==================== stream_byte_packer
Figure 1. Metal 3 (stream_byte_packer).
Scale bar: 100 um.
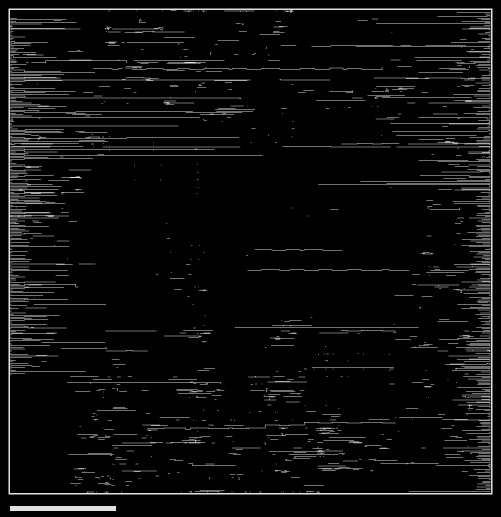
Figure 2. Signal wires on met4 (stream_byte_packer).
Cells faint in the background.
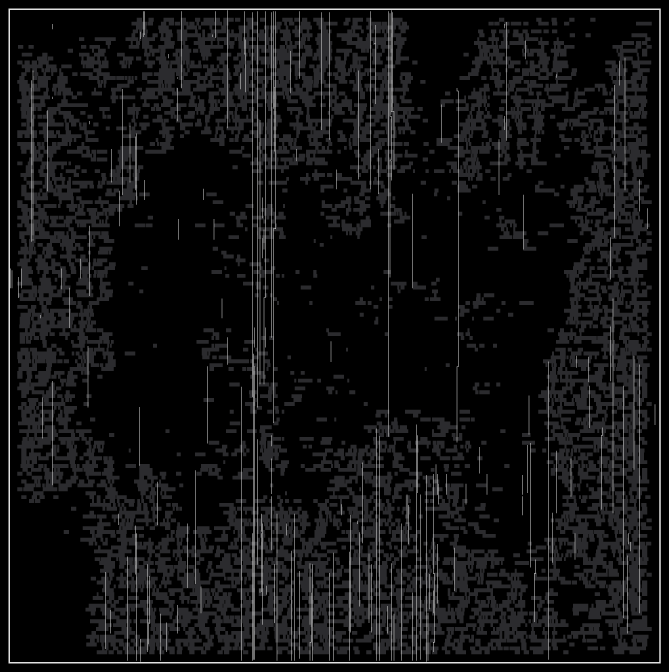
Figure 3. Congestion heat map (stream_byte_packer).
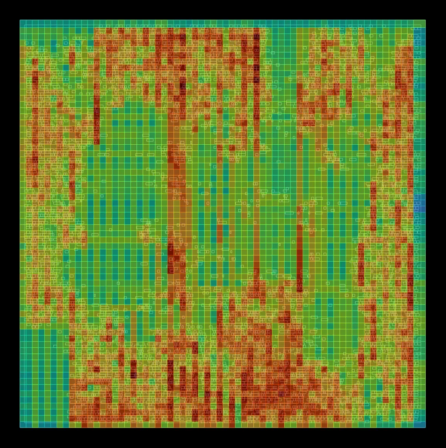
==> src/rtl/stream_pkg.sv <==
// rtl/stream_pkg.sv - shared types and helpers for the stream byte packer
package stream_pkg;

  localparam int BYTES  = 64;
  localparam int DATA_W = 8 * BYTES;

  typedef struct packed {
    logic [DATA_W-1:0] data;
    logic [BYTES-1:0]  keep;
    logic              last;
    logic              last_xfer;
  } beat_t;

  typedef enum logic {ACCUM, FLUSH} state_e;

  function automatic logic [DATA_W-1:0] expand_keep(input logic [BYTES-1:0] keep);
    for (int i = 0; i < BYTES; i++) expand_keep[8*i +: 8] = {8{keep[i]}};
  endfunction

endpackage

==> src/rtl/byte_mask_gen.sv <==
// rtl/byte_mask_gen.sv - byte count to thermometer keep mask (low count bytes set)
module byte_mask_gen
  import stream_pkg::*;
#(
  parameter int WIDTH = BYTES,
  parameter int CNT_W = 7
) (
  input  logic [CNT_W-1:0] count,
  output logic [WIDTH-1:0] mask
);

  always_comb begin
    for (int i = 0; i < WIDTH; i++) mask[i] = (CNT_W'(i) < count);
  end

endmodule

==> src/rtl/stream_byte_packer.sv <==
// rtl/stream_byte_packer.sv - merges pre-rotated partial beats into dense full-width stream beats
module stream_byte_packer #(
  parameter int BYTES = stream_pkg::BYTES,
  parameter int CNT_W = 7
) (
  input  logic                 aclk,
  input  logic                 aresetn,
  input  logic [8*BYTES-1:0]   data_in,
  input  logic [BYTES-1:0]     keep_in,
  input  logic [CNT_W-1:0]     count_in,
  input  logic                 valid_in,
  input  logic                 last_in,
  input  logic                 last_xfer_in,
  output logic                 in_ready,
  output logic [8*BYTES-1:0]   m_data,
  output logic [BYTES-1:0]     m_keep,
  output logic                 m_valid,
  output logic                 m_last,
  output logic                 m_last_xfer,
  input  logic                 m_ready,
  output logic [$clog2(BYTES)-1:0] fill_out,
  output logic                 align_err
);
  import stream_pkg::*;

  localparam int DW = 8 * BYTES;
  localparam int FW = $clog2(BYTES);

  state_e           state_q, state_d;
  logic [DW-1:0]    acc_q, acc_d, merged;
  logic [FW-1:0]    fill_q, fill_d;
  logic             xfer_q, xfer_d;
  logic             align_err_q;
  beat_t            out_q, out_d;
  logic             out_valid_q;
  logic             emit, accept;
  logic [BYTES-1:0] fill_mask, keep_mask, cur_keep, ovf_keep;
  logic [CNT_W-1:0] sum, keep_cnt;

  assign in_ready = (state_q == ACCUM) & (~out_valid_q | m_ready);
  assign accept   = valid_in & in_ready;
  assign sum      = CNT_W'(fill_q) + count_in;
  assign cur_keep = keep_in & ~fill_mask;
  assign ovf_keep = keep_in & fill_mask;
  assign merged   = acc_q | (data_in & expand_keep(cur_keep));

  // In FLUSH the output mask covers the residual fill; otherwise the post-merge byte count
  assign keep_cnt = (state_q == FLUSH)         ? CNT_W'(fill_q) :
                    (sum >= CNT_W'(BYTES))     ? CNT_W'(BYTES)  : sum;

  byte_mask_gen #(.WIDTH(BYTES), .CNT_W(CNT_W)) u_fill_mask (
    .count (CNT_W'(fill_q)),
    .mask  (fill_mask)
  );

  byte_mask_gen #(.WIDTH(BYTES), .CNT_W(CNT_W)) u_keep_mask (
    .count (keep_cnt),
    .mask  (keep_mask)
  );

  always_comb begin
    state_d = state_q;
    acc_d   = acc_q;
    fill_d  = fill_q;
    xfer_d  = xfer_q;
    emit    = 1'b0;
    out_d   = '0;
    case (state_q)
      ACCUM: begin
        if (accept && !(count_in == '0 && !last_in)) begin
          if (sum >= CNT_W'(BYTES)) begin
            emit            = 1'b1;
            out_d.data      = merged;
            out_d.keep      = '1;
            out_d.last      = last_in && (sum == CNT_W'(BYTES));
            out_d.last_xfer = last_in && (sum == CNT_W'(BYTES)) && last_xfer_in;
            acc_d           = data_in & expand_keep(ovf_keep);
            fill_d          = FW'(sum - CNT_W'(BYTES));
            if (last_in && sum > CNT_W'(BYTES)) begin
              state_d = FLUSH;
              xfer_d  = last_xfer_in;
            end
          end else if (!last_in) begin
            acc_d  = merged;
            fill_d = FW'(sum);
          end else begin
            emit            = 1'b1;
            out_d.data      = merged;
            out_d.keep      = keep_mask;
            out_d.last      = 1'b1;
            out_d.last_xfer = last_xfer_in;
            acc_d           = '0;
            fill_d          = '0;
          end
        end
      end
      FLUSH: begin
        if (!out_valid_q || m_ready) begin
          emit            = 1'b1;
          out_d.data      = acc_q;
          out_d.keep      = keep_mask;
          out_d.last      = 1'b1;
          out_d.last_xfer = xfer_q;
          acc_d           = '0;
          fill_d          = '0;
          state_d         = ACCUM;
        end
      end
      default: state_d = ACCUM;
    endcase
  end

  always_ff @(posedge aclk) begin
    if (!aresetn) begin
      state_q     <= ACCUM;
      acc_q       <= '0;
      fill_q      <= '0;
      xfer_q      <= 1'b0;
      out_q       <= '0;
      out_valid_q <= 1'b0;
      align_err_q <= 1'b0;
    end else begin
      state_q <= state_d;
      acc_q   <= acc_d;
      fill_q  <= fill_d;
      xfer_q  <= xfer_d;
      if (emit) begin
        out_q       <= out_d;
        out_valid_q <= 1'b1;
      end else if (m_ready) begin
        out_valid_q <= 1'b0;
      end
      if (accept && (count_in > CNT_W'(BYTES) || (count_in != '0 && !keep_in[fill_q])))
        align_err_q <= 1'b1;
    end
  end

  // Bytes above the fill point must stay clear, or later merges would corrupt them
  always_ff @(posedge aclk) begin
    if (aresetn && !align_err_q) assert ((acc_q & ~expand_keep(fill_mask)) == '0);
  end

  assign m_data      = out_q.data;
  assign m_keep      = out_q.keep;
  assign m_last      = out_q.last;
  assign m_last_xfer = out_q.last_xfer;
  assign m_valid     = out_valid_q;
  assign fill_out    = fill_q;
  assign align_err   = align_err_q;

endmodule
==> config.mk <==
export PLATFORM = sky130hd
export DESIGN_NAME = stream_byte_packer
export DESIGN_NICKNAME = d
export VERILOG_FILES = /design/src/rtl/stream_pkg.sv /design/src/rtl/byte_mask_gen.sv /design/src/rtl/stream_byte_packer.sv
export SDC_FILE = /design/constraint.sdc
export NUM_CORES = 2
export LEC_CHECK = 0
export CORE_AREA = 5 5 450 452
export CTS_BUF_LIST = sky130_fd_sc_hd__clkbuf_4 sky130_fd_sc_hd__clkbuf_8 sky130_fd_sc_hd__clkbuf_16
export CTS_CLUSTER_SIZE = 20
export DETAILED_ROUTE_END_ITERATION = 16
export DIE_AREA = 0 0 455 457
export PLACE_DENSITY = 0.57
export SLEW_MARGIN = 30
export SYNTH_ARGS = -nofsm -noshare
export SYNTH_HDL_FRONTEND = slang
export SYNTH_SLANG_ARGS = --single-unit
==> constraint.sdc <==
create_clock -name aclk -period 3.5 [get_ports aclk]
set_clock_uncertainty 0.1 [all_clocks]
set_input_delay 0.875 -clock aclk [delete_from_list [all_inputs] [get_ports aclk]]
set_output_delay 0.875 -clock aclk [all_outputs]
set_load 0.05 [all_outputs]
==> reports/results.ini <==
[synthesis]
ys_seq_share_pct = 47.6
postSynthRegisterBits = 1100
synth_xor_xnor_area_share_pct = 1.19
chip_area_line_of_the_yosys_report_sq_mm = 0.0462
netlist_top_cells_area = dfxtp_1 (48%), nand2_1 (7.9%), a21oi_1 (7.9%)
synth_async_sr_flop_share_pct = 0

[detailed_routing]
drtAntennaViolNets = 0

[finish]
syn2layout_area_growth_pct = 49.7
clockBufferCount = 193

[die]
core.rowCount = 164
chipArea_sq_mm = 0.208

[run_status]
status = complete, no violations

[critical_path]
worst-endpoint-required_ns = 4.06

[pwr]
sequentialPowerShare_pct = 34.4

[worst_hold_path]
min_from = m_data[244]$_SDFFE_PN0P_
timing.hold.worst_path_depth = 2

[cts]
clkSinkCount = 1100

[global_routing]
grt.total_usage_pct = 23.2
vias_in_the_first_global_route = 46300

[timing]
finalCriticalPeriod_ns = 3.40

[place]
gpl.final_weighted_congestion = 0.889
detailedPlace.worstSlack_ns = -0.988
post_dp_cell_area_sq_mm = 0.0641
dp_hpwl_um = 194000

## Picture notes: Figure 1
main direction: horizontal
share of all routed wire: 7.8%
wire length on this layer: 20000 um
longest straight run: 227 um

## Picture notes: Figure 2
nets with wire on the layer: 146
wire length on this layer: 10600 um
share of all routed wire: 4.1%
longest straight run: 298 um
routed wire length: 256000 um
via count: 48.6k

## Picture notes: Figure 3
met3 usage: 6.44%
met1 GRT Util: 27.3%

-- layer usage --
metal / part of all wire, % / vias up / track usage, %
met5: 0.059 / - / 0
met4: 4.1 / 24 / 10.4
met3: 7.8 / 432 / 6.44
met2: 48 / 1948 / 39.3
met1: 40 / 23800 / 27.3
li1: - / 22400 / -
-- logic make-up after synthesis --
family | after synthesis
AOI/OAI and AO/OA | 2123
and+or+nand+nor | 1694
DFF | 1100
buffers and inverters | 480
muxes | 52
xor gates and xnor gates | 39
adders and majority gates | 7

==================== step_updown_counter
File: src/rtl/counter_pkg.sv
// Shared counter-library definitions: counting mode constants and the
// next-state select encoding used by the step up/down counter.
package counter_pkg;

    // Behaviour at a range boundary: wrap modulo (limit+1) or clamp.
    typedef enum logic [0:0] {
        CNT_MODE_WRAP = 1'b0,
        CNT_MODE_SAT  = 1'b1
    } cnt_mode_t;

    // Which kind of update the counter performs this cycle.
    typedef enum logic [2:0] {
        HOLD  = 3'd0,
        LOAD  = 3'd1,
        UP    = 3'd2,
        DOWN  = 3'd3,
        RESET = 3'd4
    } cnt_sel_t;

endpackage

File: src/rtl/step_updown_counter_dff.sv
// Parametrised D flip-flop register with synchronous active-high reset to zero.
module step_updown_counter_dff #(
    parameter int W = 8
) (
    input  logic         clk,
    input  logic         rst,
    input  logic [W-1:0] d,
    output logic [W-1:0] q
);

    // Register the next state; reset clears every bit.
    always_ff @(posedge clk) begin
        if (rst) begin
            q <= '0;
        end else begin
            q <= d;
        end
    end

endmodule

File: src/rtl/step_updown_counter.sv
// Programmable-stride up/down counter over the range 0..limit with load,
// boundary pulse and sticky illegal-step flag.
// Build option: define STEP_CNT_SAT_EN to clamp at the range bounds instead
// of wrapping modulo (limit+1).
module step_updown_counter
    import counter_pkg::*;
#(
    parameter int N = 8,
    parameter int S = 4
) (
    input  logic         clk,
    input  logic         rst,
    input  logic         inc,
    input  logic         dec,
    input  logic         load,
    input  logic [N-1:0] load_val,
    input  logic [S-1:0] step,
    input  logic [N-1:0] limit,
    output logic [N-1:0] out,
    output logic         wrap,
    output logic         err,
    output logic         at_zero,
    output logic         at_limit
);

`ifdef STEP_CNT_SAT_EN
    localparam cnt_mode_t MODE = CNT_MODE_SAT;
`else
    localparam cnt_mode_t MODE = CNT_MODE_WRAP;
`endif

    logic [N+1:0] state_q;
    logic [N+1:0] state_d;
    cnt_sel_t     sel;

    logic [N-1:0] step_n;
    logic [N:0]   lim_p1;
    logic [N:0]   sum_up;
    logic [N:0]   up_wrapped;
    logic [N:0]   dn_wrapped;
    logic         step_zero;
    logic         step_big;
    logic         out_oor;
    logic [N-1:0] bound_lo;
    logic [N-1:0] bound_hi;

    assign {err, wrap, out} = state_q;
    assign at_zero  = (out == '0);
    assign at_limit = (out == limit);

    // Arithmetic is carried at N+1 bits so limit = 2^N-1 wraps modulo 2^N.
    assign step_n     = N'(step);
    assign lim_p1     = {1'b0, limit} + (N+1)'(1);
    assign sum_up     = {1'b0, out} + {1'b0, step_n};
    assign up_wrapped = sum_up - lim_p1;
    assign dn_wrapped = {1'b0, out} + lim_p1 - {1'b0, step_n};
    assign step_zero  = (step_n == '0);
    assign step_big   = (step_n > limit);
    assign out_oor    = (out > limit);

    // Landing values when crossing the bottom / top of the range.
    assign bound_lo = (MODE == CNT_MODE_SAT) ? '0    : N'(dn_wrapped);
    assign bound_hi = (MODE == CNT_MODE_SAT) ? limit : N'(up_wrapped);

    // Select the update kind by priority and compute {err, wrap, out} next.
    always_comb begin
        state_d = {err, 1'b0, out};
        if (rst) begin
            sel = RESET;
        end else if (load) begin
            sel = LOAD;
        end else if (inc && !dec) begin
            sel = UP;
        end else if (dec && !inc) begin
            sel = DOWN;
        end else begin
            sel = HOLD;
        end

        case (sel)
            RESET: begin
                state_d = '0;
            end
            LOAD: begin
                state_d = {1'b0, 1'b0, (load_val > limit) ? limit : load_val};
            end
            UP: begin
                if (step_zero) begin
                    state_d = {err, 1'b0, out};
                end else if (step_big) begin
                    state_d = {1'b1, 1'b0, out};
                end else if (out_oor) begin
                    state_d = {err, 1'b1, (MODE == CNT_MODE_SAT) ? limit : '0};
                end else if (sum_up <= {1'b0, limit}) begin
                    state_d = {err, 1'b0, N'(sum_up)};
                end else begin
                    state_d = {err, 1'b1, bound_hi};
                end
            end
            DOWN: begin
                if (step_zero) begin
                    state_d = {err, 1'b0, out};
                end else if (step_big) begin
                    state_d = {1'b1, 1'b0, out};
                end else if (out_oor) begin
                    state_d = {err, 1'b1, (MODE == CNT_MODE_SAT) ? limit : '0};
                end else if (out >= step_n) begin
                    state_d = {err, 1'b0, out - step_n};
                end else begin
                    state_d = {err, 1'b1, bound_lo};
                end
            end
            HOLD: begin
                state_d = {err, 1'b0, out};
            end
            default: begin
                state_d = {err, 1'b0, out};
            end
        endcase
    end

    step_updown_counter_dff #(
        .W (N + 2)
    ) u_state (
        .clk (clk),
        .rst (rst),
        .d   (state_d),
        .q   (state_q)
    );

endmodule
File: config.mk
export PLATFORM = sky130hd
export DESIGN_NAME = step_updown_counter
export DESIGN_NICKNAME = d
export VERILOG_FILES = /design/src/rtl/counter_pkg.sv /design/src/rtl/step_updown_counter_dff.sv /design/src/rtl/step_updown_counter.sv
export SDC_FILE = /design/constraint.sdc
export NUM_CORES = 1
export LEC_CHECK = 0
export ABC_AREA = 0
export CAP_MARGIN = 20
export CORE_MARGIN = 2
export CORE_UTILIZATION = 60
export DETAILED_ROUTE_END_ITERATION = 12
export DONT_BUFFER_PORTS = 1
export PLACE_DENSITY_LB_ADDON = 0.15
export SYNTH_ARGS = -nofsm -noshare
export SYNTH_HDL_FRONTEND = slang
export SYNTH_SLANG_ARGS = --single-unit
File: constraint.sdc
create_clock -name clk -period 4 [get_ports clk]
set_input_delay 1.2 -clock clk [delete_from_list [all_inputs] [get_ports clk]]
set_output_delay 1.2 -clock clk [all_outputs]
set_load 0.005 [all_outputs]
Figure 4. M1 wires (step_updown_counter).
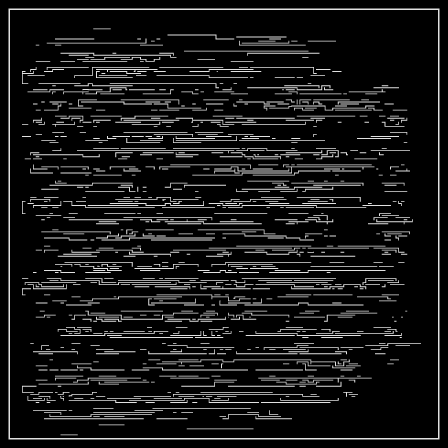
longest straight run: 26.2 um
main direction: horizontal
share of all routed wire: 42%
nets with wire on the layer: 443
wire length on this layer: 3370 um
routed wire length: 8090 um
via count: 2773
met1 GRT Util: 44.8%

Figure 5. M2 wires (step_updown_counter).
Scale bar: 20 um. Cells faint in the background.
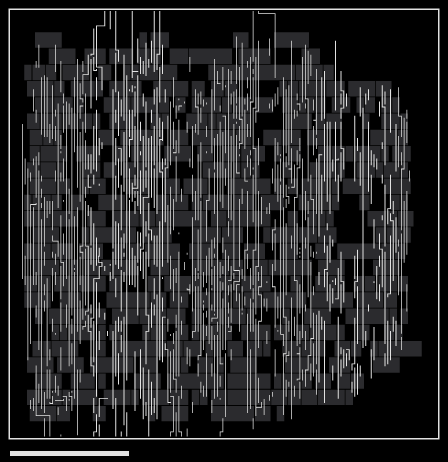
nets with wire on the layer: 391
wire length on this layer: 3780 um
share of all routed wire: 47%
longest straight run: 51.0 um
main direction: vertical

Figure 6. Metal 3 (step_updown_counter).
Scale bar: 20 um.
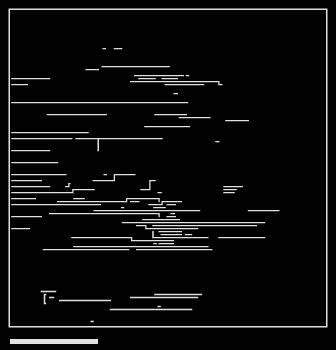
wire length on this layer: 717 um
nets with wire on the layer: 60
main direction: horizontal
share of all routed wire: 8.9%
longest straight run: 39.8 um
met3 usage: 3.80%

==> reports/results.ini <==
[finish]
seq-cell-share_pct = 6.51
top_register = u_state.q

[flow_run]
log.warning_count = 34
timing.max_cap.violations = 0

[cts]
ctsHtreeMaxLevel = 1

[global_routing]
grt_most_used_layer = met2
vias_in_the_first_global_route = 2740
gr-usage-met2_pct = 56.0

[critical_path]
cp.depth = 16

[synthesis]
compound_area_share_pct = 20.8
syn_avg_cell_area_sq_um = 7.83
yosysCellCount = 351

[pwr]
seq-power_w = 0.000132
power.combinational.fraction_pct = 76.9
pwr_density_cell_mw_per_mm2 = 339
clkPwrFrac_pct = 10.4

[detailed_routing]
dr.first_iter.drc_count = 227

[timing]
timing.slew.headroom_pct = 54.8

[run_status]
status = complete, no violations

[die]
placeable_core_region_sq_mm = 0.00438

==> Yosys cell counts, types with 5 or more instances <==
library cell,n,area (sq um)
a21oi_1,20,100
inv_1,41,154
nand4_1,8,50.1
nor2_1,29,109
nand2_1,13,48.8
xnor2_1,21,184
o21a_1,5,37.5
nor4_1,5,31.3
nand2b_1,7,43.8
nor2b_1,11,68.8
o21ai_0,9,45.0
nor3_1,13,65.1
fa_1,7,140
ha_1,55,688
a221o_1,5,50.1
mux2i_1,9,90.1
dfxtp_1,10,200
nand3_1,11,55.1
o211ai_1,5,37.5

==================== instruction_fetch
Figure 7. M1 wires (instruction_fetch).
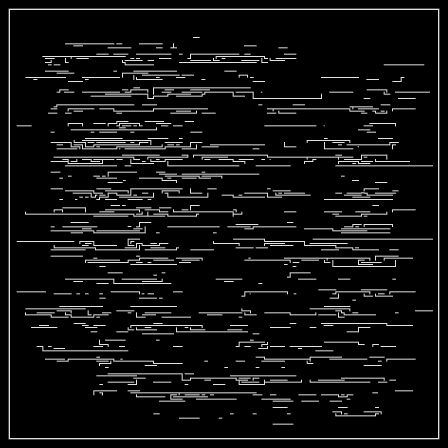
Figure 8. M2 wires (instruction_fetch).
Scale bar: 20 um. Cells faint in the background.
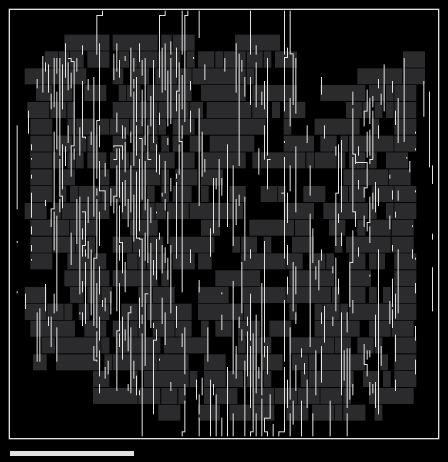
File: src/rtl/fetch_pkg.sv
// Shared widths, types and the IF/ID bundle for the instruction fetch stage.
package fetch_pkg;

  localparam int DATA_WIDTH    = 20;
  localparam int ADDRESS_WIDTH = 8;
  localparam int MEM_SIZE      = 256;

  typedef logic [ADDRESS_WIDTH-1:0] addr_t;
  typedef logic [DATA_WIDTH-1:0]    instr_t;

  typedef struct packed {
    logic   valid;
    addr_t  pc;
    instr_t instr;
  } fetch_pkt_t;

  // Word-address increment; wraps silently modulo 2^ADDRESS_WIDTH.
  function automatic addr_t pc_inc(input addr_t pc);
    return pc + addr_t'(1);
  endfunction

endpackage

File: src/rtl/fetch_perf_counters.sv
// Saturating fetch/stall event counters for the fetch stage (built only with FETCH_PERF_EN).
module fetch_perf_counters (
  input  logic        clk,
  input  logic        rst_n,
  input  logic        fetch_inc,
  input  logic        stall_inc,
  output logic [31:0] perf_fetched,
  output logic [31:0] perf_stall_cycles
);

  logic [31:0] fetched_q, fetched_d;
  logic [31:0] stalls_q,  stalls_d;

  function automatic logic [31:0] sat_inc(input logic [31:0] v);
    return (v == 32'hFFFF_FFFF) ? v : v + 32'd1;
  endfunction

  // Next-count selection with saturation.
  always_comb begin
    fetched_d = fetched_q;
    stalls_d  = stalls_q;
    if (fetch_inc) begin
      fetched_d = sat_inc(fetched_q);
    end else begin
      fetched_d = fetched_q;
    end
    if (stall_inc) begin
      stalls_d = sat_inc(stalls_q);
    end else begin
      stalls_d = stalls_q;
    end
  end

  // Counter registers, synchronous active-low clear.
  always_ff @(posedge clk) begin
    if (!rst_n) begin
      fetched_q <= 32'd0;
      stalls_q  <= 32'd0;
    end else begin
      fetched_q <= fetched_d;
      stalls_q  <= stalls_d;
    end
  end

  assign perf_fetched      = fetched_q;
  assign perf_stall_cycles = stalls_q;

endmodule

File: src/rtl/instruction_fetch.sv
// PC owner and 1-cycle-latency memory initiator feeding IF/ID; handles stall and redirect.
// Optional FETCH_PERF_EN adds saturating perf_fetched / perf_stall_cycles outputs.
module instruction_fetch
  import fetch_pkg::*;
#(
  parameter addr_t RESET_PC = '0
) (
  input  logic                     clk,
  input  logic                     rst_n,
  input  logic                     stall,
  input  logic                     redirect_valid,
  input  logic [ADDRESS_WIDTH-1:0] redirect_pc,
  output logic [ADDRESS_WIDTH-1:0] mem_addr,
  input  logic [DATA_WIDTH-1:0]    mem_instr,
  output logic                     if_valid,
  output logic [ADDRESS_WIDTH-1:0] if_pc,
  output logic [DATA_WIDTH-1:0]    if_instr
`ifdef FETCH_PERF_EN
  ,
  output logic [31:0]              perf_fetched,
  output logic [31:0]              perf_stall_cycles
`endif
);

  addr_t      pc_q, pc_d;
  logic       f2_valid_q, f2_valid_d;
  addr_t      f2_pc_q, f2_pc_d;
  fetch_pkt_t if_q, if_d;

  // Address to memory; a stall replays the in-flight read so mem_instr keeps M[f2_pc].
  always_comb begin
    mem_addr = pc_q;
    if (redirect_valid) begin
      mem_addr = redirect_pc;
    end else if (stall) begin
      mem_addr = f2_pc_q;
    end else begin
      mem_addr = pc_q;
    end
  end

  // Next-state: redirect squashes the in-flight word, stall holds, otherwise advance.
  always_comb begin
    pc_d       = pc_q;
    f2_valid_d = f2_valid_q;
    f2_pc_d    = f2_pc_q;
    if_d       = if_q;
    if (redirect_valid) begin
      pc_d       = pc_inc(redirect_pc);
      f2_valid_d = 1'b1;
      f2_pc_d    = redirect_pc;
      if_d.valid = 1'b0;
    end else if (stall) begin
      pc_d = pc_q;
    end else begin
      if_d.valid = f2_valid_q;
      if_d.pc    = f2_pc_q;
      if_d.instr = mem_instr;
      f2_valid_d = 1'b1;
      f2_pc_d    = pc_q;
      pc_d       = pc_inc(pc_q);
    end
  end

  // Fetch state registers, synchronous active-low reset.
  always_ff @(posedge clk) begin
    if (!rst_n) begin
      pc_q       <= RESET_PC;
      f2_valid_q <= 1'b0;
      f2_pc_q    <= '0;
      if_q       <= '0;
    end else begin
      pc_q       <= pc_d;
      f2_valid_q <= f2_valid_d;
      f2_pc_q    <= f2_pc_d;
      if_q       <= if_d;
    end
  end

  assign if_valid = if_q.valid;
  assign if_pc    = if_q.pc;
  assign if_instr = if_q.instr;

`ifdef FETCH_PERF_EN
  logic fetch_inc;
  logic stall_inc;

  assign fetch_inc = !redirect_valid && !stall && f2_valid_q;
  assign stall_inc = stall && !redirect_valid;

  fetch_perf_counters u_perf (
    .clk               (clk),
    .rst_n             (rst_n),
    .fetch_inc         (fetch_inc),
    .stall_inc         (stall_inc),
    .perf_fetched      (perf_fetched),
    .perf_stall_cycles (perf_stall_cycles)
  );
`endif

endmodule

File: config.mk
export PLATFORM = sky130hd
export DESIGN_NAME = instruction_fetch
export DESIGN_NICKNAME = d
export VERILOG_FILES = /design/src/rtl/fetch_pkg.sv /design/src/rtl/fetch_perf_counters.sv /design/src/rtl/instruction_fetch.sv
export SDC_FILE = /design/constraint.sdc
export NUM_CORES = 1
export LEC_CHECK = 0
export CORE_MARGIN = 2
export CORE_UTILIZATION = 48
export CTS_CLUSTER_DIAMETER = 50
export CTS_CLUSTER_SIZE = 20
export DETAILED_ROUTE_END_ITERATION = 16
export PLACE_DENSITY = 0.87
export SYNTH_ARGS = -nofsm -noshare
export SYNTH_HDL_FRONTEND = slang
export SYNTH_SLANG_ARGS = --single-unit
File: constraint.sdc
create_clock -name clk -period 3.3 [get_ports clk]
set_input_delay 0.495 -clock clk [delete_from_list [all_inputs] [get_ports clk]]
set_output_delay 0.495 -clock clk [all_outputs]
set_load 0.02 [all_outputs]
==> reports/results.ini <==
[run_status]
status = complete, no violations

[timing]
hold-worst-slack_ns = 0.455
setup_violations = 0
skew_ns = 0.00306
fin_tns_setup_ns = 0
maxSlewViolCount = 0
report.final.hold_viol_count = 0
final_min_period_over_clock_period_pct = 80.4
fmax_ghz = 0.377

[global_routing]
overflow = 0
gr-usage-met1_pct = 22.6

[critical_path]
path_delay_family = buffers and inverters
worst-endpoint-required_ns = 2.80
cp.depth = 5
timing.critical_path.fanout_max = 16
worst_setup_path_start_kind = primary input
critPathBufInv = 3
r2r_start = pc_q[1]$_SDFFE_PN0P_

[detailed_routing]
met2_length_um = 2070
first_pass_iters = 4
postRouteWirelength_um = 4430
dr.first_iter.drc_count = 55
wire_per_inst_um = 12.4
route.top_layer_used = met4
met3_length_um = 275

[finish]
drive_above_1_share_pct = 5.23
layout.cells.largest_class = multi-input combinational cells
comb_area_sq_mm = 0.00103
final_cell_mix = nand2_1 (72), clkdlybuf4s50_1 (68), dfxtp_1 (46), a21boi_0 (25), mux2i_1 (9)
flop-count = 46
layout.area.seq_sq_um = 921
stdcell_count = 356

[cts]
post-cts-setup-buffers = 0
ctsHtreeMaxLevel = 2
clkSlewWorstSetupHoldPaths_ns = 0.08
clk_latency_ns = 0.29

[place]
dp_cells = 348
placement.io_buffers = 68

[die]
initCoreUtil_pct = 50.3
nWellTaps = 50

[pwr]
power.ir.vdd_worst_v = 0.000251
cellInternalPower_w = 0.000924

[synthesis]
yosysCellCount = 241
synth.net_count = 274
synth_top_area_share_pct = 45.1
synth.cellmix.adderShare_pct = 0.613
netlist_top_cells_area = dfxtp_1 (45%), nand2_1 (13%), a21boi_0 (9.2%)

[flow_run]
timing.max_cap.violations = 0
log.warning_count = 26

About Figure 7:
nets with wire on the layer: 294
share of all routed wire: 46%
longest straight run: 20.2 um
main direction: horizontal
wire length on this layer: 2020 um

About Figure 8:
main direction: vertical
share of all routed wire: 47%
wire length on this layer: 2070 um
longest straight run: 26.5 um

[flip-flops by register name, indices dropped and copies added, names as in the netlist]
signal / flops
if_pc: 8
pc_q: 8
if_valid: 1
f2_valid_q: 1
f2_pc_q: 8
if_instr: 20
[power groups by stage]
stage          clock, W  sequential, W  combinational [W]
2_1_floorplan         0       0.000629           0.000100
3_3_place_gp          0       0.000615           0.000216
3_5_place_dp          0       0.000616           0.000219
4_1_cts        0.000417       0.000603           0.000221
5_1_grt        0.000434       0.000607           0.000236
6_report       0.000404       0.000603           0.000219

==================== clk_div_sequencer
### config.mk
export PLATFORM = sky130hd
export DESIGN_NAME = clk_div_sequencer
export DESIGN_NICKNAME = d
export VERILOG_FILES = /design/src/rtl/clk_div_pkg.sv /design/src/rtl/clk_div_phase_cnt.sv /design/src/rtl/clk_div_sequencer.sv
export SDC_FILE = /design/constraint.sdc
export NUM_CORES = 1
export LEC_CHECK = 0
export CAP_MARGIN = 15
export CORE_MARGIN = 2
export CORE_UTILIZATION = 56
export DETAILED_ROUTE_END_ITERATION = 8
export HOLD_SLACK_MARGIN = 0.12
export PLACE_DENSITY = 0.84
export SETUP_SLACK_MARGIN = 0.1
export SLEW_MARGIN = 20
export SYNTH_ARGS = -nofsm -noshare
export SYNTH_HDL_FRONTEND = slang
export SYNTH_SLANG_ARGS = --single-unit
### constraint.sdc
create_clock -name clk -period 4.2 [get_ports clk]
set_input_delay 1.05 -clock clk [delete_from_list [all_inputs] [get_ports clk]]
set_output_delay 1.05 -clock clk [all_outputs]
set_load 0.02 [all_outputs]
### src/rtl/clk_div_pkg.sv
// Shared types and defaults for the clk_div_sequencer divided-clock controller.
// Optional rising-edge counter is enabled with the CLK_DIV_EDGE_CNT_EN macro.
package clk_div_pkg;

   localparam int CLK_DIV_HALF_W       = 8;
   localparam int CLK_DIV_DEFAULT_HALF = 3;
   localparam int CLK_DIV_EDGE_CNT_W   = 16;

   typedef enum logic [1:0] {
      ST_IDLE = 2'd0,
      ST_RUN  = 2'd1,
      ST_STOP = 2'd2
   } div_state_e;

endpackage

### src/rtl/clk_div_phase_cnt.sv
// Half-period counter for clk_div_sequencer: counts while run is high, toggles
// clk_div every half cycles and flags the period boundary (the cycle before a fall).
module clk_div_phase_cnt
   import clk_div_pkg::*;
#(
   parameter int HALF_W = CLK_DIV_HALF_W
) (
   input  logic              clk,
   input  logic              reset,
   input  logic              run,
   input  logic [HALF_W-1:0] half,
   output logic              clk_div,
   output logic              rise,
   output logic              fall,
   output logic              boundary
);

   localparam logic [HALF_W-1:0] ONE = HALF_W'(1);

   logic [HALF_W-1:0] count_q, count_d;
   logic              clk_div_q, clk_div_d;
   logic              rise_q, rise_d;
   logic              fall_q, fall_d;
   logic              terminal;

   assign terminal = (count_q == (half - ONE));

   always_comb begin
      // NOTE: every output gets a default first so no path leaves a latch behind.
      count_d   = count_q;
      clk_div_d = clk_div_q;
      rise_d    = 1'b0;
      fall_d    = 1'b0;
      if (!run) begin
         count_d   = '0;
         clk_div_d = 1'b0;
      end else if (terminal) begin
         count_d   = '0;
         clk_div_d = !clk_div_q;
         rise_d    = !clk_div_q;
         fall_d    = clk_div_q;
      end else begin
         count_d = count_q + ONE;
      end
   end

   // NOTE: sequential state uses non-blocking assignments so all flops update together.
   always_ff @(posedge clk or posedge reset) begin
      if (reset) begin
         count_q   <= '0;
         clk_div_q <= 1'b0;
         rise_q    <= 1'b0;
         fall_q    <= 1'b0;
      end else begin
         count_q   <= count_d;
         clk_div_q <= clk_div_d;
         rise_q    <= rise_d;
         fall_q    <= fall_d;
      end
   end

   assign clk_div  = clk_div_q;
   assign rise     = rise_q;
   assign fall     = fall_q;
   assign boundary = run && terminal && clk_div_q;

endmodule

### src/rtl/clk_div_sequencer.sv
// Glitch-free programmable clock divider controller: start/stop sequencing and
// ratio changes applied at full-period boundaries. Macro CLK_DIV_EDGE_CNT_EN adds edge_cnt.
module clk_div_sequencer
   import clk_div_pkg::*;
#(
   parameter int HALF_W       = CLK_DIV_HALF_W,
   parameter int DEFAULT_HALF = CLK_DIV_DEFAULT_HALF
`ifdef CLK_DIV_EDGE_CNT_EN
   ,
   parameter int EDGE_CNT_W   = CLK_DIV_EDGE_CNT_W
`endif
) (
   input  logic                  clk,
   input  logic                  reset,
   input  logic                  en,
   input  logic                  cfg_valid,
   input  logic [HALF_W-1:0]     cfg_half,
   output logic                  cfg_ready,
   output logic                  clk_div,
   output logic                  div_rise,
   output logic                  div_fall,
   output logic                  busy,
   output logic [HALF_W-1:0]     active_half
`ifdef CLK_DIV_EDGE_CNT_EN
   ,
   output logic [EDGE_CNT_W-1:0] edge_cnt
`endif
);

   div_state_e        state_q, state_d;
   logic              pend_q, pend_d;
   logic [HALF_W-1:0] pend_half_q, pend_half_d;
   logic [HALF_W-1:0] active_half_q, active_half_d;
   logic [HALF_W-1:0] next_half;
   logic              accept;
   logic              run;
   logic              boundary;

   assign accept    = cfg_valid && !pend_q;
   assign run       = (state_q == ST_RUN);
   // N that will be in force after this cycle if a pending change is applied now.
   assign next_half = pend_q ? pend_half_q : active_half_q;

   clk_div_phase_cnt #(
      .HALF_W (HALF_W)
   ) u_phase_cnt (
      .clk      (clk),
      .reset    (reset),
      .run      (run),
      .half     (active_half_q),
      .clk_div  (clk_div),
      .rise     (div_rise),
      .fall     (div_fall),
      .boundary (boundary)
   );

   always_comb begin
      state_d       = state_q;
      pend_d        = pend_q;
      pend_half_d   = pend_half_q;
      active_half_d = active_half_q;
      unique case (state_q)
         ST_IDLE: begin
            if (pend_q) begin
               active_half_d = pend_half_q;
               pend_d        = 1'b0;
            end
            if (en && (next_half != '0)) state_d = ST_RUN;
         end
         ST_RUN: begin
            if (boundary) begin
               if (pend_q) begin
                  active_half_d = pend_half_q;
                  pend_d        = 1'b0;
               end
               if (!en || (next_half == '0)) state_d = ST_STOP;
            end
         end
         ST_STOP: state_d = ST_IDLE;
         default: state_d = ST_IDLE;
      endcase
      // Acceptance needs pend clear and apply needs pend set, so they never collide.
      if (accept) begin
         pend_d      = 1'b1;
         pend_half_d = cfg_half;
      end
   end

   always_ff @(posedge clk or posedge reset) begin
      if (reset) begin
         state_q       <= ST_IDLE;
         pend_q        <= 1'b0;
         pend_half_q   <= '0;
         active_half_q <= HALF_W'(DEFAULT_HALF);
      end else begin
         state_q       <= state_d;
         pend_q        <= pend_d;
         pend_half_q   <= pend_half_d;
         active_half_q <= active_half_d;
      end
   end

   assign cfg_ready   = !pend_q;
   assign busy        = (state_q != ST_IDLE);
   assign active_half = active_half_q;

`ifdef CLK_DIV_EDGE_CNT_EN
   logic [EDGE_CNT_W-1:0] edge_cnt_q, edge_cnt_d;

   assign edge_cnt_d = edge_cnt_q + EDGE_CNT_W'(div_rise);

   always_ff @(posedge clk or posedge reset) begin
      if (reset) edge_cnt_q <= '0;
      else       edge_cnt_q <= edge_cnt_d;
   end

   assign edge_cnt = edge_cnt_q;
`endif

endmodule
Figure 9. M1 wires (clk_div_sequencer).
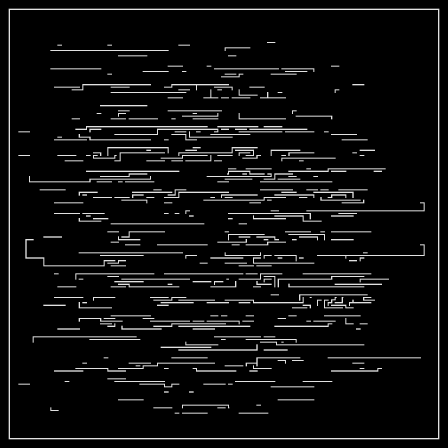
nets with wire on the layer: 161
main direction: horizontal
longest straight run: 15.6 um
wire length on this layer: 1260 um

Figure 10. M2 wires (clk_div_sequencer).
Scale bar: 20 um. Cells faint in the background.
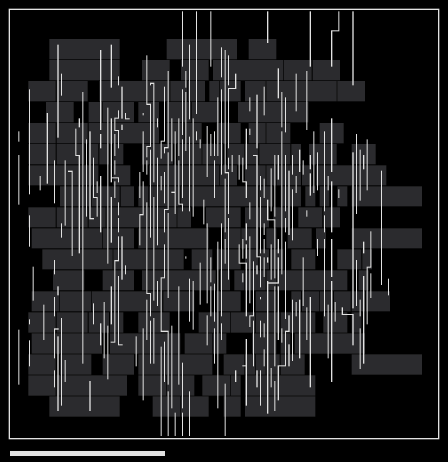
nets with wire on the layer: 153
share of all routed wire: 51%
met2 track demand over resource: 34.5%
routed wire length: 2890 um
via count: 1084

Figure 11. A small window of the routed layout (clk_div_sequencer).
Scale bar: 5 um. Window x 4 to 24, y 32 to 52 um. Cells in grey, sequential cells in the stronger grey; small squares are vias.
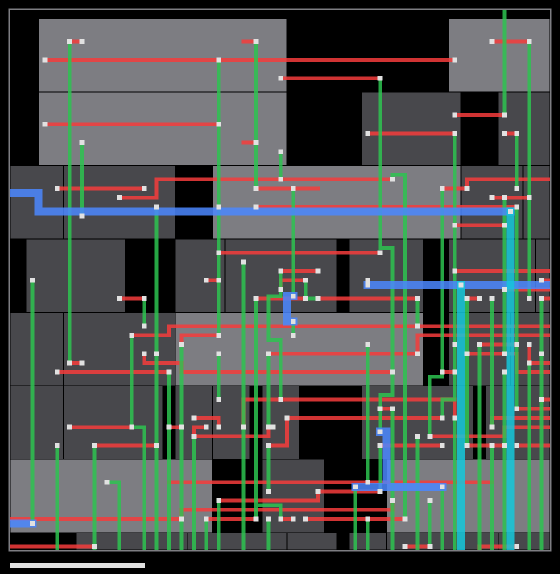
legend:
  cyan:
    layer: met4
  blue:
    layer: met3
  green:
    layer: met2
  red:
    layer: met1
sequential cells in the window: 6
most frequent: clkdlybuf4s50_1 (7), dfrtp_1 (6), mux2_2 (4)
netlist names of flops here include: pend_half_q (3)
cells with their middle in the window: 28

cell usage in the layout (no fill, tap or decap), drive strengths merged, types with 3 or more instances in the layout:
| cell | n |
|---|---|
| and3 | 3 |
| clkbuf | 5 |
| clkdlybuf4s50 | 24 |
| dfrtp | 28 |
| inv | 5 |
| mux2 | 16 |
| nand2 | 4 |
| nand2b | 3 |
| nand3 | 6 |
| nor2 | 18 |
| nor3 | 4 |
| xnor2 | 5 |
| xor2 | 10 |
==> reports/results.ini <==
[timing]
postLayoutSetupSlackWorst_ns = 1.20
final_min_period_over_clock_period_pct = 71.4
skew_ns = 0.0116

[pwr]
power_of_the_clock_network_w = 0.000174
pwr_density_cell_mw_per_mm2 = 731
seq-power_w = 0.000562

[finish]
antenna-diode-count = 0
logic_share_of_the_area_pct = 38.7
syn2layout_area_growth_pct = 22.3
finish.instance_area_sq_mm = 0.00181

[die]
die_y_um = 55.4

[detailed_routing]
route.top_layer_used = met4
routedLengthMet1_um = 1260

[global_routing]
gr-usage-met1_pct = 25.9
gr-usage-met3_pct = 6.32
antenna_found_initial = 0

[place]
post_dp_cell_area_sq_mm = 0.00175

[critical_path]
cp.depth = 6
critPathBufInv = 0

[worst_hold_path]
holdPathEnd = state_q[0]$_DFFE_PP0P_

[cts]
ctsHtreeMaxLevel = 2
post_cts.resized_instances = 0

[flow_run]
timing.max_cap.violations = 0

[synthesis]
synth_xor_xnor_area_share_pct = 8.88
syn_avg_cell_area_sq_um = 11.2
muxShareOfSynthArea_pct = 12.9

[run_status]
status = complete, no violations


==================== nfc_multi_chan_sched
Figure 12. M1 wires (nfc_multi_chan_sched).
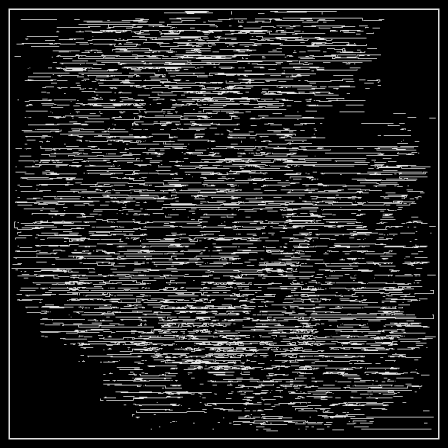
<file path="src/rtl/nfc_multi_chan_sched.sv">
// nfc_multi_chan_sched: multi-channel NAND command scheduler.
// Queues host commands and dispatches each to the channel selected by the low
// row-address bits. It also gathers per-channel completion results into a
// show-ahead status FIFO.
//
// Handshakes: a transfer happens on any rising CLK edge where valid and ready
// are both high.
// - cmd_valid/cmd_ready: cmd_ready depends only on registered state.
// - sts_valid/sts_ready: sts_* are stable while sts_valid is high and no pop occurs.
// - ch_strt/ch_done: single-cycle pulses. ch_cmd/ch_rwa are valid with ch_strt.
module nfc_multi_chan_sched #(
    parameter int NUM_CH         = 4,
    parameter int ROW_ADDR_WIDTH = 24,
    parameter int QDEPTH         = 8,
    parameter int SDEPTH         = 8,
    parameter int TAG_WIDTH      = 4,
    localparam int CHW           = $clog2(NUM_CH),
    localparam int QCW           = $clog2(QDEPTH) + 1
) (
    input  logic                             CLK,
    input  logic                             RES,
    input  logic                             cmd_valid,
    output logic                             cmd_ready,
    input  logic [2:0]                       cmd_op,
    input  logic [ROW_ADDR_WIDTH-1:0]        cmd_row,
    input  logic [TAG_WIDTH-1:0]             cmd_tag,
    output logic [NUM_CH-1:0]                ch_strt,
    output logic [3*NUM_CH-1:0]              ch_cmd,
    output logic [NUM_CH*ROW_ADDR_WIDTH-1:0] ch_rwa,
    input  logic [NUM_CH-1:0]                ch_done,
    input  logic [NUM_CH-1:0]                ch_perr,
    input  logic [NUM_CH-1:0]                ch_eerr,
    input  logic [NUM_CH-1:0]                ch_rerr,
    output logic                             sts_valid,
    input  logic                             sts_ready,
    output logic [TAG_WIDTH-1:0]             sts_tag,
    output logic [CHW-1:0]                   sts_ch,
    output logic [2:0]                       sts_err,
    output logic                             sts_illegal,
    output logic [NUM_CH-1:0]                ch_busy,
    output logic [QCW-1:0]                   q_count
);
    localparam int QAW = $clog2(QDEPTH);
    localparam int SAW = $clog2(SDEPTH);
    localparam int RW  = ROW_ADDR_WIDTH;
    localparam int TW  = TAG_WIDTH;

    // Command queue storage and pointers
    logic [2:0]     q_op_mem  [QDEPTH];
    logic [RW-1:0]  q_row_mem [QDEPTH];
    logic [TW-1:0]  q_tag_mem [QDEPTH];
    logic [QAW-1:0] q_wr_q, q_wr_d, q_rd_q, q_rd_d;
    logic [QAW:0]   q_cnt_q, q_cnt_d;

    // Status FIFO storage and pointers
    logic [TW-1:0]  s_tag_mem [SDEPTH];
    logic [CHW-1:0] s_ch_mem  [SDEPTH];
    logic [2:0]     s_err_mem [SDEPTH];
    logic           s_ill_mem [SDEPTH];
    logic [SAW-1:0] s_wr_q, s_wr_d, s_rd_q, s_rd_d;
    logic [SAW:0]   s_cnt_q, s_cnt_d;

    // Per-channel ownership, pending completion and the command it holds
    logic [NUM_CH-1:0] busy_q, busy_d, pend_q, pend_d;
    logic [2:0]        err_q [NUM_CH];
    logic [2:0]        err_d [NUM_CH];
    logic [2:0]        cmd_q [NUM_CH];
    logic [2:0]        cmd_d [NUM_CH];
    logic [RW-1:0]     rwa_q [NUM_CH];
    logic [RW-1:0]     rwa_d [NUM_CH];
    logic [TW-1:0]     tag_q [NUM_CH];
    logic [TW-1:0]     tag_d [NUM_CH];
    logic [CHW-1:0]    rr_q, rr_d;   // first channel examined by the arbiter

    logic [2:0]     head_op;
    logic [RW-1:0]  head_row;
    logic [TW-1:0]  head_tag;
    logic [CHW-1:0] head_ch;
    logic           head_legal, q_empty, q_push, q_pop, disp;
    logic           s_full, s_push, s_pop, srv_found, srv_wr, ill_wr;
    logic [CHW-1:0] srv_ch, idx;
    logic [TW-1:0]  w_tag;
    logic [CHW-1:0] w_ch;
    logic [2:0]     w_err;
    logic           w_ill;

    assign head_op    = q_op_mem[q_rd_q];
    assign head_row   = q_row_mem[q_rd_q];
    assign head_tag   = q_tag_mem[q_rd_q];
    assign head_ch    = head_row[CHW-1:0];
    assign head_legal = (head_op >= 3'd1) && (head_op <= 3'd4);
    assign q_empty    = (q_cnt_q == '0);
    assign cmd_ready  = (q_cnt_q != QCW'(QDEPTH));
    assign q_count    = q_cnt_q;
    assign ch_busy    = busy_q;
    assign s_full     = (s_cnt_q == (SAW + 1)'(SDEPTH));
    assign sts_valid  = (s_cnt_q != '0);
    assign sts_tag    = sts_valid ? s_tag_mem[s_rd_q] : '0;
    assign sts_ch     = sts_valid ? s_ch_mem[s_rd_q]  : '0;
    assign sts_err    = sts_valid ? s_err_mem[s_rd_q] : '0;
    assign sts_illegal = sts_valid ? s_ill_mem[s_rd_q] : 1'b0;

    // Dispatch, completion capture, status arbitration and pointer updates
    always_comb begin
        q_push = cmd_valid && cmd_ready;
        disp   = !q_empty && head_legal && !busy_q[head_ch];
        srv_found = 1'b0;
        srv_ch    = '0;
        idx       = '0;
        for (int i = 0; i < NUM_CH; i++) begin
            idx = rr_q + CHW'(i);
            if (!srv_found && pend_q[idx]) begin
                srv_found = 1'b1;
                srv_ch    = idx;
            end
        end
        srv_wr = srv_found && !s_full;
        // An illegal head only gets a status slot when no channel is waiting.
        ill_wr = !srv_found && !s_full && !q_empty && !head_legal;
        s_push = srv_wr || ill_wr;
        s_pop  = sts_valid && sts_ready;
        q_pop  = disp || ill_wr;
        w_tag  = srv_wr ? tag_q[srv_ch] : head_tag;
        w_ch   = srv_wr ? srv_ch : '0;
        w_err  = srv_wr ? err_q[srv_ch] : 3'b000;
        w_ill  = !srv_wr;

        q_wr_d  = q_wr_q + QAW'(q_push);
        q_rd_d  = q_rd_q + QAW'(q_pop);
        q_cnt_d = q_cnt_q + (QAW + 1)'(q_push) - (QAW + 1)'(q_pop);
        s_wr_d  = s_wr_q + SAW'(s_push);
        s_rd_d  = s_rd_q + SAW'(s_pop);
        s_cnt_d = s_cnt_q + (SAW + 1)'(s_push) - (SAW + 1)'(s_pop);

        busy_d = busy_q;
        pend_d = pend_q;
        rr_d   = rr_q;
        for (int c = 0; c < NUM_CH; c++) begin
            err_d[c] = err_q[c];
            cmd_d[c] = cmd_q[c];
            rwa_d[c] = rwa_q[c];
            tag_d[c] = tag_q[c];
            // Completions on idle channels are ignored.
            if (ch_done[c] && busy_q[c] && !pend_q[c]) begin
                pend_d[c] = 1'b1;
                err_d[c]  = {ch_perr[c], ch_eerr[c], ch_rerr[c]};
            end
        end
        if (srv_wr) begin
            pend_d[srv_ch] = 1'b0;
            busy_d[srv_ch] = 1'b0;
            rr_d           = srv_ch + CHW'(1);
        end
        if (disp) begin
            busy_d[head_ch] = 1'b1;
            cmd_d[head_ch]  = head_op;
            rwa_d[head_ch]  = head_row;
            tag_d[head_ch]  = head_tag;
        end
    end

    // Channel outputs: the head is forwarded during the start pulse, then held
    always_comb begin
        ch_strt = '0;
        ch_cmd  = '0;
        ch_rwa  = '0;
        for (int c = 0; c < NUM_CH; c++) begin
            ch_strt[c]         = disp && (head_ch == CHW'(c));
            ch_cmd[3*c +: 3]   = (disp && (head_ch == CHW'(c))) ? head_op  : cmd_q[c];
            ch_rwa[RW*c +: RW] = (disp && (head_ch == CHW'(c))) ? head_row : rwa_q[c];
        end
    end

    // Queue and status FIFO payload storage (no reset needed, gated by counts)
    always_ff @(posedge CLK) begin
        if (q_push) begin
            q_op_mem[q_wr_q]  <= cmd_op;
            q_row_mem[q_wr_q] <= cmd_row;
            q_tag_mem[q_wr_q] <= cmd_tag;
        end
        if (s_push) begin
            s_tag_mem[s_wr_q] <= w_tag;
            s_ch_mem[s_wr_q]  <= w_ch;
            s_err_mem[s_wr_q] <= w_err;
            s_ill_mem[s_wr_q] <= w_ill;
        end
    end

    // Control state; asynchronous reset discards all queued and outstanding work
    always_ff @(posedge CLK or negedge RES) begin
        if (!RES) begin
            q_wr_q  <= '0;
            q_rd_q  <= '0;
            q_cnt_q <= '0;
            s_wr_q  <= '0;
            s_rd_q  <= '0;
            s_cnt_q <= '0;
            busy_q  <= '0;
            pend_q  <= '0;
            rr_q    <= '0;
            for (int c = 0; c < NUM_CH; c++) begin
                err_q[c] <= '0;
                cmd_q[c] <= '0;
                rwa_q[c] <= '0;
                tag_q[c] <= '0;
            end
        end else begin
            q_wr_q  <= q_wr_d;
            q_rd_q  <= q_rd_d;
            q_cnt_q <= q_cnt_d;
            s_wr_q  <= s_wr_d;
            s_rd_q  <= s_rd_d;
            s_cnt_q <= s_cnt_d;
            busy_q  <= busy_d;
            pend_q  <= pend_d;
            rr_q    <= rr_d;
            for (int c = 0; c < NUM_CH; c++) begin
                err_q[c] <= err_d[c];
                cmd_q[c] <= cmd_d[c];
                rwa_q[c] <= rwa_d[c];
                tag_q[c] <= tag_d[c];
            end
        end
    end
endmodule
</file>
<file path="config.mk">
export PLATFORM = sky130hd
export DESIGN_NAME = nfc_multi_chan_sched
export DESIGN_NICKNAME = d
export VERILOG_FILES = /design/src/rtl/nfc_multi_chan_sched.sv
export SDC_FILE = /design/constraint.sdc
export NUM_CORES = 1
export LEC_CHECK = 0
export CAP_MARGIN = 20
export CORE_MARGIN = 2
export CORE_UTILIZATION = 57
export CTS_CLUSTER_SIZE = 28
export DETAILED_ROUTE_END_ITERATION = 8
export PLACE_DENSITY = 0.84
export SYNTH_ARGS = -nofsm -noshare
export SYNTH_HDL_FRONTEND = slang
export SYNTH_SLANG_ARGS = --single-unit
</file>
<file path="constraint.sdc">
create_clock -name CLK -period 4.8 [get_ports CLK]
set_clock_uncertainty 0.15 [all_clocks]
set_input_delay 0.96 -clock CLK [delete_from_list [all_inputs] [get_ports CLK]]
set_output_delay 0.96 -clock CLK [all_outputs]
set_load 0.1 [all_outputs]
</file>
==> reports/results.ini <==
[cts]
clkSlewWorstSetupHoldPaths_ns = 0.06
ctsHtreeMaxLevel = 2
post_cts.resized_instances = 3

[synthesis]
yosys_most_used_dff = edfxtp_1
synth_top_area_share_pct = 49.5
synth-edff-count = 328
synth.largest_area_cell = edfxtp_1
yosysCellCount = 1099
ys_top_cells_by_count = edfxtp_1 (328), dfrtp_1 (166), nand2_1 (113), mux4_2 (80), mux2_1 (52)

[finish]
largest_reg_flops = 192
leading_registers_by_flop_count = q_row_mem (192), rwa_q (96)

[timing]
finalCriticalPeriod_ns = 4.72
setup_violations = 0

[global_routing]
gr-usage-met2_pct = 46.0
overflow = 0

[detailed_routing]
met2_length_um = 24600
met3_length_um = 3820

[die]
nWellTaps = 455
core.rowCount = 68

[flow_run]
log.warning_count = 32

[critical_path]
worst_setup_path_start_kind = flop

[run_status]
status = complete, no violations

[place]
placement.io_buffers = 182

Notes on Figure 12 above:
nets with wire on the layer: 1288
wire length on this layer: 18200 um
longest straight run: 63.0 um
share of all routed wire: 37%
main direction: horizontal
routed wire length: 48600 um
via count: 11.2k

[cell usage in the layout, fill, tap and decap left out, drive strengths merged, types with 3 or more instances in the layout]
cell           count
ha                24
nand2            115
nor3               9
and3               4
nor2b              4
bufinv             5
nor4b              3
clkdlybuf4s50     59
a211oi            13
nand2b             8
edfxtp           328
a21o               5
or2                5
a21oi             18
o22ai              3
mux2i             26
xor2               7
mux4              80
clkinv            19
mux2             127
nor4               4
inv               29
buf              160
and2              10
diode              5
clkbuf            69
nand3              4
dfrtp            166
nor2              35

==================== reorder_buffer
--- config.mk ---
export PLATFORM = sky130hd
export DESIGN_NAME = reorder_buffer
export DESIGN_NICKNAME = d
export VERILOG_FILES = /design/src/rtl/reorder_buffer.sv
export SDC_FILE = /design/constraint.sdc
export NUM_CORES = 1
export LEC_CHECK = 0
export CAP_MARGIN = 20
export CORE_MARGIN = 1
export CORE_UTILIZATION = 50
export CTS_CLUSTER_DIAMETER = 80
export CTS_CLUSTER_SIZE = 25
export DETAILED_ROUTE_END_ITERATION = 10
export GPL_TIMING_DRIVEN = 0
export HOLD_SLACK_MARGIN = 0.1
export PLACE_DENSITY = 0.71
export SETUP_SLACK_MARGIN = 0.5
export SLEW_MARGIN = 20
export SYNTH_ARGS = -nofsm -noshare
export SYNTH_HDL_FRONTEND = slang
export SYNTH_SLANG_ARGS = --single-unit
--- constraint.sdc ---
create_clock -name clk -period 6.5 [get_ports clk]
set_input_delay 1.3 -clock clk [delete_from_list [all_inputs] [get_ports clk]]
set_output_delay 1.3 -clock clk [all_outputs]
set_load 0.01 [all_outputs]
--- src/rtl/reorder_buffer.sv ---
// In-order retirement buffer. Entries are allocated at the tail on dispatch and
// marked done on writeback. The head retires once it is done, which returns the
// superseded physical registers to the free lists.
module reorder_buffer #(
    parameter  int unsigned DEPTH     = 16,
    parameter  int unsigned NUM_D_REG = 32,
    parameter  int unsigned NUM_S_REG = 8,
    localparam int unsigned TAG_W     = $clog2(DEPTH),
    localparam int unsigned RW_W      = $clog2(NUM_D_REG),
    localparam int unsigned RS_W      = $clog2(NUM_S_REG),
    localparam int unsigned CNT_W     = TAG_W + 1
) (
    input  logic             clk,
    input  logic             n_rst,
    input  logic             dispatch_valid,
    input  logic             dispatch_use_rw,
    input  logic [RW_W-1:0]  dispatch_prev_rw,
    input  logic             dispatch_use_rs,
    input  logic [RS_W-1:0]  dispatch_prev_rs,
    output logic [TAG_W-1:0] dispatch_tag,
    output logic             full,
    input  logic             wb_valid,
    input  logic [TAG_W-1:0] wb_tag,
    input  logic             flush,
    output logic             commit_valid,
    output logic             return_r,
    output logic [RW_W-1:0]  r_addr,
    output logic             return_s,
    output logic [RS_W-1:0]  s_addr,
    output logic [CNT_W-1:0] count
);

    logic [DEPTH-1:0] valid_q, valid_d;
    logic [DEPTH-1:0] done_q, done_d;
    logic [DEPTH-1:0] use_rw_q, use_rw_d;
    logic [DEPTH-1:0] use_rs_q, use_rs_d;
    logic [RW_W-1:0]  prev_rw_q [DEPTH];
    logic [RW_W-1:0]  prev_rw_d [DEPTH];
    logic [RS_W-1:0]  prev_rs_q [DEPTH];
    logic [RS_W-1:0]  prev_rs_d [DEPTH];
    logic [TAG_W-1:0] head_q, head_d;
    logic [TAG_W-1:0] tail_q, tail_d;
    logic [CNT_W-1:0] count_q, count_d;

    logic accept;
    logic retire;

    // Full blocks dispatch even when the head retires in the same cycle.
    assign full   = (count_q == CNT_W'(DEPTH));
    assign accept = dispatch_valid & ~full & ~flush;
    assign retire = valid_q[head_q] & done_q[head_q] & ~flush;

    assign dispatch_tag = tail_q;
    assign count        = count_q;
    assign commit_valid = retire;
    assign return_r     = retire & use_rw_q[head_q];
    assign return_s     = retire & use_rs_q[head_q];
    assign r_addr       = retire ? prev_rw_q[head_q] : '0;
    assign s_addr       = retire ? prev_rs_q[head_q] : '0;

    // Next-state: flush overrides writeback, retirement and allocation.
    always_comb begin
        valid_d   = valid_q;
        done_d    = done_q;
        use_rw_d  = use_rw_q;
        use_rs_d  = use_rs_q;
        prev_rw_d = prev_rw_q;
        prev_rs_d = prev_rs_q;
        head_d    = head_q;
        tail_d    = tail_q;
        count_d   = count_q;

        if (flush) begin
            valid_d = '0;
            done_d  = '0;
            head_d  = '0;
            tail_d  = '0;
            count_d = '0;
        end else begin
            if (wb_valid && valid_q[wb_tag]) begin
                done_d[wb_tag] = 1'b1;
            end
            if (retire) begin
                valid_d[head_q] = 1'b0;
                done_d[head_q]  = 1'b0;
                head_d          = head_q + TAG_W'(1);
            end
            // Tail never aliases the retiring head here: that needs a full buffer.
            if (accept) begin
                valid_d[tail_q]   = 1'b1;
                done_d[tail_q]    = 1'b0;
                use_rw_d[tail_q]  = dispatch_use_rw;
                use_rs_d[tail_q]  = dispatch_use_rs;
                prev_rw_d[tail_q] = dispatch_prev_rw;
                prev_rs_d[tail_q] = dispatch_prev_rs;
                tail_d            = tail_q + TAG_W'(1);
            end
            count_d = count_q + CNT_W'(accept) - CNT_W'(retire);
        end
    end

    always_ff @(posedge clk or negedge n_rst) begin
        if (!n_rst) begin
            valid_q   <= '0;
            done_q    <= '0;
            use_rw_q  <= '0;
            use_rs_q  <= '0;
            prev_rw_q <= '{default: '0};
            prev_rs_q <= '{default: '0};
            head_q    <= '0;
            tail_q    <= '0;
            count_q   <= '0;
        end else begin
            valid_q   <= valid_d;
            done_q    <= done_d;
            use_rw_q  <= use_rw_d;
            use_rs_q  <= use_rs_d;
            prev_rw_q <= prev_rw_d;
            prev_rs_q <= prev_rs_d;
            head_q    <= head_d;
            tail_q    <= tail_d;
            count_q   <= count_d;
        end
    end

endmodule

Figure 13. M1 wires (reorder_buffer).
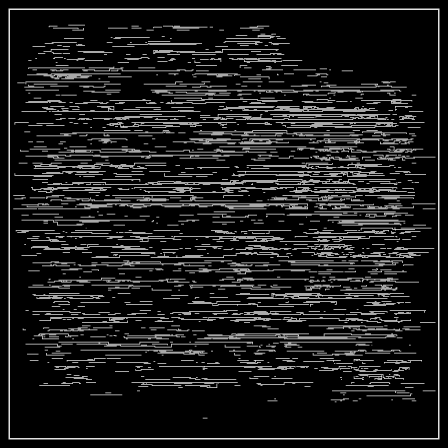
wire length on this layer: 10100 um
longest straight run: 67.2 um
nets with wire on the layer: 727
share of all routed wire: 42%
main direction: horizontal
routed wire length: 24200 um
via count: 6266
met1 GRT Util: 33.0%

==> reports/results.ini <==
[synthesis]
synth-edff-count = 0
logic_family = multiplexers
synth.net_count = 733
yosysUniqueCellTypes = 52
postSynthRegisterBits = 205
syn_avg_cell_area_sq_um = 14.3
synth_top_area_share_pct = 51.4
synth_area_sq_mm = 0.00998
ys_top_cells_by_count = dfrtp_1 (205), mux2_2 (160), mux4_2 (53), nor2_1 (29), a21oi_1 (27)
netlist_top_cells_area = dfrtp_1 (51%), mux2_2 (18%), mux4_2 (12%)
most_common_cell = dfrtp_1
post_synth_inst_count = 699

[finish]
finish.instance_area_sq_mm = 0.0111
syn2layout_area_growth_pct = 11.6
stdcell_count = 1022
layout.core_utilization_pct = 57.0
multi_input_logic_cell_count = 429
antenna-diode-count = 0
clockBufferCount = 14
top_register = prev_rw_q
seq-cell-share_pct = 46.1
fin_nets = 787

[detailed_routing]
first_pass_iters = 5
wire_per_inst_um = 23.7
route.detailed.vias_per_inst = 6.13

[global_routing]
grt.total_usage_pct = 25.0
gr-usage-met2_pct = 42.0
antenna_found_initial = 0
overflow = 0
gr-usage-met3_pct = 3.39

[critical_path]
timing.critical_path.fanout_max = 10
worstPathCellList = clkbuf_1 -> clkbuf_1 -> mux4_2 -> mux4_2 -> nor2b_1 -> clkdlybuf4s50_1
capture_point_of_the_critical_path = s_addr[1]
critical_setup_path_kind = reg2out
cp.depth = 6
crit_path_top_delay_cell = clkbuf_1
regToRegSetupSlack_ns = 2.40
worstReg2RegEnd = count[4]$_DFF_PN0_
path_delay_family = buffers and inverters

[pwr]
cellInternalPower_w = 0.00208
top_power_group = registers
sequentialPowerShare_pct = 52.9
power_of_the_clock_network_w = 0.000873

[timing]
report.final.hold_viol_count = 0
setup_violations = 0
maxSlewViolCount = 0
finalCriticalPeriod_ns = 5.04
worst_slew_pin_slew_ns = 0.850
skew_ns = 0.00779
postLayoutSetupSlackWorst_ns = 1.46
final_min_period_over_clock_period_pct = 77.5

[cts]
tritoncts_clock_tree = built
clkSlewWorstSetupHoldPaths_ns = 0.09
post_cts.resized_instances = 0
cts_hold_bufs = 0

[worst_hold_path]
timing.hold.worst_path_depth = 1
holdPathEnd = prev_rw_q[60]$_DFFE_PN0P_

[die]
nWellTaps = 265
chipWidth_um = 143
chipArea_sq_mm = 0.0205
initCoreUtil_pct = 51.1
core.rowCount = 51
die_y_um = 143

[flow_run]
timing.max_cap.violations = 0
log.warning_count = 37

[place]
dp_hpwl_um = 16800
post_dp_cell_area_sq_mm = 0.0107
gpl.final_weighted_congestion = 1.01

[run_status]
status = complete, no violations

==> routing by layer <==
| metal | part of all wire, % | wire length, um | vias to the layer above |
|---|---|---|---|
| li1 | - | - | 2690 |
| met1 | 42 | 10100 | 3292 |
| met2 | 49 | 11800 | 220 |
| met3 | 5.3 | 1290 | 64 |
| met4 | 4.1 | 1000 | 0 |
| met5 | 0 | 0 | - |
==> cell families after synthesis <==
logic type | count (synthesis)
mux | 214
buf+inv | 65
fa+ha+maj | 15
compound gates | 65
simple gates | 128
flops | 205
xor+xnor | 7

==================== demultiplexer_stream
Figure 14. M1 wires (demultiplexer_stream).
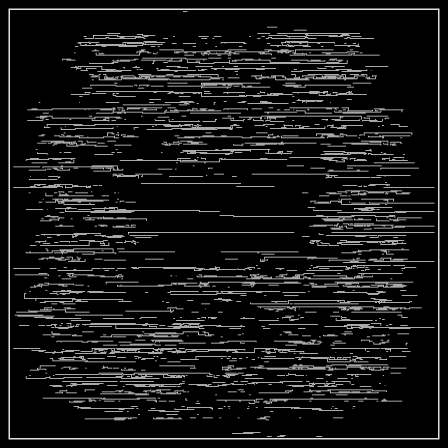
--- config.mk ---
export PLATFORM = sky130hd
export DESIGN_NAME = demultiplexer_stream
export DESIGN_NICKNAME = d
export VERILOG_FILES = /design/src/rtl/demultiplexer_stream.sv
export SDC_FILE = /design/constraint.sdc
export NUM_CORES = 1
export LEC_CHECK = 0
export ABC_AREA = 1
export CAP_MARGIN = 5
export CORE_MARGIN = 5
export CORE_UTILIZATION = 30
export DETAILED_ROUTE_END_ITERATION = 8
export PLACE_DENSITY = 0.56
export SYNTH_ARGS = -nofsm -noshare
export SYNTH_HDL_FRONTEND = slang
export SYNTH_SLANG_ARGS = --single-unit
--- constraint.sdc ---
create_clock -name clk -period 1.3 [get_ports clk]
set_input_delay 0.13 -clock clk [delete_from_list [all_inputs] [get_ports clk]]
set_output_delay 0.13 -clock clk [all_outputs]
set_load 0.02 [all_outputs]
--- src/rtl/demultiplexer_stream.sv ---
// ============================================================================
// demultiplexer_stream
// ----------------------------------------------------------------------------
// Routes a valid/ready input stream to one of two registered output ports.
// Each output port owns a single holding register governed by a two-state
// EMPTY/FULL machine. The selector is only looked at in the cycle an input
// word is actually accepted; the word lands in the chosen register and its
// valid rises one clock later. The port that is not selected keeps its word
// and drains on its own schedule, so both ports can drain in the same cycle
// that one of them is being reloaded.
//
// Optional feature (macro DEMUX_XFER_COUNT_EN):
//   When defined, two 16-bit free-running output-transfer counters are
//   added (a_count, b_count). They wrap from 16'hFFFF to 0 silently.
//   When undefined, the counters and their ports do not exist.
//
// Parameters:
//   WIDTH      data width of in_data, a and b (default 64)
//
// Ports:
//   clk        single clock, rising-edge active
//   reset      synchronous, active-high reset
//   selector   1 routes the accepted word to port a, 0 routes it to port b
//   in_data    input word
//   in_valid   in_data is valid this cycle
//   in_ready   block accepts in_data this cycle (combinational, 0 in reset)
//   a          registered output word, port a
//   a_valid    port a holds an undelivered word
//   a_ready    consumer of port a accepts this cycle
//   b          registered output word, port b
//   b_valid    port b holds an undelivered word
//   b_ready    consumer of port b accepts this cycle
//   a_count    (DEMUX_XFER_COUNT_EN only) port a output transfers, mod 2^16
//   b_count    (DEMUX_XFER_COUNT_EN only) port b output transfers, mod 2^16
// ============================================================================
module demultiplexer_stream #(
    parameter int WIDTH = 64
) (
    input  logic             clk,
    input  logic             reset,
    input  logic             selector,
    input  logic [WIDTH-1:0] in_data,
    input  logic             in_valid,
    output logic             in_ready,
    output logic [WIDTH-1:0] a,
    output logic             a_valid,
    input  logic             a_ready,
    output logic [WIDTH-1:0] b,
    output logic             b_valid,
    input  logic             b_ready
`ifdef DEMUX_XFER_COUNT_EN
    ,
    output logic [15:0]      a_count,
    output logic [15:0]      b_count
`endif
);

    // ------------------------------------------------------------------------
    // Per-port holding-register state
    // ------------------------------------------------------------------------
    typedef enum logic [0:0] {
        ST_EMPTY = 1'b0,
        ST_FULL  = 1'b1
    } port_state_t;

    port_state_t      a_state_r;
    port_state_t      a_state_next_s;
    port_state_t      b_state_r;
    port_state_t      b_state_next_s;

    logic [WIDTH-1:0] a_data_r;
    logic [WIDTH-1:0] b_data_r;

    // ------------------------------------------------------------------------
    // Handshake decode
    // ------------------------------------------------------------------------
    logic             a_full_s;
    logic             b_full_s;
    logic             a_space_s;
    logic             b_space_s;
    logic             in_ready_s;
    logic             in_xfer_s;
    logic             a_load_s;
    logic             b_load_s;
    logic             a_drain_s;
    logic             b_drain_s;

    // Decode occupancy, space and transfer strobes for both ports.
    always_comb begin
        a_full_s  = (a_state_r == ST_FULL);
        b_full_s  = (b_state_r == ST_FULL);

        // A port can take a word if it is empty, or if its current word is
        // leaving in this very cycle (gives back-to-back throughput).
        a_space_s = (!a_full_s) || a_ready;
        b_space_s = (!b_full_s) || b_ready;

        // in_ready only looks at the currently selected port, so a selector
        // change while stalled immediately re-evaluates against the new port.
        if (reset) begin
            in_ready_s = 1'b0;
        end else if (selector) begin
            in_ready_s = a_space_s;
        end else begin
            in_ready_s = b_space_s;
        end

        in_xfer_s = in_valid && in_ready_s;

        // Selector matters only on the cycle a word is actually accepted.
        a_load_s  = in_xfer_s && selector;
        b_load_s  = in_xfer_s && !selector;

        // Output transfers are gated by reset so a reset cycle never counts
        // as a delivery of the held word.
        a_drain_s = a_full_s && a_ready && !reset;
        b_drain_s = b_full_s && b_ready && !reset;
    end

    // ------------------------------------------------------------------------
    // Port a next-state
    // ------------------------------------------------------------------------
    // Next-state logic for the port a holding register.
    always_comb begin
        a_state_next_s = a_state_r;
        case (a_state_r)
            ST_EMPTY: begin
                if (a_load_s) begin
                    a_state_next_s = ST_FULL;
                end else begin
                    a_state_next_s = ST_EMPTY;
                end
            end
            ST_FULL: begin
                // A drain coinciding with a load keeps the port FULL with the
                // new word; a drain alone empties it.
                if (a_drain_s && !a_load_s) begin
                    a_state_next_s = ST_EMPTY;
                end else begin
                    a_state_next_s = ST_FULL;
                end
            end
            default: begin
                a_state_next_s = ST_EMPTY;
            end
        endcase
    end

    // ------------------------------------------------------------------------
    // Port b next-state
    // ------------------------------------------------------------------------
    // Next-state logic for the port b holding register.
    always_comb begin
        b_state_next_s = b_state_r;
        case (b_state_r)
            ST_EMPTY: begin
                if (b_load_s) begin
                    b_state_next_s = ST_FULL;
                end else begin
                    b_state_next_s = ST_EMPTY;
                end
            end
            ST_FULL: begin
                if (b_drain_s && !b_load_s) begin
                    b_state_next_s = ST_EMPTY;
                end else begin
                    b_state_next_s = ST_FULL;
                end
            end
            default: begin
                b_state_next_s = ST_EMPTY;
            end
        endcase
    end

    // ------------------------------------------------------------------------
    // State and data registers
    // ------------------------------------------------------------------------
    // Port a state register and data holding register.
    always_ff @(posedge clk) begin
        if (reset) begin
            a_state_r <= ST_EMPTY;
            a_data_r  <= {WIDTH{1'b0}};
        end else begin
            a_state_r <= a_state_next_s;
            // Data changes only on a load; a drained word stays visible.
            if (a_load_s) begin
                a_data_r <= in_data;
            end else begin
                a_data_r <= a_data_r;
            end
        end
    end

    // Port b state register and data holding register.
    always_ff @(posedge clk) begin
        if (reset) begin
            b_state_r <= ST_EMPTY;
            b_data_r  <= {WIDTH{1'b0}};
        end else begin
            b_state_r <= b_state_next_s;
            if (b_load_s) begin
                b_data_r <= in_data;
            end else begin
                b_data_r <= b_data_r;
            end
        end
    end

`ifdef DEMUX_XFER_COUNT_EN
    // ------------------------------------------------------------------------
    // Output-transfer counters (wrap silently at 16 bits)
    // ------------------------------------------------------------------------
    logic [15:0] a_count_r;
    logic [15:0] b_count_r;

    // Count delivered words on each port.
    always_ff @(posedge clk) begin
        if (reset) begin
            a_count_r <= 16'd0;
            b_count_r <= 16'd0;
        end else begin
            if (a_drain_s) begin
                a_count_r <= a_count_r + 16'd1;
            end else begin
                a_count_r <= a_count_r;
            end
            if (b_drain_s) begin
                b_count_r <= b_count_r + 16'd1;
            end else begin
                b_count_r <= b_count_r;
            end
        end
    end

    assign a_count = a_count_r;
    assign b_count = b_count_r;
`else
    // Counters are not built in this configuration.
`endif

    // ------------------------------------------------------------------------
    // Output drive: data and valid come straight from registers
    // ------------------------------------------------------------------------
    assign a        = a_data_r;
    assign a_valid  = (a_state_r == ST_FULL);
    assign b        = b_data_r;
    assign b_valid  = (b_state_r == ST_FULL);
    assign in_ready = in_ready_s;

endmodule

==> reports/results.ini <==
[run_status]
status = complete, but fails checks
failing_checks = setup timing

[detailed_routing]
first_pass_iters = 4
dr.first_iter.drc_count = 232
postRouteWirelength_um = 19100

[synthesis]
chip_area_line_of_the_yosys_report_sq_mm = 0.00510
yosys_most_used_dff = dfxtp_1
muxShareOfSynthArea_pct = 0
ys_seq_share_pct = 51.0
synth.net_count = 786
postSynthRegisterBits = 130
synth_area_sq_mm = 0.00510
yosys_warnings = 0
synth_top_area_share_pct = 51.0
yosysUniqueCellTypes = 11

[finish]
comb_area_sq_mm = 0.00233
flop-count = 130
clockBufferCount = 25
logic_share_of_the_area_pct = 26.7
layout.core_utilization_pct = 52.5
seq-cell-share_pct = 29.8
layout_top_cell = nor2_1
antenna-diode-count = 0
multi_input_logic_cell_count = 461
syn2layout_area_growth_pct = 71.4

[pwr]
sequentialPowerShare_pct = 39.9
pwr_density_cell_mw_per_mm2 = 1220
power.share.switching_pct = 25.2

[timing]
skew_ns = 0.00721
hold-worst-slack_ns = 0.216
rsz0062_at_grt = true
finalCriticalPeriod_ns = 1.44
setup_violations = 54
postLayoutSetupSlackWorst_ns = -0.141
final_min_period_over_clock_period_pct = 111

[die]
chipArea_sq_mm = 0.0197

[global_routing]
antenna_found_initial = 0
grt.total_usage_pct = 17.7
overflow = 0

[critical_path]
crit_path_top_delay_cell = dfxtp_2
worst_setup_path_start_kind = flop
capture_point_of_the_critical_path = in_ready
timing.critical_path.fanout_max = 7
worstPathCellList = nand3_2 -> nand2_2 -> nor2_4 -> buf_12 -> buf_12
critical_setup_path_kind = reg2out

[place]
gpl.final_weighted_congestion = 0.809

[worst_hold_path]
timing.hold.worst_path_depth = 3

[cts]
post_cts.resized_instances = 175
buffers_from_clock_root_to_sink_at_most = 2
numCtsBuffers = 17

## Picture notes: Figure 14
share of all routed wire: 42%
wire length on this layer: 8020 um
main direction: horizontal
longest straight run: 54.3 um
nets with wire on the layer: 911

==> power groups by stage <==
stage | Sequential [W] | Combinational [W] | Clock [W]
global placement | 0.00432 | 0.00155 | 0
global route | 0.00427 | 0.00182 | 0.00501
finish | 0.00425 | 0.00168 | 0.00471
CTS | 0.00424 | 0.00152 | 0.00483
floorplan | 0.00453 | 0.000544 | 0
detailed placement | 0.00433 | 0.00155 | 0
==> metal layers <==
layer	GRT usage [%]	up-vias	share of wire, %
met4	6.94	0	2.1
met2	30.4	156	49
met3	5.79	30	6.8
met1	20.4	2456	42
li1	-	2687	-
met5	0	-	0

==================== nios_system_onchip_mem_tester
**src/rtl/nios_system_onchip_mem_tester.sv**
```systemverilog
// Power-on self-test master for the 16-bit on-chip RAM: writes a pattern over a word range,
// reads it back through the fixed-latency read path and reports pass, error count and first bad address.
module nios_system_onchip_mem_tester #(
    parameter int          ADDR_W       = 13,
    parameter int          DATA_W       = 16,
    parameter int          READ_LATENCY = 1,
    parameter logic [15:0] DEF_SEED     = 16'hACE1
) (
    input  logic              clk,
    input  logic              reset,
    input  logic              start,
    input  logic              abort,
    input  logic [ADDR_W-1:0] base_addr,
    input  logic [ADDR_W:0]   length,
    input  logic              mode,
    input  logic [15:0]       seed,
    output logic [ADDR_W-1:0] m_address,
    output logic [1:0]        m_byteenable,
    output logic              m_chipselect,
    output logic              m_write,
    output logic [DATA_W-1:0] m_writedata,
    output logic              m_clken,
    input  logic [DATA_W-1:0] m_readdata,
    output logic              busy,
    output logic              done,
    output logic              pass,
    output logic [15:0]       err_count,
    output logic [ADDR_W-1:0] first_err_addr
);

    typedef enum logic [2:0] {
        ST_IDLE  = 3'd0,
        ST_WRITE = 3'd1,
        ST_READ  = 3'd2,
        ST_DRAIN = 3'd3,
        ST_DONE  = 3'd4
    } state_t;

    localparam logic [ADDR_W-1:0] ADDR_ZERO = {ADDR_W{1'b0}};
    localparam logic [ADDR_W-1:0] ADDR_ONE  = ADDR_W'(1);
    localparam logic [ADDR_W:0]   LEN_ZERO  = {(ADDR_W+1){1'b0}};
    localparam logic [ADDR_W:0]   LEN_ONE   = (ADDR_W+1)'(1);

    function automatic logic [15:0] lfsr_step(input logic [15:0] x);
        return {x[14:0], x[15] ^ x[13] ^ x[12] ^ x[10]};
    endfunction

    function automatic logic [15:0] seed_init(input logic [15:0] s);
        return (s == 16'h0000) ? DEF_SEED : s;
    endfunction

    function automatic logic [15:0] pattern_word(input logic m, input logic [ADDR_W-1:0] a,
                                                 input logic [15:0] l, input logic [15:0] s);
        return m ? l : (16'(a) ^ s);
    endfunction

    state_t              state_r, state_nxt_s;
    logic [ADDR_W-1:0]   base_r;
    logic [ADDR_W:0]     len_r, rem_r, rem_nxt_s;
    logic                mode_r;
    logic [15:0]         seed_r, lfsr_r, lfsr_nxt_s;
    logic [ADDR_W-1:0]   addr_cnt_r, addr_cnt_nxt_s;
    logic [7:0]          drain_r, drain_nxt_s;
    logic                capture_s, push_s, cs_nxt_s, wr_nxt_s, done_nxt_s, pass_nxt_s;
    logic [ADDR_W-1:0]   addr_nxt_s, push_addr_s, first_nxt_s;
    logic [DATA_W-1:0]   wdata_nxt_s, push_data_s;
    logic [15:0]         err_nxt_s;
    logic                mismatch_s;

    // Expected word/address travel alongside the read so stage READ_LATENCY lines up with readdata.
    logic [DATA_W-1:0]   exp_data_r [0:READ_LATENCY];
    logic [ADDR_W-1:0]   exp_addr_r [0:READ_LATENCY];
    logic [READ_LATENCY:0] exp_vld_r;

    assign m_clken    = 1'b1;
    assign mismatch_s = exp_vld_r[READ_LATENCY] && (m_readdata != exp_data_r[READ_LATENCY]);

    // Next-state and next-output logic; outputs are registered from these values.
    always_comb begin
        state_nxt_s    = state_r;
        addr_cnt_nxt_s = addr_cnt_r;
        lfsr_nxt_s     = lfsr_r;
        rem_nxt_s      = rem_r;
        drain_nxt_s    = drain_r;
        cs_nxt_s       = 1'b0;
        wr_nxt_s       = 1'b0;
        addr_nxt_s     = ADDR_ZERO;
        wdata_nxt_s    = 16'h0000;
        done_nxt_s     = 1'b0;
        pass_nxt_s     = pass;
        capture_s      = 1'b0;
        push_s         = 1'b0;
        push_addr_s    = ADDR_ZERO;
        push_data_s    = 16'h0000;
        if (abort) begin
            state_nxt_s = ST_IDLE;
            pass_nxt_s  = 1'b0;
        end else begin
            case (state_r)
                ST_IDLE: begin
                    if (start) begin
                        capture_s  = 1'b1;
                        pass_nxt_s = 1'b0;
                        if (length == LEN_ZERO) begin
                            state_nxt_s = ST_DONE;
                            done_nxt_s  = 1'b1;
                            pass_nxt_s  = 1'b1;
                        end else begin
                            state_nxt_s    = ST_WRITE;
                            cs_nxt_s       = 1'b1;
                            wr_nxt_s       = 1'b1;
                            addr_nxt_s     = base_addr;
                            wdata_nxt_s    = pattern_word(mode, base_addr, seed_init(seed), seed);
                            addr_cnt_nxt_s = base_addr + ADDR_ONE;
                            lfsr_nxt_s     = lfsr_step(seed_init(seed));
                            rem_nxt_s      = length - LEN_ONE;
                        end
                    end else begin
                        state_nxt_s = ST_IDLE;
                    end
                end
                ST_WRITE: begin
                    if (rem_r != LEN_ZERO) begin
                        cs_nxt_s       = 1'b1;
                        wr_nxt_s       = 1'b1;
                        addr_nxt_s     = addr_cnt_r;
                        wdata_nxt_s    = pattern_word(mode_r, addr_cnt_r, lfsr_r, seed_r);
                        addr_cnt_nxt_s = addr_cnt_r + ADDR_ONE;
                        lfsr_nxt_s     = lfsr_step(lfsr_r);
                        rem_nxt_s      = rem_r - LEN_ONE;
                    end else begin
                        // Readback regenerates the same sequence from the captured base and seed.
                        state_nxt_s    = ST_READ;
                        cs_nxt_s       = 1'b1;
                        addr_nxt_s     = base_r;
                        push_s         = 1'b1;
                        push_addr_s    = base_r;
                        push_data_s    = pattern_word(mode_r, base_r, seed_init(seed_r), seed_r);
                        addr_cnt_nxt_s = base_r + ADDR_ONE;
                        lfsr_nxt_s     = lfsr_step(seed_init(seed_r));
                        rem_nxt_s      = len_r - LEN_ONE;
                    end
                end
                ST_READ: begin
                    if (rem_r != LEN_ZERO) begin
                        cs_nxt_s       = 1'b1;
                        addr_nxt_s     = addr_cnt_r;
                        push_s         = 1'b1;
                        push_addr_s    = addr_cnt_r;
                        push_data_s    = pattern_word(mode_r, addr_cnt_r, lfsr_r, seed_r);
                        addr_cnt_nxt_s = addr_cnt_r + ADDR_ONE;
                        lfsr_nxt_s     = lfsr_step(lfsr_r);
                        rem_nxt_s      = rem_r - LEN_ONE;
                    end else begin
                        state_nxt_s = ST_DRAIN;
                        drain_nxt_s = 8'(READ_LATENCY - 1);
                    end
                end
                ST_DRAIN: begin
                    if (drain_r == 8'd0) begin
                        state_nxt_s = ST_DONE;
                        done_nxt_s  = 1'b1;
                        pass_nxt_s  = (err_count == 16'h0000) && !mismatch_s;
                    end else begin
                        drain_nxt_s = drain_r - 8'd1;
                    end
                end
                ST_DONE: begin
                    state_nxt_s = ST_IDLE;
                end
                default: begin
                    state_nxt_s = ST_IDLE;
                end
            endcase
        end
    end

    // Saturating error counter and first-failure capture; both clear when a test is accepted.
    always_comb begin
        err_nxt_s   = err_count;
        first_nxt_s = first_err_addr;
        if (capture_s) begin
            err_nxt_s   = 16'h0000;
            first_nxt_s = ADDR_ZERO;
        end else if (mismatch_s) begin
            if (err_count != 16'hFFFF) begin
                err_nxt_s = err_count + 16'h0001;
            end else begin
                err_nxt_s = err_count;
            end
            if (err_count == 16'h0000) begin
                first_nxt_s = exp_addr_r[READ_LATENCY];
            end else begin
                first_nxt_s = first_err_addr;
            end
        end else begin
            err_nxt_s   = err_count;
            first_nxt_s = first_err_addr;
        end
    end

    // State, counters, captured test parameters and registered bus/status outputs.
    always_ff @(posedge clk) begin
        if (reset) begin
            state_r        <= ST_IDLE;
            base_r         <= ADDR_ZERO;
            len_r          <= LEN_ZERO;
            mode_r         <= 1'b0;
            seed_r         <= 16'h0000;
            lfsr_r         <= 16'h0000;
            addr_cnt_r     <= ADDR_ZERO;
            rem_r          <= LEN_ZERO;
            drain_r        <= 8'd0;
            m_address      <= ADDR_ZERO;
            m_byteenable   <= 2'b00;
            m_chipselect   <= 1'b0;
            m_write        <= 1'b0;
            m_writedata    <= 16'h0000;
            busy           <= 1'b0;
            done           <= 1'b0;
            pass           <= 1'b0;
            err_count      <= 16'h0000;
            first_err_addr <= ADDR_ZERO;
        end else begin
            state_r        <= state_nxt_s;
            lfsr_r         <= lfsr_nxt_s;
            addr_cnt_r     <= addr_cnt_nxt_s;
            rem_r          <= rem_nxt_s;
            drain_r        <= drain_nxt_s;
            m_address      <= addr_nxt_s;
            m_byteenable   <= cs_nxt_s ? 2'b11 : 2'b00;
            m_chipselect   <= cs_nxt_s;
            m_write        <= wr_nxt_s;
            m_writedata    <= wdata_nxt_s;
            busy           <= (state_nxt_s == ST_WRITE) || (state_nxt_s == ST_READ) ||
                              (state_nxt_s == ST_DRAIN);
            done           <= done_nxt_s;
            pass           <= pass_nxt_s;
            err_count      <= err_nxt_s;
            first_err_addr <= first_nxt_s;
            if (capture_s) begin
                base_r <= base_addr;
                len_r  <= length;
                mode_r <= mode;
                seed_r <= seed;
            end
        end
    end

    // Expected-value pipeline; an abort discards whatever reads are still in flight.
    always_ff @(posedge clk) begin
        if (reset) begin
            exp_vld_r <= {(READ_LATENCY+1){1'b0}};
            for (int k = 0; k <= READ_LATENCY; k++) begin
                exp_data_r[k] <= 16'h0000;
                exp_addr_r[k] <= ADDR_ZERO;
            end
        end else begin
            exp_vld_r     <= abort ? {(READ_LATENCY+1){1'b0}} : {exp_vld_r[READ_LATENCY-1:0], push_s};
            exp_data_r[0] <= push_data_s;
            exp_addr_r[0] <= push_addr_s;
            for (int k = 1; k <= READ_LATENCY; k++) begin
                exp_data_r[k] <= exp_data_r[k-1];
                exp_addr_r[k] <= exp_addr_r[k-1];
            end
        end
    end

endmodule
```
**config.mk**
```make
export PLATFORM = sky130hd
export DESIGN_NAME = nios_system_onchip_mem_tester
export DESIGN_NICKNAME = d
export VERILOG_FILES = /design/src/rtl/nios_system_onchip_mem_tester.sv
export SDC_FILE = /design/constraint.sdc
export NUM_CORES = 1
export LEC_CHECK = 0
export CAP_MARGIN = 20
export CORE_ASPECT_RATIO = 0.75
export CORE_MARGIN = 3
export CORE_UTILIZATION = 23
export CTS_CLUSTER_DIAMETER = 200
export DETAILED_ROUTE_END_ITERATION = 6
export SLEW_MARGIN = 10
export SYNTH_ARGS = -nofsm -noshare
export SYNTH_HDL_FRONTEND = slang
export SYNTH_SLANG_ARGS = --single-unit
```
**constraint.sdc**
```tcl
create_clock -name clk -period 3.5 [get_ports clk]
set_input_delay 0.7 -clock clk [delete_from_list [all_inputs] [get_ports clk]]
set_output_delay 0.7 -clock clk [all_outputs]
set_load 0.01 [all_outputs]
```
Figure 15. M1 wires (nios_system_onchip_mem_tester).
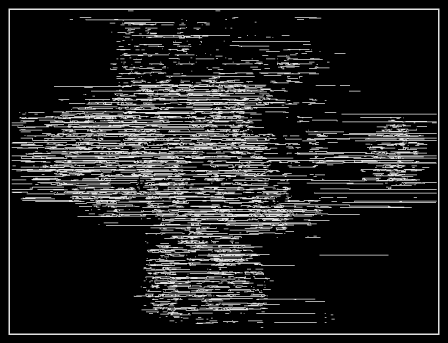
wire length on this layer: 19300 um
main direction: horizontal
routed wire length: 40700 um
via count: 10.9k

Figure 16. M2 wires (nios_system_onchip_mem_tester).
Scale bar: 100 um. Cells faint in the background.
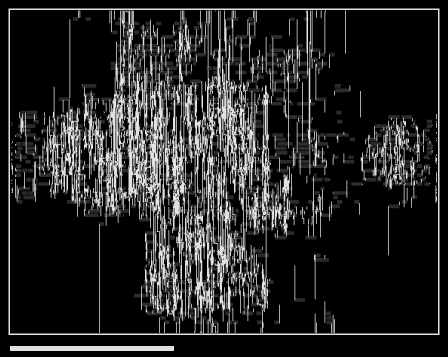
main direction: vertical
longest straight run: 80.9 um
nets with wire on the layer: 1267
met2 track demand over resource: 22.1%

-- per-layer routing --
metal  share of wire, %  vias up  wire [um]
met5                  0        -          0
met4                3.0        0       1220
met3                8.9       77       3630
met2                 41      576      16600
met1                 47     5064      19300
li1                   -     5204          -
-- where the power goes --
group	switching [W]	internal [W]
clock network	0.00118	0.00165
registers	0.000130	0.00260
logic	0.000626	0.000411
total	0.00194	0.00466
-- through the flow --
step	instance area, sq um	total power, W
after floorplan	11200	0.00338
after global placement	13300	0.00379
after detailed placement	13300	0.00379
after CTS	14200	0.00666
after global routing	14200	0.00687
final	14200	0.00659
==> reports/results.ini <==
[run_status]
status = complete, no violations

[synthesis]
syn_avg_cell_area_sq_um = 7.82
synth.largest_area_cell = dfxtp_1
muxShareOfSynthArea_pct = 1.44
post_synth_and_or_nand_nor_area_fraction_pct = 24.6
post_synth_inst_count = 1435
synth_xor_xnor_area_share_pct = 9.68

[finish]
clockBufferCount = 26
nonClockInverterCount = 38
antenna-diode-count = 2
layout_top_cell = dfxtp_1
filler_cell_count = 5104
top_register = exp_data_r
largest_reg_flops = 32

[cts]
cts_hold_bufs = 0
tritoncts_clock_tree = built
buffers_from_clock_root_to_sink_at_most = 3
clkSinkCount = 221
ctsHtreeMaxLevel = 1

[pwr]
pwr_density_cell_mw_per_mm2 = 466
total_leakage_power_nw = 4.71

[critical_path]
crit_path_start = rem_r[0]$_SDFFE_PP0P_
endpoint_class_of_the_critical_path = flop
crit_arrival_ns = 3.38

[detailed_routing]
route.detailed.vias_per_inst = 4.97

[timing]
setup_violations = 0
fmax_ghz = 0.334
final_min_period_over_clock_period_pct = 85.5
rsz0062_at_grt = false

[global_routing]
overflow = 0

[place]
dp_hpwl_um = 29400

[die]
die_y_um = 197
nWellTaps = 639

[worst_hold_path]
holdPathEnd = exp_addr_r[1][3]$_SDFF_PP0_


==================== intpol2_d4_sample_window_flat
File: src/rtl/intpol2_d4_sample_window_if.sv
// Sample-window bus: upstream valid/ready sample input plus the
// windowed tap/phase outputs toward the downstream subtract stage.
//   master : drives in_valid/in_data/out_ready, observes window outputs
//   slave  : the sample-window block itself
interface intpol2_d4_sample_window_if #(
    parameter int unsigned DATAPATH_WIDTH = 32,
    parameter int unsigned N_bits         = 2,
    parameter int unsigned PHASE_LOG2     = 2
);
    localparam int unsigned OUT_W = DATAPATH_WIDTH + N_bits;

    logic                      in_valid;
    logic                      in_ready;
    logic [DATAPATH_WIDTH-1:0] in_data;
    logic                      out_valid;
    logic                      out_ready;
    logic [OUT_W-1:0]          y0;
    logic [OUT_W-1:0]          y1;
    logic [OUT_W-1:0]          y2;
    logic [PHASE_LOG2-1:0]     phase;
    logic                      out_first;
    logic                      sub_en;

    modport master (
        output in_valid, in_data, out_ready,
        input  in_ready, out_valid, y0, y1, y2, phase, out_first, sub_en
    );

    modport slave (
        input  in_valid, in_data, out_ready,
        output in_ready, out_valid, y0, y1, y2, phase, out_first, sub_en
    );
endinterface

File: src/rtl/intpol2_d4_sample_window.sv
// Interpolator sample window: keeps a 3-tap sliding window of signed input
// samples (y0 newest .. y2 oldest), sign-extends them by N_bits and replays
// the window for 2^PHASE_LOG2 output phases per accepted sample.
// Ports:
//   clk   - clock, rising edge
//   rstn  - synchronous active-low reset
//   flush - soft reset to FILL (only when INTPOL2_D4_FLUSH_EN is defined)
//   bus   - slave side of intpol2_d4_sample_window_if (handshakes, taps,
//           phase, out_first, sub_en)
// Optional macro: INTPOL2_D4_FLUSH_EN adds the flush input.
module intpol2_d4_sample_window #(
    parameter int unsigned DATAPATH_WIDTH = 32,
    parameter int unsigned N_bits         = 2,
    parameter int unsigned PHASE_LOG2     = 2
) (
    input  logic clk,
    input  logic rstn,
`ifdef INTPOL2_D4_FLUSH_EN
    input  logic flush,
`endif
    intpol2_d4_sample_window_if.slave bus
);
    localparam int unsigned OUT_W = DATAPATH_WIDTH + N_bits;
    localparam logic [PHASE_LOG2-1:0] PHASE_LAST = '1;

    typedef enum logic [1:0] {
        ST_FILL = 2'd0,
        ST_RUN  = 2'd1,
        ST_WAIT = 2'd2
    } state_e;

    state_e                state_q, state_d;
    logic [1:0]            fill_cnt_q, fill_cnt_d;
    logic [OUT_W-1:0]      y0_q, y0_d;
    logic [OUT_W-1:0]      y1_q, y1_d;
    logic [OUT_W-1:0]      y2_q, y2_d;
    logic [PHASE_LOG2-1:0] phase_q, phase_d;

    logic                  in_ready_c;
    logic                  out_valid_c;
    logic                  accept_c;
    logic [OUT_W-1:0]      sext_c;

    // Handshake outputs depend only on registered state and out_ready
    assign in_ready_c  = (state_q == ST_FILL) || (state_q == ST_WAIT);
    assign out_valid_c = (state_q == ST_RUN);
    assign accept_c    = bus.in_valid && in_ready_c;
    assign sext_c      = OUT_W'($signed(bus.in_data));

    // Next-state, window shift and phase sequencing
    always_comb begin
        state_d    = state_q;
        fill_cnt_d = fill_cnt_q;
        y0_d       = y0_q;
        y1_d       = y1_q;
        y2_d       = y2_q;
        phase_d    = phase_q;

        if (accept_c) begin
            y2_d = y1_q;
            y1_d = y0_q;
            y0_d = sext_c;
        end

        unique case (state_q)
            ST_FILL: begin
                if (accept_c) begin
                    if (fill_cnt_q == 2'd2) begin
                        fill_cnt_d = 2'd0;
                        phase_d    = '0;
                        state_d    = ST_RUN;
                    end else begin
                        fill_cnt_d = 2'(fill_cnt_q + 2'd1);
                    end
                end
            end
            ST_RUN: begin
                if (bus.out_ready) begin
                    if (phase_q == PHASE_LAST) begin
                        phase_d = '0;
                        state_d = ST_WAIT;
                    end else begin
                        phase_d = PHASE_LOG2'(phase_q + 1'b1);
                    end
                end
            end
            ST_WAIT: begin
                if (accept_c) begin
                    phase_d = '0;
                    state_d = ST_RUN;
                end
            end
            default: begin
                state_d = ST_FILL;
            end
        endcase

`ifdef INTPOL2_D4_FLUSH_EN
        // Soft reset overrides any accept or phase handshake this cycle
        if (flush) begin
            state_d    = ST_FILL;
            fill_cnt_d = 2'd0;
            y0_d       = '0;
            y1_d       = '0;
            y2_d       = '0;
            phase_d    = '0;
        end
`endif
    end

    // State and window registers
    always_ff @(posedge clk) begin
        if (!rstn) begin
            state_q    <= ST_FILL;
            fill_cnt_q <= 2'd0;
            y0_q       <= '0;
            y1_q       <= '0;
            y2_q       <= '0;
            phase_q    <= '0;
        end else begin
            state_q    <= state_d;
            fill_cnt_q <= fill_cnt_d;
            y0_q       <= y0_d;
            y1_q       <= y1_d;
            y2_q       <= y2_d;
            phase_q    <= phase_d;
        end
    end

    assign bus.in_ready  = in_ready_c;
    assign bus.out_valid = out_valid_c;
    assign bus.y0        = y0_q;
    assign bus.y1        = y1_q;
    assign bus.y2        = y2_q;
    assign bus.phase     = phase_q;
    assign bus.out_first = out_valid_c && (phase_q == '0);
    assign bus.sub_en    = out_valid_c && bus.out_ready;
endmodule

File: src/flat_wrapper.sv
// flat-port wrapper written by rule: the top's interface ports become plain ports
module intpol2_d4_sample_window_flat 
#(
    parameter int unsigned DATAPATH_WIDTH = 32,
    parameter int unsigned N_bits         = 2,
    parameter int unsigned PHASE_LOG2     = 2
)
  (clk, rstn, bus_in_valid, bus_in_data, bus_out_ready, bus_in_ready, bus_out_valid, bus_y0, bus_y1, bus_y2, bus_phase, bus_out_first, bus_sub_en);
  intpol2_d4_sample_window_if #(.DATAPATH_WIDTH(DATAPATH_WIDTH), .N_bits(N_bits), .PHASE_LOG2(PHASE_LOG2)) bus_i ();
  input  logic clk;
  input  logic rstn;
  input wire logic [$bits(bus_i.in_valid)-1:0] bus_in_valid;
  input wire logic [$bits(bus_i.in_data)-1:0] bus_in_data;
  input wire logic [$bits(bus_i.out_ready)-1:0] bus_out_ready;
  output wire logic [$bits(bus_i.in_ready)-1:0] bus_in_ready;
  output wire logic [$bits(bus_i.out_valid)-1:0] bus_out_valid;
  output wire logic [$bits(bus_i.y0)-1:0] bus_y0;
  output wire logic [$bits(bus_i.y1)-1:0] bus_y1;
  output wire logic [$bits(bus_i.y2)-1:0] bus_y2;
  output wire logic [$bits(bus_i.phase)-1:0] bus_phase;
  output wire logic [$bits(bus_i.out_first)-1:0] bus_out_first;
  output wire logic [$bits(bus_i.sub_en)-1:0] bus_sub_en;
  assign bus_i.in_valid = bus_in_valid;
  assign bus_i.in_data = bus_in_data;
  assign bus_i.out_ready = bus_out_ready;
  assign bus_in_ready = bus_i.in_ready;
  assign bus_out_valid = bus_i.out_valid;
  assign bus_y0 = bus_i.y0;
  assign bus_y1 = bus_i.y1;
  assign bus_y2 = bus_i.y2;
  assign bus_phase = bus_i.phase;
  assign bus_out_first = bus_i.out_first;
  assign bus_sub_en = bus_i.sub_en;
  intpol2_d4_sample_window #(.DATAPATH_WIDTH(DATAPATH_WIDTH), .N_bits(N_bits), .PHASE_LOG2(PHASE_LOG2)) u_core (.clk(clk), .rstn(rstn), .bus(bus_i));
endmodule
File: config.mk
export PLATFORM = sky130hd
export DESIGN_NAME = intpol2_d4_sample_window_flat
export DESIGN_NICKNAME = d
export VERILOG_FILES = /design/src/rtl/intpol2_d4_sample_window_if.sv /design/src/rtl/intpol2_d4_sample_window.sv /design/src/flat_wrapper.sv
export SDC_FILE = /design/constraint.sdc
export NUM_CORES = 1
export LEC_CHECK = 0
export ABC_CLOCK_PERIOD_IN_PS = 1300
export CAP_MARGIN = 10
export CORE_MARGIN = 3
export CORE_UTILIZATION = 38
export CTS_BUF_LIST = sky130_fd_sc_hd__clkbuf_16
export DETAILED_ROUTE_END_ITERATION = 8
export PLACE_DENSITY_LB_ADDON = 0.3
export SLEW_MARGIN = 20
export SYNTH_ARGS = -nofsm -noshare
export SYNTH_HDL_FRONTEND = slang
export SYNTH_SLANG_ARGS = --single-unit
File: constraint.sdc
create_clock -name clk -period 1.3 [get_ports clk]
set_input_delay 0.26 -clock clk [delete_from_list [all_inputs] [get_ports clk]]
set_output_delay 0.26 -clock clk [all_outputs]
set_load 0.02 [all_outputs]
Figure 17. M1 wires (intpol2_d4_sample_window_flat).
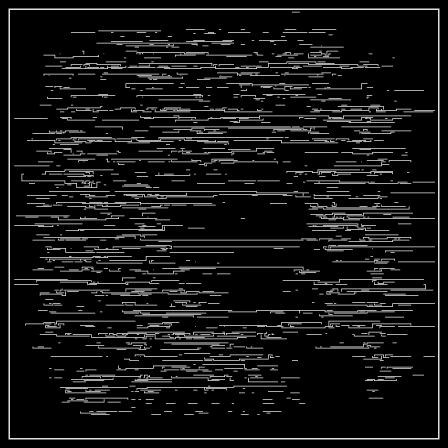
wire length on this layer: 5100 um
main direction: horizontal
nets with wire on the layer: 594
share of all routed wire: 44%

==> reports/results.ini <==
[place]
dp_hpwl_um = 7030

[finish]
clockBufferCount = 9
final_cell_mix = nand2_1 (196), dfxtp_1 (96), a21boi_0 (50), a21boi_1 (47), clkdlybuf4s15_1 (41)
finish.instance_area_sq_mm = 0.00614

[critical_path]
crit_path_start = u_core.bus.phase[0]$_SDFFE_PN0P_
critical_setup_path_kind = reg2out

[timing]
postLayoutSetupSlackWorst_ns = -0.0786
finalCriticalPeriod_ns = 1.38
setup_violations = 6

[die]
placeable_core_region_sq_mm = 0.00991
chipWidth_um = 108
nWellTaps = 133

[run_status]
failing_checks = setup timing
status = complete, but fails checks

[flow_run]
timing.max_cap.violations = 0

[synthesis]
yosysCellCount = 461
logic_family = simple AND/OR/NAND/NOR gates
compound_area_share_pct = 20.1

[pwr]
total_leakage_power_nw = 2.51

[global_routing]
vias_in_the_first_global_route = 3233
overflow = 0

Figure 18. M2 wires (intpol2_d4_sample_window_flat).
Scale bar: 20 um. Cells faint in the background.
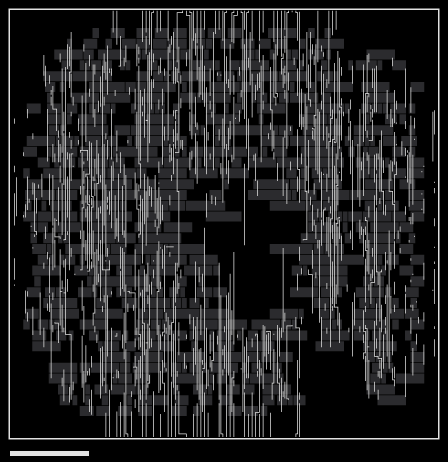
share of all routed wire: 49%
longest straight run: 51.3 um
main direction: vertical

==> metal layers <==
layer  global-route usage [%]  part of all wire, %
met5                        0                    0
met4                     4.33                  1.4
met3                     4.80                  5.5
met2                     29.1                   49
met1                     21.2                   44
==> power groups by stage <==
| stage | combinational, W | sequential, W | clock [W] |
|---|---|---|---|
| global placement | 0.000914 | 0.00338 | 0 |
| finish | 0.00100 | 0.00332 | 0.00294 |
| CTS | 0.000868 | 0.00332 | 0.00301 |
| global route | 0.00108 | 0.00333 | 0.00313 |
| detailed placement | 0.000923 | 0.00339 | 0 |
| floorplan | 0.000332 | 0.00351 | 0 |

==================== sync_updown_counter
Figure 19. M1 wires (sync_updown_counter).
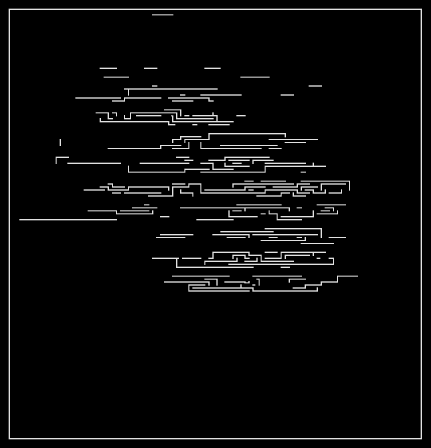
Figure 20. Metal 3 (sync_updown_counter).
Scale bar: 10 um.
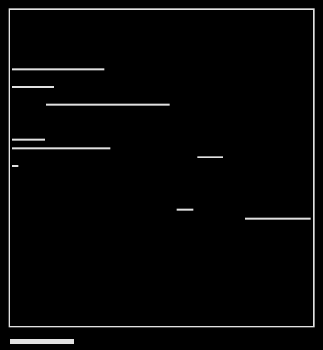
Figure 21. M2 wires (sync_updown_counter).
Scale bar: 10 um. Cells faint in the background.
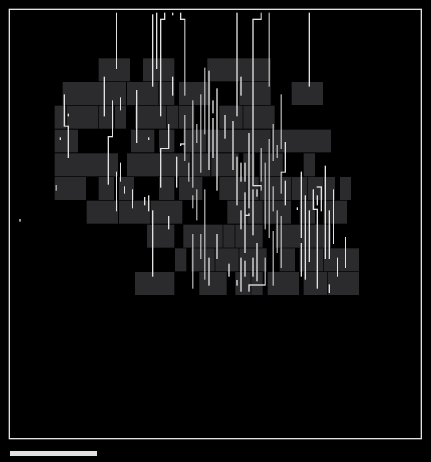
`src/rtl/sync_updown_counter.sv`:
```
// Parametrised synchronous up/down counter with modulus, parallel load, enable and wrap/saturate mode.
// Optional registered Gray-code output enabled by defining SYNC_UPDOWN_COUNTER_GRAY_EN.
module sync_updown_counter #(
  parameter int unsigned     WIDTH   = 4,
  parameter longint unsigned MODULUS = 64'd1 << WIDTH
) (
  input  logic             clk,
  input  logic             rst,
  input  logic             en,
  input  logic             up,
  input  logic             sat,
  input  logic             load,
  input  logic [WIDTH-1:0] load_val,
  output logic [WIDTH-1:0] out,
  output logic             tc
`ifdef SYNC_UPDOWN_COUNTER_GRAY_EN
  ,
  output logic [WIDTH-1:0] gray_out
`endif
);

  if (WIDTH < 1 || WIDTH > 32) begin : g_bad_width
    $error("sync_updown_counter: WIDTH must be in 1..32");
  end
  if (MODULUS < 64'd2 || MODULUS > (64'd1 << WIDTH)) begin : g_bad_modulus
    $error("sync_updown_counter: MODULUS must be in 2..2**WIDTH");
  end

  // Top count value held in WIDTH bits, so the boundary test never overflows at MODULUS == 2**WIDTH.
  localparam logic [WIDTH-1:0] MAX = WIDTH'(MODULUS - 64'd1);

  logic [WIDTH-1:0] count_q;
  logic [WIDTH-1:0] count_next;
  logic             tc_q;
  logic             tc_next;

  always_comb begin
    count_next = count_q;
    tc_next    = 1'b0;
    if (load) begin
      count_next = (load_val > MAX) ? MAX : load_val;
    end else if (en) begin
      if (up) begin
        if (count_q != MAX) begin
          count_next = count_q + WIDTH'(1);
        end else begin
          tc_next = 1'b1;
          if (!sat) count_next = '0;
        end
      end else begin
        if (count_q != '0) begin
          count_next = count_q - WIDTH'(1);
        end else begin
          tc_next = 1'b1;
          if (!sat) count_next = MAX;
        end
      end
    end
  end

  always_ff @(posedge clk) begin
    if (!rst) begin
      count_q <= '0;
      tc_q    <= 1'b0;
    end else begin
      count_q <= count_next;
      tc_q    <= tc_next;
    end
  end

  assign out = count_q;
  assign tc  = tc_q;

`ifdef SYNC_UPDOWN_COUNTER_GRAY_EN
  logic [WIDTH-1:0] gray_q;

  // Encoded from the next count so gray_out lines up with out in the same cycle.
  always_ff @(posedge clk) begin
    if (!rst) begin
      gray_q <= '0;
    end else begin
      gray_q <= count_next ^ (count_next >> 1);
    end
  end

  assign gray_out = gray_q;
`endif

endmodule

```
`config.mk`:
```
export PLATFORM = sky130hd
export DESIGN_NAME = sync_updown_counter
export DESIGN_NICKNAME = d
export VERILOG_FILES = /design/src/rtl/sync_updown_counter.sv
export SDC_FILE = /design/constraint.sdc
export NUM_CORES = 1
export LEC_CHECK = 0
export ABC_AREA = 0
export CORE_AREA = 5 5 42 44
export DETAILED_ROUTE_END_ITERATION = 10
export DIE_AREA = 0 0 47 49
export PLACE_DENSITY = 0.69
export SLEW_MARGIN = 40
export SYNTH_ARGS = -nofsm -noshare
export SYNTH_HDL_FRONTEND = slang
export SYNTH_SLANG_ARGS = --single-unit
```
`constraint.sdc`:
```
create_clock -name clk -period 2.2 [get_ports clk]
set_clock_uncertainty 0.1 [all_clocks]
set_input_delay 0.33 -clock clk [delete_from_list [all_inputs] [get_ports clk]]
set_output_delay 0.33 -clock clk [all_outputs]
set_load 0.01 [all_outputs]
```
==> reports/results.ini <==
[run_status]
status = complete, no violations

[flow_run]
log.warning_count = 27

[timing]
maxSlewViolCount = 0
finalCriticalPeriod_ns = 2.00
final_min_period_over_clock_period_pct = 90.7

[synthesis]
logic_family = AND-OR/OR-AND gates
syn_avg_cell_area_sq_um = 8.20
yosysUniqueCellTypes = 29
post_synth_and_or_nand_nor_area_fraction_pct = 22.6
yosysCellCount = 54
ys_seq_share_pct = 22.6

[critical_path]
capture_point_of_the_critical_path = out[3]$_SDFFE_PN0P_
path_delay_family = AND-OR/OR-AND gates
worst_path_largest_cell_delay_ns = 0.49

[die]
placeable_core_region_sq_mm = 0.00140
chipArea_sq_mm = 0.00230

[cts]
cts_hold_bufs = 0
post-cts-setup-buffers = 0

[finish]
syn2layout_area_growth_pct = 39.0
layout.cells.largest_class = multi-input combinational cells
fin_nets = 83

[global_routing]
vias_in_the_first_global_route = 400

[worst_hold_path]
holdPathEnd = out[0]$_SDFFE_PN0P_
timing.hold.worst_path_depth = 2

[place]
gpl.final_weighted_congestion = 0.764

[pwr]
total_leakage_power_nw = 0.239

About Figure 19:
nets with wire on the layer: 72
main direction: horizontal

About Figure 20:
nets with wire on the layer: 9
share of all routed wire: 7.1%
main direction: horizontal
longest straight run: 18.9 um
routed wire length: 1070 um
met3 usage: 6.27%
via count: 438

About Figure 21:
main direction: vertical
wire length on this layer: 448 um
longest straight run: 19.0 um

==> cells by family (layout without fill, tap and decap cells) <==
logic type	Yosys count	count (layout)
xor gates and xnor gates	2	2
muxes	1	1
AOI/OAI and AO/OA	20	20
adders and majority gates	2	2
and+or+nand+nor	17	17
DFF	5	5
buffers and inverters	7	23
==> layer usage <==
metal  up-vias  track usage [%]  routed length [um]
li1        230                -                   -
met1       195             14.7                 542
met2        13             13.1                 447
met3         0             6.27                  75
met4         0             3.23                   0
met5         -                0                   0
==> sequential cells by signal (all words and copies together), names as in the netlist <==
| name | cells |
|---|---|
| tc | 1 |
| out | 4 |

==================== muldiv_seq_32
Figure 22. M1 wires (muldiv_seq_32).
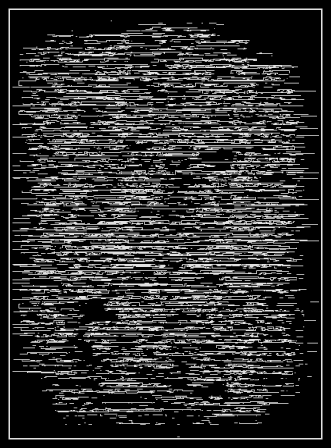
Figure 23. M2 wires (muldiv_seq_32).
Scale bar: 50 um. Cells faint in the background.
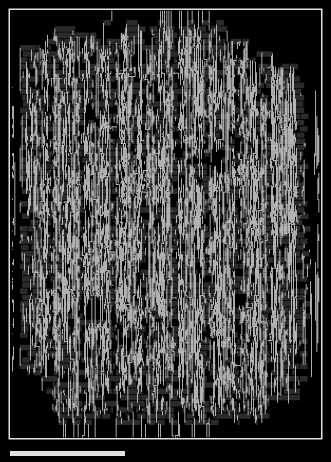
### src/rtl/muldiv_seq_32.sv
// ---------------------------------------------------------------------------
// muldiv_seq_32 : sequential 32-bit multiply / divide unit.
//
// One shift-add (multiply) or restoring-subtract (divide) iteration per
// clock, 32 iterations per operation, 64-bit HI:LO result.
//
// Optional feature macro: SIGNED_MD_EN
//   defined   : op[1]=1 selects signed MULT/DIV (magnitudes + FIX state).
//   undefined : op[1] is ignored, MULT/DIV behave as MULTU/DIVU.
//
// Ports
//   clk       in   system clock, rising edge
//   rst       in   synchronous active-high reset
//   start     in   operation request, sampled only while idle
//   op[1:0]   in   00 MULTU, 01 DIVU, 10 MULT, 11 DIV
//   A[31:0]   in   multiplicand / dividend
//   B[31:0]   in   multiplier / divisor
//   busy      out  operation in progress
//   done      out  one-cycle pulse, results just updated
//   hi[31:0]  out  product[63:32] or remainder
//   lo[31:0]  out  product[31:0] or quotient
//   zero      out  registered (lo == 0)
//   div_zero  out  last completed divide had B == 0
// ---------------------------------------------------------------------------
module muldiv_seq_32 (
  input  logic        clk,
  input  logic        rst,
  input  logic        start,
  input  logic [1:0]  op,
  input  logic [31:0] A,
  input  logic [31:0] B,
  output logic        busy,
  output logic        done,
  output logic [31:0] hi,
  output logic [31:0] lo,
  output logic        zero,
  output logic        div_zero
);

  typedef enum logic [1:0] {
    ST_IDLE = 2'd0,
    ST_CALC = 2'd1,
    ST_FIX  = 2'd2,
    ST_OUT  = 2'd3
  } state_t;

  state_t      state_r;
  logic [4:0]  cnt_r;
  // Multiply: full 64-bit accumulator {upper, multiplier}.
  // Divide:   acc_r[31:0] holds the quotient shifting in from the dividend.
  logic [63:0] acc_r;
  logic [31:0] rem_r;     // divide remainder (always < divisor after a step)
  logic [31:0] mcand_r;   // multiplicand magnitude or divisor magnitude
  logic        is_div_r;
  logic        dz_r;      // operation is a divide by zero

`ifdef SIGNED_MD_EN
  logic        signed_r;
  logic        neg_q_r;   // negate product / quotient
  logic        neg_r_r;   // negate remainder
  logic        sgn_op_s;
`endif

  logic        is_div_s;
  logic [31:0] a_mag_s;
  logic [31:0] b_mag_s;
  logic [32:0] mul_sum_s;
  logic [63:0] mul_next_s;
  logic [32:0] div_sh_s;
  logic        div_ge_s;
  logic [31:0] rem_nx_s;
  logic [31:0] res_hi_s;
  logic [31:0] res_lo_s;

  // Operation decode and operand magnitude conversion
  always_comb begin
    is_div_s = 1'b0;
    // Full-width decode keeps op[1] consumed even when it is functionally ignored.
    case (op)
      2'b00:   is_div_s = 1'b0;
      2'b01:   is_div_s = 1'b1;
      2'b10:   is_div_s = 1'b0;
      2'b11:   is_div_s = 1'b1;
      default: is_div_s = 1'b0;
    endcase
`ifdef SIGNED_MD_EN
    sgn_op_s = op[1];
    if (sgn_op_s && A[31]) begin
      a_mag_s = 32'd0 - A;
    end else begin
      a_mag_s = A;
    end
    if (sgn_op_s && B[31]) begin
      b_mag_s = 32'd0 - B;
    end else begin
      b_mag_s = B;
    end
`else
    a_mag_s = A;
    b_mag_s = B;
`endif
  end

  // One multiply and one divide iteration, plus result selection for OUT
  always_comb begin
    mul_sum_s = {1'b0, acc_r[63:32]} + {1'b0, mcand_r};
    if (acc_r[0]) begin
      mul_next_s = {mul_sum_s, acc_r[31:1]};
    end else begin
      mul_next_s = {1'b0, acc_r[63:1]};
    end
    div_sh_s = {rem_r, acc_r[31]};
    div_ge_s = (div_sh_s >= {1'b0, mcand_r});
    // When the subtract happens the true difference is below 2^32,
    // so a 32-bit modular subtract is exact.
    if (div_ge_s) begin
      rem_nx_s = div_sh_s[31:0] - mcand_r;
    end else begin
      rem_nx_s = div_sh_s[31:0];
    end
    if (is_div_r) begin
      res_hi_s = rem_r;
      res_lo_s = acc_r[31:0];
    end else begin
      res_hi_s = acc_r[63:32];
      res_lo_s = acc_r[31:0];
    end
  end

  // Control FSM, datapath registers and registered outputs
  always_ff @(posedge clk) begin
    if (rst) begin
      state_r  <= ST_IDLE;
      cnt_r    <= 5'd0;
      acc_r    <= 64'd0;
      rem_r    <= 32'd0;
      mcand_r  <= 32'd0;
      is_div_r <= 1'b0;
      dz_r     <= 1'b0;
`ifdef SIGNED_MD_EN
      signed_r <= 1'b0;
      neg_q_r  <= 1'b0;
      neg_r_r  <= 1'b0;
`endif
      busy     <= 1'b0;
      done     <= 1'b0;
      hi       <= 32'd0;
      lo       <= 32'd0;
      zero     <= 1'b1;
      div_zero <= 1'b0;
    end else begin
      done <= 1'b0;
      case (state_r)
        ST_IDLE: begin
          if (start) begin
            is_div_r <= is_div_s;
            cnt_r    <= 5'd0;
`ifdef SIGNED_MD_EN
            signed_r <= sgn_op_s;
            neg_q_r  <= sgn_op_s & (A[31] ^ B[31]);
            neg_r_r  <= sgn_op_s & A[31];
`endif
            if (is_div_s && (B == 32'd0)) begin
              // Divide by zero: load the fixed result and skip CALC; busy stays low.
              dz_r    <= 1'b1;
              rem_r   <= A;
              acc_r   <= {32'd0, 32'hFFFF_FFFF};
              state_r <= ST_OUT;
            end else begin
              dz_r    <= 1'b0;
              busy    <= 1'b1;
              rem_r   <= 32'd0;
              state_r <= ST_CALC;
              if (is_div_s) begin
                acc_r   <= {32'd0, a_mag_s};
                mcand_r <= b_mag_s;
              end else begin
                acc_r   <= {32'd0, b_mag_s};
                mcand_r <= a_mag_s;
              end
            end
          end
        end
        ST_CALC: begin
          if (is_div_r) begin
            acc_r <= {acc_r[63:32], acc_r[30:0], div_ge_s};
            rem_r <= rem_nx_s;
          end else begin
            acc_r <= mul_next_s;
          end
          cnt_r <= cnt_r + 5'd1;
          if (cnt_r == 5'd31) begin
`ifdef SIGNED_MD_EN
            state_r <= signed_r ? ST_FIX : ST_OUT;
`else
            state_r <= ST_OUT;
`endif
          end
        end
`ifdef SIGNED_MD_EN
        ST_FIX: begin
          if (is_div_r) begin
            if (neg_q_r) begin
              acc_r <= {acc_r[63:32], 32'd0 - acc_r[31:0]};
            end
            if (neg_r_r) begin
              rem_r <= 32'd0 - rem_r;
            end
          end else if (neg_q_r) begin
            acc_r <= 64'd0 - acc_r;
          end
          state_r <= ST_OUT;
        end
`endif
        ST_OUT: begin
          hi       <= res_hi_s;
          lo       <= res_lo_s;
          zero     <= (res_lo_s == 32'd0);
          div_zero <= dz_r;
          done     <= 1'b1;
          busy     <= 1'b0;
          state_r  <= ST_IDLE;
        end
        default: begin
          busy    <= 1'b0;
          state_r <= ST_IDLE;
        end
      endcase
    end
  end

endmodule

### config.mk
export PLATFORM = sky130hd
export DESIGN_NAME = muldiv_seq_32
export DESIGN_NICKNAME = d
export VERILOG_FILES = /design/src/rtl/muldiv_seq_32.sv
export SDC_FILE = /design/constraint.sdc
export NUM_CORES = 1
export LEC_CHECK = 0
export CORE_ASPECT_RATIO = 1.4
export CORE_MARGIN = 4
export CORE_UTILIZATION = 58
export CTS_CLUSTER_SIZE = 20
export DETAILED_ROUTE_END_ITERATION = 7
export PLACE_DENSITY_LB_ADDON = 0.3
export SYNTH_ARGS = -nofsm -noshare
export SYNTH_HDL_FRONTEND = slang
export SYNTH_SLANG_ARGS = --single-unit
### constraint.sdc
create_clock -name clk -period 3.7 [get_ports clk]
set_clock_uncertainty 0.05 [all_clocks]
set_input_delay 0.74 -clock clk [delete_from_list [all_inputs] [get_ports clk]]
set_output_delay 0.74 -clock clk [all_outputs]
set_load 0.05 [all_outputs]
==> reports/results.ini <==
[timing]
timing.slew.headroom_pct = 20.5
setup_violations = 0
report.final.hold_viol_count = 0
fin_tns_setup_ns = 0
worst_slew_pin_slew_ns = 1.19

[synthesis]
syn_avg_cell_area_sq_um = 8.21
logic_family = AND-OR/OR-AND gates
synth_async_sr_flop_share_pct = 0
synth.net_count = 1743
compound_area_share_pct = 25.4
yosys_warnings = 0
most_common_cell = dfxtp_1

[finish]
finish.instance_area_sq_mm = 0.0157
final_cell_mix = dfxtp_1 (204), nor2_1 (187), a21oi_1 (159), mux2i_1 (152), nand2_1 (141)
layout.core_utilization_pct = 69.8
layout_top_cell = dfxtp_1
fin_nets = 1839

[die]
top_level_ports = 137
core.rowCount = 65
die_y_um = 186

[worst_hold_path]
worst_hold_path_type = reg2reg
timing.hold.worst_path_depth = 2

[pwr]
power_of_the_clock_network_w = 0.00238
power.combinational.fraction_pct = 26.8
top_power_group = registers
sequentialPowerShare_pct = 37.2
comb_pwr_w = 0.00177
power.share.switching_pct = 31.9
pwr_density_cell_mw_per_mm2 = 421

[flow_run]
log.warning_count = 27

[cts]
root_buffer = clkbuf_16
ctsHtreeMaxLevel = 1
buffers_from_clock_root_to_sink_at_most = 3
clkSinkCount = 205

[place]
detailedPlace.worstSlack_ns = 0.310
gpl.final_weighted_congestion = 1.02
post_dp_cell_area_sq_mm = 0.0149
dp_hpwl_um = 32100

[critical_path]
crit_path_start = mcand_r[3]$_SDFFE_PP0P_
cp.depth = 11
worst_path_largest_cell_delay_ns = 0.57
regToRegSetupSlack_ns = 0.25
worstPathCellList = inv_1 -> ha_1 -> nand4_1 -> o21ba_1 -> or4_4 -> a21oi_4 -> a21o_4 -> o211ai_4 -> buf_4 -> mux2i_1 -> a2111oi_2
crit_path_top_delay_cell = o211ai_4
endpoint_class_of_the_critical_path = flop

[global_routing]
grt_pass1_wl_um = 67600
grt.total_usage_pct = 33.3
grt_most_used_layer = met2
pin_count_of_the_biggest_net_entering_global_routing = 98

[detailed_routing]
met3_length_um = 2860
first_pass_iters = 7
drtAntennaViolNets = 0

[run_status]
status = complete, no violations

About Figure 22:
main direction: horizontal
share of all routed wire: 39%
nets with wire on the layer: 1713
wire length on this layer: 16800 um
longest straight run: 51.1 um
routed wire length: 43200 um
met1 GRT Util: 40.1%
via count: 13.0k

About Figure 23:
main direction: vertical
nets with wire on the layer: 1549
wire length on this layer: 19700 um
share of all routed wire: 46%
longest straight run: 59.8 um
met2 track demand over resource: 53.9%

-- cell type report --
| type | instances | area [sq um] |
|---|---|---|
| Fill cell | 1856 | 6780 |
| Multi-Input combinational cell | 1234 | 8430 |
| Clock inverter | 8 | 98.8 |
| Timing Repair Buffer | 187 | 1780 |
| Clock buffer | 32 | 689 |
| Tap cell | 301 | 377 |
| Sequential cell | 205 | 4110 |
| Inverter | 52 | 195 |
-- registers in the layout (all words and copies together) (netlist names), 2 cells and up --
name,cells
acc_r,64
rem_r,32
cnt_r,5
mcand_r,32
state_r,2
lo,32
hi,32

==================== alu_control_sequencer
Figure 24. M1 wires (alu_control_sequencer).
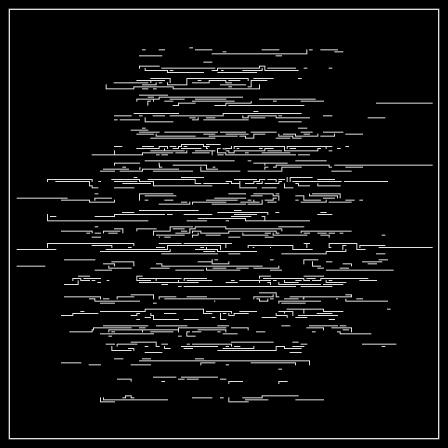
Figure 25. M2 wires (alu_control_sequencer).
Scale bar: 20 um. Cells faint in the background.
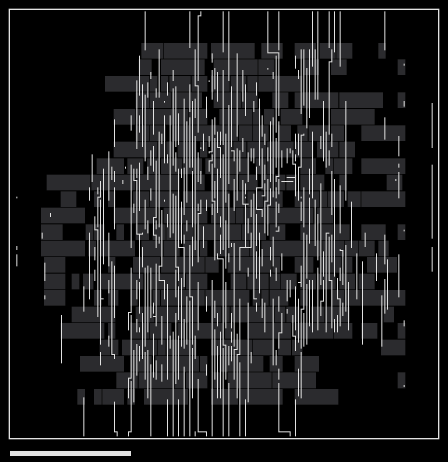
## src/rtl/cpu_ctrl_pkg.sv

```systemverilog
// Shared definitions for the hardwired CPU control sequencer: opcodes, ALU op codes, FSM states, IR fields.
// Latency: n/a (definitions only).
// Backpressure: n/a.
package cpu_ctrl_pkg;

    // Instruction opcodes (IR[31:27])
    localparam logic [4:0] OP_ADD = 5'b00011;
    localparam logic [4:0] OP_SUB = 5'b00100;
    localparam logic [4:0] OP_AND = 5'b00101;
    localparam logic [4:0] OP_OR  = 5'b00110;
    localparam logic [4:0] OP_MUL = 5'b01111;
    localparam logic [4:0] OP_DIV = 5'b10000;

    // ALU operation select codes
    localparam logic [5:0] ALU_ADD = 6'd1;
    localparam logic [5:0] ALU_SUB = 6'd2;
    localparam logic [5:0] ALU_AND = 6'd3;
    localparam logic [5:0] ALU_OR  = 6'd4;
    localparam logic [5:0] ALU_MUL = 6'd8;
    localparam logic [5:0] ALU_DIV = 6'd9;

    // IR field bit positions
    localparam int OPC_MSB = 31;
    localparam int OPC_LSB = 27;
    localparam int RA_MSB  = 26;
    localparam int RA_LSB  = 23;
    localparam int RB_MSB  = 22;
    localparam int RB_LSB  = 19;
    localparam int RC_MSB  = 18;
    localparam int RC_LSB  = 15;

    // T-state encoding; S_T4S launches a mul/div, S_T4W waits for it
    typedef enum logic [3:0] {
        S_HALT = 4'd0,
        S_T0   = 4'd1,
        S_T1   = 4'd2,
        S_T2   = 4'd3,
        S_T3   = 4'd4,
        S_T4   = 4'd5,
        S_T4S  = 4'd6,
        S_T4W  = 4'd7,
        S_T5   = 4'd8,
        S_T6   = 4'd9
    } state_e;

endpackage

```

## src/rtl/opcode_decoder.sv

```systemverilog
// Combinational instruction decode: IR -> ALU op select, mul/div flag, validity, register fields.
// Latency: 0 cycles (pure combinational).
// Backpressure: none.
module opcode_decoder
    import cpu_ctrl_pkg::*;
(
    input  logic [31:0] IR,
    output logic [5:0]  op_sel,
    output logic        is_muldiv,
    output logic        is_valid,
    output logic [3:0]  ra,
    output logic [3:0]  rb,
    output logic [3:0]  rc
);

    // Low IR bits carry no control information for register-register ops
    logic unused_ir_lo;
    assign unused_ir_lo = ^IR[RC_LSB-1:0];

    assign ra = IR[RA_MSB:RA_LSB];
    assign rb = IR[RB_MSB:RB_LSB];
    assign rc = IR[RC_MSB:RC_LSB];

    // Map opcode to ALU operation; anything outside the table is invalid
    always_comb begin
        op_sel    = '0;
        is_muldiv = 1'b0;
        is_valid  = 1'b1;
        case (IR[OPC_MSB:OPC_LSB])
            OP_ADD: op_sel = ALU_ADD;
            OP_SUB: op_sel = ALU_SUB;
            OP_AND: op_sel = ALU_AND;
            OP_OR:  op_sel = ALU_OR;
            OP_MUL: begin
                op_sel    = ALU_MUL;
                is_muldiv = 1'b1;
            end
            OP_DIV: begin
                op_sel    = ALU_DIV;
                is_muldiv = 1'b1;
            end
            default: is_valid = 1'b0;
        endcase
    end

endmodule

```

## src/rtl/alu_control_sequencer.sv

```systemverilog
// Hardwired Moore control unit: fetch T0-T2, execute T3-T6 for ALU, mul and div instructions.
// Latency: ALU op 6 cycles; mul/div 7 cycles plus cycles spent waiting for finished (bounded by MULDIV_TIMEOUT).
// Backpressure: stalls in S_T4W until finished; aborts with sticky timeout_err if it never arrives.
module alu_control_sequencer
    import cpu_ctrl_pkg::*;
#(
    parameter int MULDIV_TIMEOUT = 64
) (
    input  logic        Clock,
    input  logic        clear,
    input  logic        run,
    input  logic [31:0] IR,
    input  logic        finished,
    output logic        PCout,
    output logic        IRout,
    output logic        RYout,
    output logic        RZLOout,
    output logic        RZHIout,
    output logic        MARout,
    output logic        RHIout,
    output logic        RLOout,
    output logic        RFout,
    output logic        MDRout,
    output logic        PCin,
    output logic        IRin,
    output logic        RYin,
    output logic        RZin,
    output logic        MARin,
    output logic        RHIin,
    output logic        RLOin,
    output logic        RFin,
    output logic        MDRin,
    output logic [4:0]  RFSelect,
    output logic [5:0]  opSelect,
    output logic        start,
    output logic        Read,
    output logic        IncPC,
    output logic        halted,
    output logic        instr_done,
    output logic        timeout_err
);

    localparam int CNT_W = (MULDIV_TIMEOUT > 1) ? $clog2(MULDIV_TIMEOUT) : 1;
    localparam logic [CNT_W-1:0] CNT_LAST = CNT_W'(MULDIV_TIMEOUT - 1);

    state_e           state_q, state_d;
    logic [CNT_W-1:0] cnt_q, cnt_d;
    logic             terr_q, terr_d;
    logic [5:0]       op_sel_q;
    logic             muldiv_q;
    logic [3:0]       rb_q, rc_q;

    logic [5:0] dec_op_sel;
    logic       dec_muldiv, dec_valid;
    logic [3:0] dec_ra, dec_rb, dec_rc;
    logic       wait_expired;
    state_e     boundary;

    opcode_decoder u_dec (
        .IR        (IR),
        .op_sel    (dec_op_sel),
        .is_muldiv (dec_muldiv),
        .is_valid  (dec_valid),
        .ra        (dec_ra),
        .rb        (dec_rb),
        .rc        (dec_rc)
    );

    // finished takes priority over an expiring wait budget
    assign wait_expired = (state_q == S_T4W) && !finished && (cnt_q == CNT_LAST);
    assign boundary     = run ? S_T0 : S_HALT;
    assign timeout_err  = terr_q;

    // State, wait counter, sticky error and IR field latches (fields captured in S_T3)
    always_ff @(posedge Clock) begin
        if (clear) begin
            state_q  <= S_HALT;
            cnt_q    <= '0;
            terr_q   <= 1'b0;
            op_sel_q <= '0;
            muldiv_q <= 1'b0;
            rb_q     <= '0;
            rc_q     <= '0;
        end else begin
            state_q <= state_d;
            cnt_q   <= cnt_d;
            terr_q  <= terr_d;
            if (state_q == S_T3) begin
                op_sel_q <= dec_op_sel;
                muldiv_q <= dec_muldiv;
                rb_q     <= dec_rb;
                rc_q     <= dec_rc;
            end
        end
    end

    // Next-state sequencing, wait counting and timeout detection
    always_comb begin
        state_d = state_q;
        cnt_d   = cnt_q;
        terr_d  = terr_q;
        case (state_q)
            S_HALT: if (run) state_d = S_T0;
            S_T0:   state_d = S_T1;
            S_T1:   state_d = S_T2;
            S_T2:   state_d = S_T3;
            S_T3: begin
                if (!dec_valid)      state_d = boundary;
                else if (dec_muldiv) state_d = S_T4S;
                else                 state_d = S_T4;
            end
            S_T4:   state_d = S_T5;
            S_T4S: begin
                cnt_d   = '0;
                state_d = S_T4W;
            end
            S_T4W: begin
                if (finished) begin
                    state_d = S_T5;
                end else if (wait_expired) begin
                    terr_d  = 1'b1;
                    state_d = boundary;
                end else begin
                    cnt_d = cnt_q + CNT_W'(1);
                end
            end
            S_T5:   state_d = muldiv_q ? S_T6 : boundary;
            S_T6:   state_d = boundary;
            default: state_d = S_HALT;
        endcase
    end

    // Control line decode from the registered state and latched IR fields
    always_comb begin
        PCout      = 1'b0;
        IRout      = 1'b0;
        RYout      = 1'b0;
        RZLOout    = 1'b0;
        RZHIout    = 1'b0;
        MARout     = 1'b0;
        RHIout     = 1'b0;
        RLOout     = 1'b0;
        RFout      = 1'b0;
        MDRout     = 1'b0;
        PCin       = 1'b0;
        IRin       = 1'b0;
        RYin       = 1'b0;
        RZin       = 1'b0;
        MARin      = 1'b0;
        RHIin      = 1'b0;
        RLOin      = 1'b0;
        RFin       = 1'b0;
        MDRin      = 1'b0;
        RFSelect   = '0;
        opSelect   = '0;
        start      = 1'b0;
        Read       = 1'b0;
        IncPC      = 1'b0;
        halted     = 1'b0;
        instr_done = 1'b0;
        case (state_q)
            S_HALT: halted = 1'b1;
            S_T0: begin
                PCout = 1'b1;
                MARin = 1'b1;
                IncPC = 1'b1;
                RZin  = 1'b1;
            end
            S_T1: begin
                RZLOout = 1'b1;
                PCin    = 1'b1;
                Read    = 1'b1;
                MDRin   = 1'b1;
            end
            S_T2: begin
                MDRout = 1'b1;
                IRin   = 1'b1;
            end
            S_T3: begin
                // IR was loaded at the end of T2, so decode it live here
                if (dec_valid) begin
                    RFSelect = {1'b0, dec_ra};
                    RFout    = 1'b1;
                    RYin     = 1'b1;
                end else begin
                    instr_done = 1'b1;
                end
            end
            S_T4, S_T4S, S_T4W: begin
                RFSelect   = {1'b0, rb_q};
                RFout      = 1'b1;
                opSelect   = op_sel_q;
                RZin       = 1'b1;
                start      = (state_q == S_T4S);
                instr_done = wait_expired;
            end
            S_T5: begin
                RZLOout = 1'b1;
                if (muldiv_q) begin
                    RLOin = 1'b1;
                end else begin
                    RFSelect   = {1'b0, rc_q};
                    RFin       = 1'b1;
                    instr_done = 1'b1;
                end
            end
            S_T6: begin
                RZHIout    = 1'b1;
                RHIin      = 1'b1;
                instr_done = 1'b1;
            end
            default: ;
        endcase
    end

endmodule

```

## config.mk

```make
export PLATFORM = sky130hd
export DESIGN_NAME = alu_control_sequencer
export DESIGN_NICKNAME = d
export VERILOG_FILES = /design/src/rtl/cpu_ctrl_pkg.sv /design/src/rtl/opcode_decoder.sv /design/src/rtl/alu_control_sequencer.sv
export SDC_FILE = /design/constraint.sdc
export NUM_CORES = 1
export LEC_CHECK = 0
export ABC_CLOCK_PERIOD_IN_PS = 2800
export CAP_MARGIN = 0
export CORE_MARGIN = 5
export CORE_UTILIZATION = 42
export CTS_BUF_LIST = sky130_fd_sc_hd__clkbuf_8
export CTS_CLUSTER_DIAMETER = 80
export CTS_CLUSTER_SIZE = 40
export DETAILED_ROUTE_END_ITERATION = 8
export PLACE_DENSITY = 0.92
export SYNTH_ARGS = -nofsm -noshare
export SYNTH_HDL_FRONTEND = slang
export SYNTH_SLANG_ARGS = --single-unit
export TNS_END_PERCENT = 50
```

## constraint.sdc

```tcl
create_clock -name Clock -period 2.8 [get_ports Clock]
set_input_delay 0.7 -clock Clock [delete_from_list [all_inputs] [get_ports Clock]]
set_output_delay 0.7 -clock Clock [all_outputs]
set_load 0.1 [all_outputs]
```

==> reports/results.ini <==
[run_status]
status = complete, but fails checks
failing_checks = setup timing

[detailed_routing]
dr_total_vias = 1591
routedLengthMet1_um = 1900
met2_length_um = 2270
dr.first_iter.drc_count = 122
route.detailed.vias_per_inst = 5.45
drtAntennaViolNets = 0
drt_drc_violations_left = 0
met3_length_um = 260

[critical_path]
critical_setup_path_kind = in2out
worst_setup_path_start_kind = primary input
capture_point_of_the_critical_path = instr_done
worstPathCellList = buf_6 -> or4b_4 -> o22a_4 -> a2111o_2 -> buf_12
timing.critical_path.fanout_max = 2
endpoint_class_of_the_critical_path = output pin

[finish]
layout_top_cell = nand2_1
syn2layout_area_growth_pct = 56.9
finish.instance_area_sq_mm = 0.00242
final_cell_mix = nand2_1 (28), buf_4 (25), dfxtp_1 (23), buf_12 (20), clkdlybuf4s50_1 (15)
fin_nets = 282

[pwr]
top_power_group = combinational logic
clkPwrFrac_pct = 27.5
seq-power_w = 0.000365
total_leakage_power_nw = 0.944
power.ir.vdd_worst_v = 0.000254
power.combinational.fraction_pct = 40.6
comb_pwr_w = 0.000463
power_of_the_clock_network_w = 0.000314

[timing]
report.final.hold_viol_count = 0
finalCriticalPeriod_ns = 2.93
skew_ns = 0.000872
maxSlewViolCount = 0
postLayoutSetupSlackWorst_ns = -0.127
hold-worst-slack_ns = 0.473
setup_violations = 7

[synthesis]
netlist_top_cells_area = dfxtp_1 (31%), buf_4 (6.8%), nand2_1 (6.8%)
synth.cellmix.adderShare_pct = 0.810
logic_family = simple AND/OR/NAND/NOR gates
muxShareOfSynthArea_pct = 5.34
post_synth_and_or_nand_nor_area_fraction_pct = 26.7
syn_avg_cell_area_sq_um = 7.88
yosys_most_used_dff = dfxtp_1

[global_routing]
pin_count_of_the_biggest_net_entering_global_routing = 18

[worst_hold_path]
timing.hold.worst_path_depth = 1

[cts]
post_cts.resized_instances = 22
ctsHtreeMaxLevel = 1
numCtsBuffers = 3
buffers_from_clock_root_to_sink_at_most = 2

[place]
dp_cells = 287

[die]
initCoreUtil_pct = 42.9

## Picture notes: Figure 24
nets with wire on the layer: 229
share of all routed wire: 42%
wire length on this layer: 1900 um
main direction: horizontal
longest straight run: 28.1 um

## Picture notes: Figure 25
nets with wire on the layer: 228
main direction: vertical
share of all routed wire: 50%

-- state kept, by name, indices dropped and copies added (netlist names) --
signal and count:
state_q 4, cnt_q 6, timeout_err 1, muldiv_q 1, rb_q 4, rc_q 4, op_sel_q 4
-- critical path: cells and delay by family --
family	cells	cell delay (ns)
simple gates	1	0.54
compound gates	2	0.71
buf+inv	2	0.27
-- layout make-up --
class,instances,area (sq um)
Timing Repair Buffer,65,779
Clock inverter,1,30.0
Clock buffer,3,41.3
Tap cell,48,60.1
Sequential cell,24,482
Multi-Input combinational cell,146,1010
Fill cell,295,1180
Inverter,5,18.8

==================== fpu_normalize_shift_left
Figure 26. M1 wires (fpu_normalize_shift_left).
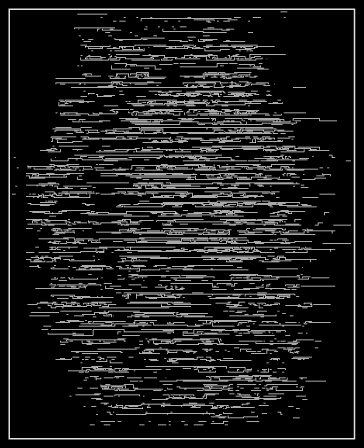
Figure 27. M2 wires (fpu_normalize_shift_left).
Scale bar: 20 um. Cells faint in the background.
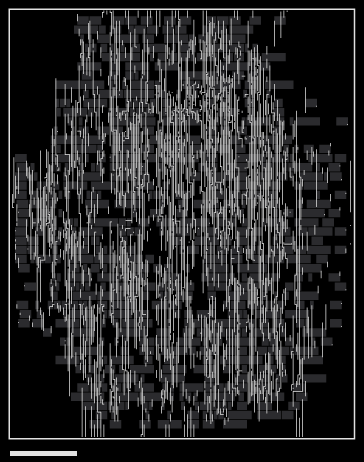
<file path="config.mk">
export PLATFORM = sky130hd
export DESIGN_NAME = fpu_normalize_shift_left
export DESIGN_NICKNAME = d
export VERILOG_FILES = /design/src/rtl/fpu_pkg.sv /design/src/rtl/leading_zero_counter_27.sv /design/src/rtl/fpu_normalize_shift_left.sv
export SDC_FILE = /design/constraint.sdc
export NUM_CORES = 1
export LEC_CHECK = 0
export CAP_MARGIN = 10
export CORE_ASPECT_RATIO = 1.25
export CORE_MARGIN = 1
export CORE_UTILIZATION = 44
export DETAILED_ROUTE_END_ITERATION = 10
export MAX_ROUTING_LAYER = met4
export PLACE_DENSITY = 0.81
export SLEW_MARGIN = 20
export SYNTH_ARGS = -nofsm -noshare
export SYNTH_HDL_FRONTEND = slang
export SYNTH_SLANG_ARGS = --single-unit
</file>
<file path="constraint.sdc">
create_clock -name clk -period 5 [get_ports clk]
set_input_delay 1 -clock clk [delete_from_list [all_inputs] [get_ports clk]]
set_output_delay 1 -clock clk [all_outputs]
set_load 0.02 [all_outputs]
</file>
<file path="src/rtl/fpu_pkg.sv">
// Shared FPU widths and constants for the add/sub datapath.
// GRS_W counts the guard, round and sticky bits carried below the significand.
package fpu_pkg;
   localparam int SIG_W   = 24;
   localparam int EXP_W   = 8;
   localparam int GRS_W   = 3;
   localparam int EXP_MAX = (1 << EXP_W) - 1;
   localparam int LZC_W   = 5;
endpackage

</file>
<file path="src/rtl/leading_zero_counter_27.sv">
// Purely combinational leading-zero count of a 27-bit word; all-zero input yields 27.
// No latency, no flow control.
module leading_zero_counter_27 (
   input  logic [26:0] value,
   output logic [4:0]  count
);

   // Ascending scan: the highest set bit is the last to write, so it wins.
   always_comb begin
      count = 5'd27;
      for (int i = 0; i < 27; i++) begin
         if (value[i]) begin
            count = 5'(26 - i);
         end
      end
   end

endmodule

</file>
<file path="src/rtl/fpu_normalize_shift_left.sv">
// Post-adder normalizer: carry right-shift or left-shift by leading zeros, clamped at the denormal boundary.
// Two-stage valid/ready pipeline, 2-cycle latency, full throughput; a stalled output stalls both stages.
module fpu_normalize_shift_left
   import fpu_pkg::*;
#(
   parameter int SIG_W = fpu_pkg::SIG_W,
   parameter int EXP_W = fpu_pkg::EXP_W
) (
   input  logic                     clk,
   input  logic                     rst,
   input  logic                     in_valid,
   output logic                     in_ready,
   input  logic [SIG_W+3:0]         sig_in,
   input  logic [EXP_W-1:0]         exp_in,
   output logic                     out_valid,
   input  logic                     out_ready,
   output logic [SIG_W+2:0]         sig_out,
   output logic [EXP_W-1:0]         exp_out,
   output logic                     zero,
   output logic                     overflow
);

   localparam int IN_W  = SIG_W + GRS_W + 1;
   localparam int OUT_W = SIG_W + GRS_W;
   localparam logic [EXP_W-1:0] EXP_TOP = EXP_W'(EXP_MAX);
   localparam logic [EXP_W-1:0] EXP_ONE = EXP_W'(1);

   logic              s1_valid;
   logic              s1_ready;
   logic [IN_W-1:0]   s1_sig;
   logic [EXP_W-1:0]  s1_exp;
   logic [LZC_W-1:0]  s1_lzc;
   logic [LZC_W-1:0]  lzc;

   logic              s2_valid;
   logic              s2_ready;
   logic [OUT_W-1:0]  s2_sig;
   logic [EXP_W-1:0]  s2_exp;
   logic              s2_zero;
   logic              s2_ovf;

   logic              carry;
   logic [OUT_W-1:0]  body;
   logic [OUT_W-1:0]  shifted;
   logic [EXP_W-1:0]  exp_inc;
   logic [EXP_W-1:0]  exp_dec1;
   logic [EXP_W-1:0]  lzc_ext;
   logic [EXP_W-1:0]  shift;
   logic [OUT_W-1:0]  nxt_sig;
   logic [EXP_W-1:0]  nxt_exp;
   logic              nxt_zero;
   logic              nxt_ovf;

   leading_zero_counter_27 u_lzc (
      .value (sig_in[OUT_W-1:0]),
      .count (lzc)
   );

   assign s2_ready  = !s2_valid || out_ready;
   assign s1_ready  = !s1_valid || s2_ready;
   assign in_ready  = s1_ready;
   assign out_valid = s2_valid;
   assign sig_out   = s2_sig;
   assign exp_out   = s2_exp;
   assign zero      = s2_zero;
   assign overflow  = s2_ovf;

   always_comb begin
      carry    = s1_sig[IN_W-1];
      body     = s1_sig[OUT_W-1:0];
      exp_inc  = s1_exp + EXP_ONE;
      exp_dec1 = s1_exp - EXP_ONE;
      lzc_ext  = EXP_W'(s1_lzc);
      // Never shift the exponent below 1; whatever remains unnormalized is a denormal.
      shift    = (lzc_ext < exp_dec1) ? lzc_ext : exp_dec1;
      shifted  = body << shift;
      nxt_sig  = '0;
      nxt_exp  = '0;
      nxt_zero = 1'b0;
      nxt_ovf  = 1'b0;
      if (s1_sig == '0) begin
         nxt_zero = 1'b1;
      end else if (carry) begin
         nxt_exp = exp_inc;
         if (exp_inc == EXP_TOP) begin
            nxt_ovf = 1'b1;
         end else begin
            nxt_sig = {s1_sig[IN_W-1:2], |s1_sig[1:0]};
         end
      end else begin
         nxt_sig = shifted;
         nxt_exp = shifted[OUT_W-1] ? (s1_exp - shift) : '0;
      end
   end

   always_ff @(posedge clk) begin
      if (rst) begin
         s1_valid <= 1'b0;
         s1_sig   <= '0;
         s1_exp   <= '0;
         s1_lzc   <= '0;
         s2_valid <= 1'b0;
         s2_sig   <= '0;
         s2_exp   <= '0;
         s2_zero  <= 1'b0;
         s2_ovf   <= 1'b0;
      end else begin
         if (s1_ready) begin
            s1_valid <= in_valid;
            if (in_valid) begin
               s1_sig <= sig_in;
               s1_exp <= exp_in;
               s1_lzc <= lzc;
            end
         end
         if (s2_ready) begin
            s2_valid <= s1_valid;
            if (s1_valid) begin
               s2_sig  <= nxt_sig;
               s2_exp  <= nxt_exp;
               s2_zero <= nxt_zero;
               s2_ovf  <= nxt_ovf;
            end
         end
      end
   end

endmodule

</file>
==> reports/results.ini <==
[critical_path]
endpoint_class_of_the_critical_path = flop

[pwr]
comb_pwr_w = 0.000378
finalPower_w = 0.00181

[global_routing]
grt_pass1_wl_um = 27200
overflow = 0

[finish]
nonClockInverterCount = 21
buf_share_pct = 13.8
comb_area_sq_mm = 0.00362

[cts]
numCtsBuffers = 9
clkSinkCount = 80

[run_status]
status = complete, no violations

[synthesis]
yosys_warnings = 0
postSynthRegisterBits = 80
yosysCellCount = 700
synth_top_area_share_pct = 29.2
synth.largest_area_cell = dfxtp_1

[timing]
finalCriticalPeriod_ns = 4.57

[detailed_routing]
routedLengthMet1_um = 7270

About Figure 26:
longest straight run: 39.1 um
main direction: horizontal
nets with wire on the layer: 748

About Figure 27:
wire length on this layer: 7860 um
longest straight run: 56.6 um
nets with wire on the layer: 668
main direction: vertical
via count: 5591
routed wire length: 17100 um
met2 track demand over resource: 42.9%

==> critical path, stage by stage (launching register included) <==
cell	delay (ns)
dfxtp_1	0.32
inv_1	0.20
ha_2	0.28
xor2_2	0.22
inv_1	0.16
ha_1	0.33
o211ai_1	0.09
a21o_1	0.18
a21o_1	0.22
nor3_4	0.22
buf_12	0.15
nor2_1	0.05
a21oi_2	0.22
inv_2	0.15
ha_1	0.32
o21ai_0	0.13
a21boi_0	0.16
o21ai_0	0.18
nand2b_1	0.11
a21oi_1	0.15
nor2b_1	0.06
o32ai_1	0.27
xnor2_1	0.11
o31ai_1	0.20

==================== bconv_pass_sched
===== src/rtl/bconv_pkg.sv =====
// ============================================================================
// bconv_pkg : shared types and sizing helpers for the binary conv sequencer
// Rev 1.0   : initial release
// ============================================================================
`default_nettype none

package bconv_pkg;

    typedef enum logic [3:0] {
        IDLE   = 4'd0,
        VS     = 4'd1,
        HS     = 4'd2,
        WLOAD  = 4'd3,
        WDRAIN = 4'd4,
        WAIT   = 4'd5,
        REUSE  = 4'd6,
        GAP    = 4'd7,
        STREAM = 4'd8,
        DONE   = 4'd9
    } sched_st_t;

    localparam int c_LANES = 16;

    function automatic int wbeats(input int channel, input int lanes);
        return channel / lanes;
    endfunction

    // Bits needed to hold every value 0..terminal (never narrower than 1).
    function automatic int cnt_w(input int terminal);
        return (terminal < 1) ? 1 : $clog2(terminal + 1);
    endfunction

endpackage

`default_nettype wire


===== src/rtl/bconv_wfetch.sv =====
// ============================================================================
// bconv_wfetch : weight beat fetcher - read strobes, addresses, beat strobes
// Rev 1.0      : initial release
// ============================================================================
`default_nettype none

module bconv_wfetch
    import bconv_pkg::*;
#(
    parameter int WIDTH_W = 18,
    parameter int LANES   = 16,
    parameter int WBEATS  = 16,
    parameter int ADDR_W  = 12
) (
    input  logic                       i_sclk,
    input  logic                       i_rst_n,
    input  logic                       i_start,
    input  logic                       i_restart,
    output logic                       o_last,
    output logic                       o_wmem_rd,
    output logic [ADDR_W-1:0]          o_wmem_addr,
    input  logic [WIDTH_W*LANES-1:0]   i_wmem_data,
    output logic                       o_weight_vld,
    output logic [WIDTH_W*LANES-1:0]   o_weight
);

    localparam int                  c_BEAT_W    = cnt_w(WBEATS - 1);
    localparam logic [c_BEAT_W-1:0] c_BEAT_LAST = c_BEAT_W'(WBEATS - 1);

    logic [c_BEAT_W-1:0] r_beat;
    logic                r_rd;
    logic [ADDR_W-1:0]   r_addr;
    logic                r_weight_vld;

    assign o_last       = r_rd && (r_beat == c_BEAT_LAST);
    assign o_wmem_rd    = r_rd;
    assign o_wmem_addr  = r_addr;
    assign o_weight_vld = r_weight_vld;
    // Memory data is already registered at the BRAM; gate it so idle cycles read as zero.
    assign o_weight     = r_weight_vld ? i_wmem_data : '0;

    always_ff @(posedge i_sclk or negedge i_rst_n) begin
        if (!i_rst_n) begin
            r_beat       <= '0;
            r_rd         <= 1'b0;
            r_addr       <= '0;
            r_weight_vld <= 1'b0;
        end else begin
            r_weight_vld <= r_rd;
            if (i_start) begin
                // Passes are contiguous in memory, so the next pass starts one past the last beat.
                r_rd   <= 1'b1;
                r_beat <= '0;
                r_addr <= i_restart ? '0 : r_addr + ADDR_W'(1);
            end else if (r_rd) begin
                if (o_last) begin
                    r_rd <= 1'b0;
                end else begin
                    r_beat <= r_beat + c_BEAT_W'(1);
                    r_addr <= r_addr + ADDR_W'(1);
                end
            end
        end
    end

endmodule

`default_nettype wire


===== src/rtl/bconv_pass_sched.sv =====
// ============================================================================
// bconv_pass_sched : frame/row/pass sequencer feeding the binary 3x3 conv engine
// Rev 1.0          : initial release
// ============================================================================
`default_nettype none

module bconv_pass_sched
    import bconv_pkg::*;
#(
    parameter int WIDTH_W   = 18,
    parameter int LANES     = c_LANES,
    parameter int CHANNEL   = 256,
    parameter int PASSES    = CHANNEL / 2,
    parameter int SIZE      = 56,
    parameter int ROWS      = 56,
    parameter int REUSE_GAP = 4,
    parameter int ADDR_W    = $clog2(PASSES * wbeats(CHANNEL, LANES))
) (
    input  logic                       i_sclk,
    input  logic                       i_rst_n,
    input  logic                       i_start,
    output logic                       o_busy,
    output logic                       o_done,
    output logic                       o_wmem_rd,
    output logic [ADDR_W-1:0]          o_wmem_addr,
    input  logic [WIDTH_W*LANES-1:0]   i_wmem_data,
    input  logic                       i_eng_ready,
    input  logic                       i_pix_valid,
    output logic                       o_pix_ready,
    input  logic [WIDTH_W-1:0]         i_pix_data,
    output logic                       o_vsync,
    output logic                       o_hsync,
    output logic                       o_reuse,
    output logic                       o_weight_vld,
    output logic [WIDTH_W*LANES-1:0]   o_weight,
    output logic                       o_valid,
    output logic [WIDTH_W-1:0]         o_tdata
);

    localparam int c_WBEATS = wbeats(CHANNEL, LANES);
    localparam int c_PASS_W = cnt_w(PASSES - 1);
    localparam int c_ROW_W  = cnt_w(ROWS - 1);
    localparam int c_PIX_W  = cnt_w(SIZE - 1);
    localparam int c_GAP_W  = cnt_w(REUSE_GAP - 1);

    localparam logic [c_PASS_W-1:0] c_PASS_LAST = c_PASS_W'(PASSES - 1);
    localparam logic [c_ROW_W-1:0]  c_ROW_LAST  = c_ROW_W'(ROWS - 1);
    localparam logic [c_PIX_W-1:0]  c_PIX_LAST  = c_PIX_W'(SIZE - 1);
    localparam logic [c_GAP_W-1:0]  c_GAP_LAST  = c_GAP_W'(REUSE_GAP - 1);

    sched_st_t           r_state;
    logic [c_PASS_W-1:0] r_pass;
    logic [c_ROW_W-1:0]  r_row;
    logic [c_PIX_W-1:0]  r_pix;
    logic [c_GAP_W-1:0]  r_gap;
    logic                r_busy;
    logic                r_done;
    logic                r_vsync;
    logic                r_hsync;
    logic                r_reuse;
    logic                r_pix_ready;
    logic                r_valid;
    logic [WIDTH_W-1:0]  r_tdata;

    logic w_accept;
    logic w_pix_last;
    logic w_fetch_start;
    logic w_fetch_restart;
    logic w_fetch_last;

    assign w_accept        = (r_state == STREAM) && r_pix_ready && i_pix_valid;
    assign w_pix_last      = (r_pix == c_PIX_LAST);
    assign w_fetch_restart = (r_state == HS);
    // Fetch kicks off on the same edge the FSM enters WLOAD, so rd lines up with that state.
    assign w_fetch_start   = w_fetch_restart || (w_accept && w_pix_last && (r_pass != c_PASS_LAST));

    bconv_wfetch #(
        .WIDTH_W (WIDTH_W),
        .LANES   (LANES),
        .WBEATS  (c_WBEATS),
        .ADDR_W  (ADDR_W)
    ) u_wfetch (
        .i_sclk       (i_sclk),
        .i_rst_n      (i_rst_n),
        .i_start      (w_fetch_start),
        .i_restart    (w_fetch_restart),
        .o_last       (w_fetch_last),
        .o_wmem_rd    (o_wmem_rd),
        .o_wmem_addr  (o_wmem_addr),
        .i_wmem_data  (i_wmem_data),
        .o_weight_vld (o_weight_vld),
        .o_weight     (o_weight)
    );

    always_ff @(posedge i_sclk or negedge i_rst_n) begin
        if (!i_rst_n) begin
            r_state     <= IDLE;
            r_pass      <= '0;
            r_row       <= '0;
            r_pix       <= '0;
            r_gap       <= '0;
            r_busy      <= 1'b0;
            r_done      <= 1'b0;
            r_vsync     <= 1'b0;
            r_hsync     <= 1'b0;
            r_reuse     <= 1'b0;
            r_pix_ready <= 1'b0;
            r_valid     <= 1'b0;
            r_tdata     <= '0;
        end else begin
            r_vsync <= 1'b0;
            r_hsync <= 1'b0;
            r_reuse <= 1'b0;
            r_done  <= 1'b0;
            r_valid <= 1'b0;
            case (r_state)
                IDLE: begin
                    if (i_start) begin
                        r_state <= VS;
                        r_vsync <= 1'b1;
                        r_busy  <= 1'b1;
                        r_row   <= '0;
                    end
                end
                VS: begin
                    r_state <= HS;
                    r_hsync <= 1'b1;
                    r_pass  <= '0;
                end
                HS:     r_state <= WLOAD;
                WLOAD:  if (w_fetch_last) r_state <= WDRAIN;
                WDRAIN: r_state <= WAIT;
                WAIT: begin
                    if (i_eng_ready) begin
                        r_state <= REUSE;
                        r_reuse <= 1'b1;
                    end
                end
                REUSE: begin
                    r_state <= GAP;
                    r_gap   <= '0;
                end
                GAP: begin
                    if (r_gap == c_GAP_LAST) begin
                        r_state     <= STREAM;
                        r_pix_ready <= 1'b1;
                        r_pix       <= '0;
                    end else begin
                        r_gap <= r_gap + c_GAP_W'(1);
                    end
                end
                STREAM: begin
                    if (w_accept) begin
                        r_valid <= 1'b1;
                        r_tdata <= i_pix_data;
                        if (w_pix_last) begin
                            r_pix_ready <= 1'b0;
                            r_pix       <= '0;
                            if (r_pass != c_PASS_LAST) begin
                                r_pass  <= r_pass + c_PASS_W'(1);
                                r_state <= WLOAD;
                            end else if (r_row != c_ROW_LAST) begin
                                r_row   <= r_row + c_ROW_W'(1);
                                r_pass  <= '0;
                                r_hsync <= 1'b1;
                                r_state <= HS;
                            end else begin
                                r_done  <= 1'b1;
                                r_state <= DONE;
                            end
                        end else begin
                            r_pix <= r_pix + c_PIX_W'(1);
                        end
                    end
                end
                DONE: begin
                    r_busy  <= 1'b0;
                    r_state <= IDLE;
                end
                default: r_state <= IDLE;
            endcase
        end
    end

    assign o_busy      = r_busy;
    assign o_done      = r_done;
    assign o_vsync     = r_vsync;
    assign o_hsync     = r_hsync;
    assign o_reuse     = r_reuse;
    assign o_pix_ready = r_pix_ready;
    assign o_valid     = r_valid;
    assign o_tdata     = r_tdata;

endmodule

`default_nettype wire


===== config.mk =====
export PLATFORM = sky130hd
export DESIGN_NAME = bconv_pass_sched
export DESIGN_NICKNAME = d
export VERILOG_FILES = /design/src/rtl/bconv_pkg.sv /design/src/rtl/bconv_wfetch.sv /design/src/rtl/bconv_pass_sched.sv
export SDC_FILE = /design/constraint.sdc
export NUM_CORES = 1
export LEC_CHECK = 0
export CAP_MARGIN = 30
export CORE_AREA = 5 5 244 246
export DETAILED_ROUTE_END_ITERATION = 10
export DIE_AREA = 0 0 249 251
export PLACE_DENSITY = 0.37
export SLEW_MARGIN = 20
export SYNTH_ARGS = -nofsm -noshare
export SYNTH_HDL_FRONTEND = slang
export SYNTH_HIERARCHICAL = 1
export SYNTH_SLANG_ARGS = --single-unit
export TNS_END_PERCENT = 10

===== constraint.sdc =====
create_clock -name i_sclk -period 3.3 [get_ports i_sclk]
set_input_delay 0.495 -clock i_sclk [delete_from_list [all_inputs] [get_ports i_sclk]]
set_output_delay 0.495 -clock i_sclk [all_outputs]
set_load 0.05 [all_outputs]

==> reports/results.ini <==
[run_status]
status = complete, no violations

[critical_path]
crit_path_top_delay_cell = clkdlybuf4s50_1
worst_path_largest_cell_delay_ns = 0.92
r2r_start = r_state[1]$_DFFE_PN0P_

[place]
placement.io_buffers = 636
post_dp_cell_area_sq_mm = 0.0122

[pwr]
top_power_group = combinational logic
switching_power_w = 0.00640

[timing]
setup_violations = 0
postLayoutSetupSlackWorst_ns = 0.503
finalCriticalPeriod_ns = 2.80

[synthesis]
ys_seq_share_pct = 31.8
postSynthRegisterBits = 67

[die]
core.rowCount = 88

[finish]
layout.area.seq_sq_mm = 0.00168

[global_routing]
overflow = 0
grt_most_used_layer = met2
gr-usage-met3_pct = 11.6

## cells by family (layout without fill, tap and decap cells)
kind of cell	after synthesis	in the layout	synth area share (%)
other cells	0	15	0
flops	67	67	31.8
xor+xnor	9	9	1.49
fa+ha+maj	6	6	1.42
compound gates	66	66	8.66
buf+inv	52	684	4.13
simple gates	408	408	47.2
mux	25	25	5.29
## critical path: cells and delay by family, from the launching register on
| kind | cells | cell delay (ns) |
|---|---|---|
| buf+inv | 2 | 1.17 |
| flops | 1 | 0.58 |
| simple gates | 1 | 0.17 |
Figure 28. Congestion heat map (bconv_pass_sched).
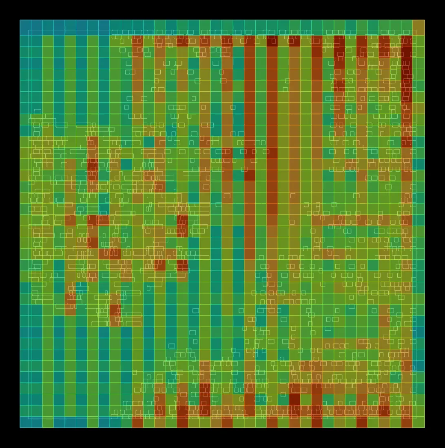
met2 track demand over resource: 29.3%
total routing usage reported by global routing: 17.0%
Wirelength per Cell: 27.5 um
met1 GRT Util: 17.1%
share of the core filled with cells: 21.9%

Figure 29. Metal 3 (bconv_pass_sched).
Scale bar: 50 um.
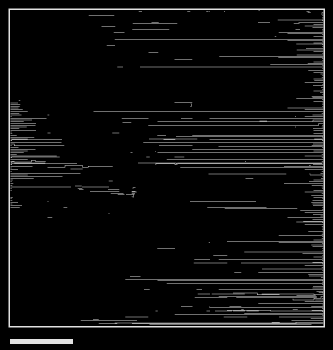
main direction: horizontal
nets with wire on the layer: 279
wire length on this layer: 7410 um
longest straight run: 182 um
share of all routed wire: 13%


==================== ifetch_ctrl_flat
Figure 30. M1 wires (ifetch_ctrl_flat).
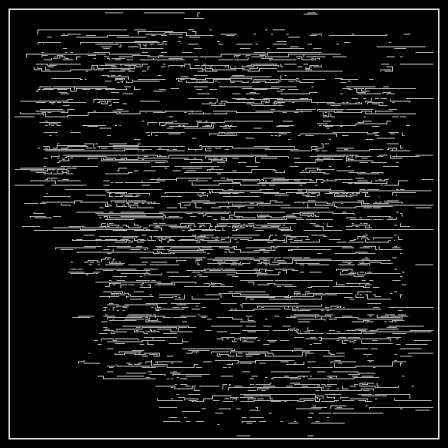
Figure 31. Signal wires on met4 (ifetch_ctrl_flat).
Cells faint in the background.
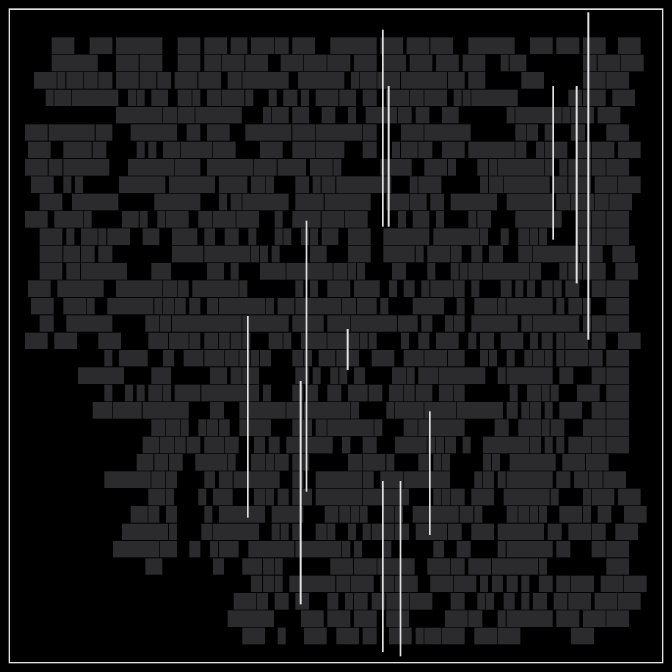
Figure 32. Metal 3 (ifetch_ctrl_flat).
Scale bar: 20 um.
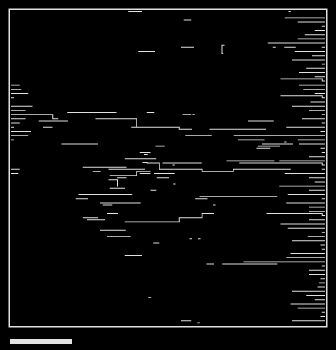
$ cat config.mk
export PLATFORM = sky130hd
export DESIGN_NAME = ifetch_ctrl_flat
export DESIGN_NICKNAME = d
export VERILOG_FILES = /design/src/rtl/ifetch_ctrl_if.sv /design/src/rtl/ifetch_ctrl.sv /design/src/flat_wrapper.sv
export SDC_FILE = /design/constraint.sdc
export NUM_CORES = 1
export LEC_CHECK = 0
export CORE_MARGIN = 2
export CORE_UTILIZATION = 44
export CTS_CLUSTER_DIAMETER = 120
export DETAILED_ROUTE_END_ITERATION = 8
export GPL_TIMING_DRIVEN = 0
export PLACE_DENSITY = 0.82
export SLEW_MARGIN = 20
export SYNTH_ARGS = -nofsm -noshare
export SYNTH_HDL_FRONTEND = slang
export SYNTH_SLANG_ARGS = --single-unit
$ cat constraint.sdc
create_clock -name i_clk -period 3.28 [get_ports i_clk]
set_input_delay 0.328 -clock i_clk [delete_from_list [all_inputs] [get_ports i_clk]]
set_output_delay 0.328 -clock i_clk [all_outputs]
set_load 0.03 [all_outputs]
$ cat src/rtl/ifetch_ctrl_if.sv
// Fetch-controller bus: PC generator link, instruction memory channel and execute handoff.
// The master modport is the fetch controller; slave is its environment.
interface ifetch_ctrl_if;
   logic [31:0] i_pc;
   logic        o_pc_en;
   logic        i_flush;
   logic        o_imem_req;
   logic [31:0] o_imem_addr;
   logic        i_imem_gnt;
   logic        i_imem_rvalid;
   logic [31:0] i_imem_rdata;
   logic        o_instr_vld;
   logic [31:0] o_instr;
   logic [31:0] o_instr_pc;
   logic        o_instr_fault;
   logic [1:0]  o_fault_cause;
   logic        i_instr_rdy;

   modport master (
      input  i_pc, i_flush, i_imem_gnt, i_imem_rvalid, i_imem_rdata, i_instr_rdy,
      output o_pc_en, o_imem_req, o_imem_addr, o_instr_vld, o_instr, o_instr_pc,
             o_instr_fault, o_fault_cause
   );

   modport slave (
      output i_pc, i_flush, i_imem_gnt, i_imem_rvalid, i_imem_rdata, i_instr_rdy,
      input  o_pc_en, o_imem_req, o_imem_addr, o_instr_vld, o_instr, o_instr_pc,
             o_instr_fault, o_fault_cause
   );
endinterface

$ cat src/rtl/ifetch_ctrl.sv
// Single-outstanding instruction fetch controller: issues one request per PC, holds the
// result (or a NOP fault entry) until execute accepts it, and gates the PC generator.
module ifetch_ctrl #(
   parameter int unsigned TIMEOUT_CYC = 255,
   parameter logic [31:0] NOP_INSTR   = 32'h0000_0013
) (
   input logic           i_clk,
   input logic           i_rst,
   ifetch_ctrl_if.master bus
);

   typedef enum logic [2:0] {StIdle, StReq, StWait, StDrop, StHold} state_e;

   localparam logic [15:0] CntLast = 16'(TIMEOUT_CYC - 1);

   state_e      state_q, state_d;
   logic [31:0] instr_q, instr_d;
   logic [31:0] instr_pc_q, instr_pc_d;
   logic        fault_q, fault_d;
   logic [1:0]  cause_q, cause_d;
   logic [15:0] cnt_q, cnt_d;
   logic        aligned;
   logic        timeout;

   assign aligned = (bus.i_pc[1:0] == 2'b00);
   assign timeout = (cnt_q == CntLast);

   always_ff @(posedge i_clk) begin
      if (!i_rst) begin
         state_q    <= StIdle;
         instr_q    <= 32'h0;
         instr_pc_q <= 32'h0;
         fault_q    <= 1'b0;
         cause_q    <= 2'b00;
         cnt_q      <= 16'h0;
      end else begin
         state_q    <= state_d;
         instr_q    <= instr_d;
         instr_pc_q <= instr_pc_d;
         fault_q    <= fault_d;
         cause_q    <= cause_d;
         cnt_q      <= cnt_d;
      end
   end

   always_comb begin
      state_d         = state_q;
      instr_d         = instr_q;
      instr_pc_d      = instr_pc_q;
      fault_d         = fault_q;
      cause_d         = cause_q;
      cnt_d           = cnt_q;
      bus.o_pc_en     = 1'b0;
      bus.o_imem_req  = 1'b0;
      bus.o_imem_addr = 32'h0;

      unique case (state_q)
         StIdle: state_d = StReq;

         StReq: begin
            if (aligned) begin
               bus.o_imem_req  = 1'b1;
               bus.o_imem_addr = bus.i_pc;
               bus.o_pc_en     = bus.i_flush;
               if (bus.i_imem_gnt) begin
                  instr_pc_d = bus.i_pc;
                  cnt_d      = 16'h0;
                  // A granted request under flush still owes a response, so drain it.
                  state_d    = bus.i_flush ? StDrop : StWait;
               end
            end else if (bus.i_flush) begin
               bus.o_pc_en = 1'b1;
            end else begin
               state_d    = StHold;
               fault_d    = 1'b1;
               cause_d    = 2'b01;
               instr_d    = NOP_INSTR;
               instr_pc_d = bus.i_pc;
            end
         end

         StWait: begin
            if (bus.i_flush) begin
               bus.o_pc_en = 1'b1;
               state_d     = bus.i_imem_rvalid ? StReq : StDrop;
            end else if (bus.i_imem_rvalid) begin
               state_d = StHold;
               instr_d = bus.i_imem_rdata;
               fault_d = 1'b0;
               cause_d = 2'b00;
            end else if (timeout) begin
               state_d = StHold;
               fault_d = 1'b1;
               cause_d = 2'b10;
               instr_d = NOP_INSTR;
            end else begin
               cnt_d = cnt_q + 16'h1;
            end
         end

         StDrop: begin
            bus.o_pc_en = bus.i_flush;
            if (bus.i_imem_rvalid) begin
               state_d = StReq;
            end
         end

         StHold: begin
            if (bus.i_instr_rdy || bus.i_flush) begin
               bus.o_pc_en = 1'b1;
               state_d     = StReq;
            end
         end

         default: state_d = StIdle;
      endcase
   end

   // Held-entry outputs are only meaningful in HOLD; elsewhere they read as zero.
   assign bus.o_instr_vld   = (state_q == StHold);
   assign bus.o_instr       = (state_q == StHold) ? instr_q : 32'h0;
   assign bus.o_instr_pc    = (state_q == StHold) ? instr_pc_q : 32'h0;
   assign bus.o_instr_fault = (state_q == StHold) ? fault_q : 1'b0;
   assign bus.o_fault_cause = (state_q == StHold) ? cause_q : 2'b00;

endmodule

$ cat src/flat_wrapper.sv
// flat-port wrapper written by rule: the top's interface ports become plain ports
module ifetch_ctrl_flat 
#(
   parameter int unsigned TIMEOUT_CYC = 255,
   parameter logic [31:0] NOP_INSTR   = 32'h0000_0013
)
  (i_clk, i_rst, bus_i_pc, bus_i_flush, bus_i_imem_gnt, bus_i_imem_rvalid, bus_i_imem_rdata, bus_i_instr_rdy, bus_o_pc_en, bus_o_imem_req, bus_o_imem_addr, bus_o_instr_vld, bus_o_instr, bus_o_instr_pc, bus_o_instr_fault, bus_o_fault_cause);
  ifetch_ctrl_if bus_i ();
  input logic i_clk;
  input logic i_rst;
  input wire logic [$bits(bus_i.i_pc)-1:0] bus_i_pc;
  input wire logic [$bits(bus_i.i_flush)-1:0] bus_i_flush;
  input wire logic [$bits(bus_i.i_imem_gnt)-1:0] bus_i_imem_gnt;
  input wire logic [$bits(bus_i.i_imem_rvalid)-1:0] bus_i_imem_rvalid;
  input wire logic [$bits(bus_i.i_imem_rdata)-1:0] bus_i_imem_rdata;
  input wire logic [$bits(bus_i.i_instr_rdy)-1:0] bus_i_instr_rdy;
  output wire logic [$bits(bus_i.o_pc_en)-1:0] bus_o_pc_en;
  output wire logic [$bits(bus_i.o_imem_req)-1:0] bus_o_imem_req;
  output wire logic [$bits(bus_i.o_imem_addr)-1:0] bus_o_imem_addr;
  output wire logic [$bits(bus_i.o_instr_vld)-1:0] bus_o_instr_vld;
  output wire logic [$bits(bus_i.o_instr)-1:0] bus_o_instr;
  output wire logic [$bits(bus_i.o_instr_pc)-1:0] bus_o_instr_pc;
  output wire logic [$bits(bus_i.o_instr_fault)-1:0] bus_o_instr_fault;
  output wire logic [$bits(bus_i.o_fault_cause)-1:0] bus_o_fault_cause;
  assign bus_i.i_pc = bus_i_pc;
  assign bus_i.i_flush = bus_i_flush;
  assign bus_i.i_imem_gnt = bus_i_imem_gnt;
  assign bus_i.i_imem_rvalid = bus_i_imem_rvalid;
  assign bus_i.i_imem_rdata = bus_i_imem_rdata;
  assign bus_i.i_instr_rdy = bus_i_instr_rdy;
  assign bus_o_pc_en = bus_i.o_pc_en;
  assign bus_o_imem_req = bus_i.o_imem_req;
  assign bus_o_imem_addr = bus_i.o_imem_addr;
  assign bus_o_instr_vld = bus_i.o_instr_vld;
  assign bus_o_instr = bus_i.o_instr;
  assign bus_o_instr_pc = bus_i.o_instr_pc;
  assign bus_o_instr_fault = bus_i.o_instr_fault;
  assign bus_o_fault_cause = bus_i.o_fault_cause;
  ifetch_ctrl #(.TIMEOUT_CYC(TIMEOUT_CYC), .NOP_INSTR(NOP_INSTR)) u_core (.i_clk(i_clk), .i_rst(i_rst), .bus(bus_i));
endmodule
==> reports/results.ini <==
[timing]
fmax_ghz = 0.323
final_min_period_over_clock_period_pct = 94.3
hold-worst-slack_ns = 0.404

[place]
detailedPlace.worstSlack_ns = 0.306
dp_cells = 838

[critical_path]
critical_setup_path_kind = reg2out
worst_path_largest_cell_delay_ns = 0.67

[global_routing]
antenna_found_initial = 0
pin_count_of_the_biggest_net_entering_global_routing = 16

[finish]
layout.area.seq_sq_mm = 0.00172
multi_input_logic_cell_count = 395
buf_share_pct = 30.4

[detailed_routing]
route.detailed.vias_per_inst = 5.57
route.top_layer_used = met4
drt_drc_violations_left = 0

[pwr]
power.ir.vdd_worst_v = 0.000274
power.share.switching_pct = 31.3
sequentialPowerShare_pct = 44.7

[die]
chipWidth_um = 102
top_level_ports = 172

[flow_run]
log.warning_count = 27

[worst_hold_path]
worst_hold_path_type = in2reg

[cts]
clk_latency_ns = 0.37
root_buffer = clkbuf_8

[synthesis]
netlist_top_cells_area = dfxtp_1 (41%), and3_1 (15%), nand2_1 (6.6%)

[run_status]
status = complete, no violations

Notes on Figure 30 above:
share of all routed wire: 41%
nets with wire on the layer: 695
met1 GRT Util: 32.0%
routed wire length: 14100 um

Notes on Figure 31 above:
nets with wire on the layer: 11
share of all routed wire: 2.4%

Notes on Figure 32 above:
share of all routed wire: 7.7%
main direction: horizontal
via count: 4759
met3 usage: 4.99%

[routing by layer]
layer  vias to the layer above  GRT usage (%)
met5                         -              0
met4                         0           11.3
met3                        27           4.99
met2                       201           45.5
met1                      2251           32.0
li1                       2280              -
[cells by family after synthesis]
kind of cell / share of synthesized area [%]
simple gates: 32.8
compound gates: 18.9
flops: 40.6
buf+inv: 6.32
fa+ha+maj: 0.590
mux: 0.472
other cells: 0.0885
xor+xnor: 0.207


==> notes/layouts.md <==
Pictures saved along the way, in no particular order.

Metal 3.
panel A
Scale bar: 50 um.
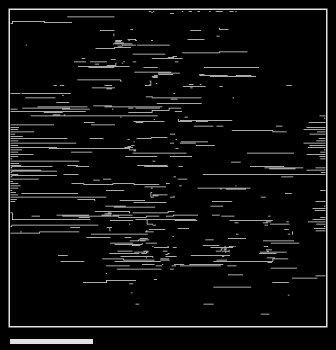
panel B
Scale bar: 20 um.
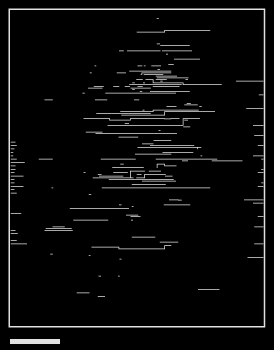
panel C
Scale bar: 20 um.
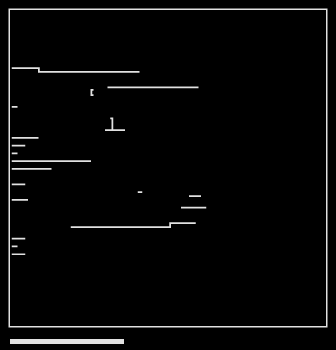
panel D
Scale bar: 50 um.
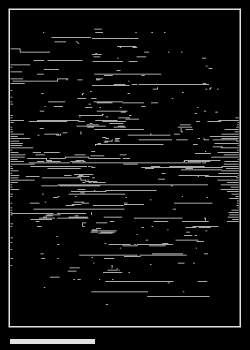
panel E
Scale bar: 50 um.
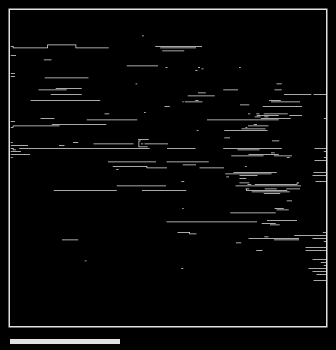
panel F
Scale bar: 100 um.
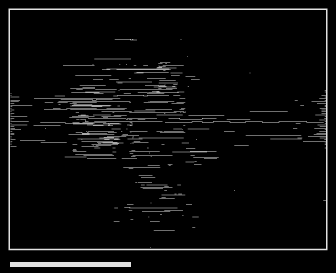
nfc_multi_chan_sched: panel A
fpu_normalize_shift_left: panel B
muldiv_seq_32: panel D
nios_system_onchip_mem_tester: panel F
clk_div_sequencer: panel C
reorder_buffer: panel E
Of these, largest die: panel F

Key to panel C:
longest straight run: 17.5 um
share of all routed wire: 3.9%
main direction: horizontal
nets with wire on the layer: 17
wire length on this layer: 111 um


==> layout pictures side by side <==
M2 wires.
image #1
Scale bar: 20 um. Cells faint in the background.
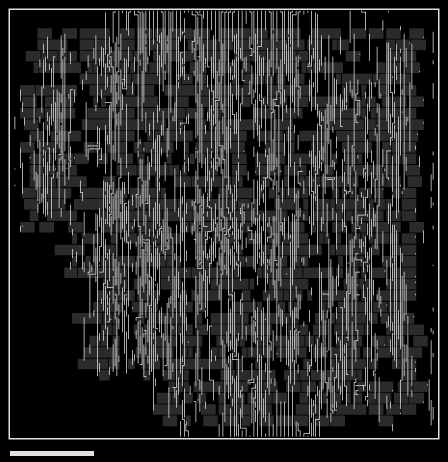
image #2
Scale bar: 100 um. Cells faint in the background.
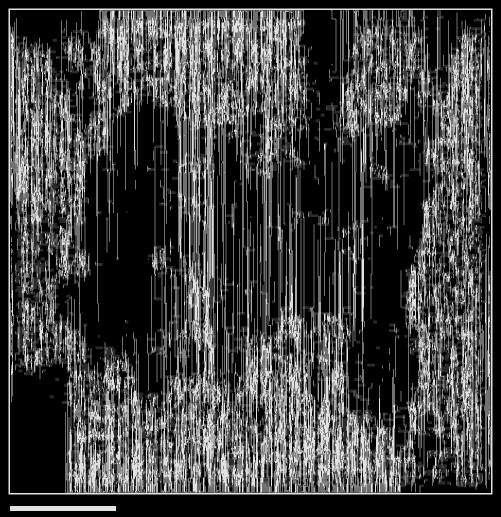
image #3
Scale bar: 50 um. Cells faint in the background.
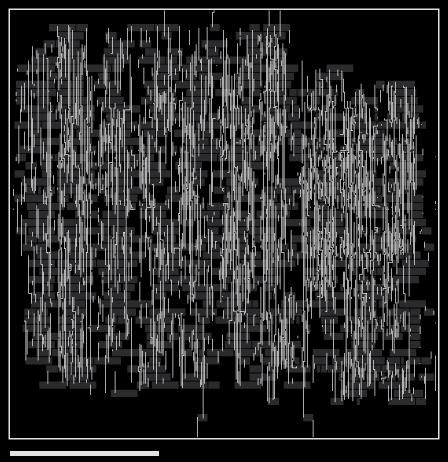
image #4
Scale bar: 50 um. Cells faint in the background.
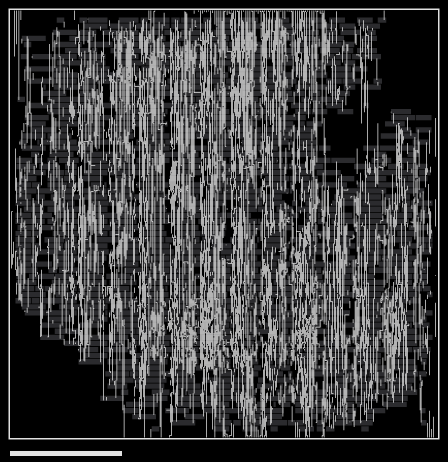
image #5
Scale bar: 50 um. Cells faint in the background.
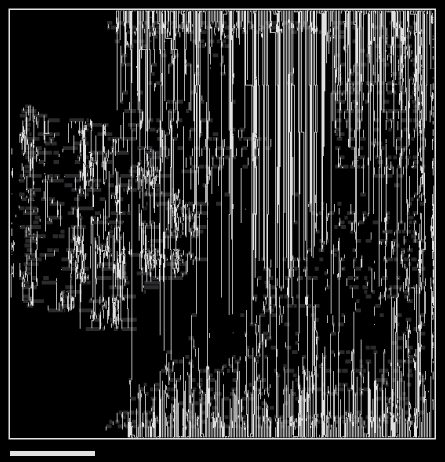
image #6
Scale bar: 50 um. Cells faint in the background.
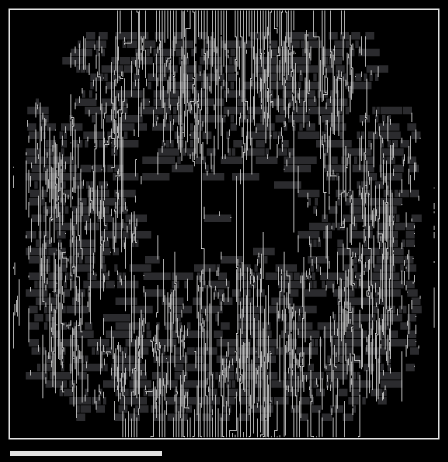
- smallest die: image #1
- largest die: image #2
| picture | from |
|---|---|
| image #5 | bconv_pass_sched |
| image #6 | demultiplexer_stream |
| image #3 | reorder_buffer |
| image #4 | nfc_multi_chan_sched |
| image #2 | stream_byte_packer |
| image #1 | ifetch_ctrl_flat |

Power is estimated from default activity; no workload was simulated.
